######## block 1 ########
**Block 1: the clock network**

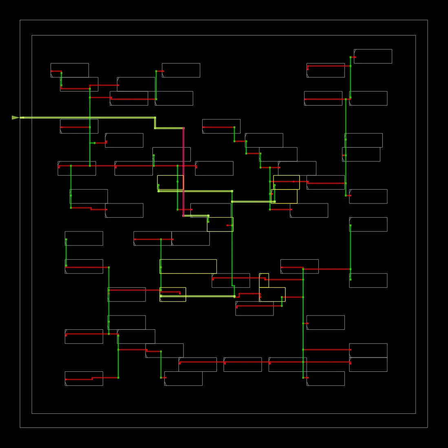

--- config.mk ---
export PLATFORM = sky130hd
export DESIGN_NAME = mem_ctrl_flat
export DESIGN_NICKNAME = d
export VERILOG_FILES = /design/src/rtl/mem_ctrl_pkg.sv /design/src/rtl/mem_ctrl_if.sv /design/src/rtl/mem_timeout.sv /design/src/rtl/mem_ctrl.sv /design/src/flat_wrapper.sv
export SDC_FILE = /design/constraint.sdc
export NUM_CORES = 1
export LEC_CHECK = 0
export CAP_MARGIN = 0
export CORE_MARGIN = 2
export CORE_UTILIZATION = 41
export CTS_CLUSTER_SIZE = 10
export DETAILED_ROUTE_END_ITERATION = 7
export PLACE_DENSITY = 0.86
export RECOVER_POWER = 25
export SYNTH_ARGS = -nofsm -noshare
export SYNTH_HDL_FRONTEND = slang
export SYNTH_HIERARCHICAL = 1
export SYNTH_SLANG_ARGS = --single-unit
--- constraint.sdc ---
create_clock -name clk -period 1.5 [get_ports clk]
set_clock_uncertainty 0.2 [all_clocks]
set_input_delay 0.15 -clock clk [delete_from_list [all_inputs] [get_ports clk]]
set_output_delay 0.15 -clock clk [all_outputs]
set_load 0.03 [all_outputs]
--- src/rtl/mem_ctrl_pkg.sv ---
// rtl/mem_ctrl_pkg.sv - shared widths, memory FSM states and ALU op codes
// Included by the memory controller and the control unit.
package mem_ctrl_pkg;

  localparam int MEM_ADDR_W         = 16;
  localparam int MEM_DATA_W         = 16;
  localparam int MEM_TIMEOUT_CYCLES = 255;

  typedef enum logic [1:0] {
    ST_IDLE = 2'd0,
    ST_REQ  = 2'd1,
    ST_DONE = 2'd2
  } mem_state_e;

  typedef enum logic [2:0] {
    ALU_ADD  = 3'd0,
    ALU_SUB  = 3'd1,
    ALU_AND  = 3'd2,
    ALU_OR   = 3'd3,
    ALU_XOR  = 3'd4,
    ALU_SHL  = 3'd5,
    ALU_SHR  = 3'd6,
    ALU_PASS = 3'd7
  } alu_op_e;

endpackage

--- src/rtl/mem_ctrl_if.sv ---
// rtl/mem_ctrl_if.sv - control-unit and RAM handshake signals of the memory controller
// slave = controller side, master = control unit / RAM side.
interface mem_ctrl_if
  import mem_ctrl_pkg::*;
#(
  parameter int ADDR_W = MEM_ADDR_W,
  parameter int DATA_W = MEM_DATA_W
) ();

  logic              I_execute;
  logic              I_we;
  logic [ADDR_W-1:0] I_addr;
  logic [DATA_W-1:0] I_wdata;
  logic              O_mem_ready;
  logic              O_data_ready;
  logic [DATA_W-1:0] O_data;
  logic              O_error;
  logic              O_ram_req;
  logic              O_ram_we;
  logic [ADDR_W-1:0] O_ram_addr;
  logic [DATA_W-1:0] O_ram_wdata;
  logic              I_ram_ack;
  logic [DATA_W-1:0] I_ram_rdata;

  modport slave (
    input  I_execute, I_we, I_addr, I_wdata, I_ram_ack, I_ram_rdata,
    output O_mem_ready, O_data_ready, O_data, O_error,
    output O_ram_req, O_ram_we, O_ram_addr, O_ram_wdata
  );

  modport master (
    output I_execute, I_we, I_addr, I_wdata, I_ram_ack, I_ram_rdata,
    input  O_mem_ready, O_data_ready, O_data, O_error,
    input  O_ram_req, O_ram_we, O_ram_addr, O_ram_wdata
  );

endinterface

--- src/rtl/mem_timeout.sv ---
// rtl/mem_timeout.sv - counts cycles of an unanswered RAM request (built under MEM_CTRL_TIMEOUT_EN)
// o_expire is high in the last allowed REQ cycle; the counter clears when a request is accepted.
module mem_timeout
  import mem_ctrl_pkg::*;
#(
  parameter int TIMEOUT_CYCLES = MEM_TIMEOUT_CYCLES
) (
  input  logic clk,
  input  logic reset,
  input  logic i_clear,
  input  logic i_count,
  output logic o_expire
);

  localparam int              CNT_W = $clog2(TIMEOUT_CYCLES + 1);
  localparam logic [CNT_W-1:0] LAST = CNT_W'(TIMEOUT_CYCLES - 1);

  logic [CNT_W-1:0] r_count;

  assign o_expire = i_count && (r_count == LAST);

  always_ff @(posedge clk) begin
    if (reset) begin
      r_count <= '0;
    end else if (i_clear) begin
      r_count <= '0;
    end else if (i_count && !o_expire) begin
      r_count <= r_count + CNT_W'(1);
    end
  end

endmodule

--- src/rtl/mem_ctrl.sv ---
// rtl/mem_ctrl.sv - memory access controller: IDLE/REQ/DONE handshake between control unit and RAM
// Optional RAM-acknowledge timeout enabled by `define MEM_CTRL_TIMEOUT_EN.
module mem_ctrl
  import mem_ctrl_pkg::*;
#(
  parameter int ADDR_W         = MEM_ADDR_W,
  parameter int DATA_W         = MEM_DATA_W,
  parameter int TIMEOUT_CYCLES = MEM_TIMEOUT_CYCLES
) (
  input logic       clk,
  input logic       reset,
  mem_ctrl_if.slave bus
);

  mem_state_e        r_state;
  mem_state_e        w_next_state;
  logic              r_we;
  logic [ADDR_W-1:0] r_addr;
  logic [DATA_W-1:0] r_wdata;
  logic [DATA_W-1:0] r_data;
  logic              w_accept;
  logic              w_ack;
  logic              w_in_req;
  logic              w_timeout;
  logic              w_mem_ready;
  logic              w_ram_req;
  logic              w_data_ready;
  logic              w_error;

  assign w_in_req = (r_state == ST_REQ);
  assign w_accept = (r_state == ST_IDLE) && bus.I_execute;
  assign w_ack    = w_in_req && bus.I_ram_ack;

`ifdef MEM_CTRL_TIMEOUT_EN
  logic r_err;

  mem_timeout #(
    .TIMEOUT_CYCLES(TIMEOUT_CYCLES)
  ) u_timeout (
    .clk      (clk),
    .reset    (reset),
    .i_clear  (w_accept),
    .i_count  (w_in_req),
    .o_expire (w_timeout)
  );

  // An acknowledge on the limit cycle is a normal completion.
  always_ff @(posedge clk) begin
    if (reset) begin
      r_err <= 1'b0;
    end else if (w_in_req) begin
      r_err <= !bus.I_ram_ack && w_timeout;
    end
  end
`else
  assign w_timeout = (TIMEOUT_CYCLES < 0);
`endif

  always_ff @(posedge clk) begin
    if (reset) begin
      r_state <= ST_IDLE;
    end else begin
      r_state <= w_next_state;
    end
  end

  always_comb begin
    w_next_state = r_state;
    case (r_state)
      ST_IDLE: if (bus.I_execute) w_next_state = ST_REQ;
      ST_REQ:  if (bus.I_ram_ack || w_timeout) w_next_state = ST_DONE;
      ST_DONE: w_next_state = ST_IDLE;
      default: w_next_state = ST_IDLE;
    endcase
  end

  always_comb begin
    w_mem_ready  = 1'b0;
    w_ram_req    = 1'b0;
    w_data_ready = 1'b0;
    w_error      = 1'b0;
    case (r_state)
      ST_IDLE: w_mem_ready = 1'b1;
      ST_REQ:  w_ram_req   = 1'b1;
      ST_DONE: begin
        w_data_ready = 1'b1;
`ifdef MEM_CTRL_TIMEOUT_EN
        w_error      = r_err;
`endif
      end
      default: ;
    endcase
  end

  // RAM-side copies only move on acceptance; read data only on an acknowledged read.
  always_ff @(posedge clk) begin
    if (reset) begin
      r_we    <= 1'b0;
      r_addr  <= '0;
      r_wdata <= '0;
      r_data  <= '0;
    end else begin
      if (w_accept) begin
        r_we    <= bus.I_we;
        r_addr  <= bus.I_addr;
        r_wdata <= bus.I_wdata;
      end
      if (w_ack && !r_we) begin
        r_data <= bus.I_ram_rdata;
      end
    end
  end

  assign bus.O_mem_ready  = w_mem_ready;
  assign bus.O_ram_req    = w_ram_req;
  assign bus.O_data_ready = w_data_ready;
  assign bus.O_error      = w_error;
  assign bus.O_data       = r_data;
  assign bus.O_ram_we     = r_we;
  assign bus.O_ram_addr   = r_addr;
  assign bus.O_ram_wdata  = r_wdata;

endmodule

--- src/flat_wrapper.sv ---
// flat-port wrapper written by rule: the top's interface ports become plain ports
module mem_ctrl_flat import mem_ctrl_pkg::*;
#(
  parameter int ADDR_W         = MEM_ADDR_W,
  parameter int DATA_W         = MEM_DATA_W,
  parameter int TIMEOUT_CYCLES = MEM_TIMEOUT_CYCLES
)
  (clk, reset, bus_I_execute, bus_I_we, bus_I_addr, bus_I_wdata, bus_I_ram_ack, bus_I_ram_rdata, bus_O_mem_ready, bus_O_data_ready, bus_O_data, bus_O_error, bus_O_ram_req, bus_O_ram_we, bus_O_ram_addr, bus_O_ram_wdata);
  mem_ctrl_if #(.ADDR_W(ADDR_W), .DATA_W(DATA_W)) bus_i ();
  input logic clk;
  input logic reset;
  input wire logic [$bits(bus_i.I_execute)-1:0] bus_I_execute;
  input wire logic [$bits(bus_i.I_we)-1:0] bus_I_we;
  input wire logic [$bits(bus_i.I_addr)-1:0] bus_I_addr;
  input wire logic [$bits(bus_i.I_wdata)-1:0] bus_I_wdata;
  input wire logic [$bits(bus_i.I_ram_ack)-1:0] bus_I_ram_ack;
  input wire logic [$bits(bus_i.I_ram_rdata)-1:0] bus_I_ram_rdata;
  output wire logic [$bits(bus_i.O_mem_ready)-1:0] bus_O_mem_ready;
  output wire logic [$bits(bus_i.O_data_ready)-1:0] bus_O_data_ready;
  output wire logic [$bits(bus_i.O_data)-1:0] bus_O_data;
  output wire logic [$bits(bus_i.O_error)-1:0] bus_O_error;
  output wire logic [$bits(bus_i.O_ram_req)-1:0] bus_O_ram_req;
  output wire logic [$bits(bus_i.O_ram_we)-1:0] bus_O_ram_we;
  output wire logic [$bits(bus_i.O_ram_addr)-1:0] bus_O_ram_addr;
  output wire logic [$bits(bus_i.O_ram_wdata)-1:0] bus_O_ram_wdata;
  assign bus_i.I_execute = bus_I_execute;
  assign bus_i.I_we = bus_I_we;
  assign bus_i.I_addr = bus_I_addr;
  assign bus_i.I_wdata = bus_I_wdata;
  assign bus_i.I_ram_ack = bus_I_ram_ack;
  assign bus_i.I_ram_rdata = bus_I_ram_rdata;
  assign bus_O_mem_ready = bus_i.O_mem_ready;
  assign bus_O_data_ready = bus_i.O_data_ready;
  assign bus_O_data = bus_i.O_data;
  assign bus_O_error = bus_i.O_error;
  assign bus_O_ram_req = bus_i.O_ram_req;
  assign bus_O_ram_we = bus_i.O_ram_we;
  assign bus_O_ram_addr = bus_i.O_ram_addr;
  assign bus_O_ram_wdata = bus_i.O_ram_wdata;
  mem_ctrl #(.ADDR_W(ADDR_W), .DATA_W(DATA_W), .TIMEOUT_CYCLES(TIMEOUT_CYCLES)) u_core (.clk(clk), .reset(reset), .bus(bus_i));
endmodule
######## block 2 ########
## src/rtl/rr_mux_arbiter.sv

```systemverilog
// Four-input round-robin arbiter with a registered select and a hold limit per ownership.
// The granted source's data word is muxed onto y; y reads zero whenever nothing is granted.
module rr_mux_arbiter #(
  parameter int unsigned W        = 8,
  parameter int unsigned MAX_HOLD = 4
) (
  input  logic         clk,
  input  logic         rst_n,
  input  logic [3:0]   req,
  input  logic [W-1:0] a,
  input  logic [W-1:0] b,
  input  logic [W-1:0] c,
  input  logic [W-1:0] d,
  output logic [3:0]   gnt,
  output logic         s1,
  output logic         s2,
  output logic [W-1:0] y,
  output logic         y_vld
);

  typedef enum logic {
    IDLE = 1'b0,
    BUSY = 1'b1
  } state_t;

  localparam logic [3:0] HOLD_LAST = 4'(MAX_HOLD - 1);

  state_t     r_state, w_state_nxt;
  logic [1:0] r_ptr, w_ptr_nxt;
  logic [1:0] r_sel, w_sel_nxt;
  logic [3:0] r_gnt, w_gnt_nxt;
  logic [3:0] r_hold_cnt, w_hold_nxt;
  logic [1:0] w_base;
  logic [1:0] w_pick;
  logic       w_found;
  logic       w_release;

  // r_sel is the current owner while BUSY and the last owner while IDLE.
  assign w_release = (r_state == BUSY) && (!req[r_sel] || (r_hold_cnt == HOLD_LAST));
  assign w_base    = (r_state == BUSY) ? r_sel + 2'd1 : r_ptr;

  // Scan from the farthest offset down so the nearest requester to w_base wins.
  always_comb begin
    w_found = 1'b0;
    w_pick  = w_base;
    for (int i = 3; i >= 0; i--) begin
      if (req[w_base + 2'(i)]) begin
        w_found = 1'b1;
        w_pick  = w_base + 2'(i);
      end
    end
  end

  always_comb begin
    // NOTE: every output of this block gets a default first, so no path can infer a latch.
    w_state_nxt = r_state;
    w_ptr_nxt   = r_ptr;
    w_sel_nxt   = r_sel;
    w_gnt_nxt   = r_gnt;
    w_hold_nxt  = r_hold_cnt;
    case (r_state)
      IDLE: begin
        if (w_found) begin
          w_state_nxt = BUSY;
          w_gnt_nxt   = 4'b0001 << w_pick;
          w_sel_nxt   = w_pick;
          w_hold_nxt  = 4'd0;
        end
      end
      BUSY: begin
        if (!w_release) begin
          w_hold_nxt = r_hold_cnt + 4'd1;
        end else begin
          w_ptr_nxt  = r_sel + 2'd1;
          w_hold_nxt = 4'd0;
          if (w_found) begin
            w_gnt_nxt = 4'b0001 << w_pick;
            w_sel_nxt = w_pick;
          end else begin
            w_state_nxt = IDLE;
            w_gnt_nxt   = 4'b0000;
          end
        end
      end
      default: w_state_nxt = IDLE;
    endcase
  end

  // NOTE: state registers use non-blocking assignments so every flop samples pre-edge values.
  always_ff @(posedge clk or negedge rst_n) begin
    if (!rst_n) begin
      r_state    <= IDLE;
      r_ptr      <= 2'd0;
      r_sel      <= 2'd0;
      r_gnt      <= 4'b0000;
      r_hold_cnt <= 4'd0;
    end else begin
      r_state    <= w_state_nxt;
      r_ptr      <= w_ptr_nxt;
      r_sel      <= w_sel_nxt;
      r_gnt      <= w_gnt_nxt;
      r_hold_cnt <= w_hold_nxt;
    end
  end

  assign gnt   = r_gnt;
  assign s1    = r_sel[1];
  assign s2    = r_sel[0];
  assign y_vld = |r_gnt;

  always_comb begin
    y = '0;
    if (y_vld) begin
      case (r_sel)
        2'd0:    y = a;
        2'd1:    y = b;
        2'd2:    y = c;
        default: y = d;
      endcase
    end
  end

endmodule
```

## config.mk

```make
export PLATFORM = sky130hd
export DESIGN_NAME = rr_mux_arbiter
export DESIGN_NICKNAME = d
export VERILOG_FILES = /design/src/rtl/rr_mux_arbiter.sv
export SDC_FILE = /design/constraint.sdc
export NUM_CORES = 1
export LEC_CHECK = 0
export CAP_MARGIN = 20
export CORE_AREA = 2 2 49 61
export DETAILED_ROUTE_END_ITERATION = 12
export DIE_AREA = 0 0 51 63
export PLACE_DENSITY = 0.78
export SLEW_MARGIN = 0
export SYNTH_ARGS = -nofsm -noshare
export SYNTH_HDL_FRONTEND = slang
export SYNTH_SLANG_ARGS = --single-unit
export TNS_END_PERCENT = 10
```

## constraint.sdc

```tcl
create_clock -name clk -period 2.39 [get_ports clk]
set_input_delay 0.5975 -clock clk [delete_from_list [all_inputs] [get_ports clk]]
set_output_delay 0.5975 -clock clk [all_outputs]
set_load 0.05 [all_outputs]
```

######## block 3 ########
### config.mk
export PLATFORM = sky130hd
export DESIGN_NAME = rdata_aligner
export DESIGN_NICKNAME = d
export VERILOG_FILES = /design/src/rtl/rdata_aligner.sv
export SDC_FILE = /design/constraint.sdc
export NUM_CORES = 1
export LEC_CHECK = 0
export ABC_AREA = 1
export CAP_MARGIN = 40
export CORE_AREA = 2 2 299 301
export DETAILED_ROUTE_END_ITERATION = 6
export DIE_AREA = 0 0 301 303
export SLEW_MARGIN = 30
export SYNTH_ARGS = -nofsm -noshare
export SYNTH_HDL_FRONTEND = slang
export SYNTH_SLANG_ARGS = --single-unit
### constraint.sdc
create_clock -name clk -period 4.1 [get_ports clk]
set_input_delay 1.23 -clock clk [delete_from_list [all_inputs] [get_ports clk]]
set_output_delay 1.23 -clock clk [all_outputs]
set_load 0.02 [all_outputs]
### src/rtl/rdata_aligner.sv
// rdata_aligner: pairs golden and DUV read beats in arrival order and holds each aligned pair for the checker
module rdata_aligner #(
  parameter int DATA_W  = 32,
  parameter int DEPTH   = 8,
  parameter int TIMEOUT = 64
) (
  input  logic                     clk,
  input  logic                     reset,
  input  logic                     golden_valid,
  input  logic [DATA_W-1:0]        golden_rdata,
  input  logic                     duv_valid,
  input  logic [DATA_W-1:0]        duv_rdata,
  output logic [DATA_W-1:0]        golden_HRDATA,
  output logic [DATA_W-1:0]        duv_HRDATA,
  output logic                     pair_valid,
  output logic [$clog2(DEPTH):0]   golden_level,
  output logic [$clog2(DEPTH):0]   duv_level,
  output logic [15:0]              pair_count,
  output logic                     overflow_err,
  output logic                     timeout_err
);
  localparam int AW = $clog2(DEPTH);
  localparam int LW = AW + 1;
  localparam int TW = $clog2(TIMEOUT + 1);
  logic [DATA_W-1:0] g_mem [DEPTH];
  logic [DATA_W-1:0] d_mem [DEPTH];
  logic [AW-1:0] g_wp, g_rp, d_wp, d_rp;
  logic [TW-1:0] tcnt;
  logic pop, g_push, d_push, idle;
  // pop and push decisions come from registered levels; a full queue still accepts when it pops in the same cycle
  always_comb begin
    pop    = (golden_level != '0) && (duv_level != '0);
    g_push = golden_valid && ((golden_level != LW'(DEPTH)) || pop);
    d_push = duv_valid && ((duv_level != LW'(DEPTH)) || pop);
    idle   = (golden_level == '0) && (duv_level == '0);
  end
  // queue storage carries no reset; contents are don't-care until written
  always_ff @(posedge clk) begin
    if (!reset && g_push) g_mem[g_wp] <= golden_rdata;
    if (!reset && d_push) d_mem[d_wp] <= duv_rdata;
  end
  // pointers, levels, aligned outputs, counters and sticky error flags
  always_ff @(posedge clk) begin
    if (reset) begin
      g_wp          <= '0;
      g_rp          <= '0;
      d_wp          <= '0;
      d_rp          <= '0;
      golden_level  <= '0;
      duv_level     <= '0;
      golden_HRDATA <= '0;
      duv_HRDATA    <= '0;
      pair_valid    <= 1'b0;
      pair_count    <= '0;
      overflow_err  <= 1'b0;
      timeout_err   <= 1'b0;
      tcnt          <= '0;
    end else begin
      g_wp          <= g_push ? g_wp + AW'(1) : g_wp;
      d_wp          <= d_push ? d_wp + AW'(1) : d_wp;
      g_rp          <= pop ? g_rp + AW'(1) : g_rp;
      d_rp          <= pop ? d_rp + AW'(1) : d_rp;
      golden_level  <= golden_level + LW'(g_push) - LW'(pop);
      duv_level     <= duv_level + LW'(d_push) - LW'(pop);
      golden_HRDATA <= pop ? g_mem[g_rp] : golden_HRDATA;
      duv_HRDATA    <= pop ? d_mem[d_rp] : duv_HRDATA;
      pair_valid    <= pop;
      pair_count    <= pair_count + 16'(pop && (pair_count != 16'hFFFF));
      overflow_err  <= overflow_err | (golden_valid && !g_push) | (duv_valid && !d_push);
      timeout_err   <= timeout_err | (tcnt == TW'(TIMEOUT));
      tcnt          <= (pop || idle) ? '0 : (tcnt == TW'(TIMEOUT)) ? tcnt : tcnt + TW'(1);
    end
  end
endmodule

######## block 4 ########
===== src/rtl/next_pc_predictor.sv =====
`default_nettype none
// ============================================================================
// Module      : next_pc_predictor
// Description : Single-cycle next-PC predictor for RV32 fetch.
//               - Decodes JAL / JALR / conditional BRANCH from in_instr[6:0]
//                 and computes the redirect target.
//               - Predicts BRANCH direction from a table of BHT_DEPTH 2-bit
//                 saturating counters, indexed by in_pc[IDX+1:2].
//               - Results are registered.
//               - hold freezes the output registers.
//               - BHT updates from branch resolution are never stalled.
// Parameters  : XLEN      - PC/target width (>= 32)
//               BHT_DEPTH - number of counters (power of 2, 4..1024)
//               CNT_RESET - reset value of every counter
// Ports       : clk, rst_n (async, active-low)
//               in_valid, in_instr, in_pc, in_rs1, hold   - lookup side
//               upd_valid, upd_pc, upd_taken              - update side
//               out_valid, out_target, out_taken, out_kind - registered result
// Revision    : 1.0 - initial release
// ============================================================================
module next_pc_predictor #(
    parameter int         XLEN      = 32,
    parameter int         BHT_DEPTH = 64,
    parameter logic [1:0] CNT_RESET = 2'b01
) (
    input  logic            clk,
    input  logic            rst_n,
    input  logic            in_valid,
    input  logic [31:0]     in_instr,
    input  logic [XLEN-1:0] in_pc,
    input  logic [XLEN-1:0] in_rs1,
    input  logic            hold,
    input  logic            upd_valid,
    input  logic [XLEN-1:0] upd_pc,
    input  logic            upd_taken,
    output logic            out_valid,
    output logic [XLEN-1:0] out_target,
    output logic            out_taken,
    output logic [1:0]      out_kind
);

    localparam int         c_IDX       = $clog2(BHT_DEPTH);
    localparam logic [6:0] c_OP_JAL    = 7'b1101111;
    localparam logic [6:0] c_OP_JALR   = 7'b1100111;
    localparam logic [6:0] c_OP_BRANCH = 7'b1100011;
    localparam logic [1:0] c_KIND_NONE = 2'b00;
    localparam logic [1:0] c_KIND_JAL  = 2'b01;
    localparam logic [1:0] c_KIND_JALR = 2'b10;
    localparam logic [1:0] c_KIND_BR   = 2'b11;

    // ------------------------------------------------------------------
    // Immediate extraction (RISC-V J/B/I formats, sign-extended to XLEN)
    // ------------------------------------------------------------------
    logic [XLEN-1:0] w_imm_j;
    logic [XLEN-1:0] w_imm_b;
    logic [XLEN-1:0] w_imm_i;

    assign w_imm_j = {{(XLEN-21){in_instr[31]}}, in_instr[31], in_instr[19:12],
                      in_instr[20], in_instr[30:21], 1'b0};
    assign w_imm_b = {{(XLEN-13){in_instr[31]}}, in_instr[31], in_instr[7],
                      in_instr[30:25], in_instr[11:8], 1'b0};
    assign w_imm_i = {{(XLEN-12){in_instr[31]}}, in_instr[31:20]};

    logic [XLEN-1:0] w_pc_plus4;
    logic [XLEN-1:0] w_pc_rel_j;
    logic [XLEN-1:0] w_pc_rel_b;
    logic [XLEN-1:0] w_jalr_sum;

    // All sums wrap modulo 2^XLEN; no carry-out is kept.
    assign w_pc_plus4 = in_pc + XLEN'(4);
    assign w_pc_rel_j = in_pc + w_imm_j;
    assign w_pc_rel_b = in_pc + w_imm_b;
    assign w_jalr_sum = in_rs1 + w_imm_i;

    // ------------------------------------------------------------------
    // Branch history table
    // ------------------------------------------------------------------
    logic [1:0]       w_bht [BHT_DEPTH];
    logic [c_IDX-1:0] w_lookup_idx;
    logic [c_IDX-1:0] w_upd_idx;
    logic [1:0]       w_lookup_cnt;

    // PC bits [1:0] never take part in indexing; upper bits alias freely.
    assign w_lookup_idx = in_pc[c_IDX+1:2];
    assign w_upd_idx    = upd_pc[c_IDX+1:2];
    assign w_lookup_cnt = w_bht[w_lookup_idx];

    logic w_unused_upd_pc;
    assign w_unused_upd_pc = ^{upd_pc[XLEN-1:c_IDX+2], upd_pc[1:0]};

    // One saturating counter per entry. The lookup reads the current
    // register value, so a same-cycle update to the same entry is seen by
    // the lookup only on the following cycle (read-before-write).
    for (genvar gi = 0; gi < BHT_DEPTH; gi++) begin : g_bht
        localparam logic [c_IDX-1:0] c_ENTRY = c_IDX'(gi);
        logic [1:0] r_cnt;

        always_ff @(posedge clk or negedge rst_n) begin
            if (!rst_n) begin
                r_cnt <= CNT_RESET;
            end else if (upd_valid && (w_upd_idx == c_ENTRY)) begin
                if (upd_taken) begin
                    if (r_cnt != 2'b11) begin
                        r_cnt <= r_cnt + 2'd1;
                    end
                end else if (r_cnt != 2'b00) begin
                    r_cnt <= r_cnt - 2'd1;
                end
            end
        end

        assign w_bht[gi] = r_cnt;
    end

    // ------------------------------------------------------------------
    // Decode and prediction
    // ------------------------------------------------------------------
    logic [1:0]      w_kind;
    logic            w_taken;
    logic [XLEN-1:0] w_target;

    always_comb begin
        w_kind   = c_KIND_NONE;
        w_taken  = 1'b0;
        w_target = w_pc_plus4;
        case (in_instr[6:0])
            c_OP_JAL: begin
                w_kind   = c_KIND_JAL;
                w_taken  = 1'b1;
                w_target = w_pc_rel_j;
            end
            c_OP_JALR: begin
                w_kind   = c_KIND_JALR;
                w_taken  = 1'b1;
                w_target = {w_jalr_sum[XLEN-1:1], 1'b0};
            end
            c_OP_BRANCH: begin
                w_kind  = c_KIND_BR;
                w_taken = w_lookup_cnt[1];
                // A not-taken branch falls through to pc + 4.
                if (w_lookup_cnt[1]) begin
                    w_target = w_pc_rel_b;
                end
            end
            default: begin
                w_kind   = c_KIND_NONE;
                w_taken  = 1'b0;
                w_target = w_pc_plus4;
            end
        endcase
    end

    // ------------------------------------------------------------------
    // Output registers
    // ------------------------------------------------------------------
    logic            r_out_valid;
    logic [XLEN-1:0] r_out_target;
    logic            r_out_taken;
    logic [1:0]      r_out_kind;

    always_ff @(posedge clk or negedge rst_n) begin
        if (!rst_n) begin
            r_out_valid  <= 1'b0;
            r_out_target <= '0;
            r_out_taken  <= 1'b0;
            r_out_kind   <= c_KIND_NONE;
        end else if (!hold) begin
            r_out_valid  <= in_valid;
            r_out_target <= w_target;
            r_out_taken  <= w_taken;
            r_out_kind   <= w_kind;
        end
    end

    assign out_valid  = r_out_valid;
    assign out_target = r_out_target;
    assign out_taken  = r_out_taken;
    assign out_kind   = r_out_kind;

endmodule
`default_nettype wire


===== config.mk =====
export PLATFORM = sky130hd
export DESIGN_NAME = next_pc_predictor
export DESIGN_NICKNAME = d
export VERILOG_FILES = /design/src/rtl/next_pc_predictor.sv
export SDC_FILE = /design/constraint.sdc
export NUM_CORES = 1
export LEC_CHECK = 0
export CELL_PAD_IN_SITES_DETAIL_PLACEMENT = 0
export CELL_PAD_IN_SITES_GLOBAL_PLACEMENT = 1
export CORE_ASPECT_RATIO = 1.2
export CORE_MARGIN = 2
export CORE_UTILIZATION = 46
export CTS_BUF_LIST = sky130_fd_sc_hd__clkbuf_16
export DETAILED_ROUTE_END_ITERATION = 7
export PLACE_DENSITY = 0.85
export SETUP_SLACK_MARGIN = 0.4
export SYNTH_ARGS = -nofsm -noshare
export SYNTH_HDL_FRONTEND = slang
export SYNTH_SLANG_ARGS = --single-unit
export TNS_END_PERCENT = 100

===== constraint.sdc =====
create_clock -name clk -period 4.1 [get_ports clk]
set_input_delay 0.82 -clock clk [delete_from_list [all_inputs] [get_ports clk]]
set_output_delay 0.82 -clock clk [all_outputs]
set_load 0.02 [all_outputs]


==> screenshots <==
Metal layers overlaid.
Two of the layers only.
Plate I
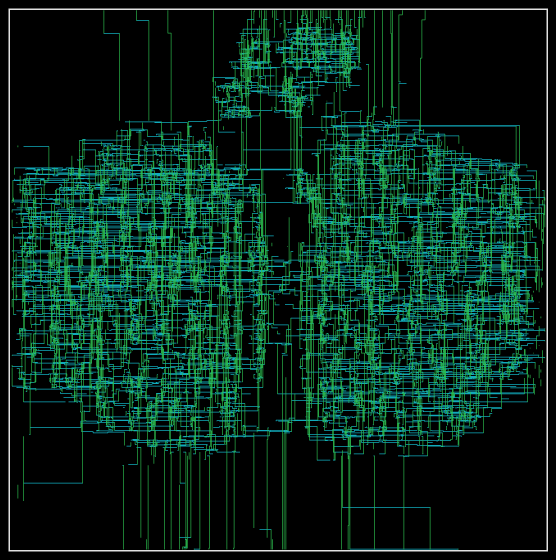
Plate II
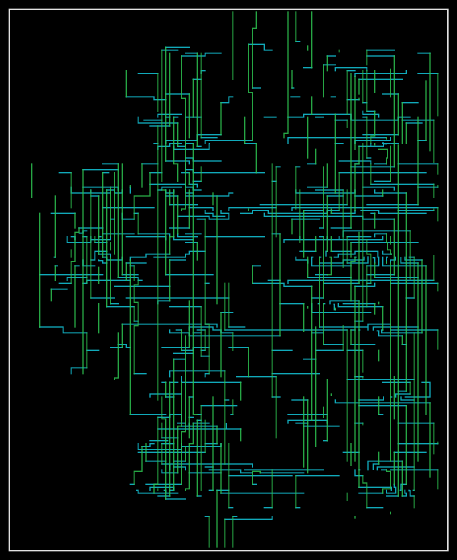
Plate III
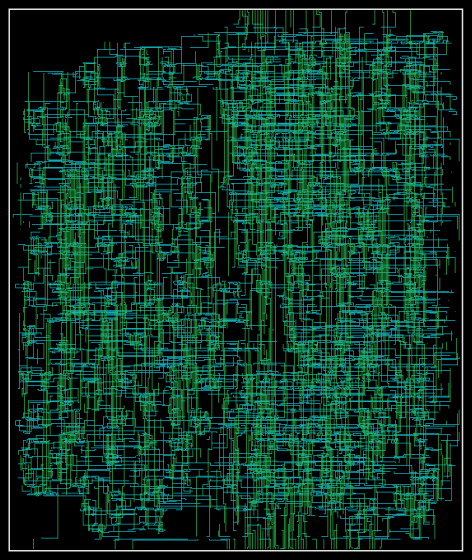
Plate IV
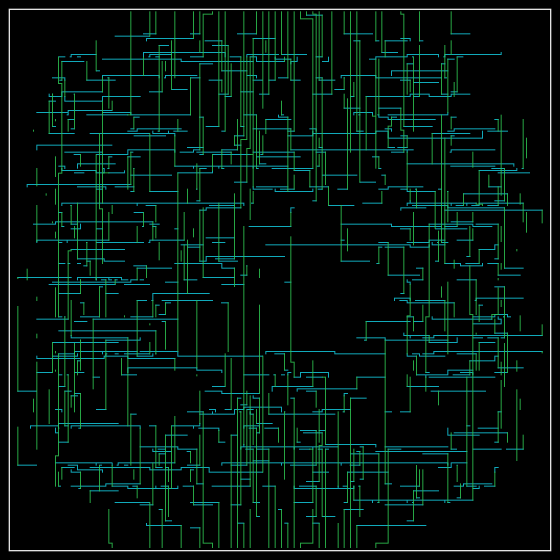
Of these, least wire: Plate II
Of these, most wire: Plate I
block 2: Plate II
block 1: Plate IV
block 4: Plate III
block 3: Plate I

Key to Plate III:
legend:
  M1:
    color: cyan
    wire_length: 18900 um
  M2:
    color: green
    wire_length: 22.5 mm

**Block 1: sequential cells grouped by signal name**

Bar = 20 um. Other sequential cells in the stronger gray, the rest of the logic in the fainter gray.
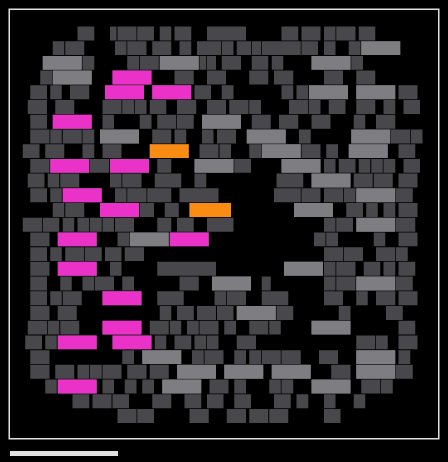
legend:
  `u_core/bus.O_ram_addr`:
    color: magenta
    sequential_cells: 16
  `u_core/r_state`:
    color: orange
    sequential_cells: 2
not colored: 33
fraction of area in registers: 29.7%
Power Sequential: 1480 uW
final standard cell utilization of the core: 62.8%
total area of sequential cells: 1020 um2

About 'the clock network' of block 1:
FF+latch count: 51
total CTS buffers: 5
clock buffer count in the final layout: 6
clock sink total: 51

==> summary.txt, block 1 <==
first-pass GRT wire length -> 7990 um
Bufs on Longest Clock Path -> 2
clock network area share -> 3.42%
Post-Place Setup Slack -> -0.124 ns
ant diodes -> 0
Top cells excl fill/tap -> sky130_fd_sc_hd__nand2b_1, sky130_fd_sc_hd__clkdlybuf4s50_1, sky130_fd_sc_hd__dfxtp_1, sky130_fd_sc_hd__dlygate4sd2_1, sky130_fd_sc_hd__mux2i_1
total overflow reported by the global router -> 0
met3 WL -> 410 um
Synth area leaders -> sky130_fd_sc_hd__dfxtp_1, sky130_fd_sc_hd__nand2b_1, sky130_fd_sc_hd__mux2i_1
status -> complete, no violations
insertion delay to the later sink of the worst-skew pair -> 0.29 ns
Critical Path Source Type -> register
average instance area after synthesis -> 10.3 um2
area overhead of the layout relative to synthesis -> 48.5%
total tool warning count -> 28
uppermost signal routing layer after detailed routing -> met4
Max Cap Violations -> 0
total number of tap cells -> 72
Leak Pwr -> 0.00153 uW
RD Place Congestion -> 0.711
most instantiated library cell after synthesis -> sky130_fd_sc_hd__nand2b_1
block 1: flip-flops by register name, indices dropped and copies added (netlist names):
register	flops
u_core/bus.O_data	16
u_core/bus.O_ram_addr	16
u_core/bus.O_ram_wdata	16
u_core/r_state	2
u_core/bus.O_ram_we	1
block 1: critical path: stages (launching register included):
cell	delay, ns
sky130_fd_sc_hd__dfxtp_1	0.44
sky130_fd_sc_hd__and2b_1	0.17
sky130_fd_sc_hd__buf_4	0.16
block 1: report_power, final:
part           total, uW  switching, uW  internal, uW
Clock                966            426           540
Combinational        691            347           344
Sequential          1480           43.8          1440
block 1: worst paths after layout:
| path | startpoint | to | slack, ns |
|---|---|---|---|
| worst max register to register | u_core/r_state[0] | u_core/bus.O_ram_wdata[2] | 0.10 |
| worst max-delay path | u_core/r_state[0] | bus_O_ram_req | 0.08 |
| worst min register to register | u_core/bus.O_ram_wdata[9] | u_core/bus.O_ram_wdata[9] | 0.27 |
| worst min-delay path | bus_I_addr[0] | u_core/bus.O_ram_addr[0] | 0.21 |
block 1: cells by family after synthesis:
group	after synthesis	synth area share, %
and+or+nand+nor	105	28.8
buffers and inverters	18	5.30
muxes	49	21.2
AOI/OAI and AO/OA	1	0.432
other	1	0.162
DFF	51	44.1
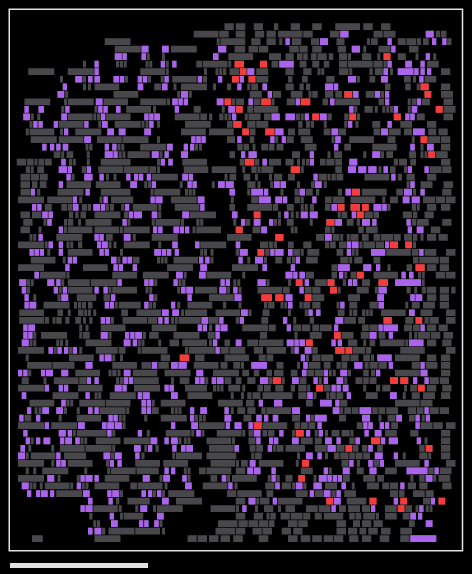
**Above:** block 4 (selected gate families).
Bar = 50 um.
legend:
  non-inverting ao/oa cells:
    color: red
    cells: 69
    most_used: a21o_1
  aoi and oai cells:
    color: purple
    cells: 633
    most_used: o21ai_0
    where: all over the die
most frequent logic cell in the layout: sky130_fd_sc_hd__nor2_1
fraction of standard cell area in multi-input logic: 54.6%
final cell count without fillers: 2375

==> summary.txt, block 4 <==
antenna violations before repair -> 0
Max Cap Violations -> 0
instance tally after logic synthesis -> 1770
post-synth tally of flip-flops with integrated enable -> 0
switching power -> 1670 uW
Top cells excl fill/tap -> sky130_fd_sc_hd__nor2_1, sky130_fd_sc_hd__o21ai_0, sky130_fd_sc_hd__nand2_1, sky130_fd_sc_hd__a21oi_1, sky130_fd_sc_hd__clkdlybuf4s50_1
number of placed cells counting well taps -> 2343
most used routing layer in global routing -> met2
total overflow reported by the global router -> 0
Async S/R FF share, synth -> 100%
beginning of the worst register-to-register path -> g_bht[55].r_cnt[1]
CTS tree -> built
status -> complete, no violations
end of the worst register-to-register path -> out_target[16]
total area of sequential cells -> 4180 um2
clock buffer count in the final layout -> 17
required time at the worst-slack endpoint -> 4.42 ns
number of multi-input combinational cells in the layout -> 1497
Starting DRT DRC Count -> 1049
RD Place Congestion -> 0.925
Critical Setup Path Class -> input port to register
first-pass GRT wire length -> 72500 um
total detailed-routing wirelength -> 45400 um
total number of tap cells -> 390
routed length on met2 -> 22500 um
Design Power -> 5180 uW
Chip Area, Yosys -> 14000 um2
ant diodes -> 0
number of global-route vias before repair -> 13900
Worst setup endpoint -> out_target[30]
dpl hpwl -> 34300 um
Logic pwr share -> 28.8%
uppermost signal routing layer after detailed routing -> met4
number of routed nets with antenna violations -> 0
Register-to-Register Setup Slack -> 1.27 ns
block 4: cell usage after synthesis (14+ instances only):
cell type / instances
sky130_fd_sc_hd__dfrtp_1: 100
sky130_fd_sc_hd__o21ai_0: 220
sky130_fd_sc_hd__ha_1: 74
sky130_fd_sc_hd__o22ai_1: 14
sky130_fd_sc_hd__xor2_1: 36
sky130_fd_sc_hd__o211ai_1: 22
sky130_fd_sc_hd__inv_1: 27
sky130_fd_sc_hd__xnor2_1: 51
sky130_fd_sc_hd__nor2_1: 222
sky130_fd_sc_hd__a21oi_1: 169
sky130_fd_sc_hd__nor3_1: 21
sky130_fd_sc_hd__o31ai_1: 44
sky130_fd_sc_hd__nand4_1: 19
sky130_fd_sc_hd__a21o_1: 34
sky130_fd_sc_hd__dfstp_2: 64
sky130_fd_sc_hd__nand2_1: 210
sky130_fd_sc_hd__and3_1: 18
sky130_fd_sc_hd__a211oi_1: 50
sky130_fd_sc_hd__a31oi_1: 36
sky130_fd_sc_hd__clkbuf_1: 61
sky130_fd_sc_hd__nand3_1: 40
block 4: state kept, by name, summed over array words and instances (netlist names):
register     flops
g_bht.r_cnt    128
out_taken        1
out_kind         2
out_valid        1
out_target      32
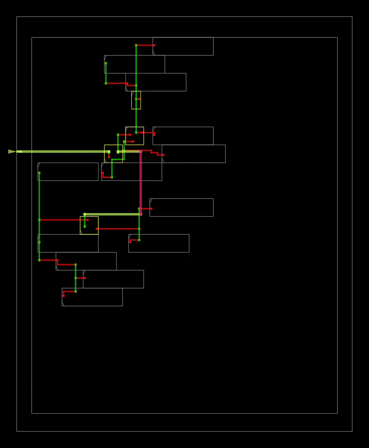
**Above:** block 2 (the clock network).
worst clock skew: 0.00102 ns
clock buffer count in the final layout: 4
insertion delay to the later sink of the worst-skew pair: 0.27 ns
total CTS buffers: 3
clock sink total: 13

==> summary.txt, block 2 <==
total number of tap cells -> 34
status -> finished, violations left
setup repair after global routing missed its margin -> yes
Core Region -> 2650 um2
fraction of standard cell area in multi-input logic -> 41.4%
standard-cell row count -> 21
setup slack of the critical path after layout -> -0.0833 ns
largest net degree at the start of global routing -> 14
fin area -> 1730 um2
instance tally after logic synthesis -> 115
Yosys cell types -> 31
combinational cell area excluding buffers and inverters -> 717 um2
Setup-failing EPs final -> 5
peak supply drop -> 0.969 mV
measured slew at the worst slew-check pin -> 0.561 ns
Hold Crit Endpoint -> r_hold_cnt[3]
dominant kind of cell by area -> multi-input combinational cells
total area of sequential cells -> 328 um2
fraction of area in registers -> 18.9%
failing checks -> negative setup slack
non-clock inverter count in the final layout -> 6
iteration count of the initial detailed-routing pass -> 5
[block 2: critical path, cell delays in order]
cell and delay, ns:
sky130_fd_sc_hd__clkdlybuf4s50_1 0.40, sky130_fd_sc_hd__a222oi_1 0.40, sky130_fd_sc_hd__nor2_1 0.08, sky130_fd_sc_hd__a21oi_1 0.16
sky130_fd_sc_hd__nor2_2 0.05, sky130_fd_sc_hd__buf_4 0.18
[block 2: power by group]
part | switching (uW) | internal (uW) | total (uW)
Combinational | 1210 | 792 | 2000
Clock | 67.4 | 64.7 | 132
Sequential | 90.6 | 302 | 392
[block 2: repair_timing]
action | CTS | global route
setup buffers | 2 | 0
gates resized | 14 | 11
endpoints found under the setup margin | 8 | 8
pin swaps | 6 | 8
[block 2: kinds of logic after synthesis]
kind of cell	Yosys count	synth area share, %
adders and majority gates	5	6.36
buffers and inverters	11	4.20
DFF	13	33.1
muxes	3	4.83
and+or+nand+nor	45	22.6
AOI/OAI and AO/OA	38	28.9
[block 2: layer usage]
metal | track usage [%] | share of wire, %
met5 | 0 | 0
met4 | 2.03 | 0.30
met3 | 5.50 | 11
met2 | 36.2 | 50
met1 | 19.7 | 38
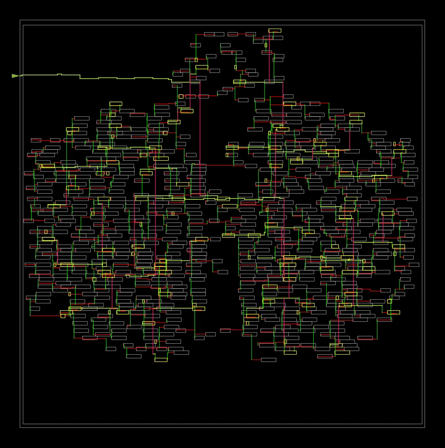
**Above:** block 3 (the clock network).
clock sink total: 622
total CTS buffers: 69
power dissipated in the clock network: 6280 uW
clock buffer count in the final layout: 90
FF+latch count: 622

==> summary.txt, block 3 <==
status -> complete, no violations
Async S/R FF share, synth -> 0%
power drawn by the combinational cells -> 4950 uW
dominant register cell -> sky130_fd_sc_hd__edfxtp_1
Yosys cell types -> 24
Top cells excl fill/tap -> sky130_fd_sc_hd__nand2_1, sky130_fd_sc_hd__inv_1, sky130_fd_sc_hd__edfxtp_1, sky130_fd_sc_hd__nand3_1, sky130_fd_sc_hd__clkdlybuf4s50_1
fraction of cell area in non-clock buffers -> 6.57%
Die Outline Area -> 91200 um2
met3 WL -> 3090 um
non-clock buffer count -> 202
iteration count of the initial detailed-routing pass -> 4
fraction of final layout cells with drive strength greater than 1 -> 6.26%
Setup-failing EPs final -> 0
most frequent logic cell in the layout -> sky130_fd_sc_hd__nand2_1
number of port buffers -> 158
clock network area share -> 7.32%
insertion delay to the later sink of the worst-skew pair -> 0.62 ns
dpl hpwl -> 38300 um
maximum level of the CTS H-tree -> 3
number of global-route vias before repair -> 17100
dominant kind of cell by area -> sequential cells
mean number of vias per cell -> 4.40
Logic pwr share -> 26.2%
Hold/Removal Path Class -> register to register
[block 3: kinds of logic after synthesis]
| kind of cell | after synthesis | synth area share (%) |
|---|---|---|
| AOI/OAI and AO/OA | 165 | 3.14 |
| xor gates and xnor gates | 11 | 0.367 |
| and+or+nand+nor | 1130 | 18.2 |
| adders and majority gates | 21 | 1.06 |
| buffers and inverters | 691 | 10.3 |
| DFF | 622 | 66.9 |
[block 3: worst reg2reg max path: stages, from the launching register on]
cell	delay, ns
sky130_fd_sc_hd__dfxtp_1	0.34
sky130_fd_sc_hd__inv_1	0.08
sky130_fd_sc_hd__ha_1	0.19
sky130_fd_sc_hd__nand2_1	0.12
sky130_fd_sc_hd__ha_4	0.46
sky130_fd_sc_hd__inv_2	0.31
sky130_fd_sc_hd__nand2_1	0.19
sky130_fd_sc_hd__nand2_1	0.12
sky130_fd_sc_hd__inv_1	0.10
sky130_fd_sc_hd__nand2_1	0.23
sky130_fd_sc_hd__nor2_4	0.43
sky130_fd_sc_hd__buf_12	0.25

######## block 5 ########
**Block 5: selected gate families**

Bar = 20 um.
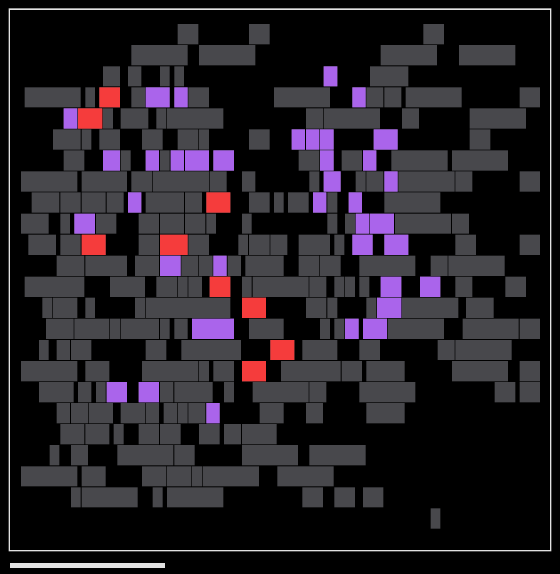

## src/rtl/rx_frame_assembler.sv

```systemverilog
// ISO/IEC 14443A PCD->PICC frame assembler: bit events from sequence_decode to bytes/frame events.
// Define RX_PARITY_CHECK_EN to enable odd-parity checking; otherwise parity bits are discarded.
module rx_frame_assembler #(
    parameter int unsigned MAX_BYTES = 64
) (
    input  logic       clk,
    input  logic       rst,
    input  logic       soc,
    input  logic       eoc,
    input  logic       data,
    input  logic       data_valid,
    input  logic       error,
    output logic       out_soc,
    output logic       out_eoc,
    output logic [7:0] out_data,
    output logic       out_data_valid,
    output logic [2:0] out_bits,
    output logic       out_short_frame,
    output logic       out_error,
    output logic [1:0] out_error_cause
);

    localparam int unsigned BCW = $clog2(MAX_BYTES + 1);

    localparam logic [1:0] CAUSE_SEQ    = 2'd0;
    localparam logic [1:0] CAUSE_PARITY = 2'd1;
    localparam logic [1:0] CAUSE_OVF    = 2'd2;

    typedef enum logic [2:0] {
        S_IDLE,
        S_RX_DATA,
        S_RX_PARITY,
        S_ERROR,
        S_FLUSH
    } state_e;

    state_e           state_q, state_d;
    logic [2:0]       bit_cnt_q, bit_cnt_d;
    logic [BCW-1:0]   byte_cnt_q, byte_cnt_d;
    logic [7:0]       shreg_q, shreg_d;
    logic             short_q, short_d;

    logic             soc_q, soc_d;
    logic             eoc_q, eoc_d;
    logic [7:0]       data_q, data_d;
    logic             dv_q, dv_d;
    logic [2:0]       bits_q, bits_d;
    logic             sf_q, sf_d;
    logic             err_q, err_d;
    logic [1:0]       cause_q, cause_d;

    logic             par_ok;

`ifdef RX_PARITY_CHECK_EN
    assign par_ok = (^shreg_q) ^ data;
`else
    assign par_ok = 1'b1;
`endif

    always_comb begin
        state_d    = state_q;
        bit_cnt_d  = bit_cnt_q;
        byte_cnt_d = byte_cnt_q;
        shreg_d    = shreg_q;
        short_d    = short_q;
        soc_d      = 1'b0;
        eoc_d      = 1'b0;
        data_d     = '0;
        dv_d       = 1'b0;
        bits_d     = '0;
        sf_d       = 1'b0;
        err_d      = 1'b0;
        cause_d    = '0;

        case (state_q)
            S_IDLE: begin
                if (soc) begin
                    soc_d      = 1'b1;
                    state_d    = S_RX_DATA;
                    bit_cnt_d  = '0;
                    byte_cnt_d = '0;
                end
            end

            S_RX_DATA, S_RX_PARITY: begin
                if (error) begin
                    err_d   = 1'b1;
                    cause_d = CAUSE_SEQ;
                    state_d = S_ERROR;
                end else if (eoc) begin
                    if (state_q == S_RX_PARITY) begin
`ifdef RX_PARITY_CHECK_EN
                        err_d   = 1'b1;
                        cause_d = CAUSE_PARITY;
                        short_d = 1'b0;
                        state_d = S_FLUSH;
`else
                        eoc_d   = 1'b1;
                        state_d = S_IDLE;
`endif
                    end else if (bit_cnt_q == 3'd0) begin
                        eoc_d   = 1'b1;
                        state_d = S_IDLE;
                    end else if (byte_cnt_q == '0 && bit_cnt_q != 3'd7) begin
                        err_d   = 1'b1;
                        cause_d = CAUSE_SEQ;
                        short_d = 1'b0;
                        state_d = S_FLUSH;
                    end else begin
                        // Short frame or trailing partial byte; bits above bit_cnt are already zero.
                        dv_d    = 1'b1;
                        data_d  = shreg_q;
                        bits_d  = bit_cnt_q;
                        short_d = (byte_cnt_q == '0);
                        state_d = S_FLUSH;
                    end
                end else if (soc) begin
                    soc_d      = 1'b1;
                    state_d    = S_RX_DATA;
                    bit_cnt_d  = '0;
                    byte_cnt_d = '0;
                end else if (data_valid) begin
                    if (state_q == S_RX_PARITY) begin
                        if (par_ok) begin
                            dv_d       = 1'b1;
                            data_d     = shreg_q;
                            byte_cnt_d = byte_cnt_q + 1'b1;
                            state_d    = S_RX_DATA;
                        end else begin
                            err_d   = 1'b1;
                            cause_d = CAUSE_PARITY;
                            state_d = S_ERROR;
                        end
                    end else if (byte_cnt_q == BCW'(MAX_BYTES)) begin
                        err_d   = 1'b1;
                        cause_d = CAUSE_OVF;
                        state_d = S_ERROR;
                    end else begin
                        if (bit_cnt_q == 3'd0) begin
                            shreg_d = {7'b0, data};
                        end else begin
                            shreg_d[bit_cnt_q] = data;
                        end
                        if (bit_cnt_q == 3'd7) begin
                            bit_cnt_d = '0;
                            state_d   = S_RX_PARITY;
                        end else begin
                            bit_cnt_d = bit_cnt_q + 3'd1;
                        end
                    end
                end
            end

            S_ERROR: begin
                if (eoc) begin
                    eoc_d   = 1'b1;
                    state_d = S_IDLE;
                end else if (soc) begin
                    soc_d      = 1'b1;
                    state_d    = S_RX_DATA;
                    bit_cnt_d  = '0;
                    byte_cnt_d = '0;
                end
            end

            S_FLUSH: begin
                eoc_d   = 1'b1;
                sf_d    = short_q;
                state_d = S_IDLE;
            end

            default: state_d = S_IDLE;
        endcase
    end

    always_ff @(posedge clk) begin
        if (rst) begin
            state_q    <= S_IDLE;
            bit_cnt_q  <= '0;
            byte_cnt_q <= '0;
            shreg_q    <= '0;
            short_q    <= 1'b0;
            soc_q      <= 1'b0;
            eoc_q      <= 1'b0;
            data_q     <= '0;
            dv_q       <= 1'b0;
            bits_q     <= '0;
            sf_q       <= 1'b0;
            err_q      <= 1'b0;
            cause_q    <= '0;
        end else begin
            state_q    <= state_d;
            bit_cnt_q  <= bit_cnt_d;
            byte_cnt_q <= byte_cnt_d;
            shreg_q    <= shreg_d;
            short_q    <= short_d;
            soc_q      <= soc_d;
            eoc_q      <= eoc_d;
            data_q     <= data_d;
            dv_q       <= dv_d;
            bits_q     <= bits_d;
            sf_q       <= sf_d;
            err_q      <= err_d;
            cause_q    <= cause_d;
        end
    end

    assign out_soc         = soc_q;
    assign out_eoc         = eoc_q;
    assign out_data        = data_q;
    assign out_data_valid  = dv_q;
    assign out_bits        = bits_q;
    assign out_short_frame = sf_q;
    assign out_error       = err_q;
    assign out_error_cause = cause_q;

endmodule

```

## config.mk

```make
export PLATFORM = sky130hd
export DESIGN_NAME = rx_frame_assembler
export DESIGN_NICKNAME = d
export VERILOG_FILES = /design/src/rtl/rx_frame_assembler.sv
export SDC_FILE = /design/constraint.sdc
export NUM_CORES = 1
export LEC_CHECK = 0
export CAP_MARGIN = 40
export CORE_UTILIZATION = 40
export CTS_CLUSTER_DIAMETER = 50
export CTS_CLUSTER_SIZE = 30
export DETAILED_ROUTE_END_ITERATION = 16
export PLACE_DENSITY_LB_ADDON = 0.3
export REMOVE_ABC_BUFFERS = 1
export SLEW_MARGIN = 30
export SYNTH_ARGS = -nofsm -noshare
export SYNTH_HDL_FRONTEND = slang
export SYNTH_SLANG_ARGS = --single-unit
```

## constraint.sdc

```tcl
create_clock -name clk -period 2.14 [get_ports clk]
set_input_delay 0.428 -clock clk [delete_from_list [all_inputs] [get_ports clk]]
set_output_delay 0.428 -clock clk [all_outputs]
set_load 0.1 [all_outputs]
```

######## block 6 ########
--- src/rtl/if_stage.sv ---
`default_nettype none
// ============================================================================
// Module      : if_stage
// Description : LA32R instruction-fetch stage. Holds the fetch PC, issues
//               requests to a synchronous instruction SRAM and presents one
//               {pc, inst} pair per cycle to decode over the
//               to_ds_valid / ds_allow_in handshake. Redirects on
//               br_taken_cancel and keeps the fetched word alive across
//               decode stalls.
// Option      : IF_INST_BUF_EN - when defined, the fetched word is captured
//               into a local buffer on the first stall cycle and the SRAM is
//               left idle for the rest of the stall. When undefined, the
//               current PC is re-fetched every stall cycle instead.
// Revision    : 1.0 - initial release
// ============================================================================
module if_stage #(
    parameter logic [31:0] RESET_PC = 32'h1c000000
) (
    input  logic        clk,
    input  logic        reset,
    input  logic        ds_allow_in,
    input  logic        br_taken_cancel,
    input  logic [31:0] br_target,
    output logic        inst_sram_en,
    output logic [31:0] inst_sram_addr,
    input  logic [31:0] inst_sram_rdata,
    output logic        to_ds_valid,
    output logic [31:0] fs_pc,
    output logic [31:0] fs_inst
);

    // PC value held in reset so that the first sequential increment lands on RESET_PC
    localparam logic [31:0] C_RESET_PC_M4 = RESET_PC - 32'd4;

    logic        r_fs_valid;
    logic [31:0] r_fs_pc;
    logic        r_buf_valid;
    logic [31:0] r_inst_buf;

    logic        w_fs_allow_in;
    logic [31:0] w_nextpc;

    // Branch target low bits are ignored: fetch addresses are always word aligned
    logic        w_unused_tgt_lsb;
    assign w_unused_tgt_lsb = ^br_target[1:0];

    // A redirect overrides any stall: the held word is wrong-path and is discarded
    assign w_fs_allow_in = !r_fs_valid | ds_allow_in | br_taken_cancel;
    assign w_nextpc      = br_taken_cancel ? {br_target[31:2], 2'b00}
                                           : r_fs_pc + 32'd4;

`ifdef IF_INST_BUF_EN
    // SRAM is only touched when a new PC is being fetched; stalls are served from the buffer
    assign inst_sram_en   = w_fs_allow_in & !reset;
    assign inst_sram_addr = w_nextpc;

    // Capture the SRAM word on the first stall cycle; any advance invalidates it
    always_ff @(posedge clk or posedge reset) begin
        if (reset) begin
            r_buf_valid <= 1'b0;
            r_inst_buf  <= 32'h0;
        end else if (w_fs_allow_in) begin
            r_buf_valid <= 1'b0;
        end else if (r_fs_valid && !r_buf_valid && !ds_allow_in && !br_taken_cancel) begin
            r_buf_valid <= 1'b1;
            r_inst_buf  <= inst_sram_rdata;
        end
    end
`else
    // Without a buffer the current PC is replayed during stalls so rdata stays valid;
    // a request therefore issues on every cycle outside reset
    assign inst_sram_en   = (w_fs_allow_in | r_fs_valid) & !reset;
    assign inst_sram_addr = w_fs_allow_in ? w_nextpc : r_fs_pc;
    assign r_buf_valid    = 1'b0;
    assign r_inst_buf     = 32'h0;
`endif

    // Fetch PC / valid advance whenever the stage can accept a new instruction
    always_ff @(posedge clk or posedge reset) begin
        if (reset) begin
            r_fs_valid <= 1'b0;
            r_fs_pc    <= C_RESET_PC_M4;
        end else if (w_fs_allow_in) begin
            r_fs_valid <= 1'b1;
            r_fs_pc    <= w_nextpc;
        end
    end

    // The word behind a taken branch is squashed on the same cycle as the redirect
    assign to_ds_valid = r_fs_valid & !br_taken_cancel;
    assign fs_pc       = r_fs_pc;
    assign fs_inst     = r_buf_valid ? r_inst_buf : inst_sram_rdata;

endmodule
`default_nettype wire

--- config.mk ---
export PLATFORM = sky130hd
export DESIGN_NAME = if_stage
export DESIGN_NICKNAME = d
export VERILOG_FILES = /design/src/rtl/if_stage.sv
export SDC_FILE = /design/constraint.sdc
export NUM_CORES = 1
export LEC_CHECK = 0
export CORE_MARGIN = 4
export CORE_UTILIZATION = 34
export CTS_CLUSTER_SIZE = 10
export DETAILED_ROUTE_END_ITERATION = 16
export PLACE_DENSITY = 0.82
export SYNTH_ARGS = -nofsm -noshare
export SYNTH_HDL_FRONTEND = slang
export SYNTH_SLANG_ARGS = --single-unit
--- constraint.sdc ---
create_clock -name clk -period 2.6 [get_ports clk]
set_input_delay 0.52 -clock clk [delete_from_list [all_inputs] [get_ports clk]]
set_output_delay 0.52 -clock clk [all_outputs]
set_load 0.02 [all_outputs]
######## block 7 ########
===== config.mk =====
export PLATFORM = sky130hd
export DESIGN_NAME = timer_sequencer
export DESIGN_NICKNAME = d
export VERILOG_FILES = /design/src/rtl/timer_sequencer.sv
export SDC_FILE = /design/constraint.sdc
export NUM_CORES = 1
export LEC_CHECK = 0
export CORE_UTILIZATION = 50
export DETAILED_ROUTE_END_ITERATION = 16
export HOLD_SLACK_MARGIN = 0.1
export PLACE_DENSITY = 0.95
export SLEW_MARGIN = 10
export SYNTH_ARGS = -nofsm -noshare
export SYNTH_HDL_FRONTEND = slang
export SYNTH_SLANG_ARGS = --single-unit
export TNS_END_PERCENT = 10

===== constraint.sdc =====
create_clock -name clk -period 3.57 [get_ports clk]
set_clock_uncertainty 0.15 [all_clocks]
set_input_delay 0.714 -clock clk [delete_from_list [all_inputs] [get_ports clk]]
set_output_delay 0.714 -clock clk [all_outputs]
set_load 0.005 [all_outputs]

===== src/rtl/timer_sequencer.sv =====
`default_nettype none
// ---------------------------------------------------------------------------
// timer_sequencer : one-shot / periodic down-timer control for an up/down/load
//                   counter. Optional cnt_q cross-check via TIMER_SEQ_FAULT_EN.
// Revision        : 1.0
// ---------------------------------------------------------------------------
module timer_sequencer #(
  parameter int N = 16
) (
  input  logic         clk,
  input  logic         reset,
  input  logic         start,
  input  logic         stop,
  input  logic         pause,
  input  logic         periodic,
  input  logic [N-1:0] period,
  input  logic [N-1:0] cnt_q,
  output logic [1:0]   cnt_control,
  output logic [N-1:0] cnt_d,
  output logic         busy,
  output logic         done,
  output logic         fault
);

  localparam logic [1:0]   CTL_HOLD = 2'b00;
  localparam logic [1:0]   CTL_DOWN = 2'b01;
  localparam logic [1:0]   CTL_LOAD = 2'b11;
  localparam logic [N-1:0] TERM_Q   = {{(N-1){1'b0}}, 1'b1};

  typedef enum logic [1:0] {
    S_IDLE = 2'd0,
    S_LOAD = 2'd1,
    S_RUN  = 2'd2,
    S_DONE = 2'd3
  } state_t;

  state_t       state;
  logic [N-1:0] period_lat;
  logic         periodic_lat;
  logic         start_ok;
  logic         mismatch;

  assign start_ok = (state == S_IDLE) && start && (period != '0);

  always_ff @(posedge clk) begin
    if (reset) begin
      state        <= S_IDLE;
      period_lat   <= '0;
      periodic_lat <= 1'b0;
      cnt_control  <= CTL_HOLD;
      cnt_d        <= '0;
      busy         <= 1'b0;
      done         <= 1'b0;
    end else begin
      done <= 1'b0;
      // Abort (stop or counter disagreement) beats terminal detection.
      if ((state != S_IDLE) && (stop || mismatch)) begin
        state       <= S_IDLE;
        cnt_control <= CTL_HOLD;
        busy        <= 1'b0;
      end else begin
        case (state)
          S_IDLE: begin
            cnt_control <= CTL_HOLD;
            if (start_ok) begin
              period_lat   <= period;
              periodic_lat <= periodic;
              cnt_d        <= period;
              cnt_control  <= CTL_LOAD;
              busy         <= 1'b1;
              state        <= S_LOAD;
            end
          end
          S_LOAD: begin
            cnt_control <= CTL_DOWN;
            state       <= S_RUN;
          end
          S_RUN: begin
            if (!pause && (cnt_q == TERM_Q)) begin
              cnt_control <= CTL_HOLD;
              done        <= 1'b1;
              state       <= S_DONE;
            end else begin
              cnt_control <= pause ? CTL_HOLD : CTL_DOWN;
            end
          end
          S_DONE: begin
            if (periodic_lat) begin
              cnt_d       <= period_lat;
              cnt_control <= CTL_LOAD;
              state       <= S_LOAD;
            end else begin
              cnt_control <= CTL_HOLD;
              busy        <= 1'b0;
              state       <= S_IDLE;
            end
          end
          default: begin
            cnt_control <= CTL_HOLD;
            busy        <= 1'b0;
            state       <= S_IDLE;
          end
        endcase
      end
    end
  end

`ifdef TIMER_SEQ_FAULT_EN
  logic [N-1:0] shadow;

  // Shadow tracks what the counter should hold given the commands issued.
  always_ff @(posedge clk) begin
    if (reset) begin
      shadow <= '0;
      fault  <= 1'b0;
    end else begin
      if (state == S_LOAD) begin
        shadow <= period_lat;
      end else if ((state == S_RUN) && (cnt_control == CTL_DOWN)) begin
        shadow <= shadow - 1'b1;
      end
      if (start_ok) begin
        fault <= 1'b0;
      end else if (mismatch && !stop) begin
        fault <= 1'b1;
      end
    end
  end

  assign mismatch = (state == S_RUN) && (cnt_q != shadow);
`else
  assign mismatch = 1'b0;
  assign fault    = 1'b0;
`endif

endmodule
`default_nettype wire


**Block 7: sequential cells grouped by signal name**

Bar = 20 um. Other sequential cells in the stronger gray, the rest of the logic in the fainter gray.
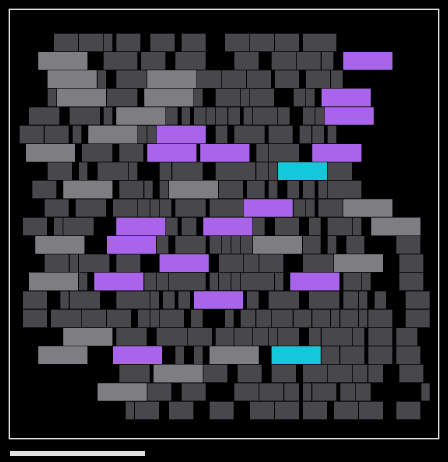
legend:
  `state`:
    color: cyan
    sequential_cells: 2
  `period_lat`:
    color: purple
    sequential_cells: 16
not colored: 21
Power Sequential: 669 uW
total area of sequential cells: 781 um2
final standard cell utilization of the core: 73.2%

==> summary.txt, block 7 <==
clock root cell -> sky130_fd_sc_hd__clkbuf_8
fraction of final layout cells with drive strength greater than 1 -> 14.1%
number of multi-input combinational cells in the layout -> 142
status -> complete, no violations
total CTS buffers -> 5
type of destination of the critical path -> register
ant diodes -> 0
dominant register cell -> sky130_fd_sc_hd__dfxtp_1
Main logic family -> simple AND/OR/NAND/NOR gates
dominant kind of cell by area -> multi-input combinational cells
most frequent logic cell in the layout -> sky130_fd_sc_hd__clkdlybuf4s50_1
fraction of area in registers -> 30.8%
tightest hold margin -> 0.319 ns
uppermost signal routing layer after detailed routing -> met4
mux frac, synth -> 9.07%
cell internal pwr -> 1160 uW
power density over the cells -> 728 nW/um2
Synth area leaders -> sky130_fd_sc_hd__dfxtp_1, sky130_fd_sc_hd__a211oi_2, sky130_fd_sc_hd__mux2i_1
Seq cells post-synth -> 39
number of warnings printed during yosys synthesis -> 0
wire length per cell -> 15.1 um
delay contributed by the slowest stage of the critical path -> 0.48 ns
top area contributor share -> 41.6%
Worst R2R Path Depth -> 8
Chip Area, Yosys -> 1880 um2
CTS tree -> built
Setup-failing EPs final -> 0
total standard cell area after synthesis -> 1880 um2
Crit path arrival time -> 2.76 ns
## block 7: worst min-delay path: stages, from the launching register on
cell and delay (ns):
sky130_fd_sc_hd__dfxtp_1 0.32, sky130_fd_sc_hd__nand2_1 0.05, sky130_fd_sc_hd__a21oi_1 0.06
## block 7: worst max path at each step
stage / to / cells past startpoint
3_5_place_dp: periodic_lat / 6
4_1_cts: periodic_lat / 6
3_3_place_gp: periodic_lat / 6
5_1_grt: periodic_lat / 6
2_1_floorplan: cnt_d[0] / 6
6_report: periodic_lat / 6
## block 7: power by group through the flow
| stage | Clock (uW) | Sequential, uW | Combinational (uW) |
|---|---|---|---|
| after detailed placement | 0 | 675 | 883 |
| after CTS | 298 | 669 | 888 |
| after floorplan | 0 | 675 | 571 |
| after global placement | 0 | 672 | 852 |
| after global routing | 325 | 687 | 959 |
| final | 295 | 669 | 885 |
## block 7: through the flow
stage | area (um2) | std cells | power [uW]
2_1_floorplan | 1880 | 200 | 1250
3_3_place_gp | 2450 | 293 | 1520
3_5_place_dp | 2450 | 293 | 1560
4_1_cts | 2540 | 301 | 1860
5_1_grt | 2540 | 301 | 1970
6_report | 2540 | 301 | 1850
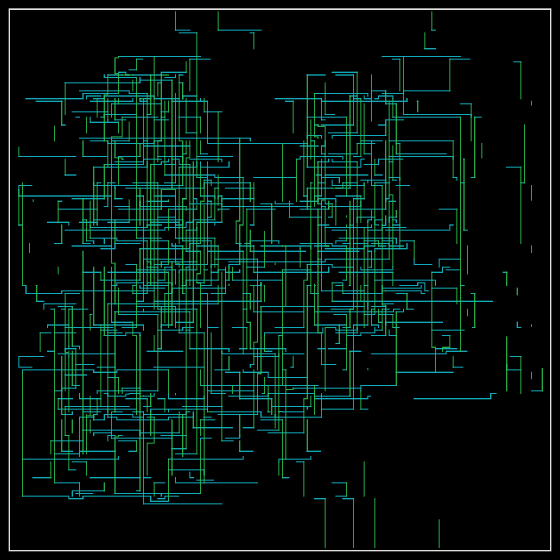
**Above:** block 5 (metal layers overlaid).
Two of the layers only.
legend:
  M1:
    color: cyan
    wire_length: 1930 um
  M2:
    color: green
    wire_length: 2050 um
wire length per cell: 13.8 um
global-route total usage across every layer: 18.2%
total via count in the routed design: 1678
total detailed-routing wirelength: 4220 um

Notes on 'selected gate families' of block 5 above:
legend:
  non-inverting ao/oa cells:
    color: red
    cells: 9
    most_used: a22o_1
  aoi and oai cells:
    color: purple
    cells: 37
    most_used: a21oi_1

==> summary.txt, block 5 <==
worst clock skew -> 0.00974 ns
RD Place Congestion -> 0.856
required time at the worst-slack endpoint -> 2.34 ns
area overhead of the layout relative to synthesis -> 28.9%
post-synth tally of flip-flops with integrated enable -> 0
ant diodes -> 0
origin of the worst setup path -> byte_cnt_q[0]
beginning of the worst register-to-register path -> byte_cnt_q[0]
Main logic family -> simple AND/OR/NAND/NOR gates
number of global-route vias before repair -> 1553
Async S/R FF share, synth -> 0%
Bufs on Longest Clock Path -> 2
non-clock buffer count -> 48
initial standard-cell utilization of the core -> 41.9%
status -> complete, no violations
Yosys cell types -> 51
total overflow reported by the global router -> 0
fraction of cell area in non-clock buffers -> 15.9%
number of placed cells counting well taps -> 296
block 5: per-layer routing:
layer	GRT usage (%)	routed length, um	vias to the layer above
met5	0	0	-
met1	22.5	1930	791
li1	-	-	837
met3	4.07	165	8
met4	9.11	75	0
met2	29.5	2050	42
block 5: state kept, by name, summed over array words and instances (netlist names):
register and cells:
out_bits 3, out_eoc 1, byte_cnt_q 7, short_q 1
shreg_q 8, out_error 1, bit_cnt_q 3, out_data_valid 1
out_data 8, out_soc 1, out_error_cause 1, out_short_frame 1
state_q 3
block 5: worst max-delay path, cell delays in order, from the launching register on:
cell and delay, ns:
sky130_fd_sc_hd__dfxtp_2 0.35, sky130_fd_sc_hd__inv_1 0.06, sky130_fd_sc_hd__ha_1 0.15, sky130_fd_sc_hd__or4b_4 0.48, sky130_fd_sc_hd__nor4_4 0.32, sky130_fd_sc_hd__a2bb2oi_2 0.15, sky130_fd_sc_hd__nor2_1 0.06, sky130_fd_sc_hd__buf_4 0.15
sky130_fd_sc_hd__and2_1 0.16
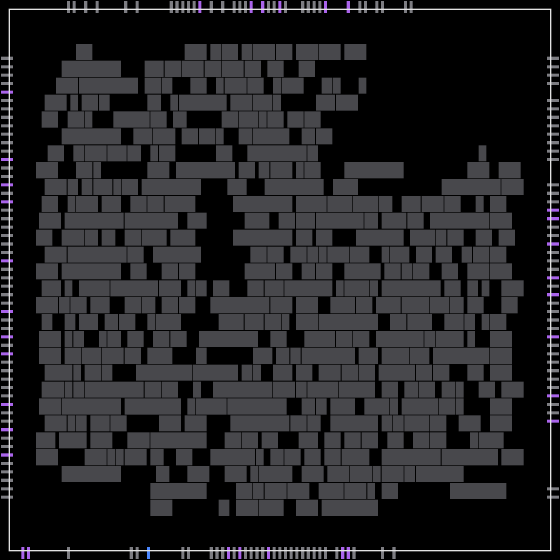
**Above:** block 6 (ports around the boundary).
Pins as bars across the die edge, other pins in gray.
legend:
  `br_target`:
    color: purple
    pins: 32
    direction: input
    edge: 11 left, 8 right, 7 bottom, 6 top
  `inst_sram_en`:
    color: blue
    pins: 1
    direction: output
    edge: bottom
all pins by edge: 53 left, 43 right, 35 bottom, 35 top

==> summary.txt, block 6 <==
status -> finished, violations left
failing checks -> negative setup slack
cell resize tally after clock tree synthesis -> 182
Die Ht -> 87 um
most area-hungry cell type in the Yosys netlist -> sky130_fd_sc_hd__dfstp_2
fraction of cell area in non-clock buffers -> 43.6%
dpl hpwl -> 5160 um
Critical Path Source Type -> register
Worst R2R Path Depth -> 12
Async S/R FF share, synth -> 100%
total standard cell area after synthesis -> 2120 um2
GR met2 Demand/Resource -> 33.7%
setup slack of the critical path after layout -> -0.230 ns
iteration count of the initial detailed-routing pass -> 4
clock buffer count in the final layout -> 8
CTS clk-pin slew, worst paths -> 0.07 ns
most instantiated library cell after synthesis -> sky130_fd_sc_hd__nand2_1
total tool warning count -> 30
Setup-failing EPs final -> 16
Min-Delay Startpoint -> fs_pc[0]
[block 6: layer usage]
layer / wire length, um / share of wire [%]
met5: 0 / 0
met4: 131 / 1.7
met3: 614 / 8.2
met2: 3980 / 53
met1: 2790 / 37
[block 6: critical path, cell delays in order, from the launching register on]
cell and delay (ns):
sky130_fd_sc_hd__dfstp_2 0.56, sky130_fd_sc_hd__ha_4 0.15, sky130_fd_sc_hd__nand2_4 0.05, sky130_fd_sc_hd__nor4_4 0.32
sky130_fd_sc_hd__buf_4 0.20, sky130_fd_sc_hd__nand4_1 0.16, sky130_fd_sc_hd__xnor2_2 0.19, sky130_fd_sc_hd__mux2_4 0.28
sky130_fd_sc_hd__buf_6 0.13
[block 6: power by group through the flow]
stage                     clock, uW  combinational, uW  sequential (uW)
after detailed placement          0                671              636
after CTS                       414                701              635
after floorplan                   0                263              715
after global routing            437                794              642
after global placement            0                665              632
final                           405                746              637
[block 6: metrics by stage]
stage / power [uW] / cell area (um2)
2_1_floorplan: 978 / 2160
3_3_place_gp: 1300 / 3530
3_5_place_dp: 1310 / 3530
4_1_cts: 1750 / 3830
5_1_grt: 1870 / 4090
6_report: 1790 / 4090

## Gallery

The clock network.
panel A
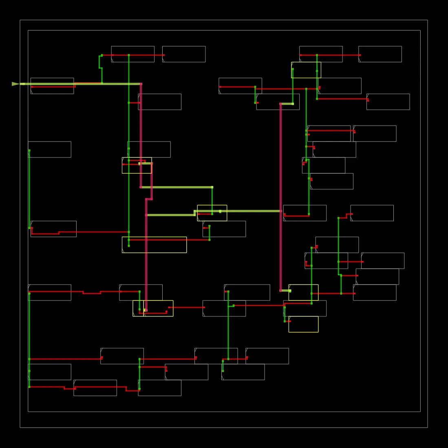
panel B
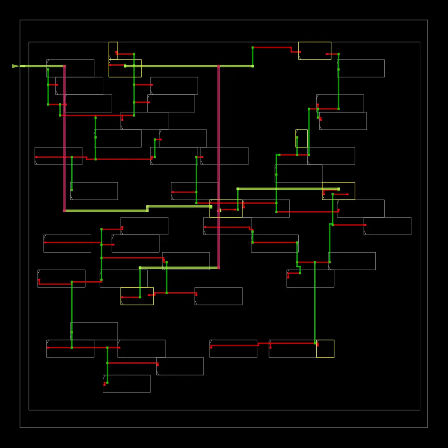
panel C
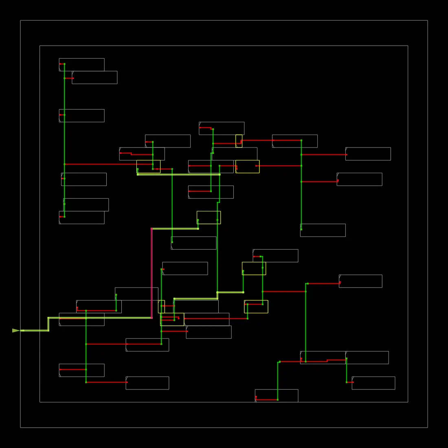
block 5 -> panel A
block 7 -> panel B
block 6 -> panel C


######## block 8 ########
**Block 8: selected gate families**

Bar = 20 um.
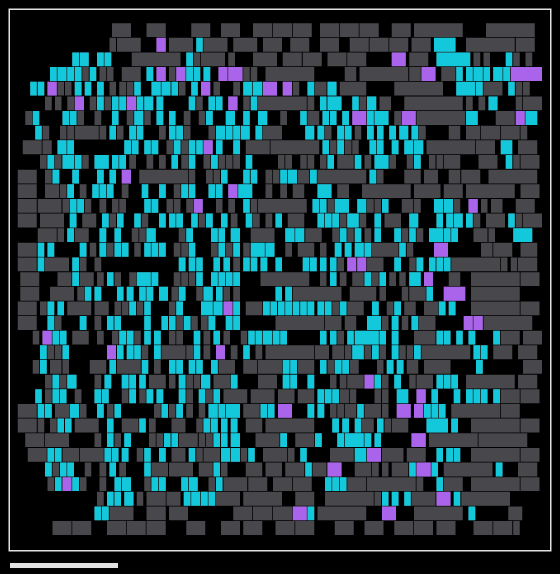

`src/rtl/branch_resolve.sv`:
```
// Branch resolution stage: it latches compare results into a flag register and evaluates branch
// conditions against them. It drives taken/next_pc and a fixed-length fetch flush after each taken branch.

`ifndef CMP_EQ
`define CMP_EQ 2'b00
`endif
`ifndef CMP_L
`define CMP_L 2'b01
`endif
`ifndef CMP_G
`define CMP_G 2'b10
`endif

module branch_resolve #(
    parameter int ADDR_WIDTH   = 32,
    parameter int INSTR_BYTES  = 4,
    parameter int FLUSH_CYCLES = 2
) (
    input  logic                  clk,
    input  logic                  rst,
    input  logic                  cmp_valid,
    input  logic [1:0]            CMPin,
    input  logic                  br_valid,
    output logic                  br_ready,
    input  logic [2:0]            br_cond,
    input  logic [ADDR_WIDTH-1:0] br_pc,
    input  logic [ADDR_WIDTH-1:0] br_offset,
    output logic                  resolve_valid,
    output logic                  taken,
    output logic [ADDR_WIDTH-1:0] next_pc,
    output logic                  flush,
    output logic                  flags_valid
);

    localparam int CNT_W = (FLUSH_CYCLES > 1) ? $clog2(FLUSH_CYCLES) : 1;
    localparam logic [CNT_W-1:0]      CNT_LOAD = CNT_W'(FLUSH_CYCLES - 1);
    localparam logic [ADDR_WIDTH-1:0] PC_STEP  = ADDR_WIDTH'(INSTR_BYTES);

    typedef enum logic [2:0] {
        COND_ALWAYS = 3'b000,
        COND_EQ     = 3'b001,
        COND_NE     = 3'b010,
        COND_LT     = 3'b011,
        COND_GE     = 3'b100,
        COND_GT     = 3'b101,
        COND_LE     = 3'b110,
        COND_NEVER  = 3'b111
    } cond_e;

    typedef enum logic {IDLE, FLUSH} state_e;

    state_e                  state_q, state_d;
    logic [CNT_W-1:0]        cnt_q, cnt_d;
    logic [1:0]              flags_q, flags_d;
    logic                    flags_valid_q, flags_valid_d;
    logic                    resolve_valid_q, resolve_valid_d;
    logic                    taken_q, taken_d;
    logic [ADDR_WIDTH-1:0]   next_pc_q, next_pc_d;

    logic                    cmp_legal;
    logic [1:0]              eff_flags;
    logic                    flags_known;
    logic                    needs_flags;
    logic                    cond_true;
    logic                    accept;

    // A same-cycle legal compare result is forwarded ahead of the flag register.
    assign cmp_legal   = cmp_valid && (CMPin != 2'b11);
    assign eff_flags   = cmp_legal ? CMPin : flags_q;
    assign flags_known = cmp_legal || flags_valid_q;

    // NOTE: every signal driven in an always_comb gets a default first, so no path can infer a latch.
    always_comb begin
        needs_flags = 1'b1;
        cond_true   = 1'b0;
        case (cond_e'(br_cond))
            COND_ALWAYS: begin cond_true = 1'b1; needs_flags = 1'b0; end
            COND_EQ:     cond_true = (eff_flags == `CMP_EQ);
            COND_NE:     cond_true = (eff_flags != `CMP_EQ);
            COND_LT:     cond_true = (eff_flags == `CMP_L);
            COND_GE:     cond_true = (eff_flags == `CMP_EQ) || (eff_flags == `CMP_G);
            COND_GT:     cond_true = (eff_flags == `CMP_G);
            COND_LE:     cond_true = (eff_flags == `CMP_EQ) || (eff_flags == `CMP_L);
            COND_NEVER:  begin cond_true = 1'b0; needs_flags = 1'b0; end
            default:     cond_true = 1'b0;
        endcase
    end

    assign br_ready = (state_q == IDLE) && (!needs_flags || flags_known);
    assign accept   = br_valid && br_ready;

    always_comb begin
        state_d         = state_q;
        cnt_d           = cnt_q;
        flags_d         = cmp_legal ? CMPin : flags_q;
        flags_valid_d   = flags_valid_q || cmp_legal;
        resolve_valid_d = accept;
        taken_d         = taken_q;
        next_pc_d       = next_pc_q;

        if (accept) begin
            taken_d   = cond_true;
            next_pc_d = cond_true ? (br_pc + br_offset) : (br_pc + PC_STEP);
        end

        case (state_q)
            IDLE: begin
                if (accept && cond_true) begin
                    state_d = FLUSH;
                    cnt_d   = CNT_LOAD;
                end
            end
            FLUSH: begin
                if (cnt_q == '0) state_d = IDLE;
                else             cnt_d   = cnt_q - 1'b1;
            end
            default: state_d = IDLE;
        endcase
    end

    // NOTE: state registers use non-blocking assignments only, so every flop samples pre-edge values.
    always_ff @(posedge clk or posedge rst) begin
        if (rst) begin
            state_q         <= IDLE;
            cnt_q           <= '0;
            flags_q         <= `CMP_EQ;
            flags_valid_q   <= 1'b0;
            resolve_valid_q <= 1'b0;
            taken_q         <= 1'b0;
            next_pc_q       <= '0;
        end else begin
            state_q         <= state_d;
            cnt_q           <= cnt_d;
            flags_q         <= flags_d;
            flags_valid_q   <= flags_valid_d;
            resolve_valid_q <= resolve_valid_d;
            taken_q         <= taken_d;
            next_pc_q       <= next_pc_d;
        end
    end

    assign resolve_valid = resolve_valid_q;
    assign taken         = taken_q;
    assign next_pc       = next_pc_q;
    assign flags_valid   = flags_valid_q;
    assign flush         = (state_q == FLUSH);

endmodule

```
`config.mk`:
```
export PLATFORM = sky130hd
export DESIGN_NAME = branch_resolve
export DESIGN_NICKNAME = d
export VERILOG_FILES = /design/src/rtl/branch_resolve.sv
export SDC_FILE = /design/constraint.sdc
export NUM_CORES = 1
export LEC_CHECK = 0
export ABC_AREA = 1
export CAP_MARGIN = 20
export CORE_UTILIZATION = 55
export CTS_CLUSTER_SIZE = 8
export DETAILED_ROUTE_END_ITERATION = 8
export GPL_ROUTABILITY_DRIVEN = 1
export PLACE_DENSITY_LB_ADDON = 0.15
export SETUP_SLACK_MARGIN = 0.3
export SYNTH_ARGS = -nofsm -noshare
export SYNTH_HDL_FRONTEND = slang
export SYNTH_SLANG_ARGS = --single-unit
```
`constraint.sdc`:
```
create_clock -name clk -period 3.1 [get_ports clk]
set_clock_uncertainty 0.05 [all_clocks]
set_input_delay 0.62 -clock clk [delete_from_list [all_inputs] [get_ports clk]]
set_output_delay 0.62 -clock clk [all_outputs]
set_load 0.03 [all_outputs]
```
######## block 9 ########
$ cat src/rtl/simon_pkg.sv
// Shared types and display constants for the Simon Says display path.
package simon_pkg;

    typedef enum logic [1:0] {
        IDLE,
        SHOW,
        LOSE,
        WIN
    } hex_state_t;

    // Active-low segment patterns, bit0 = a ... bit6 = g
    localparam logic [6:0] SEG_DASH  = 7'h3F;
    localparam logic [6:0] SEG_BLANK = 7'h7F;

    localparam logic [6:0] SEG_FONT [16] = '{
        7'h40, 7'h79, 7'h24, 7'h30,
        7'h19, 7'h12, 7'h02, 7'h78,
        7'h00, 7'h10, 7'h08, 7'h03,
        7'h46, 7'h21, 7'h06, 7'h0E
    };

    // Chase: one lit outer segment, stepping a -> f
    localparam int unsigned CHASE_LEN   = 6;
    localparam int unsigned CHASE_STEPS = 12;
    localparam logic [6:0] CHASE_SEG [CHASE_LEN] = '{
        7'h7E, 7'h7D, 7'h7B, 7'h77, 7'h6F, 7'h5F
    };

    function automatic logic [6:0] seg(input logic [3:0] v);
        return SEG_FONT[v];
    endfunction

endpackage

$ cat src/rtl/tick_gen.sv
// Prescaler: pulses tick on the last cycle of every ms-cycle window.
// clear forces the count back to zero so a new window starts next cycle.
module tick_gen #(
    parameter int unsigned ms = 1_000_000
) (
    input  logic clk,
    input  logic reset,
    input  logic clear,
    output logic tick
);

    localparam int unsigned CW = (ms > 1) ? $clog2(ms) : 1;

    logic [CW-1:0] cnt_q, cnt_d;

    assign tick = (cnt_q == CW'(ms - 1));

    // Next count: wrap on tick, restart on clear
    always_comb begin
        cnt_d = cnt_q;
        if (clear || tick) begin
            cnt_d = '0;
        end else begin
            cnt_d = cnt_q + CW'(1);
        end
    end

    // Count register
    always_ff @(posedge clk or posedge reset) begin
        if (reset) begin
            cnt_q <= '0;
        end else begin
            cnt_q <= cnt_d;
        end
    end

endmodule

$ cat src/rtl/hex_status.sv
// HEX0 display stage: level digit during play, flash on loss, chase on win.
// HEX_STATUS_WIN_CHASE_EN: when defined WIN runs a two-revolution segment
// chase; otherwise WIN holds the level digit for two phases.
module hex_status
    import simon_pkg::*;
#(
    parameter int unsigned ms              = 1_000_000,
    parameter int unsigned FLASH_COUNT     = 6,
    parameter int unsigned TICKS_PER_PHASE = 25
) (
    input  logic       clk,
    input  logic       reset,
    input  logic [3:0] level,
    input  logic       level_valid,
    input  logic       game_over,
    input  logic       game_won,
    output logic [6:0] hex,
    output logic       anim_done,
    output logic       busy
);

    localparam int unsigned TW     = (TICKS_PER_PHASE > 1) ? $clog2(TICKS_PER_PHASE) : 1;
    localparam int unsigned PH_MAX = (FLASH_COUNT > CHASE_STEPS) ? FLASH_COUNT : CHASE_STEPS;
    localparam int unsigned PW     = $clog2(PH_MAX);
`ifdef HEX_STATUS_WIN_CHASE_EN
    localparam int unsigned WIN_PHASES = CHASE_STEPS;
`else
    localparam int unsigned WIN_PHASES = 2;
`endif

    hex_state_t     state_q, state_d;
    logic [3:0]     level_q, level_d;
    logic [TW-1:0]  tk_q, tk_d;
    logic [PW-1:0]  ph_q, ph_d;
    logic [6:0]     hex_q, hex_d;
    logic           done_q, done_d;
    logic           busy_q, busy_d;
`ifdef HEX_STATUS_WIN_CHASE_EN
    logic [2:0]     pos_q, pos_d;
`endif

    logic tick;
    logic tick_clear;
    logic phase_end;
    logic anim_end;

    tick_gen #(.ms(ms)) u_tick_gen (
        .clk   (clk),
        .reset (reset),
        .clear (tick_clear),
        .tick  (tick)
    );

    // Next-state, phase counting and display selection
    always_comb begin
        state_d  = state_q;
        level_d  = level_q;
        tk_d     = tk_q;
        ph_d     = ph_q;
        anim_end = 1'b0;
`ifdef HEX_STATUS_WIN_CHASE_EN
        pos_d    = pos_q;
`endif
        phase_end = tick && (tk_q == TW'(TICKS_PER_PHASE - 1));

        case (state_q)
            IDLE, SHOW: begin
                tk_d = '0;
                ph_d = '0;
`ifdef HEX_STATUS_WIN_CHASE_EN
                pos_d = '0;
`endif
                // level is latched even when game_over wins the priority
                if (level_valid) begin
                    level_d = level;
                end
                if (game_over) begin
                    state_d = LOSE;
                end else if (game_won) begin
                    state_d = WIN;
                end else if (level_valid) begin
                    state_d = SHOW;
                end
            end
            LOSE: begin
                if (phase_end) begin
                    tk_d = '0;
                    if (ph_q == PW'(FLASH_COUNT - 1)) begin
                        state_d  = IDLE;
                        anim_end = 1'b1;
                        ph_d     = '0;
                    end else begin
                        ph_d = ph_q + PW'(1);
                    end
                end else if (tick) begin
                    tk_d = tk_q + TW'(1);
                end
            end
            WIN: begin
                if (phase_end) begin
                    tk_d = '0;
`ifdef HEX_STATUS_WIN_CHASE_EN
                    pos_d = (pos_q == 3'(CHASE_LEN - 1)) ? '0 : pos_q + 3'd1;
`endif
                    if (ph_q == PW'(WIN_PHASES - 1)) begin
                        state_d  = IDLE;
                        anim_end = 1'b1;
                        ph_d     = '0;
`ifdef HEX_STATUS_WIN_CHASE_EN
                        pos_d    = '0;
`endif
                    end else begin
                        ph_d = ph_q + PW'(1);
                    end
                end else if (tick) begin
                    tk_d = tk_q + TW'(1);
                end
            end
            default: begin
                state_d = IDLE;
            end
        endcase

        // Prescaler runs only inside an animation so each phase starts aligned
        tick_clear = !((state_q == LOSE) || (state_q == WIN)) || anim_end;

        done_d = anim_end;
        busy_d = (state_d == LOSE) || (state_d == WIN);

        // Display follows the next state so hex changes with the state edge
        case (state_d)
            IDLE:    hex_d = SEG_DASH;
            SHOW:    hex_d = seg(level_d);
            LOSE:    hex_d = ph_d[0] ? SEG_BLANK : seg(level_d);
`ifdef HEX_STATUS_WIN_CHASE_EN
            WIN:     hex_d = CHASE_SEG[pos_d];
`else
            WIN:     hex_d = seg(level_d);
`endif
            default: hex_d = SEG_DASH;
        endcase
    end

    // State and registered outputs
    always_ff @(posedge clk or posedge reset) begin
        if (reset) begin
            state_q <= IDLE;
            level_q <= '0;
            tk_q    <= '0;
            ph_q    <= '0;
            hex_q   <= SEG_DASH;
            done_q  <= 1'b0;
            busy_q  <= 1'b0;
`ifdef HEX_STATUS_WIN_CHASE_EN
            pos_q   <= '0;
`endif
        end else begin
            state_q <= state_d;
            level_q <= level_d;
            tk_q    <= tk_d;
            ph_q    <= ph_d;
            hex_q   <= hex_d;
            done_q  <= done_d;
            busy_q  <= busy_d;
`ifdef HEX_STATUS_WIN_CHASE_EN
            pos_q   <= pos_d;
`endif
        end
    end

    assign hex       = hex_q;
    assign anim_done = done_q;
    assign busy      = busy_q;

endmodule

$ cat config.mk
export PLATFORM = sky130hd
export DESIGN_NAME = hex_status
export DESIGN_NICKNAME = d
export VERILOG_FILES = /design/src/rtl/simon_pkg.sv /design/src/rtl/tick_gen.sv /design/src/rtl/hex_status.sv
export SDC_FILE = /design/constraint.sdc
export NUM_CORES = 1
export LEC_CHECK = 0
export CAP_MARGIN = 20
export CORE_ASPECT_RATIO = 1.2
export CORE_MARGIN = 10
export CORE_UTILIZATION = 40
export CTS_CLUSTER_DIAMETER = 120
export DETAILED_ROUTE_END_ITERATION = 16
export PLACE_DENSITY_LB_ADDON = 0.15
export RECOVER_POWER = 100
export SETUP_SLACK_MARGIN = 0.15
export SYNTH_ARGS = -nofsm -noshare
export SYNTH_HDL_FRONTEND = slang
export SYNTH_SLANG_ARGS = --single-unit
$ cat constraint.sdc
create_clock -name clk -period 2.85 [get_ports clk]
set_input_delay 0.855 -clock clk [delete_from_list [all_inputs] [get_ports clk]]
set_output_delay 0.855 -clock clk [all_outputs]
set_load 0.01 [all_outputs]
######## block 10 ########
==> src/rtl/fifo_serial_drain.sv <==
`default_nettype none
// ============================================================================
// Module   : fifo_serial_drain
// Purpose  : Pulls words from a synchronous FIFO and sends each one as a
//            serial frame: start, data MSB-first, optional even parity, stop.
// Revision : 1.0  initial release
// ============================================================================
module fifo_serial_drain #(
    parameter int DATA_WIDTH = 8,
    parameter int BIT_CYCLES = 4,
    parameter int PARITY_EN  = 1,
    parameter int CNT_WIDTH  = 16
) (
    input  logic                  clk,
    input  logic                  Reset,
    input  logic                  Enable,
    input  logic                  sink_ready,
    input  logic [DATA_WIDTH-1:0] FIFO_data_out,
    input  logic                  FIFO_empty,
    output logic                  read_enable,
    output logic                  serial_out,
    output logic                  tx_busy,
    output logic                  frame_done,
    output logic [CNT_WIDTH-1:0]  frames_sent
);

    localparam int c_BIT_W  = (DATA_WIDTH > 1) ? $clog2(DATA_WIDTH) : 1;
    localparam int c_BAUD_W = (BIT_CYCLES > 1) ? $clog2(BIT_CYCLES) : 1;

    localparam logic [c_BIT_W-1:0]  c_BIT_LAST  = c_BIT_W'(DATA_WIDTH - 1);
    localparam logic [c_BAUD_W-1:0] c_BAUD_LAST = c_BAUD_W'(BIT_CYCLES - 1);

    localparam logic [2:0] c_IDLE   = 3'd0;
    localparam logic [2:0] c_READ   = 3'd1;
    localparam logic [2:0] c_WAIT   = 3'd2;
    localparam logic [2:0] c_START  = 3'd3;
    localparam logic [2:0] c_DATA   = 3'd4;
    localparam logic [2:0] c_PARITY = 3'd5;
    localparam logic [2:0] c_STOP   = 3'd6;

    logic [2:0]            r_state;
    logic [c_BAUD_W-1:0]   r_baud;
    logic [c_BIT_W-1:0]    r_bit;
    logic [DATA_WIDTH-1:0] r_shift;
    logic                  r_parity;
    logic                  r_read_enable;
    logic                  r_serial_out;
    logic                  r_tx_busy;
    logic                  r_frame_done;
    logic [CNT_WIDTH-1:0]  r_frames_sent;

    logic [2:0]            w_state_nxt;
    logic [c_BAUD_W-1:0]   w_baud_nxt;
    logic [c_BIT_W-1:0]    w_bit_nxt;
    logic [c_BIT_W-1:0]    w_sel;
    logic                  w_baud_last;
    logic                  w_serial_nxt;
    logic                  w_done_nxt;

    assign w_baud_last = (r_baud == c_BAUD_LAST);

    // State register; outputs are registered from next-state values so they
    // line up with the state they describe.
    always_ff @(posedge clk) begin
        if (Reset) begin
            r_state       <= c_IDLE;
            r_baud        <= '0;
            r_bit         <= '0;
            r_shift       <= '0;
            r_parity      <= 1'b0;
            r_read_enable <= 1'b0;
            r_serial_out  <= 1'b1;
            r_tx_busy     <= 1'b0;
            r_frame_done  <= 1'b0;
            r_frames_sent <= '0;
        end else begin
            r_state       <= w_state_nxt;
            r_baud        <= w_baud_nxt;
            r_bit         <= w_bit_nxt;
            if (r_state == c_WAIT) begin
                r_shift  <= FIFO_data_out;
                r_parity <= ^FIFO_data_out;
            end
            r_read_enable <= (w_state_nxt == c_READ);
            r_serial_out  <= w_serial_nxt;
            r_tx_busy     <= (w_state_nxt != c_IDLE);
            r_frame_done  <= w_done_nxt;
            if (w_done_nxt) begin
                r_frames_sent <= r_frames_sent + 1'b1;
            end
        end
    end

    // Next-state and counter logic
    always_comb begin
        w_state_nxt = r_state;
        w_baud_nxt  = '0;
        w_bit_nxt   = r_bit;
        case (r_state)
            c_IDLE: begin
                w_bit_nxt = '0;
                if (Enable && !FIFO_empty && sink_ready) begin
                    w_state_nxt = c_READ;
                end
            end
            c_READ:  w_state_nxt = c_WAIT;
            c_WAIT:  w_state_nxt = c_START;
            c_START: begin
                if (w_baud_last) begin
                    w_state_nxt = c_DATA;
                    w_bit_nxt   = '0;
                end else begin
                    w_baud_nxt = r_baud + 1'b1;
                end
            end
            c_DATA: begin
                if (!w_baud_last) begin
                    w_baud_nxt = r_baud + 1'b1;
                end else if (r_bit == c_BIT_LAST) begin
                    w_state_nxt = (PARITY_EN != 0) ? c_PARITY : c_STOP;
                    w_bit_nxt   = '0;
                end else begin
                    w_bit_nxt = r_bit + 1'b1;
                end
            end
            c_PARITY: begin
                if (w_baud_last) begin
                    w_state_nxt = c_STOP;
                end else begin
                    w_baud_nxt = r_baud + 1'b1;
                end
            end
            c_STOP: begin
                if (w_baud_last) begin
                    w_state_nxt = c_IDLE;
                end else begin
                    w_baud_nxt = r_baud + 1'b1;
                end
            end
            default: begin
                w_state_nxt = c_IDLE;
                w_bit_nxt   = '0;
            end
        endcase
    end

    // Output values for the upcoming cycle
    always_comb begin
        w_sel        = c_BIT_LAST - w_bit_nxt;
        w_serial_nxt = 1'b1;
        w_done_nxt   = (r_state == c_STOP) && w_baud_last;
        case (w_state_nxt)
            c_START:  w_serial_nxt = 1'b0;
            c_DATA:   w_serial_nxt = r_shift[w_sel];
            c_PARITY: w_serial_nxt = r_parity;
            default:  w_serial_nxt = 1'b1;
        endcase
    end

    assign read_enable = r_read_enable;
    assign serial_out  = r_serial_out;
    assign tx_busy     = r_tx_busy;
    assign frame_done  = r_frame_done;
    assign frames_sent = r_frames_sent;

endmodule
`default_nettype wire

==> config.mk <==
export PLATFORM = sky130hd
export DESIGN_NAME = fifo_serial_drain
export DESIGN_NICKNAME = d
export VERILOG_FILES = /design/src/rtl/fifo_serial_drain.sv
export SDC_FILE = /design/constraint.sdc
export NUM_CORES = 1
export LEC_CHECK = 0
export ABC_CLOCK_PERIOD_IN_PS = 5900
export CAP_MARGIN = 20
export CORE_UTILIZATION = 30
export CTS_CLUSTER_SIZE = 30
export DETAILED_ROUTE_END_ITERATION = 6
export GPL_TIMING_DRIVEN = 0
export PLACE_DENSITY = 0.52
export SLEW_MARGIN = 25
export SYNTH_ARGS = -nofsm -noshare
export SYNTH_HDL_FRONTEND = slang
export SYNTH_SLANG_ARGS = --single-unit
==> constraint.sdc <==
create_clock -name clk -period 5.9 [get_ports clk]
set_input_delay 1.475 -clock clk [delete_from_list [all_inputs] [get_ports clk]]
set_output_delay 1.475 -clock clk [all_outputs]
set_load 0.01 [all_outputs]
######## block 11 ########
`src/rtl/reg_serial_tx.sv`:
```
// Word-wide UART-style transmitter: sends a 16-bit word as two 8N1 frames, low byte first.
// Define REG_SERIAL_TX_PARITY_EN to insert an even-parity bit after each byte's data bits.
module reg_serial_tx #(
  parameter int BAUD_DIV   = 434,
  parameter bit IDLE_LEVEL = 1'b1
) (
  input  logic        CLOCK_50,
  input  logic        KEY0,
  input  logic [15:0] Areg,
  input  logic        start,
  output logic        tx,
  output logic        busy,
  output logic        done,
  output logic [3:0]  bit_idx
);

  localparam int CW = (BAUD_DIV > 1) ? $clog2(BAUD_DIV) : 1;
  localparam logic [CW-1:0] BAUD_RELOAD = CW'(BAUD_DIV - 1);

`ifdef REG_SERIAL_TX_PARITY_EN
  localparam logic [3:0] LAST_BIT = 4'd8;
`else
  localparam logic [3:0] LAST_BIT = 4'd7;
`endif

  typedef enum logic [1:0] {
    ST_IDLE  = 2'd0,
    ST_START = 2'd1,
    ST_DATA  = 2'd2,
    ST_STOP  = 2'd3
  } state_t;

  state_t         state_q, state_d;
  logic [CW-1:0]  baud_q, baud_d;
  logic [3:0]     bit_q, bit_d;
  logic           byte_q, byte_d;
  logic [15:0]    shift_q, shift_d;
  logic           done_q, done_d;
`ifdef REG_SERIAL_TX_PARITY_EN
  logic           parity_q, parity_d;
`endif

  logic baud_tick;
  assign baud_tick = (baud_q == '0);

  // State register; reset wins over any start request seen on the same edge.
  always_ff @(posedge CLOCK_50) begin
    if (!KEY0) begin
      state_q  <= ST_IDLE;
      baud_q   <= '0;
      bit_q    <= '0;
      byte_q   <= 1'b0;
      shift_q  <= '0;
      done_q   <= 1'b0;
`ifdef REG_SERIAL_TX_PARITY_EN
      parity_q <= 1'b0;
`endif
    end else begin
      state_q  <= state_d;
      baud_q   <= baud_d;
      bit_q    <= bit_d;
      byte_q   <= byte_d;
      shift_q  <= shift_d;
      done_q   <= done_d;
`ifdef REG_SERIAL_TX_PARITY_EN
      parity_q <= parity_d;
`endif
    end
  end

  always_comb begin
    state_d  = state_q;
    baud_d   = baud_q;
    bit_d    = bit_q;
    byte_d   = byte_q;
    shift_d  = shift_q;
    done_d   = 1'b0;
`ifdef REG_SERIAL_TX_PARITY_EN
    parity_d = parity_q;
`endif

    case (state_q)
      ST_IDLE: begin
        if (start) begin
          shift_d = Areg;
          byte_d  = 1'b0;
          bit_d   = '0;
          baud_d  = BAUD_RELOAD;
          state_d = ST_START;
        end
      end

      ST_START: begin
        if (baud_tick) begin
          baud_d  = BAUD_RELOAD;
          bit_d   = '0;
`ifdef REG_SERIAL_TX_PARITY_EN
          parity_d = 1'b0;
`endif
          state_d = ST_DATA;
        end else begin
          baud_d = baud_q - CW'(1);
        end
      end

      ST_DATA: begin
        if (baud_tick) begin
          baud_d = BAUD_RELOAD;
          // After the low byte has shifted out, the high byte sits in [7:0].
`ifdef REG_SERIAL_TX_PARITY_EN
          if (bit_q != 4'd8) begin
            shift_d  = {1'b0, shift_q[15:1]};
            parity_d = parity_q ^ shift_q[0];
          end
`else
          shift_d = {1'b0, shift_q[15:1]};
`endif
          if (bit_q == LAST_BIT) begin
            state_d = ST_STOP;
          end else begin
            bit_d = bit_q + 4'd1;
          end
        end else begin
          baud_d = baud_q - CW'(1);
        end
      end

      ST_STOP: begin
        if (baud_tick) begin
          baud_d = BAUD_RELOAD;
          if (!byte_q) begin
            byte_d  = 1'b1;
            state_d = ST_START;
          end else begin
            byte_d  = 1'b0;
            done_d  = 1'b1;
            state_d = ST_IDLE;
          end
        end else begin
          baud_d = baud_q - CW'(1);
        end
      end

      default: begin
        state_d = ST_IDLE;
      end
    endcase
  end

  always_comb begin
    tx      = IDLE_LEVEL;
    busy    = (state_q != ST_IDLE);
    done    = done_q;
    bit_idx = 4'd15;

    case (state_q)
      ST_START: tx = 1'b0;
      ST_DATA: begin
        bit_idx = bit_q;
`ifdef REG_SERIAL_TX_PARITY_EN
        tx = (bit_q == 4'd8) ? parity_q : shift_q[0];
`else
        tx = shift_q[0];
`endif
      end
      ST_STOP: tx = 1'b1;
      default: tx = IDLE_LEVEL;
    endcase
  end

endmodule

```
`config.mk`:
```
export PLATFORM = sky130hd
export DESIGN_NAME = reg_serial_tx
export DESIGN_NICKNAME = d
export VERILOG_FILES = /design/src/rtl/reg_serial_tx.sv
export SDC_FILE = /design/constraint.sdc
export NUM_CORES = 1
export LEC_CHECK = 0
export CAP_MARGIN = 40
export CORE_AREA = 2 2 75 77
export DETAILED_ROUTE_END_ITERATION = 10
export DIE_AREA = 0 0 77 79
export GPL_TIMING_DRIVEN = 1
export HOLD_SLACK_MARGIN = 0.15
export PLACE_DENSITY = 0.62
export SLEW_MARGIN = 20
export SYNTH_ARGS = -nofsm -noshare
export SYNTH_HDL_FRONTEND = slang
export SYNTH_SLANG_ARGS = --single-unit
```
`constraint.sdc`:
```
create_clock -name CLOCK_50 -period 2.3 [get_ports CLOCK_50]
set_input_delay 0.69 -clock CLOCK_50 [delete_from_list [all_inputs] [get_ports CLOCK_50]]
set_output_delay 0.69 -clock CLOCK_50 [all_outputs]
set_load 0.01 [all_outputs]
```

## Gallery

Metal layers overlaid.
Two of the layers only.
image #1
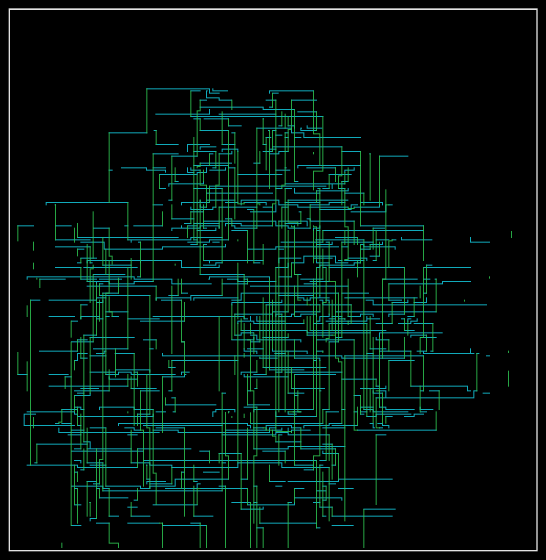
image #2
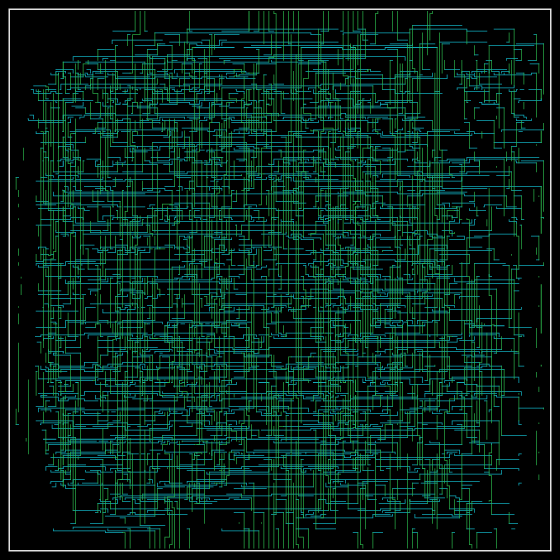
image #3
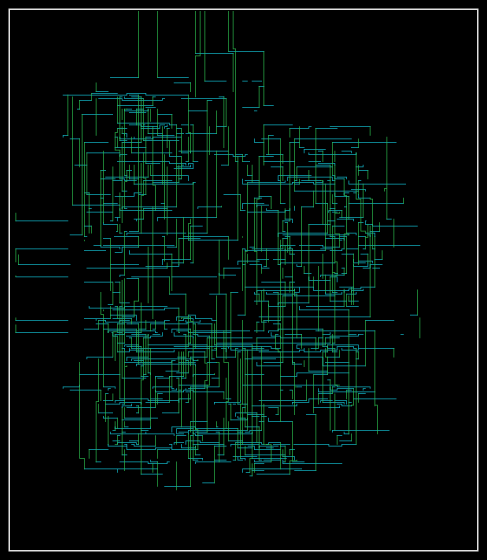
image #4
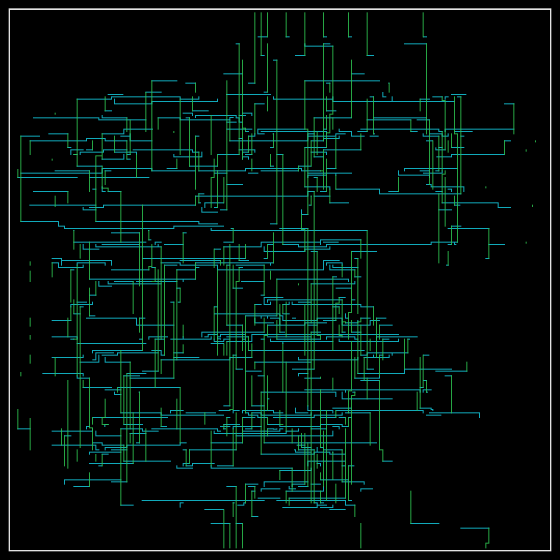
image #1 -> block 11
image #4 -> block 10
image #2 -> block 8
image #3 -> block 9

**Block 8: sequential cells grouped by signal name**

Bar = 20 um. Other sequential cells in the stronger gray, the rest of the logic in the fainter gray.
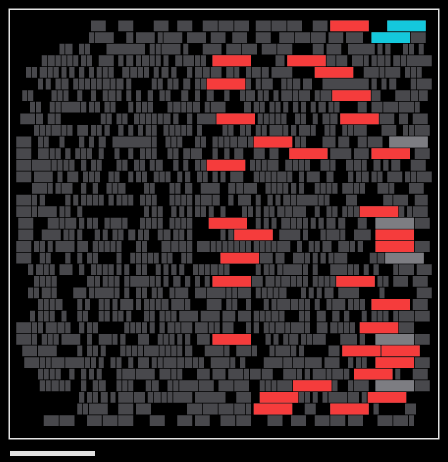
legend:
  `flags_q`:
    color: cyan
    sequential_cells: 2
  `next_pc`:
    color: red
    sequential_cells: 32
fraction of area in registers: 14.4%
total area of sequential cells: 976 um2

About 'selected gate families' of block 8:
legend:
  aoi and oai cells:
    color: purple
    cells: 47
    most_used: a21oi_1
    where: all over the die
  nand cells:
    color: cyan
    cells: 498
    most_used: nand2_1
    where: all over the die

==> summary.txt, block 8 <==
total standard cell area after synthesis -> 5310 um2
total tool warning count -> 26
final standard cell utilization of the core -> 72.9%
fillcell total -> 872
met3 WL -> 992 um
sw frac -> 47.1%
Max stage delay cell, worst path -> sky130_fd_sc_hd__clkdlybuf4s50_1
RD Place Congestion -> 0.943
number of stages on the worst setup path -> 7
cell internal pwr -> 1840 uW
post-CTS repair timing setup buffer count -> 0
total CTS buffers -> 5
Async S/R FF share, synth -> 100%
number of placed cells counting well taps -> 1206
Period Utilization, post-route -> 85.8%
power drawn by the combinational cells -> 2140 uW
Synth area leaders -> sky130_fd_sc_hd__nand2_1, sky130_fd_sc_hd__dfrtp_1, sky130_fd_sc_hd__inv_1
Worst path top cell family by delay -> buffers and inverters
most frequent logic cell in the layout -> sky130_fd_sc_hd__nand2_1
clock network area share -> 1.66%
number of pins with negative max-slew slack in the final report -> 0
Clock power frac -> 12.8%
Yosys cell types -> 33
origin of the worst setup path -> CMPin[0]
maximum level of the CTS H-tree -> 2
largest net degree at the start of global routing -> 40
mean number of vias per cell -> 4.98
hold-fix buffers at CTS -> 0
nets@finish -> 1190
global-route total usage across every layer -> 34.1%
instance tally after logic synthesis -> 960
Setup TNS Final -> 0 ns
fraction of cell area in non-clock buffers -> 18.3%
number of port buffers -> 109
status -> complete, no violations
setup slack of the critical path after layout -> 0.440 ns
Setup-failing EPs final -> 0
-- block 8: cell usage after synthesis (2+ instances only) --
library cell	n
sky130_fd_sc_hd__o21ai_0	5
sky130_fd_sc_hd__nand2_2	5
sky130_fd_sc_hd__o211ai_1	9
sky130_fd_sc_hd__nand3_1	49
sky130_fd_sc_hd__or2_0	8
sky130_fd_sc_hd__nand3b_1	12
sky130_fd_sc_hd__inv_1	168
sky130_fd_sc_hd__o21ai_1	3
sky130_fd_sc_hd__xor2_1	19
sky130_fd_sc_hd__buf_6	2
sky130_fd_sc_hd__inv_2	4
sky130_fd_sc_hd__nor2_4	2
sky130_fd_sc_hd__buf_4	5
sky130_fd_sc_hd__buf_2	5
sky130_fd_sc_hd__nor2_2	5
sky130_fd_sc_hd__nand2_4	2
sky130_fd_sc_hd__nor2_1	100
sky130_fd_sc_hd__a21oi_1	21
sky130_fd_sc_hd__ha_1	32
sky130_fd_sc_hd__xnor2_1	15
sky130_fd_sc_hd__a21boi_1	6
sky130_fd_sc_hd__nand2_1	420
sky130_fd_sc_hd__or2_2	8
sky130_fd_sc_hd__nand4_1	5
sky130_fd_sc_hd__nand3_2	3
sky130_fd_sc_hd__dfrtp_1	39
sky130_fd_sc_hd__nor3_1	2
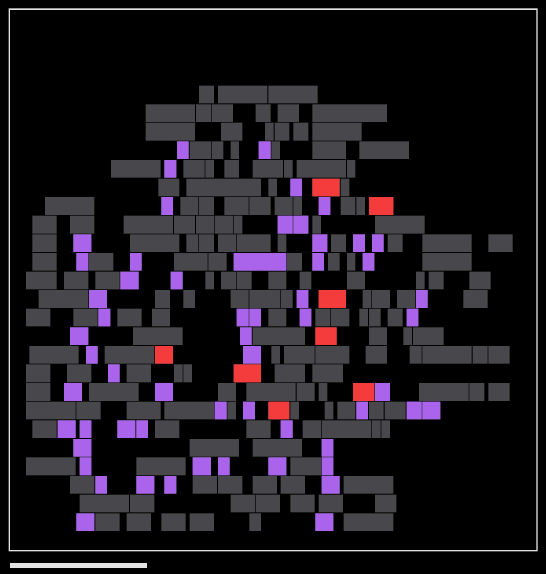
**Above:** block 11 (selected gate families).
Bar = 20 um.
legend:
  non-inverting ao/oa cells:
    color: red
    cells: 8
    most_used: o221a_2
  aoi and oai cells:
    color: purple
    cells: 58
    most_used: a21oi_1

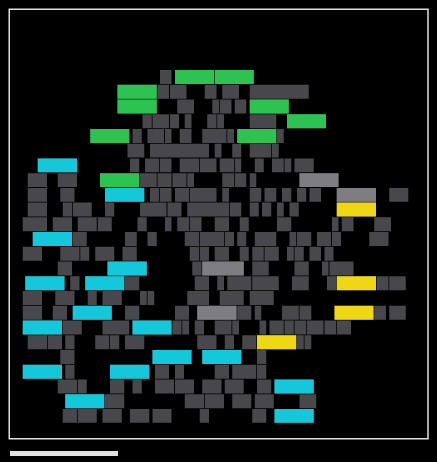
**Above:** block 11 (sequential cells grouped by signal name).
Bar = 20 um. Other sequential cells in the stronger gray, the rest of the logic in the fainter gray.
legend:
  `shift_q`:
    color: cyan
    sequential_cells: 16
  `bit_q`:
    color: yellow
    sequential_cells: 4
  `baud_q`:
    color: green
    sequential_cells: 9
fraction of area in registers: 28.6%
final standard cell utilization of the core: 43.3%

==> summary.txt, block 11 <==
RD Place Congestion -> 0.867
nets@finish -> 265
part of the total power dissipated in sequential elements -> 27.5%
met3 WL -> 172 um
Hold/Removal Path Class -> register to register
final hold viol count -> 0
buffer-and-inverter tally for the worst setup path -> 3
tightest hold margin -> 0.500 ns
compound-gate portion of the synthesized area -> 23.9%
dominant register cell -> sky130_fd_sc_hd__dfxtp_1
power density over the cells -> 1420 nW/um2
total tool warning count -> 30
hold-fix buffers at CTS -> 0
worst clock skew -> 0.00961 ns
Top cells excl fill/tap -> sky130_fd_sc_hd__dfxtp_1, sky130_fd_sc_hd__a21oi_1, sky130_fd_sc_hd__clkdlybuf4s50_1, sky130_fd_sc_hd__a211oi_1
Core Region -> 5340 um2
Bufs on Longest Clock Path -> 2
total via count in the routed design -> 1620
Yosys cell types -> 40
global-route total usage across every layer -> 15.4%
setup repair after global routing missed its margin -> no
Critical Setup Path Class -> register to output pin
hold path cells -> 2
average instance area after synthesis -> 8.79 um2
number of placed cells counting well taps -> 304
antenna violations before repair -> 0
clock root cell -> sky130_fd_sc_hd__clkbuf_8
iteration count of the initial detailed-routing pass -> 4
Worst R2R Path Depth -> 6
number of global-route vias before repair -> 1617
FF+latch count -> 33
non-clock inverter count in the final layout -> 12
most instantiated cells after synthesis -> sky130_fd_sc_hd__dfxtp_1, sky130_fd_sc_hd__a21oi_1, sky130_fd_sc_hd__a211oi_1, sky130_fd_sc_hd__mux2i_1, sky130_fd_sc_hd__inv_1
status -> complete, no violations
GR met2 Demand/Resource -> 24.6%
Async S/R FF share, synth -> 0%
fraction of standard cell area in multi-input logic -> 44.3%
Chip Width -> 77 um
most used routing layer in global routing -> met2
initial standard-cell utilization of the core -> 33.9%
most instantiated library cell after synthesis -> sky130_fd_sc_hd__dfxtp_1
## block 11: tightest hold or removal path: stages (launching register included)
cell and delay (ns):
sky130_fd_sc_hd__dfxtp_1 0.33, sky130_fd_sc_hd__nand2_1 0.06, sky130_fd_sc_hd__o21ai_0 0.06
## block 11: final timing paths
kind,startpoint,slack (ns),endpoint
worst max-delay path,state_q[0],0.12,bit_idx[0]
worst min register to register,bit_q[1],0.50,bit_q[1]
worst min-delay path,bit_q[1],0.50,bit_q[1]
worst max register to register,baud_q[0],0.18,baud_q[1]
## block 11: state kept, by name, summed over array words and instances, names as in the netlist
name,count
shift_q,16
byte_q,1
done,1
state_q,2
baud_q,9
bit_q,4
## block 11: through the flow
step	total power, uW	instance area, um2
3_5_place_dp	2660	2180
5_1_grt	3540	2310
2_1_floorplan	2180	1810
4_1_cts	3310	2310
6_report	3290	2310
3_3_place_gp	2650	2180
## block 11: power groups by stage
| stage | Clock [uW] | Sequential, uW | Combinational [uW] |
|---|---|---|---|
| after floorplan | 0 | 875 | 1310 |
| after global placement | 0 | 910 | 1740 |
| after detailed placement | 0 | 911 | 1750 |
| after CTS | 666 | 903 | 1740 |
| after global routing | 687 | 932 | 1920 |
| final | 656 | 904 | 1720 |
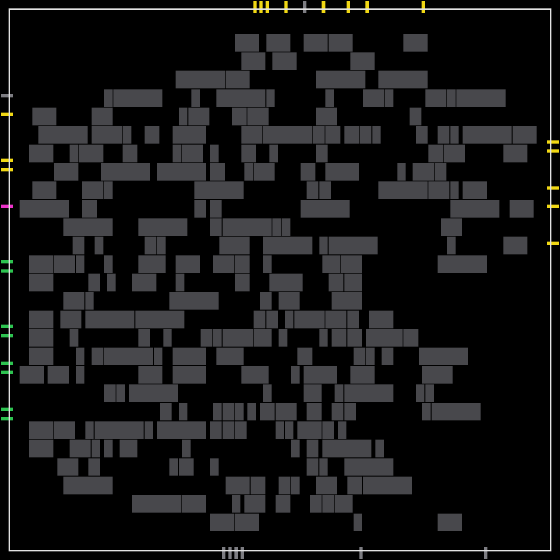
**Above:** block 10 (ports around the boundary).
Pins as bars across the die edge, other pins in gray.
legend:
  `frame_done`:
    color: magenta
    pins: 1
    direction: output
    edge: left
  `frames_sent`:
    color: yellow
    pins: 16
    direction: output
    edge: 8 top, 5 right, 3 left
  `FIFO_data_out`:
    color: green
    pins: 8
    direction: input
    edge: left

==> summary.txt, block 10 <==
most area-hungry cell type in the Yosys netlist -> sky130_fd_sc_hd__dfxtp_1
beginning of the worst register-to-register path -> r_bit[0]
worst clock skew -> 0.0115 ns
total standard cell area after synthesis -> 1810 um2
clock sink total -> 37
fraction of cell area in non-clock buffers -> 15.6%
dpl hpwl -> 2790 um
total via count in the routed design -> 1537
dominant register cell -> sky130_fd_sc_hd__dfxtp_1
Max Cap Violations -> 0
Chip Width -> 79.6 um
Post-Place Setup Slack -> 3.07 ns
Period Utilization, post-route -> 47.3%
standard-cell row count -> 27
cell resize tally after clock tree synthesis -> 0
Logic pwr share -> 8.9%
power dissipated in the clock network -> 184 uW
peak supply drop -> 0.0983 mV
clock buffer count in the final layout -> 6
post-synth tally of flip-flops with integrated enable -> 0
measured slew at the worst slew-check pin -> 0.527 ns
Synth area leaders -> sky130_fd_sc_hd__dfxtp_1, sky130_fd_sc_hd__xnor2_1, sky130_fd_sc_hd__nand2_1
Setup TNS Final -> 0 ns
Power Sequential -> 257 uW
fin crit period -> 2.79 ns
origin of the worst setup path -> frames_sent[3]
total number of tap cells -> 72
power drawn by the combinational cells -> 43.3 uW
Seq cells post-synth -> 37
Max power group -> sequential cells
Seq share, synth -> 41.0%
power density over the cells -> 211 nW/um2
status -> complete, no violations
dominant kind of cell by area -> multi-input combinational cells
Register-to-Register Setup Slack -> 3.39 ns
Worst setup endpoint -> frames_sent[3]
post-CTS repair timing setup buffer count -> 0
[block 10: per-layer routing]
layer / wire (um) / global-route usage (%) / vias to the layer above
li1: - / - / 809
met1: 1960 / 18.5 / 699
met2: 1620 / 19.6 / 23
met3: 141 / 3.77 / 6
met4: 60 / 5.09 / 0
met5: 0 / 0 / -
[block 10: through the flow]
stage          cell area [um2]  power [uW]  hold slack, ns  std cells  utilization [%]
6_report                  2300         485           0.425        326             40.7
3_5_place_dp              2210         307           0.415        319             39.1
5_1_grt                   2300         507           0.478        326             40.7
4_1_cts                   2300         490           0.430        326             40.7
2_1_floorplan             1810         289           0.397        216                -
3_3_place_gp              2210         307           0.414        319             39.1
[block 10: sequential cells by signal, indices dropped and copies added, names as in the netlist]
name,cells
frame_done,1
frames_sent,16
r_baud,2
r_bit,3
r_parity,1
r_shift,8
r_state,3
read_enable,1
serial_out,1
tx_busy,1
[block 10: kinds of logic (layout without fill, tap and decap cells)]
family	Yosys count	count (layout)	share of synthesized area, %
AND/OR/NAND/NOR	89	89	24.4
AND-OR/OR-AND	39	39	13.8
flip-flops	37	37	41.0
XOR/XNOR	22	22	10.7
buffers and inverters	19	57	4.08
multiplexers	6	6	3.39
adder cells (fa/ha/maj)	4	4	2.77
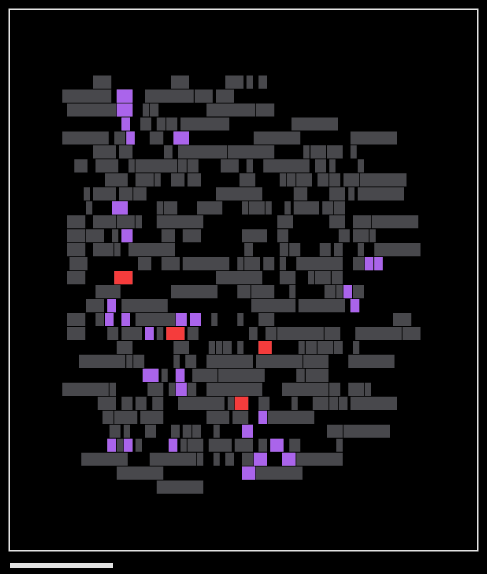
**Above:** block 9 (selected gate families).
Bar = 20 um.
legend:
  non-inverting ao/oa cells:
    color: red
    cells: 4
    most_used: a21o_1
    where: center
  aoi and oai cells:
    color: purple
    cells: 29
    most_used: a21oi_1
final cell count without fillers: 348
fraction of standard cell area in multi-input logic: 42.4%

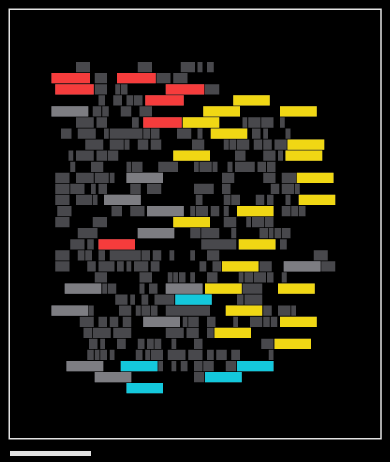
**Above:** block 9 (sequential cells grouped by signal name).
Bar = 20 um. Other sequential cells in the stronger gray, the rest of the logic in the fainter gray.
legend:
  `tk_q`:
    color: cyan
    sequential_cells: 5
    where: bottom center
  `u_tick_gen.cnt_q`:
    color: yellow
    sequential_cells: 20
  `hex`:
    color: red
    sequential_cells: 7
total area of sequential cells: 1110 um2
Power Sequential: 751 uW
fraction of area in registers: 39.2%

==> summary.txt, block 9 <==
status -> complete, no violations
number of placed cells counting well taps -> 340
area overhead of the layout relative to synthesis -> 17.0%
number of routed nets with antenna violations -> 0
Chip Width -> 91.0 um
CTS tree -> built
most area-hungry cell type in the Yosys netlist -> sky130_fd_sc_hd__dfrtp_1
Critical Path Source Type -> input port
iteration count of the initial detailed-routing pass -> 4
met3 WL -> 157 um
sw frac -> 27.0%
Setup-failing EPs final -> 0
Seq share, synth -> 45.9%
Bufs on Longest Clock Path -> 2
Max stage delay cell, worst path -> sky130_fd_sc_hd__clkdlybuf4s50_1
RD Place Congestion -> 0.846
compound-gate portion of the synthesized area -> 8.90%
post-synthesis cell count from yosys -> 241
initial standard-cell utilization of the core -> 41.8%
clock buffer count in the final layout -> 5
maximum level of the CTS H-tree -> 2
number of pins with negative max-slew slack in the final report -> 0
[block 9: how the worst max path moves through the flow]
| stage | from | endpoint | slack [ns] | cells past startpoint |
|---|---|---|---|---|
| floorplan | level_valid | hex[6] | 0.31 | 8 |
| global placement | level_valid | hex[3] | -0.10 | 6 |
| detailed placement | level_valid | hex[3] | -0.15 | 6 |
| CTS | level_valid | hex[3] | 0.17 | 6 |
| global route | level_valid | hex[3] | 0.09 | 7 |
| finish | level_valid | hex[3] | 0.22 | 7 |
[block 9: cell usage after synthesis, drive strengths merged, types with 2 or more instances]
library cell and number:
nand2 17, nor2b 3, nor4b 2, clkbuf 3
nor2 20, nor4 2, xnor2 3, ha 10
o21ai 5, nand4 9, and3 6, dfrtp 38
o221ai 2, and4b 2, mux2i 6, buf 10
or3 6, xor2 15, and2 6, inv 11
o31ai 2, o311ai 2, and4 4, dfstp 6
a21o 2, nor3 3, a31oi 4, a21oi 10
nand2b 5, o211ai 2, nand3 17
[block 9: state kept, by name, indices dropped and copies added (netlist names)]
name,count
anim_done,1
u_tick_gen.cnt_q,20
tk_q,5
level_q,4
state_q,2
busy,1
hex,7
ph_q,4

######## block 12 ########
**Block 12: the clock network**

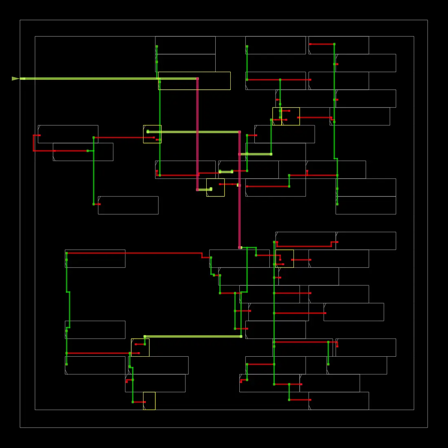

$ cat src/rtl/fft_seq_ctrl.sv
// fft_seq_ctrl: stage/butterfly sequencer for an in-place radix-2 FFT engine.
// Build macro FFT_SEQ_STALL_EN adds an i_stall input that freezes issue in RUN.
module fft_seq_ctrl #(
    parameter int R        = 5,
    parameter int PIPE_LAT = 3
) (
    input  logic         i_clk,
    input  logic         i_rstn,
    input  logic         i_start,
`ifdef FFT_SEQ_STALL_EN
    input  logic         i_stall,
`endif
    output logic         o_busy,
    output logic         o_done,
    output logic         o_rd_en,
    output logic [3:0]   o_c,
    output logic [R-2:0] o_b,
    output logic         o_s,
    output logic         o_wr_en,
    output logic [3:0]   o_wr_c,
    output logic [R-2:0] o_wr_b,
    output logic         o_wr_s
);

    typedef enum logic [1:0] {
        IDLE,
        RUN,
        DRAIN,
        DONE
    } state_e;

    localparam int              BW     = R - 1;
    localparam logic [3:0]      C_LAST = 4'(R - 1);
    localparam logic [3:0]      D_LAST = 4'(PIPE_LAT - 1);
    localparam logic [BW-1:0]   B_LAST = '1;

    state_e        state_q, state_d;
    logic [3:0]    c_q, c_d;
    logic [BW-1:0] b_q, b_d;
    logic [3:0]    dcnt_q, dcnt_d;
    logic          stall;
    logic          issue;

    logic [PIPE_LAT-1:0] pv_q;
    logic [PIPE_LAT-1:0] ps_q;
    logic [3:0]          pc_q [PIPE_LAT];
    logic [BW-1:0]       pb_q [PIPE_LAT];

`ifdef FFT_SEQ_STALL_EN
    assign stall = i_stall;
`else
    assign stall = 1'b0;
`endif

    // A butterfly is issued in every non-stalled RUN cycle.
    assign issue   = (state_q == RUN) && !stall;
    assign o_rd_en = issue;
    assign o_c     = issue ? c_q : 4'd0;
    assign o_b     = issue ? b_q : '0;
    assign o_s     = issue ? ^b_q : 1'b0;
    assign o_busy  = (state_q == RUN) || (state_q == DRAIN);
    assign o_done  = (state_q == DONE);

    assign o_wr_en = pv_q[PIPE_LAT-1];
    assign o_wr_c  = pc_q[PIPE_LAT-1];
    assign o_wr_b  = pb_q[PIPE_LAT-1];
    assign o_wr_s  = ps_q[PIPE_LAT-1];

    // State and counter registers.
    always_ff @(posedge i_clk or negedge i_rstn) begin
        if (!i_rstn) begin
            state_q <= IDLE;
            c_q     <= '0;
            b_q     <= '0;
            dcnt_q  <= '0;
        end else begin
            state_q <= state_d;
            c_q     <= c_d;
            b_q     <= b_d;
            dcnt_q  <= dcnt_d;
        end
    end

    // Next-state logic: issue all butterflies, then drain the pipeline.
    always_comb begin
        state_d = state_q;
        c_d     = c_q;
        b_d     = b_q;
        dcnt_d  = dcnt_q;
        unique case (state_q)
            IDLE: begin
                if (i_start) begin
                    state_d = RUN;
                    c_d     = '0;
                    b_d     = '0;
                end
            end
            RUN: begin
                if (!stall) begin
                    if (b_q == B_LAST) begin
                        b_d     = '0;
                        dcnt_d  = '0;
                        state_d = DRAIN;
                    end else begin
                        b_d = b_q + 1'b1;
                    end
                end
            end
            DRAIN: begin
                if (dcnt_q == D_LAST) begin
                    dcnt_d = '0;
                    if (c_q == C_LAST) begin
                        c_d     = '0;
                        state_d = DONE;
                    end else begin
                        c_d     = c_q + 4'd1;
                        state_d = RUN;
                    end
                end else begin
                    dcnt_d = dcnt_q + 4'd1;
                end
            end
            DONE: begin
                state_d = IDLE;
            end
            default: begin
                state_d = IDLE;
            end
        endcase
    end

    // Write-back shift register; advances every cycle, bubbles included.
    always_ff @(posedge i_clk or negedge i_rstn) begin
        if (!i_rstn) begin
            pv_q <= '0;
            ps_q <= '0;
            for (int i = 0; i < PIPE_LAT; i++) begin
                pc_q[i] <= '0;
                pb_q[i] <= '0;
            end
        end else begin
            pv_q[0] <= issue;
            ps_q[0] <= o_s;
            pc_q[0] <= o_c;
            pb_q[0] <= o_b;
            for (int i = 1; i < PIPE_LAT; i++) begin
                pv_q[i] <= pv_q[i-1];
                ps_q[i] <= ps_q[i-1];
                pc_q[i] <= pc_q[i-1];
                pb_q[i] <= pb_q[i-1];
            end
        end
    end

endmodule

$ cat config.mk
export PLATFORM = sky130hd
export DESIGN_NAME = fft_seq_ctrl
export DESIGN_NICKNAME = d
export VERILOG_FILES = /design/src/rtl/fft_seq_ctrl.sv
export SDC_FILE = /design/constraint.sdc
export NUM_CORES = 1
export LEC_CHECK = 0
export CORE_MARGIN = 2
export CORE_UTILIZATION = 53
export CTS_CLUSTER_SIZE = 8
export DETAILED_ROUTE_END_ITERATION = 10
export GPL_ROUTABILITY_DRIVEN = 0
export PLACE_DENSITY = 0.78
export SYNTH_ARGS = -nofsm -noshare
export SYNTH_HDL_FRONTEND = slang
export SYNTH_SLANG_ARGS = --single-unit
$ cat constraint.sdc
create_clock -name i_clk -period 2 [get_ports i_clk]
set_clock_uncertainty 0.2 [all_clocks]
set_input_delay 0.4 -clock i_clk [delete_from_list [all_inputs] [get_ports i_clk]]
set_output_delay 0.4 -clock i_clk [all_outputs]
set_load 0.005 [all_outputs]
######## block 13 ########
===== src/rtl/rx_block.sv =====
// Receive-only CAN 2.0A deserialiser: synchronises can_rx, destuffs, checks CRC-15, decodes standard frames.
// Latency: can_rx -> sampled bit 2 clk; rx_valid / rx_err one clk after the baud_clk cycle that decides them.
// Backpressure: none; results are single-cycle strobes the host must capture. baud_clk = 0 freezes all state.
//
// Ports:
//   clk, rst (async active-low), baud_clk (one-cycle strobe at the bit sample point), can_rx (raw bus, 0 = dominant)
//   address_rx / rx_dlc / rx_rtr / rx_data : last good frame (payload first byte at [63:56], unused bytes 0)
//   rx_valid / rx_err : one-cycle completion / error strobes; err_code : 1 stuff, 2 CRC, 3 form, 4 IDE=1
//   rxing : high from the SOF sample until the frame completes or aborts
module rx_block #(
    parameter logic [14:0] CRC_POLY  = 15'h4599,
    parameter int          IDLE_BITS = 11
) (
    input  logic        clk,
    input  logic        rst,
    input  logic        baud_clk,
    input  logic        can_rx,
    output logic [10:0] address_rx,
    output logic [3:0]  rx_dlc,
    output logic        rx_rtr,
    output logic [63:0] rx_data,
    output logic        rx_valid,
    output logic        rx_err,
    output logic [2:0]  err_code,
    output logic        rxing
);

    localparam int IW = $clog2(IDLE_BITS + 1);

    typedef enum logic [3:0] {
        S_WAIT_IDLE,
        S_IDLE,
        S_ID,
        S_CTRL,
        S_DATA,
        S_CRC,
        S_CRC_DEL,
        S_ACK,
        S_EOF
    } state_t;

    state_t        r_state;
    logic          r_sync1;
    logic          r_sync2;
    logic [IW-1:0] r_idle_cnt;
    logic [2:0]    r_run_cnt;
    logic          r_last_bit;
    logic [14:0]   r_crc;
    logic [14:0]   r_crc_rx;
    logic [6:0]    r_bit_cnt;
    logic [6:0]    r_data_bits;
    logic [10:0]   r_sh_id;
    logic          r_sh_rtr;
    logic [3:0]    r_sh_dlc;
    logic [63:0]   r_sh_data;

    logic          w_bit;
    logic          w_destuff_active;
    logic          w_stuff_slot;
    logic [14:0]   w_crc_next;
    logic [3:0]    w_dlc_full;
    logic [3:0]    w_nbytes;
    logic [6:0]    w_data_bits;
    logic [2:0]    w_err_code;

    function automatic logic [14:0] crc_step(input logic [14:0] c, input logic b);
        return {c[13:0], 1'b0} ^ ((b ^ c[14]) ? CRC_POLY : 15'h0000);
    endfunction

    assign w_bit            = r_sync2;
    assign w_destuff_active = (r_state == S_ID) || (r_state == S_CTRL) ||
                              (r_state == S_DATA) || (r_state == S_CRC);
    // After a run of five equal bits the next line bit is a stuff bit, never payload.
    assign w_stuff_slot     = w_destuff_active && (r_run_cnt == 3'd5);
    assign w_crc_next       = crc_step(r_crc, w_bit);
    // DLC is only complete on the last CTRL bit, so the payload length is formed from the live bit.
    assign w_dlc_full       = {r_sh_dlc[2:0], w_bit};
    assign w_nbytes         = r_sh_rtr ? 4'd0 : ((w_dlc_full > 4'd8) ? 4'd8 : w_dlc_full);
    assign w_data_bits      = {w_nbytes, 3'b000};

    always_comb begin
        w_err_code = 3'd0;
        case (r_state)
            S_ID, S_CTRL, S_DATA, S_CRC: begin
                if (w_stuff_slot) begin
                    if (w_bit == r_last_bit) w_err_code = 3'd1;
                end else if (r_state == S_CTRL && r_bit_cnt == 7'd1 && w_bit) begin
                    w_err_code = 3'd4;
                end else if (r_state == S_CRC && r_bit_cnt == 7'd14 &&
                             {r_crc_rx[13:0], w_bit} != r_crc) begin
                    w_err_code = 3'd2;
                end
            end
            S_CRC_DEL: if (!w_bit) w_err_code = 3'd3;
            S_ACK:     if (r_bit_cnt == 7'd1 && !w_bit) w_err_code = 3'd3;
            S_EOF:     if (!w_bit) w_err_code = 3'd3;
            default:   w_err_code = 3'd0;
        endcase
    end

    always_ff @(posedge clk or negedge rst) begin
        if (!rst) begin
            r_state     <= S_WAIT_IDLE;
            r_sync1     <= 1'b1;
            r_sync2     <= 1'b1;
            r_idle_cnt  <= '0;
            r_run_cnt   <= 3'd0;
            r_last_bit  <= 1'b0;
            r_crc       <= 15'd0;
            r_crc_rx    <= 15'd0;
            r_bit_cnt   <= 7'd0;
            r_data_bits <= 7'd0;
            r_sh_id     <= 11'd0;
            r_sh_rtr    <= 1'b0;
            r_sh_dlc    <= 4'd0;
            r_sh_data   <= 64'd0;
            address_rx  <= 11'd0;
            rx_dlc      <= 4'd0;
            rx_rtr      <= 1'b0;
            rx_data     <= 64'd0;
            rx_valid    <= 1'b0;
            rx_err      <= 1'b0;
            err_code    <= 3'd0;
            rxing       <= 1'b0;
        end else begin
            r_sync1  <= can_rx;
            r_sync2  <= r_sync1;
            rx_valid <= 1'b0;
            rx_err   <= 1'b0;
            if (baud_clk) begin
                if (w_err_code != 3'd0) begin
                    rx_err     <= 1'b1;
                    err_code   <= w_err_code;
                    rxing      <= 1'b0;
                    r_state    <= S_WAIT_IDLE;
                    r_idle_cnt <= '0;
                    r_bit_cnt  <= 7'd0;
                end else begin
                    if (w_destuff_active) begin
                        // A valid stuff bit differs from the run, so it also restarts the count at 1.
                        if (w_stuff_slot || w_bit != r_last_bit) r_run_cnt <= 3'd1;
                        else                                     r_run_cnt <= r_run_cnt + 3'd1;
                        r_last_bit <= w_bit;
                    end
                    if (!w_stuff_slot) begin
                        case (r_state)
                            S_WAIT_IDLE: begin
                                if (w_bit) begin
                                    if (r_idle_cnt == IW'(IDLE_BITS - 1)) begin
                                        r_state    <= S_IDLE;
                                        r_idle_cnt <= '0;
                                    end else begin
                                        r_idle_cnt <= r_idle_cnt + 1'b1;
                                    end
                                end else begin
                                    r_idle_cnt <= '0;
                                end
                            end
                            S_IDLE: begin
                                if (!w_bit) begin
                                    r_state    <= S_ID;
                                    rxing      <= 1'b1;
                                    r_run_cnt  <= 3'd1;
                                    r_last_bit <= 1'b0;
                                    r_crc      <= crc_step(15'd0, w_bit);
                                    r_bit_cnt  <= 7'd0;
                                    r_sh_data  <= 64'd0;
                                    r_sh_dlc   <= 4'd0;
                                end
                            end
                            S_ID: begin
                                r_sh_id <= {r_sh_id[9:0], w_bit};
                                r_crc   <= w_crc_next;
                                if (r_bit_cnt == 7'd10) begin
                                    r_state   <= S_CTRL;
                                    r_bit_cnt <= 7'd0;
                                end else begin
                                    r_bit_cnt <= r_bit_cnt + 7'd1;
                                end
                            end
                            S_CTRL: begin
                                r_crc <= w_crc_next;
                                if (r_bit_cnt == 7'd0) r_sh_rtr <= w_bit;
                                if (r_bit_cnt >= 7'd3) r_sh_dlc <= w_dlc_full;
                                if (r_bit_cnt == 7'd6) begin
                                    r_bit_cnt   <= 7'd0;
                                    r_data_bits <= w_data_bits;
                                    r_state     <= (w_data_bits == 7'd0) ? S_CRC : S_DATA;
                                end else begin
                                    r_bit_cnt <= r_bit_cnt + 7'd1;
                                end
                            end
                            S_DATA: begin
                                r_crc <= w_crc_next;
                                r_sh_data[6'd63 - r_bit_cnt[5:0]] <= w_bit;
                                if (r_bit_cnt == r_data_bits - 7'd1) begin
                                    r_state   <= S_CRC;
                                    r_bit_cnt <= 7'd0;
                                end else begin
                                    r_bit_cnt <= r_bit_cnt + 7'd1;
                                end
                            end
                            S_CRC: begin
                                r_crc_rx <= {r_crc_rx[13:0], w_bit};
                                if (r_bit_cnt == 7'd14) begin
                                    r_state   <= S_CRC_DEL;
                                    r_bit_cnt <= 7'd0;
                                end else begin
                                    r_bit_cnt <= r_bit_cnt + 7'd1;
                                end
                            end
                            S_CRC_DEL: begin
                                r_state   <= S_ACK;
                                r_bit_cnt <= 7'd0;
                            end
                            S_ACK: begin
                                if (r_bit_cnt == 7'd1) begin
                                    r_state   <= S_EOF;
                                    r_bit_cnt <= 7'd0;
                                end else begin
                                    r_bit_cnt <= r_bit_cnt + 7'd1;
                                end
                            end
                            S_EOF: begin
                                if (r_bit_cnt == 7'd6) begin
                                    address_rx <= r_sh_id;
                                    rx_dlc     <= r_sh_dlc;
                                    rx_rtr     <= r_sh_rtr;
                                    rx_data    <= r_sh_data;
                                    rx_valid   <= 1'b1;
                                    rxing      <= 1'b0;
                                    r_state    <= S_IDLE;
                                    r_bit_cnt  <= 7'd0;
                                end else begin
                                    r_bit_cnt <= r_bit_cnt + 7'd1;
                                end
                            end
                            default: r_state <= S_WAIT_IDLE;
                        endcase
                    end
                end
            end
        end
    end

endmodule


===== config.mk =====
export PLATFORM = sky130hd
export DESIGN_NAME = rx_block
export DESIGN_NICKNAME = d
export VERILOG_FILES = /design/src/rtl/rx_block.sv
export SDC_FILE = /design/constraint.sdc
export NUM_CORES = 1
export LEC_CHECK = 0
export ABC_AREA = 1
export CORE_MARGIN = 8
export CORE_UTILIZATION = 55
export CTS_CLUSTER_DIAMETER = 60
export DETAILED_ROUTE_END_ITERATION = 6
export GPL_TIMING_DRIVEN = 0
export PLACE_DENSITY = 0.74
export SLEW_MARGIN = 5
export SYNTH_ARGS = -nofsm -noshare
export SYNTH_HDL_FRONTEND = slang
export SYNTH_SLANG_ARGS = --single-unit
export TNS_END_PERCENT = 100

===== constraint.sdc =====
create_clock -name clk -period 3.3 [get_ports clk]
set_clock_uncertainty 0.15 [all_clocks]
set_input_delay 0.66 -clock clk [delete_from_list [all_inputs] [get_ports clk]]
set_output_delay 0.66 -clock clk [all_outputs]
set_load 0.02 [all_outputs]

######## block 14 ########
<file path="src/rtl/apb_timeout_slice_if.sv">
// APB bus bundle used on both sides of apb_timeout_slice.
// master drives the request, slave returns pready/prdata/pslverr.
interface apb_timeout_slice_if #(
  parameter int unsigned ADDR_WIDTH = 32,
  parameter int unsigned DATA_WIDTH = 32
);
  logic                    psel;
  logic                    penable;
  logic                    pwrite;
  logic [ADDR_WIDTH-1:0]   paddr;
  logic [DATA_WIDTH-1:0]   pwdata;
  logic [DATA_WIDTH/8-1:0] pstrb;
  logic [2:0]              pprot;
  logic                    pready;
  logic [DATA_WIDTH-1:0]   prdata;
  logic                    pslverr;

  modport master (
    output psel, penable, pwrite, paddr, pwdata, pstrb, pprot,
    input  pready, prdata, pslverr
  );

  modport slave (
    input  psel, penable, pwrite, paddr, pwdata, pstrb, pprot,
    output pready, prdata, pslverr
  );
endinterface

</file>
<file path="src/rtl/apb_timeout_slice.sv">
// Registered APB slice with downstream hang protection (abort + PSLVERR upstream).
// Optional APB_SLICE_STATS_EN adds txn_count / timeout_count outputs.
module apb_timeout_slice #(
  parameter int unsigned TIMEOUT_CYCLES = 256,
  parameter logic [31:0] TIMEOUT_DATA   = 32'hdeadbeef
) (
  input  logic                pclk,
  input  logic                preset_n,
  apb_timeout_slice_if.slave  upstream,
  apb_timeout_slice_if.master downstream
`ifdef APB_SLICE_STATS_EN
  ,
  output logic [31:0]         txn_count,
  output logic [15:0]         timeout_count
`endif
);

  localparam logic [1:0] S_IDLE   = 2'd0;
  localparam logic [1:0] S_SETUP  = 2'd1;
  localparam logic [1:0] S_ACCESS = 2'd2;
  localparam logic [1:0] S_RESP   = 2'd3;

  localparam logic [15:0] WAIT_LIMIT = 16'(TIMEOUT_CYCLES - 1);

  logic [1:0]  state;
  logic [15:0] wait_cnt;
  logic        abandoned;

  logic accept;
  logic dn_done;
  logic dn_abort;
  logic up_gone;
  logic drop_resp;

  always_comb begin
    accept    = (state == S_IDLE) && upstream.psel && upstream.penable && !upstream.pready;
    dn_done   = (state == S_ACCESS) && downstream.pready;
    // pready on the limit cycle takes priority over the abort
    dn_abort  = (state == S_ACCESS) && !downstream.pready && (wait_cnt == WAIT_LIMIT);
    up_gone   = ((state == S_SETUP) || (state == S_ACCESS)) && !upstream.psel;
    drop_resp = abandoned || up_gone;
  end

  always_ff @(posedge pclk or negedge preset_n) begin
    if (!preset_n) begin
      state              <= S_IDLE;
      wait_cnt           <= '0;
      abandoned          <= 1'b0;
      downstream.psel    <= 1'b0;
      downstream.penable <= 1'b0;
      downstream.pwrite  <= 1'b0;
      downstream.paddr   <= '0;
      downstream.pwdata  <= '0;
      downstream.pstrb   <= '0;
      downstream.pprot   <= '0;
      upstream.pready    <= 1'b0;
      upstream.prdata    <= '0;
      upstream.pslverr   <= 1'b0;
    end else begin
      case (state)
        S_IDLE: begin
          upstream.pready  <= 1'b0;
          upstream.prdata  <= '0;
          upstream.pslverr <= 1'b0;
          if (accept) begin
            downstream.paddr  <= upstream.paddr;
            downstream.pwrite <= upstream.pwrite;
            downstream.pwdata <= upstream.pwdata;
            downstream.pstrb  <= upstream.pstrb;
            downstream.pprot  <= upstream.pprot;
            downstream.psel   <= 1'b1;
            wait_cnt          <= '0;
            abandoned         <= 1'b0;
            state             <= S_SETUP;
          end
        end

        S_SETUP: begin
          downstream.penable <= 1'b1;
          abandoned          <= drop_resp;
          state              <= S_ACCESS;
        end

        S_ACCESS: begin
          abandoned <= drop_resp;
          if (dn_done || dn_abort) begin
            downstream.psel    <= 1'b0;
            downstream.penable <= 1'b0;
            upstream.pready    <= !drop_resp;
            state              <= S_RESP;
            if (drop_resp) begin
              upstream.prdata  <= '0;
              upstream.pslverr <= 1'b0;
            end else if (dn_done) begin
              upstream.prdata  <= downstream.pwrite ? '0 : downstream.prdata;
              upstream.pslverr <= downstream.pslverr;
            end else begin
              upstream.prdata  <= downstream.pwrite ? '0 : TIMEOUT_DATA;
              upstream.pslverr <= 1'b1;
            end
          end else begin
            wait_cnt <= wait_cnt + 16'd1;
          end
        end

        S_RESP: begin
          upstream.pready  <= 1'b0;
          upstream.prdata  <= '0;
          upstream.pslverr <= 1'b0;
          state            <= S_IDLE;
        end

        default: begin
          state <= S_IDLE;
        end
      endcase
    end
  end

`ifdef APB_SLICE_STATS_EN
  always_ff @(posedge pclk or negedge preset_n) begin
    if (!preset_n) begin
      txn_count     <= '0;
      timeout_count <= '0;
    end else begin
      if (state == S_RESP) begin
        txn_count <= txn_count + 32'd1;
      end
      if (dn_abort && (timeout_count != 16'hffff)) begin
        timeout_count <= timeout_count + 16'd1;
      end
    end
  end
`endif

endmodule

</file>
<file path="src/flat_wrapper.sv">
// flat-port wrapper written by rule: the top's interface ports become plain ports
module apb_timeout_slice_flat 
#(
  parameter int unsigned TIMEOUT_CYCLES = 256,
  parameter logic [31:0] TIMEOUT_DATA   = 32'hdeadbeef
)
  (pclk, preset_n, upstream_psel, upstream_penable, upstream_pwrite, upstream_paddr, upstream_pwdata, upstream_pstrb, upstream_pprot, upstream_pready, upstream_prdata, upstream_pslverr, downstream_psel, downstream_penable, downstream_pwrite, downstream_paddr, downstream_pwdata, downstream_pstrb, downstream_pprot, downstream_pready, downstream_prdata, downstream_pslverr);
  apb_timeout_slice_if #(.ADDR_WIDTH(32), .DATA_WIDTH(32)) upstream_i ();
  apb_timeout_slice_if #(.ADDR_WIDTH(32), .DATA_WIDTH(32)) downstream_i ();
  input  logic pclk;
  input  logic preset_n;
  input wire logic [$bits(upstream_i.psel)-1:0] upstream_psel;
  input wire logic [$bits(upstream_i.penable)-1:0] upstream_penable;
  input wire logic [$bits(upstream_i.pwrite)-1:0] upstream_pwrite;
  input wire logic [$bits(upstream_i.paddr)-1:0] upstream_paddr;
  input wire logic [$bits(upstream_i.pwdata)-1:0] upstream_pwdata;
  input wire logic [$bits(upstream_i.pstrb)-1:0] upstream_pstrb;
  input wire logic [$bits(upstream_i.pprot)-1:0] upstream_pprot;
  output wire logic [$bits(upstream_i.pready)-1:0] upstream_pready;
  output wire logic [$bits(upstream_i.prdata)-1:0] upstream_prdata;
  output wire logic [$bits(upstream_i.pslverr)-1:0] upstream_pslverr;
  output wire logic [$bits(downstream_i.psel)-1:0] downstream_psel;
  output wire logic [$bits(downstream_i.penable)-1:0] downstream_penable;
  output wire logic [$bits(downstream_i.pwrite)-1:0] downstream_pwrite;
  output wire logic [$bits(downstream_i.paddr)-1:0] downstream_paddr;
  output wire logic [$bits(downstream_i.pwdata)-1:0] downstream_pwdata;
  output wire logic [$bits(downstream_i.pstrb)-1:0] downstream_pstrb;
  output wire logic [$bits(downstream_i.pprot)-1:0] downstream_pprot;
  input wire logic [$bits(downstream_i.pready)-1:0] downstream_pready;
  input wire logic [$bits(downstream_i.prdata)-1:0] downstream_prdata;
  input wire logic [$bits(downstream_i.pslverr)-1:0] downstream_pslverr;
  assign upstream_i.psel = upstream_psel;
  assign upstream_i.penable = upstream_penable;
  assign upstream_i.pwrite = upstream_pwrite;
  assign upstream_i.paddr = upstream_paddr;
  assign upstream_i.pwdata = upstream_pwdata;
  assign upstream_i.pstrb = upstream_pstrb;
  assign upstream_i.pprot = upstream_pprot;
  assign upstream_pready = upstream_i.pready;
  assign upstream_prdata = upstream_i.prdata;
  assign upstream_pslverr = upstream_i.pslverr;
  assign downstream_psel = downstream_i.psel;
  assign downstream_penable = downstream_i.penable;
  assign downstream_pwrite = downstream_i.pwrite;
  assign downstream_paddr = downstream_i.paddr;
  assign downstream_pwdata = downstream_i.pwdata;
  assign downstream_pstrb = downstream_i.pstrb;
  assign downstream_pprot = downstream_i.pprot;
  assign downstream_i.pready = downstream_pready;
  assign downstream_i.prdata = downstream_prdata;
  assign downstream_i.pslverr = downstream_pslverr;
  apb_timeout_slice #(.TIMEOUT_CYCLES(TIMEOUT_CYCLES), .TIMEOUT_DATA(TIMEOUT_DATA)) u_core (.pclk(pclk), .preset_n(preset_n), .upstream(upstream_i), .downstream(downstream_i));
endmodule
</file>
<file path="config.mk">
export PLATFORM = sky130hd
export DESIGN_NAME = apb_timeout_slice_flat
export DESIGN_NICKNAME = d
export VERILOG_FILES = /design/src/rtl/apb_timeout_slice_if.sv /design/src/rtl/apb_timeout_slice.sv /design/src/flat_wrapper.sv
export SDC_FILE = /design/constraint.sdc
export NUM_CORES = 1
export LEC_CHECK = 0
export CAP_MARGIN = 40
export CORE_AREA = 10 10 130 132
export DETAILED_ROUTE_END_ITERATION = 16
export DIE_AREA = 0 0 140 142
export HOLD_SLACK_MARGIN = 0.03
export PLACE_DENSITY_LB_ADDON = 0.1
export SLEW_MARGIN = 25
export SYNTH_ARGS = -nofsm -noshare
export SYNTH_HDL_FRONTEND = slang
export SYNTH_SLANG_ARGS = --single-unit
</file>
<file path="constraint.sdc">
create_clock -name pclk -period 1.77 [get_ports pclk]
set_input_delay 0.177 -clock pclk [delete_from_list [all_inputs] [get_ports pclk]]
set_output_delay 0.177 -clock pclk [all_outputs]
set_load 0.01 [all_outputs]
</file>
######## block 15 ########
## src/rtl/pc_sequencer.sv

```systemverilog
// pc_sequencer: fetch-stage program counter with stall, absolute jump,
// PC-relative branch and a circular return-address stack (RAS).
//
// Ports:
//   clk, rst              rising-edge clock, async active-high reset
//   stall                 hold PC, stack and flags (clr_err still works)
//   branch_taken/offset   pc <= pc + signed offset
//   jump/target           pc <= target
//   call                  push pc+INCR, pc <= target
//   ret                   pop stack into pc (TRAP_VECTOR if empty)
//   clr_err               clear sticky error flags
//   pc_out                registered PC / instruction-memory address
//   ras_count/empty/full  stack occupancy
//   err_overflow/underflow sticky stack error flags
module pc_sequencer #(
    parameter int WIDTH        = 32,
    parameter     RESET_VECTOR = 0,
    parameter int INCR         = 1,
    parameter int RAS_DEPTH    = 8,
    parameter     TRAP_VECTOR  = 32'hFFFF_FFF0
) (
    input  logic                           clk,
    input  logic                           rst,
    input  logic                           stall,
    input  logic                           branch_taken,
    input  logic [WIDTH-1:0]               branch_offset,
    input  logic                           jump,
    input  logic                           call,
    input  logic                           ret,
    input  logic [WIDTH-1:0]               target,
    input  logic                           clr_err,
    output logic [WIDTH-1:0]               pc_out,
    output logic [$clog2(RAS_DEPTH):0]     ras_count,
    output logic                           ras_empty,
    output logic                           ras_full,
    output logic                           err_overflow,
    output logic                           err_underflow
);
    localparam int PW = $clog2(RAS_DEPTH);
    localparam int CW = PW + 1;
    localparam logic [WIDTH-1:0] RST_PC  = WIDTH'(RESET_VECTOR);
    localparam logic [WIDTH-1:0] TRAP_PC = WIDTH'(TRAP_VECTOR);
    localparam logic [WIDTH-1:0] STEP    = WIDTH'(INCR);
    localparam logic [CW-1:0]    FULL_CNT = CW'(RAS_DEPTH);

    logic [WIDTH-1:0] pc_q, pc_d;
    logic [PW-1:0]    ptr_q, ptr_d;
    logic [CW-1:0]    cnt_q, cnt_d;
    logic             ovf_q, ovf_d;
    logic             unf_q, unf_d;
    logic             push;
    logic [PW-1:0]    ptr_m1;
    logic [WIDTH-1:0] stack_q [RAS_DEPTH];

    assign ptr_m1 = ptr_q - PW'(1);

    always_comb begin
        pc_d  = pc_q;
        ptr_d = ptr_q;
        cnt_d = cnt_q;
        ovf_d = ovf_q;
        unf_d = unf_q;
        push  = 1'b0;
        // Clear first so a same-cycle set below takes precedence.
        if (clr_err) begin
            ovf_d = 1'b0;
            unf_d = 1'b0;
        end
        if (!stall) begin
            if (ret) begin
                if (cnt_q != '0) begin
                    pc_d  = stack_q[ptr_m1];
                    ptr_d = ptr_m1;
                    cnt_d = cnt_q - CW'(1);
                end else begin
                    pc_d  = TRAP_PC;
                    unf_d = 1'b1;
                end
            end else if (call) begin
                // When full, ptr already points at the oldest entry, so the
                // push overwrites it and the count saturates.
                push  = 1'b1;
                pc_d  = target;
                ptr_d = ptr_q + PW'(1);
                if (cnt_q == FULL_CNT) ovf_d = 1'b1;
                else                   cnt_d = cnt_q + CW'(1);
            end else if (jump) begin
                pc_d = target;
            end else if (branch_taken) begin
                pc_d = pc_q + branch_offset;
            end else begin
                pc_d = pc_q + STEP;
            end
        end
    end

    always_ff @(posedge clk or posedge rst) begin
        if (rst) begin
            pc_q  <= RST_PC;
            ptr_q <= '0;
            cnt_q <= '0;
            ovf_q <= 1'b0;
            unf_q <= 1'b0;
        end else begin
            pc_q  <= pc_d;
            ptr_q <= ptr_d;
            cnt_q <= cnt_d;
            ovf_q <= ovf_d;
            unf_q <= unf_d;
        end
    end

    // Stack contents need no reset; only ptr/count define validity.
    always_ff @(posedge clk) begin
        if (push) stack_q[ptr_q] <= pc_q + STEP;
    end

    assign pc_out        = pc_q;
    assign ras_count     = cnt_q;
    assign ras_empty     = (cnt_q == '0);
    assign ras_full      = (cnt_q == FULL_CNT);
    assign err_overflow  = ovf_q;
    assign err_underflow = unf_q;
endmodule
```

## config.mk

```make
export PLATFORM = sky130hd
export DESIGN_NAME = pc_sequencer
export DESIGN_NICKNAME = d
export VERILOG_FILES = /design/src/rtl/pc_sequencer.sv
export SDC_FILE = /design/constraint.sdc
export NUM_CORES = 1
export LEC_CHECK = 0
export CAP_MARGIN = 10
export CORE_MARGIN = 2
export CORE_UTILIZATION = 25
export DETAILED_ROUTE_END_ITERATION = 10
export PLACE_DENSITY = 0.5
export REMOVE_ABC_BUFFERS = 1
export SYNTH_ARGS = -nofsm -noshare
export SYNTH_HDL_FRONTEND = slang
export SYNTH_SLANG_ARGS = --single-unit
```

## constraint.sdc

```tcl
create_clock -name clk -period 5.2 [get_ports clk]
set_clock_uncertainty 0.2 [all_clocks]
set_input_delay 1.04 -clock clk [delete_from_list [all_inputs] [get_ports clk]]
set_output_delay 1.04 -clock clk [all_outputs]
set_load 0.1 [all_outputs]
```


==> layout pictures side by side <==
The clock network.
picture 1
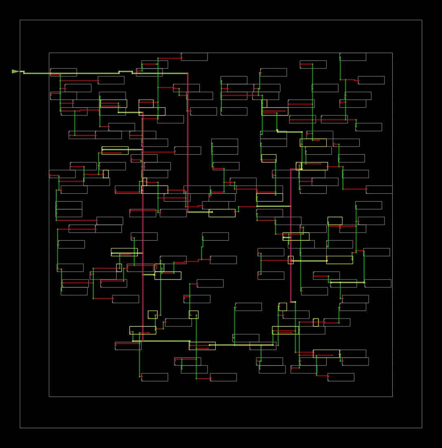
picture 2
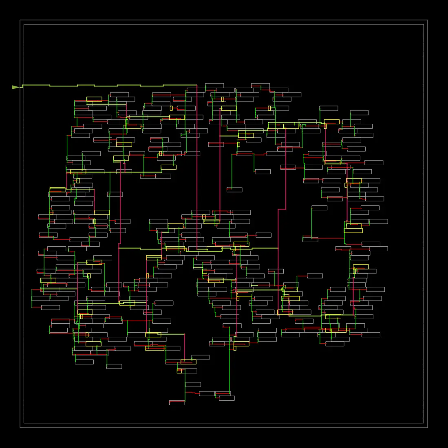
picture 3
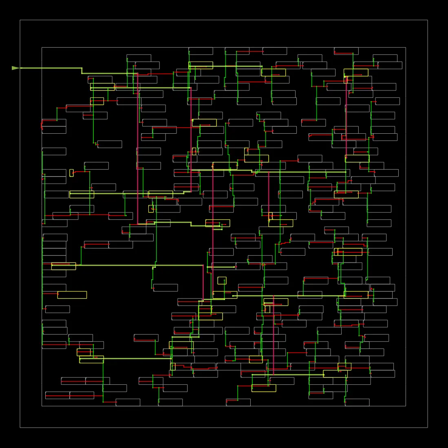
Of these, most sequential cells: picture 2
Of these, fewest clock buffers: picture 1
Block 14 is picture 1.
Block 13 is picture 3.
Block 15 is picture 2.

**Block 14: selected gate families**

Bar = 50 um.
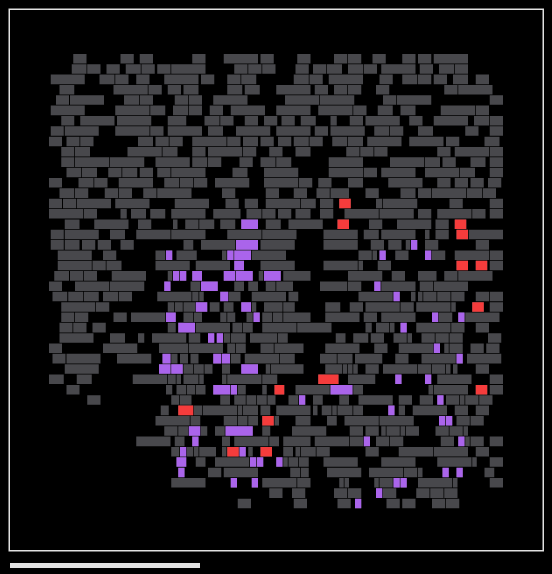
legend:
  aoi and oai cells:
    color: purple
    cells: 68
    most_used: o21ai_0
  non-inverting ao/oa cells:
    color: red
    cells: 14
    most_used: a22o_1
final cell count without fillers: 895
most frequent logic cell in the layout: sky130_fd_sc_hd__clkdlybuf4s50_1
fraction of standard cell area in multi-input logic: 25.1%

==> summary.txt, block 14 <==
status -> finished, violations left
failing checks -> negative setup slack
FF+latch count -> 127
clock root cell -> sky130_fd_sc_hd__clkbuf_16
CTS clk-pin slew, worst paths -> 0.06 ns
wire length per cell -> 19.7 um
insertion delay to the later sink of the worst-skew pair -> 0.42 ns
uppermost signal routing layer after detailed routing -> met4
met3 WL -> 1460 um
Setup-failing EPs final -> 30
routed length on met1 -> 6880 um
non-clock inverter count in the final layout -> 33
Seq share, synth -> 57.1%
fraction of area in registers -> 35.2%
final hold viol count -> 0
number of pins with negative max-slew slack in the final report -> 0
Register-to-Register Setup Slack -> -0.07 ns
Power Sequential -> 4370 uW
hold-fix buffers at CTS -> 1
measured slew at the worst slew-check pin -> 0.496 ns
combinational cell area excluding buffers and inverters -> 2260 um2
setup slack of the critical path after layout -> -0.0729 ns
clock buffer count in the final layout -> 21
total number of tap cells -> 184
Yosys cell types -> 51
required time at the worst-slack endpoint -> 2.10 ns
dpl hpwl -> 13300 um
fin crit period -> 1.84 ns
Leak Pwr -> 0.00390 uW
beginning of the worst register-to-register path -> u_core.state[0]
antenna violations before repair -> 0
Core Region -> 14300 um2
floorplan net count -> 545
number of global-route vias before repair -> 4900
total area of sequential cells -> 3180 um2
maximum level of the CTS H-tree -> 4
buffer-and-inverter tally for the worst setup path -> 2
Adder Share, Synth -> 0.898%
[block 14: stage by stage]
step / setup TNS (ns) / hold slack, ns / util [%] / cells / power (uW)
2_1_floorplan: -0.00144 / -0.119 / - / 431 / 7000
3_3_place_gp: -1.23 / 0.168 / 57.9 / 859 / 9970
3_5_place_dp: -3.08 / 0.178 / 57.9 / 859 / 10100
4_1_cts: -1.26 / 0.272 / 61.9 / 891 / 13400
5_1_grt: -3.96 / 0.298 / 63.0 / 895 / 14200
6_report: -1.23 / 0.267 / 63.0 / 895 / 13400
[block 14: cell usage after synthesis (all sizes together)]
cell	number
a22o	10
o21ai	37
and2	3
nor4b	1
inv	33
nand2b	4
nand2	7
buf	16
nor3b	1
or4	3
o41ai	2
a2bb2oi	1
and3	4
nand3b	2
nor3	2
o41a	1
dfrtp	127
a31oi	3
a21o	2
and4b	1
o211ai	1
ha	4
a211o	1
a21oi	7
a41oi	2
nand4	6
nand3	8
mux2	74
mux2i	27
and4	4
o22ai	2
a211oi	2
a221oi	1
nor2b	1
nor2	10
clkbuf	6
o31ai	10
nor4	5
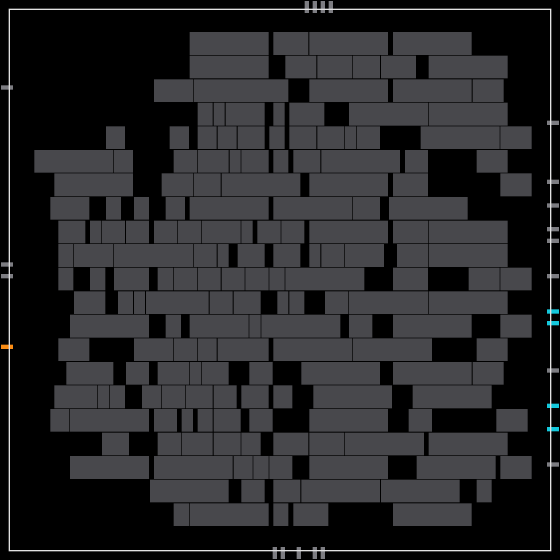
**Above:** block 12 (ports around the boundary).
Pins as bars across the die edge, other pins in gray.
legend:
  `i_start`:
    color: orange
    pins: 1
    direction: input
    edge: left
  `o_wr_b`:
    color: cyan
    pins: 4
    direction: output
    edge: right
Die Ht: 62.3 um
number of port buffers: 24
Chip Width: 62.3 um

## Picture notes: 'the clock network' of block 12
total CTS buffers: 5
clock sink total: 44
clock buffer count in the final layout: 6

==> summary.txt, block 12 <==
final hold viol count -> 0
first-pass GRT wire length -> 5470 um
delay contributed by the slowest stage of the critical path -> 0.41 ns
Hold/Removal Path Class -> register to register
fraction of met1 tracks used by global routing -> 23.7%
met3 WL -> 154 um
count of unresolved DRC violations after routing -> 0
measured slew at the worst slew-check pin -> 0.484 ns
global-route total usage across every layer -> 18.4%
IO Pins -> 25
status -> finished, violations left
Worst path top cell family by delay -> flip-flops
end of the worst register-to-register path -> b_q[3]
fin crit period -> 2.08 ns
synthesized-area fraction occupied by and/or/nand/nor cells -> 10.7%
cell resize tally after clock tree synthesis -> 64
Setup-failing EPs final -> 2
beginning of the worst register-to-register path -> state_q[1]
Logic pwr share -> 1.7%
failing checks -> negative setup slack
switching power -> 286 uW
largest registers -> pb_q: 8 flops, pc_q: 8 flops
setup slack of the critical path after layout -> -0.0829 ns
tightest hold margin -> 0.161 ns
[block 12: synthesized netlist by cell type (3+ instances only)]
master                     count  area share, %
sky130_fd_sc_hd__a21oi_1       3           0.83
sky130_fd_sc_hd__nand3_1       4            1.1
sky130_fd_sc_hd__buf_4         8            3.3
sky130_fd_sc_hd__dfrtp_1      44             61
sky130_fd_sc_hd__nand2b_1      4            1.4
sky130_fd_sc_hd__inv_1         8            1.7
sky130_fd_sc_hd__ha_1         10            6.9
sky130_fd_sc_hd__and2_1       10            3.5
sky130_fd_sc_hd__nor2_1        3           0.62
sky130_fd_sc_hd__o21ai_0       4            1.1
[block 12: layout make-up]
cell class / count / area share (%)
Clock inverter: 2 / 1.49
Sequential cell: 44 / 46.7
Clock buffer: 6 / 1.75
Multi-Input combinational cell: 74 / 28.4
Timing Repair Buffer: 49 / 18.0
Tap cell: 46 / 2.44
Inverter: 8 / 1.27
[block 12: power by group through the flow]
stage | sequential (uW) | clock (uW) | combinational (uW)
2_1_floorplan | 907 | 0 | 0.608
3_3_place_gp | 906 | 0 | 23.7
3_5_place_dp | 906 | 0 | 24.5
4_1_cts | 889 | 545 | 26.1
5_1_grt | 890 | 595 | 29.9
6_report | 889 | 531 | 24.5
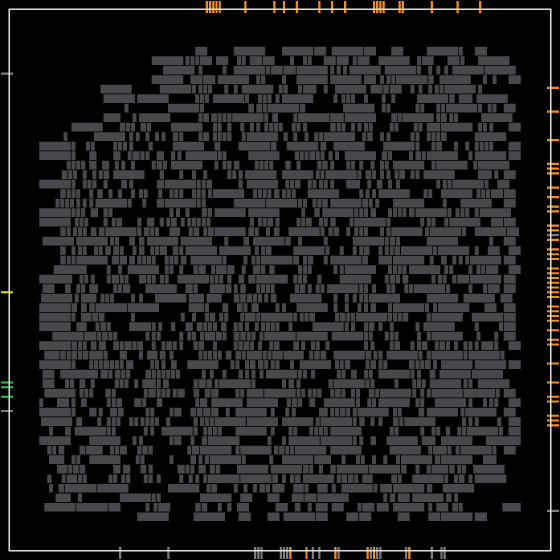
**Above:** block 13 (ports around the boundary).
Pins as bars across the die edge, other pins in gray.
legend:
  `rx_data`:
    color: orange
    pins: 64
    direction: output
    edge: 37 right, 21 top, 6 bottom
  `err_code`:
    color: green
    pins: 3
    direction: output
    edge: left
  `can_rx`:
    color: yellow
    pins: 1
    direction: input
    edge: left
number of port buffers: 88
Die Ht: 155 um
Chip Width: 155 um

==> summary.txt, block 13 <==
average instance area after synthesis -> 7.55 um2
largest registers -> r_sh_data: 64 flops, rx_data: 64 flops, r_crc: 15 flops
Power Sequential -> 3030 uW
RD Place Congestion -> 0.903
Worst R2R Path Depth -> 11
crit-path max FO -> 10
clock sink total -> 220
final cell count without fillers -> 1760
end of the worst register-to-register path -> rx_data[50]
global-route total usage across every layer -> 21.7%
Critical Setup Path Class -> register to register
Logic pwr share -> 26.6%
status -> complete, no violations
power drawn by the combinational cells -> 2010 uW
number of global-route vias before repair -> 8663
Chip Area, Yosys -> 10600 um2
final hold viol count -> 0
setup slack of the critical path after layout -> 0.352 ns
Clock power frac -> 33.2%
block 13: per-layer routing:
metal	global-route usage (%)	vias up	routed length, um
met5	0	-	0
li1	-	4590	-
met2	36.5	271	12400
met1	29.4	4381	11500
met4	4.53	0	346
met3	3.37	25	1740
block 13: worst max path at each step:
stage	startpoint	endpoint	slack (ns)
floorplan	r_sync2	rx_data[0]	1.15
global placement	rst	r_crc[6]	-7.79
detailed placement	r_sync2	rx_data[23]	0.38
CTS	r_sync2	rx_data[23]	0.33
global route	r_sync2	r_crc_rx[7]	0.19
finish	r_sync2	rx_data[50]	0.35
block 13: stage by stage:
step	power, uW	util, %	setup TNS (ns)	cell area, um2
4_1_cts	7550	66.5	0	12500
6_report	7530	66.5	0	12500
5_1_grt	7970	66.5	0	12500
3_5_place_dp	5050	62.7	0	11800
2_1_floorplan	4440	-	0	10600
3_3_place_gp	5010	62.5	-1703.57	11700
block 13: layout by cell type, fill, tap and decap left out, drive strengths merged, types with 8 or more instances in the layout:
cell / count
a21oi: 9
buf: 34
clkbuf: 57
clkdlybuf4s50: 87
clkinv: 8
dfrtp: 218
ha: 9
inv: 107
nand2: 590
nand3: 38
nand4: 39
nor2: 182
nor3: 14
o21ai: 123
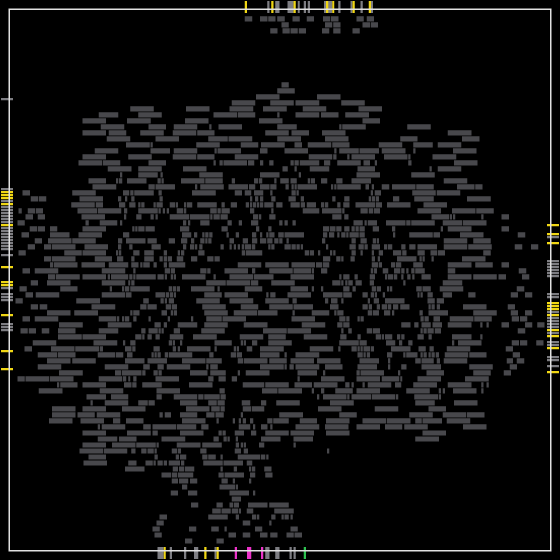
**Above:** block 15 (ports around the boundary).
Pins as bars across the die edge, other pins in gray.
legend:
  `target`:
    color: yellow
    pins: 32
    direction: input
    edge: 11 left, 11 right, 7 top, 3 bottom
  `err_underflow`:
    color: green
    pins: 1
    direction: output
    edge: bottom
  `ras_count`:
    color: magenta
    pins: 4
    direction: output
    edge: bottom
all pins by edge: 36 left, 31 right, 23 top, 22 bottom
number of port buffers: 111
Chip Width: 245 um

==> summary.txt, block 15 <==
status -> complete, no violations
wire length per cell -> 23.3 um
nets@finish -> 1293
achievable clock frequency -> 0.243 GHz
largest register by flop count -> stack_q
number of pins with negative max-slew slack in the final report -> 0
clock network area share -> 6.43%
most instantiated cells after synthesis -> sky130_fd_sc_hd__edfxtp_1, sky130_fd_sc_hd__nand2_1, sky130_fd_sc_hd__nor2_1, sky130_fd_sc_hd__mux4_2, sky130_fd_sc_hd__a21oi_1
Setup-failing EPs final -> 0
CTS clk-pin slew, worst paths -> 0.06 ns
critical path, cell by cell -> nor3_1 -> nand2b_1 -> inv_1 -> clkdlybuf4s50_1
total cell area at the placement stage -> 16700 um2
delay contributed by the slowest stage of the critical path -> 1.15 ns
standard-cell row count -> 88
clock sink total -> 297
Seq cells post-synth -> 297
CTS tree -> built
total via count in the routed design -> 9763
fraction of synthesized cell area in xor and xnor cells -> 3.56%
Logic pwr share -> 47.3%
mux frac, synth -> 11.7%
Chip Area, Yosys -> 14500 um2
total tool warning count -> 26
Worst path top cell family by delay -> buffers and inverters
iteration count of the initial detailed-routing pass -> 6
fraction of final layout cells with drive strength greater than 1 -> 15.1%
post-synthesis cell count from yosys -> 1050
==> block 15: power by group through the flow <==
| stage | sequential [uW] | combinational (uW) | clock [uW] |
|---|---|---|---|
| global placement | 3620 | 5430 | 0 |
| finish | 3570 | 5450 | 2490 |
| CTS | 3580 | 5500 | 2540 |
| detailed placement | 3620 | 5480 | 0 |
| global route | 3620 | 5890 | 2630 |
| floorplan | 4500 | 2970 | 0 |
==> block 15: routing by layer <==
| metal | vias to the layer above | track usage [%] |
|---|---|---|
| li1 | 4362 | - |
| met1 | 5037 | 21.9 |
| met2 | 304 | 24.4 |
| met3 | 58 | 2.24 |
| met4 | 2 | 4.02 |
| met5 | - | 0 |
==> block 15: path summary, 6_finish.rpt <==
path	start	to	slack (ns)	cells after the start
min in group asynchronous	rst	ras_count[2]	0.52	2
max in group asynchronous	rst	pc_out[24]	3.43	3
worst max-delay path	ras_count[0]	ras_empty	1.09	4
worst min-delay path	ras_count[3]	ras_count[3]	0.32	1
worst min register to register	ras_count[3]	ras_count[3]	0.32	1
worst max register to register	pc_out[8]	pc_out[28]	1.66	8


==> screenshots <==
Metal layers overlaid.
Two of the layers only.
(a)
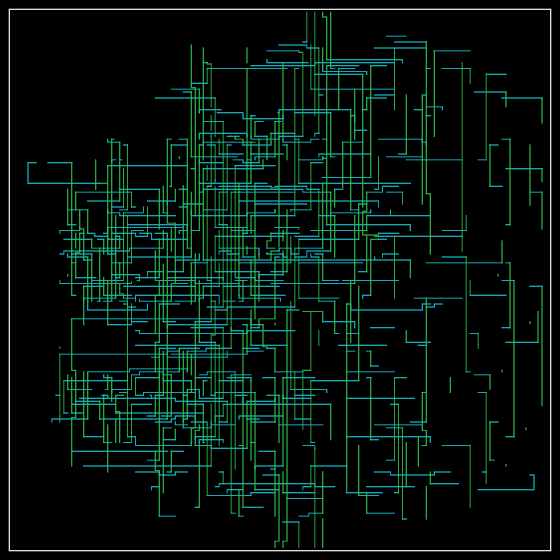
(b)
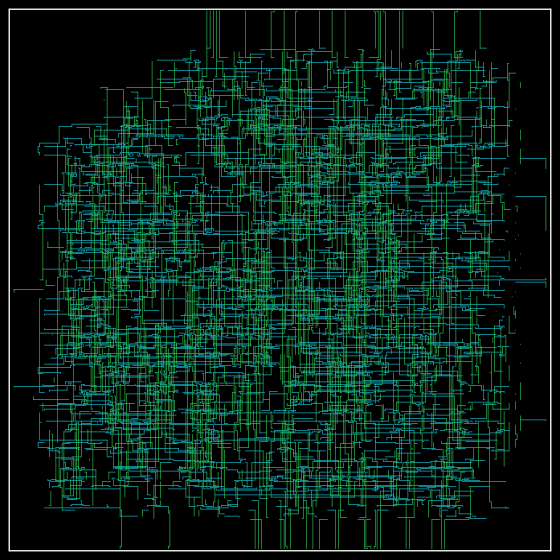
(c)
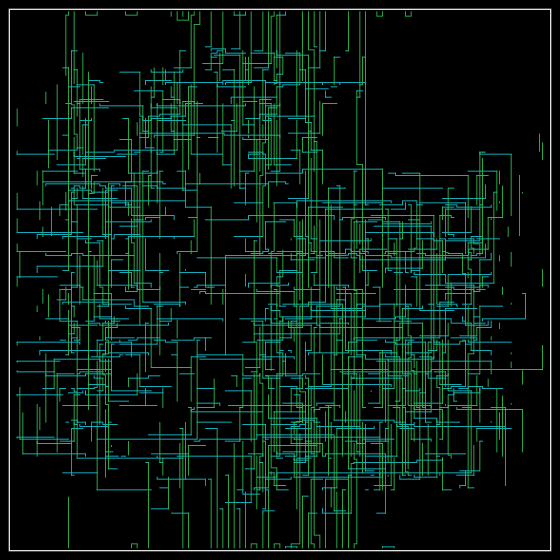
(d)
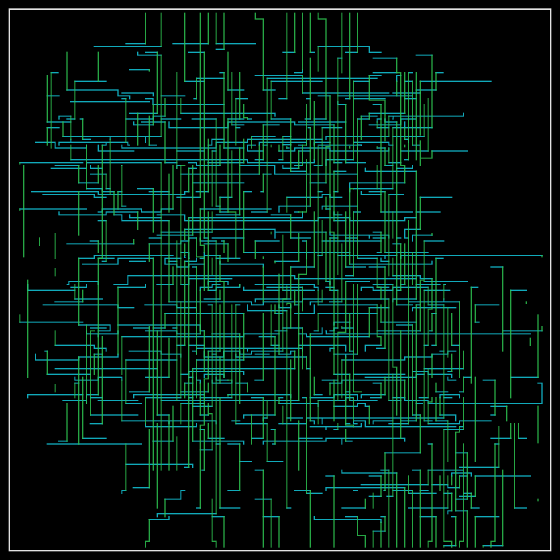
(e)
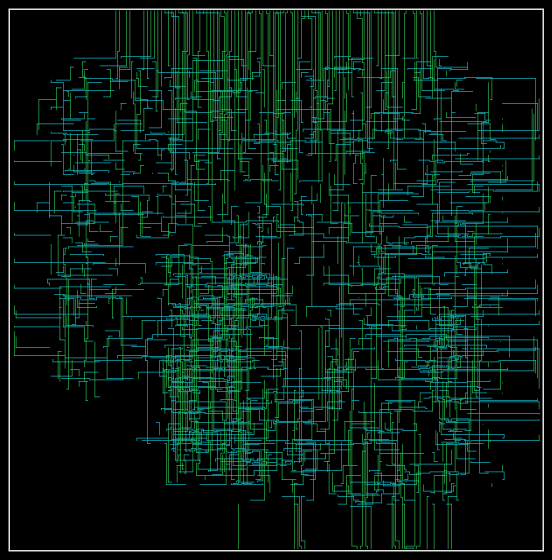
(f)
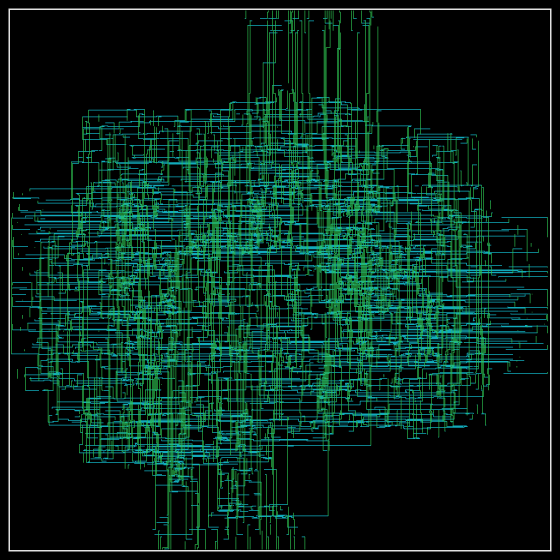
| from | picture |
|---|---|
| block 14 | (e) |
| block 6 | (c) |
| block 7 | (d) |
| block 15 | (f) |
| block 13 | (b) |
| block 12 | (a) |

Key to (c):
legend:
  M2:
    color: green
    wire_length: 3980 um
  M1:
    color: cyan
    wire_length: 2790 um


==> notes/layouts.md <==
Pictures saved along the way, in no particular order.

The clock network.
shot_01.png
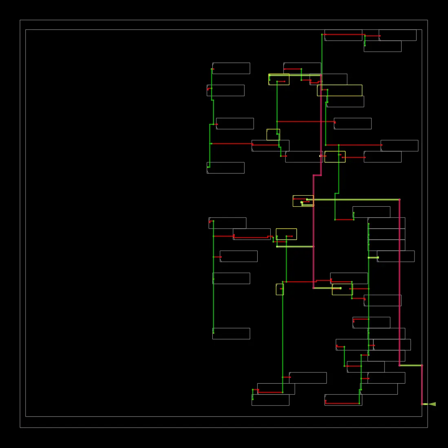
shot_02.png
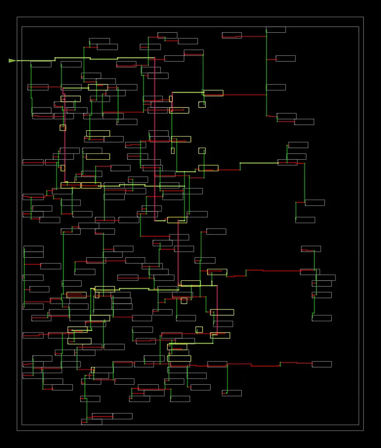
shot_03.png
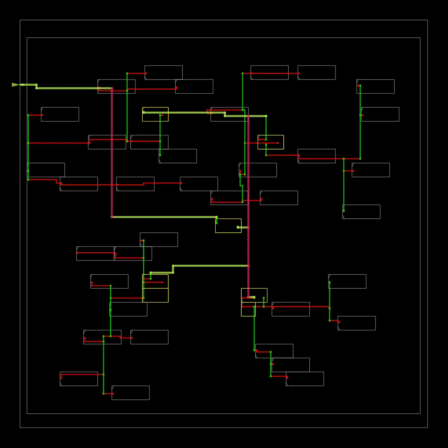
shot_04.png
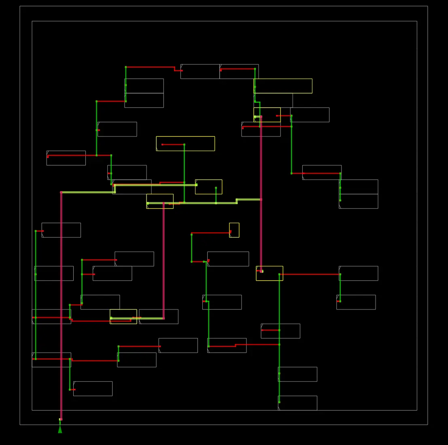
Of these, most sequential cells: shot_02.png
Of these, most clock buffers: shot_02.png
shot_03.png comes from block 10.
shot_01.png comes from block 8.
shot_02.png comes from block 4.
shot_04.png comes from block 11.

Power is estimated from default activity; no workload was simulated.
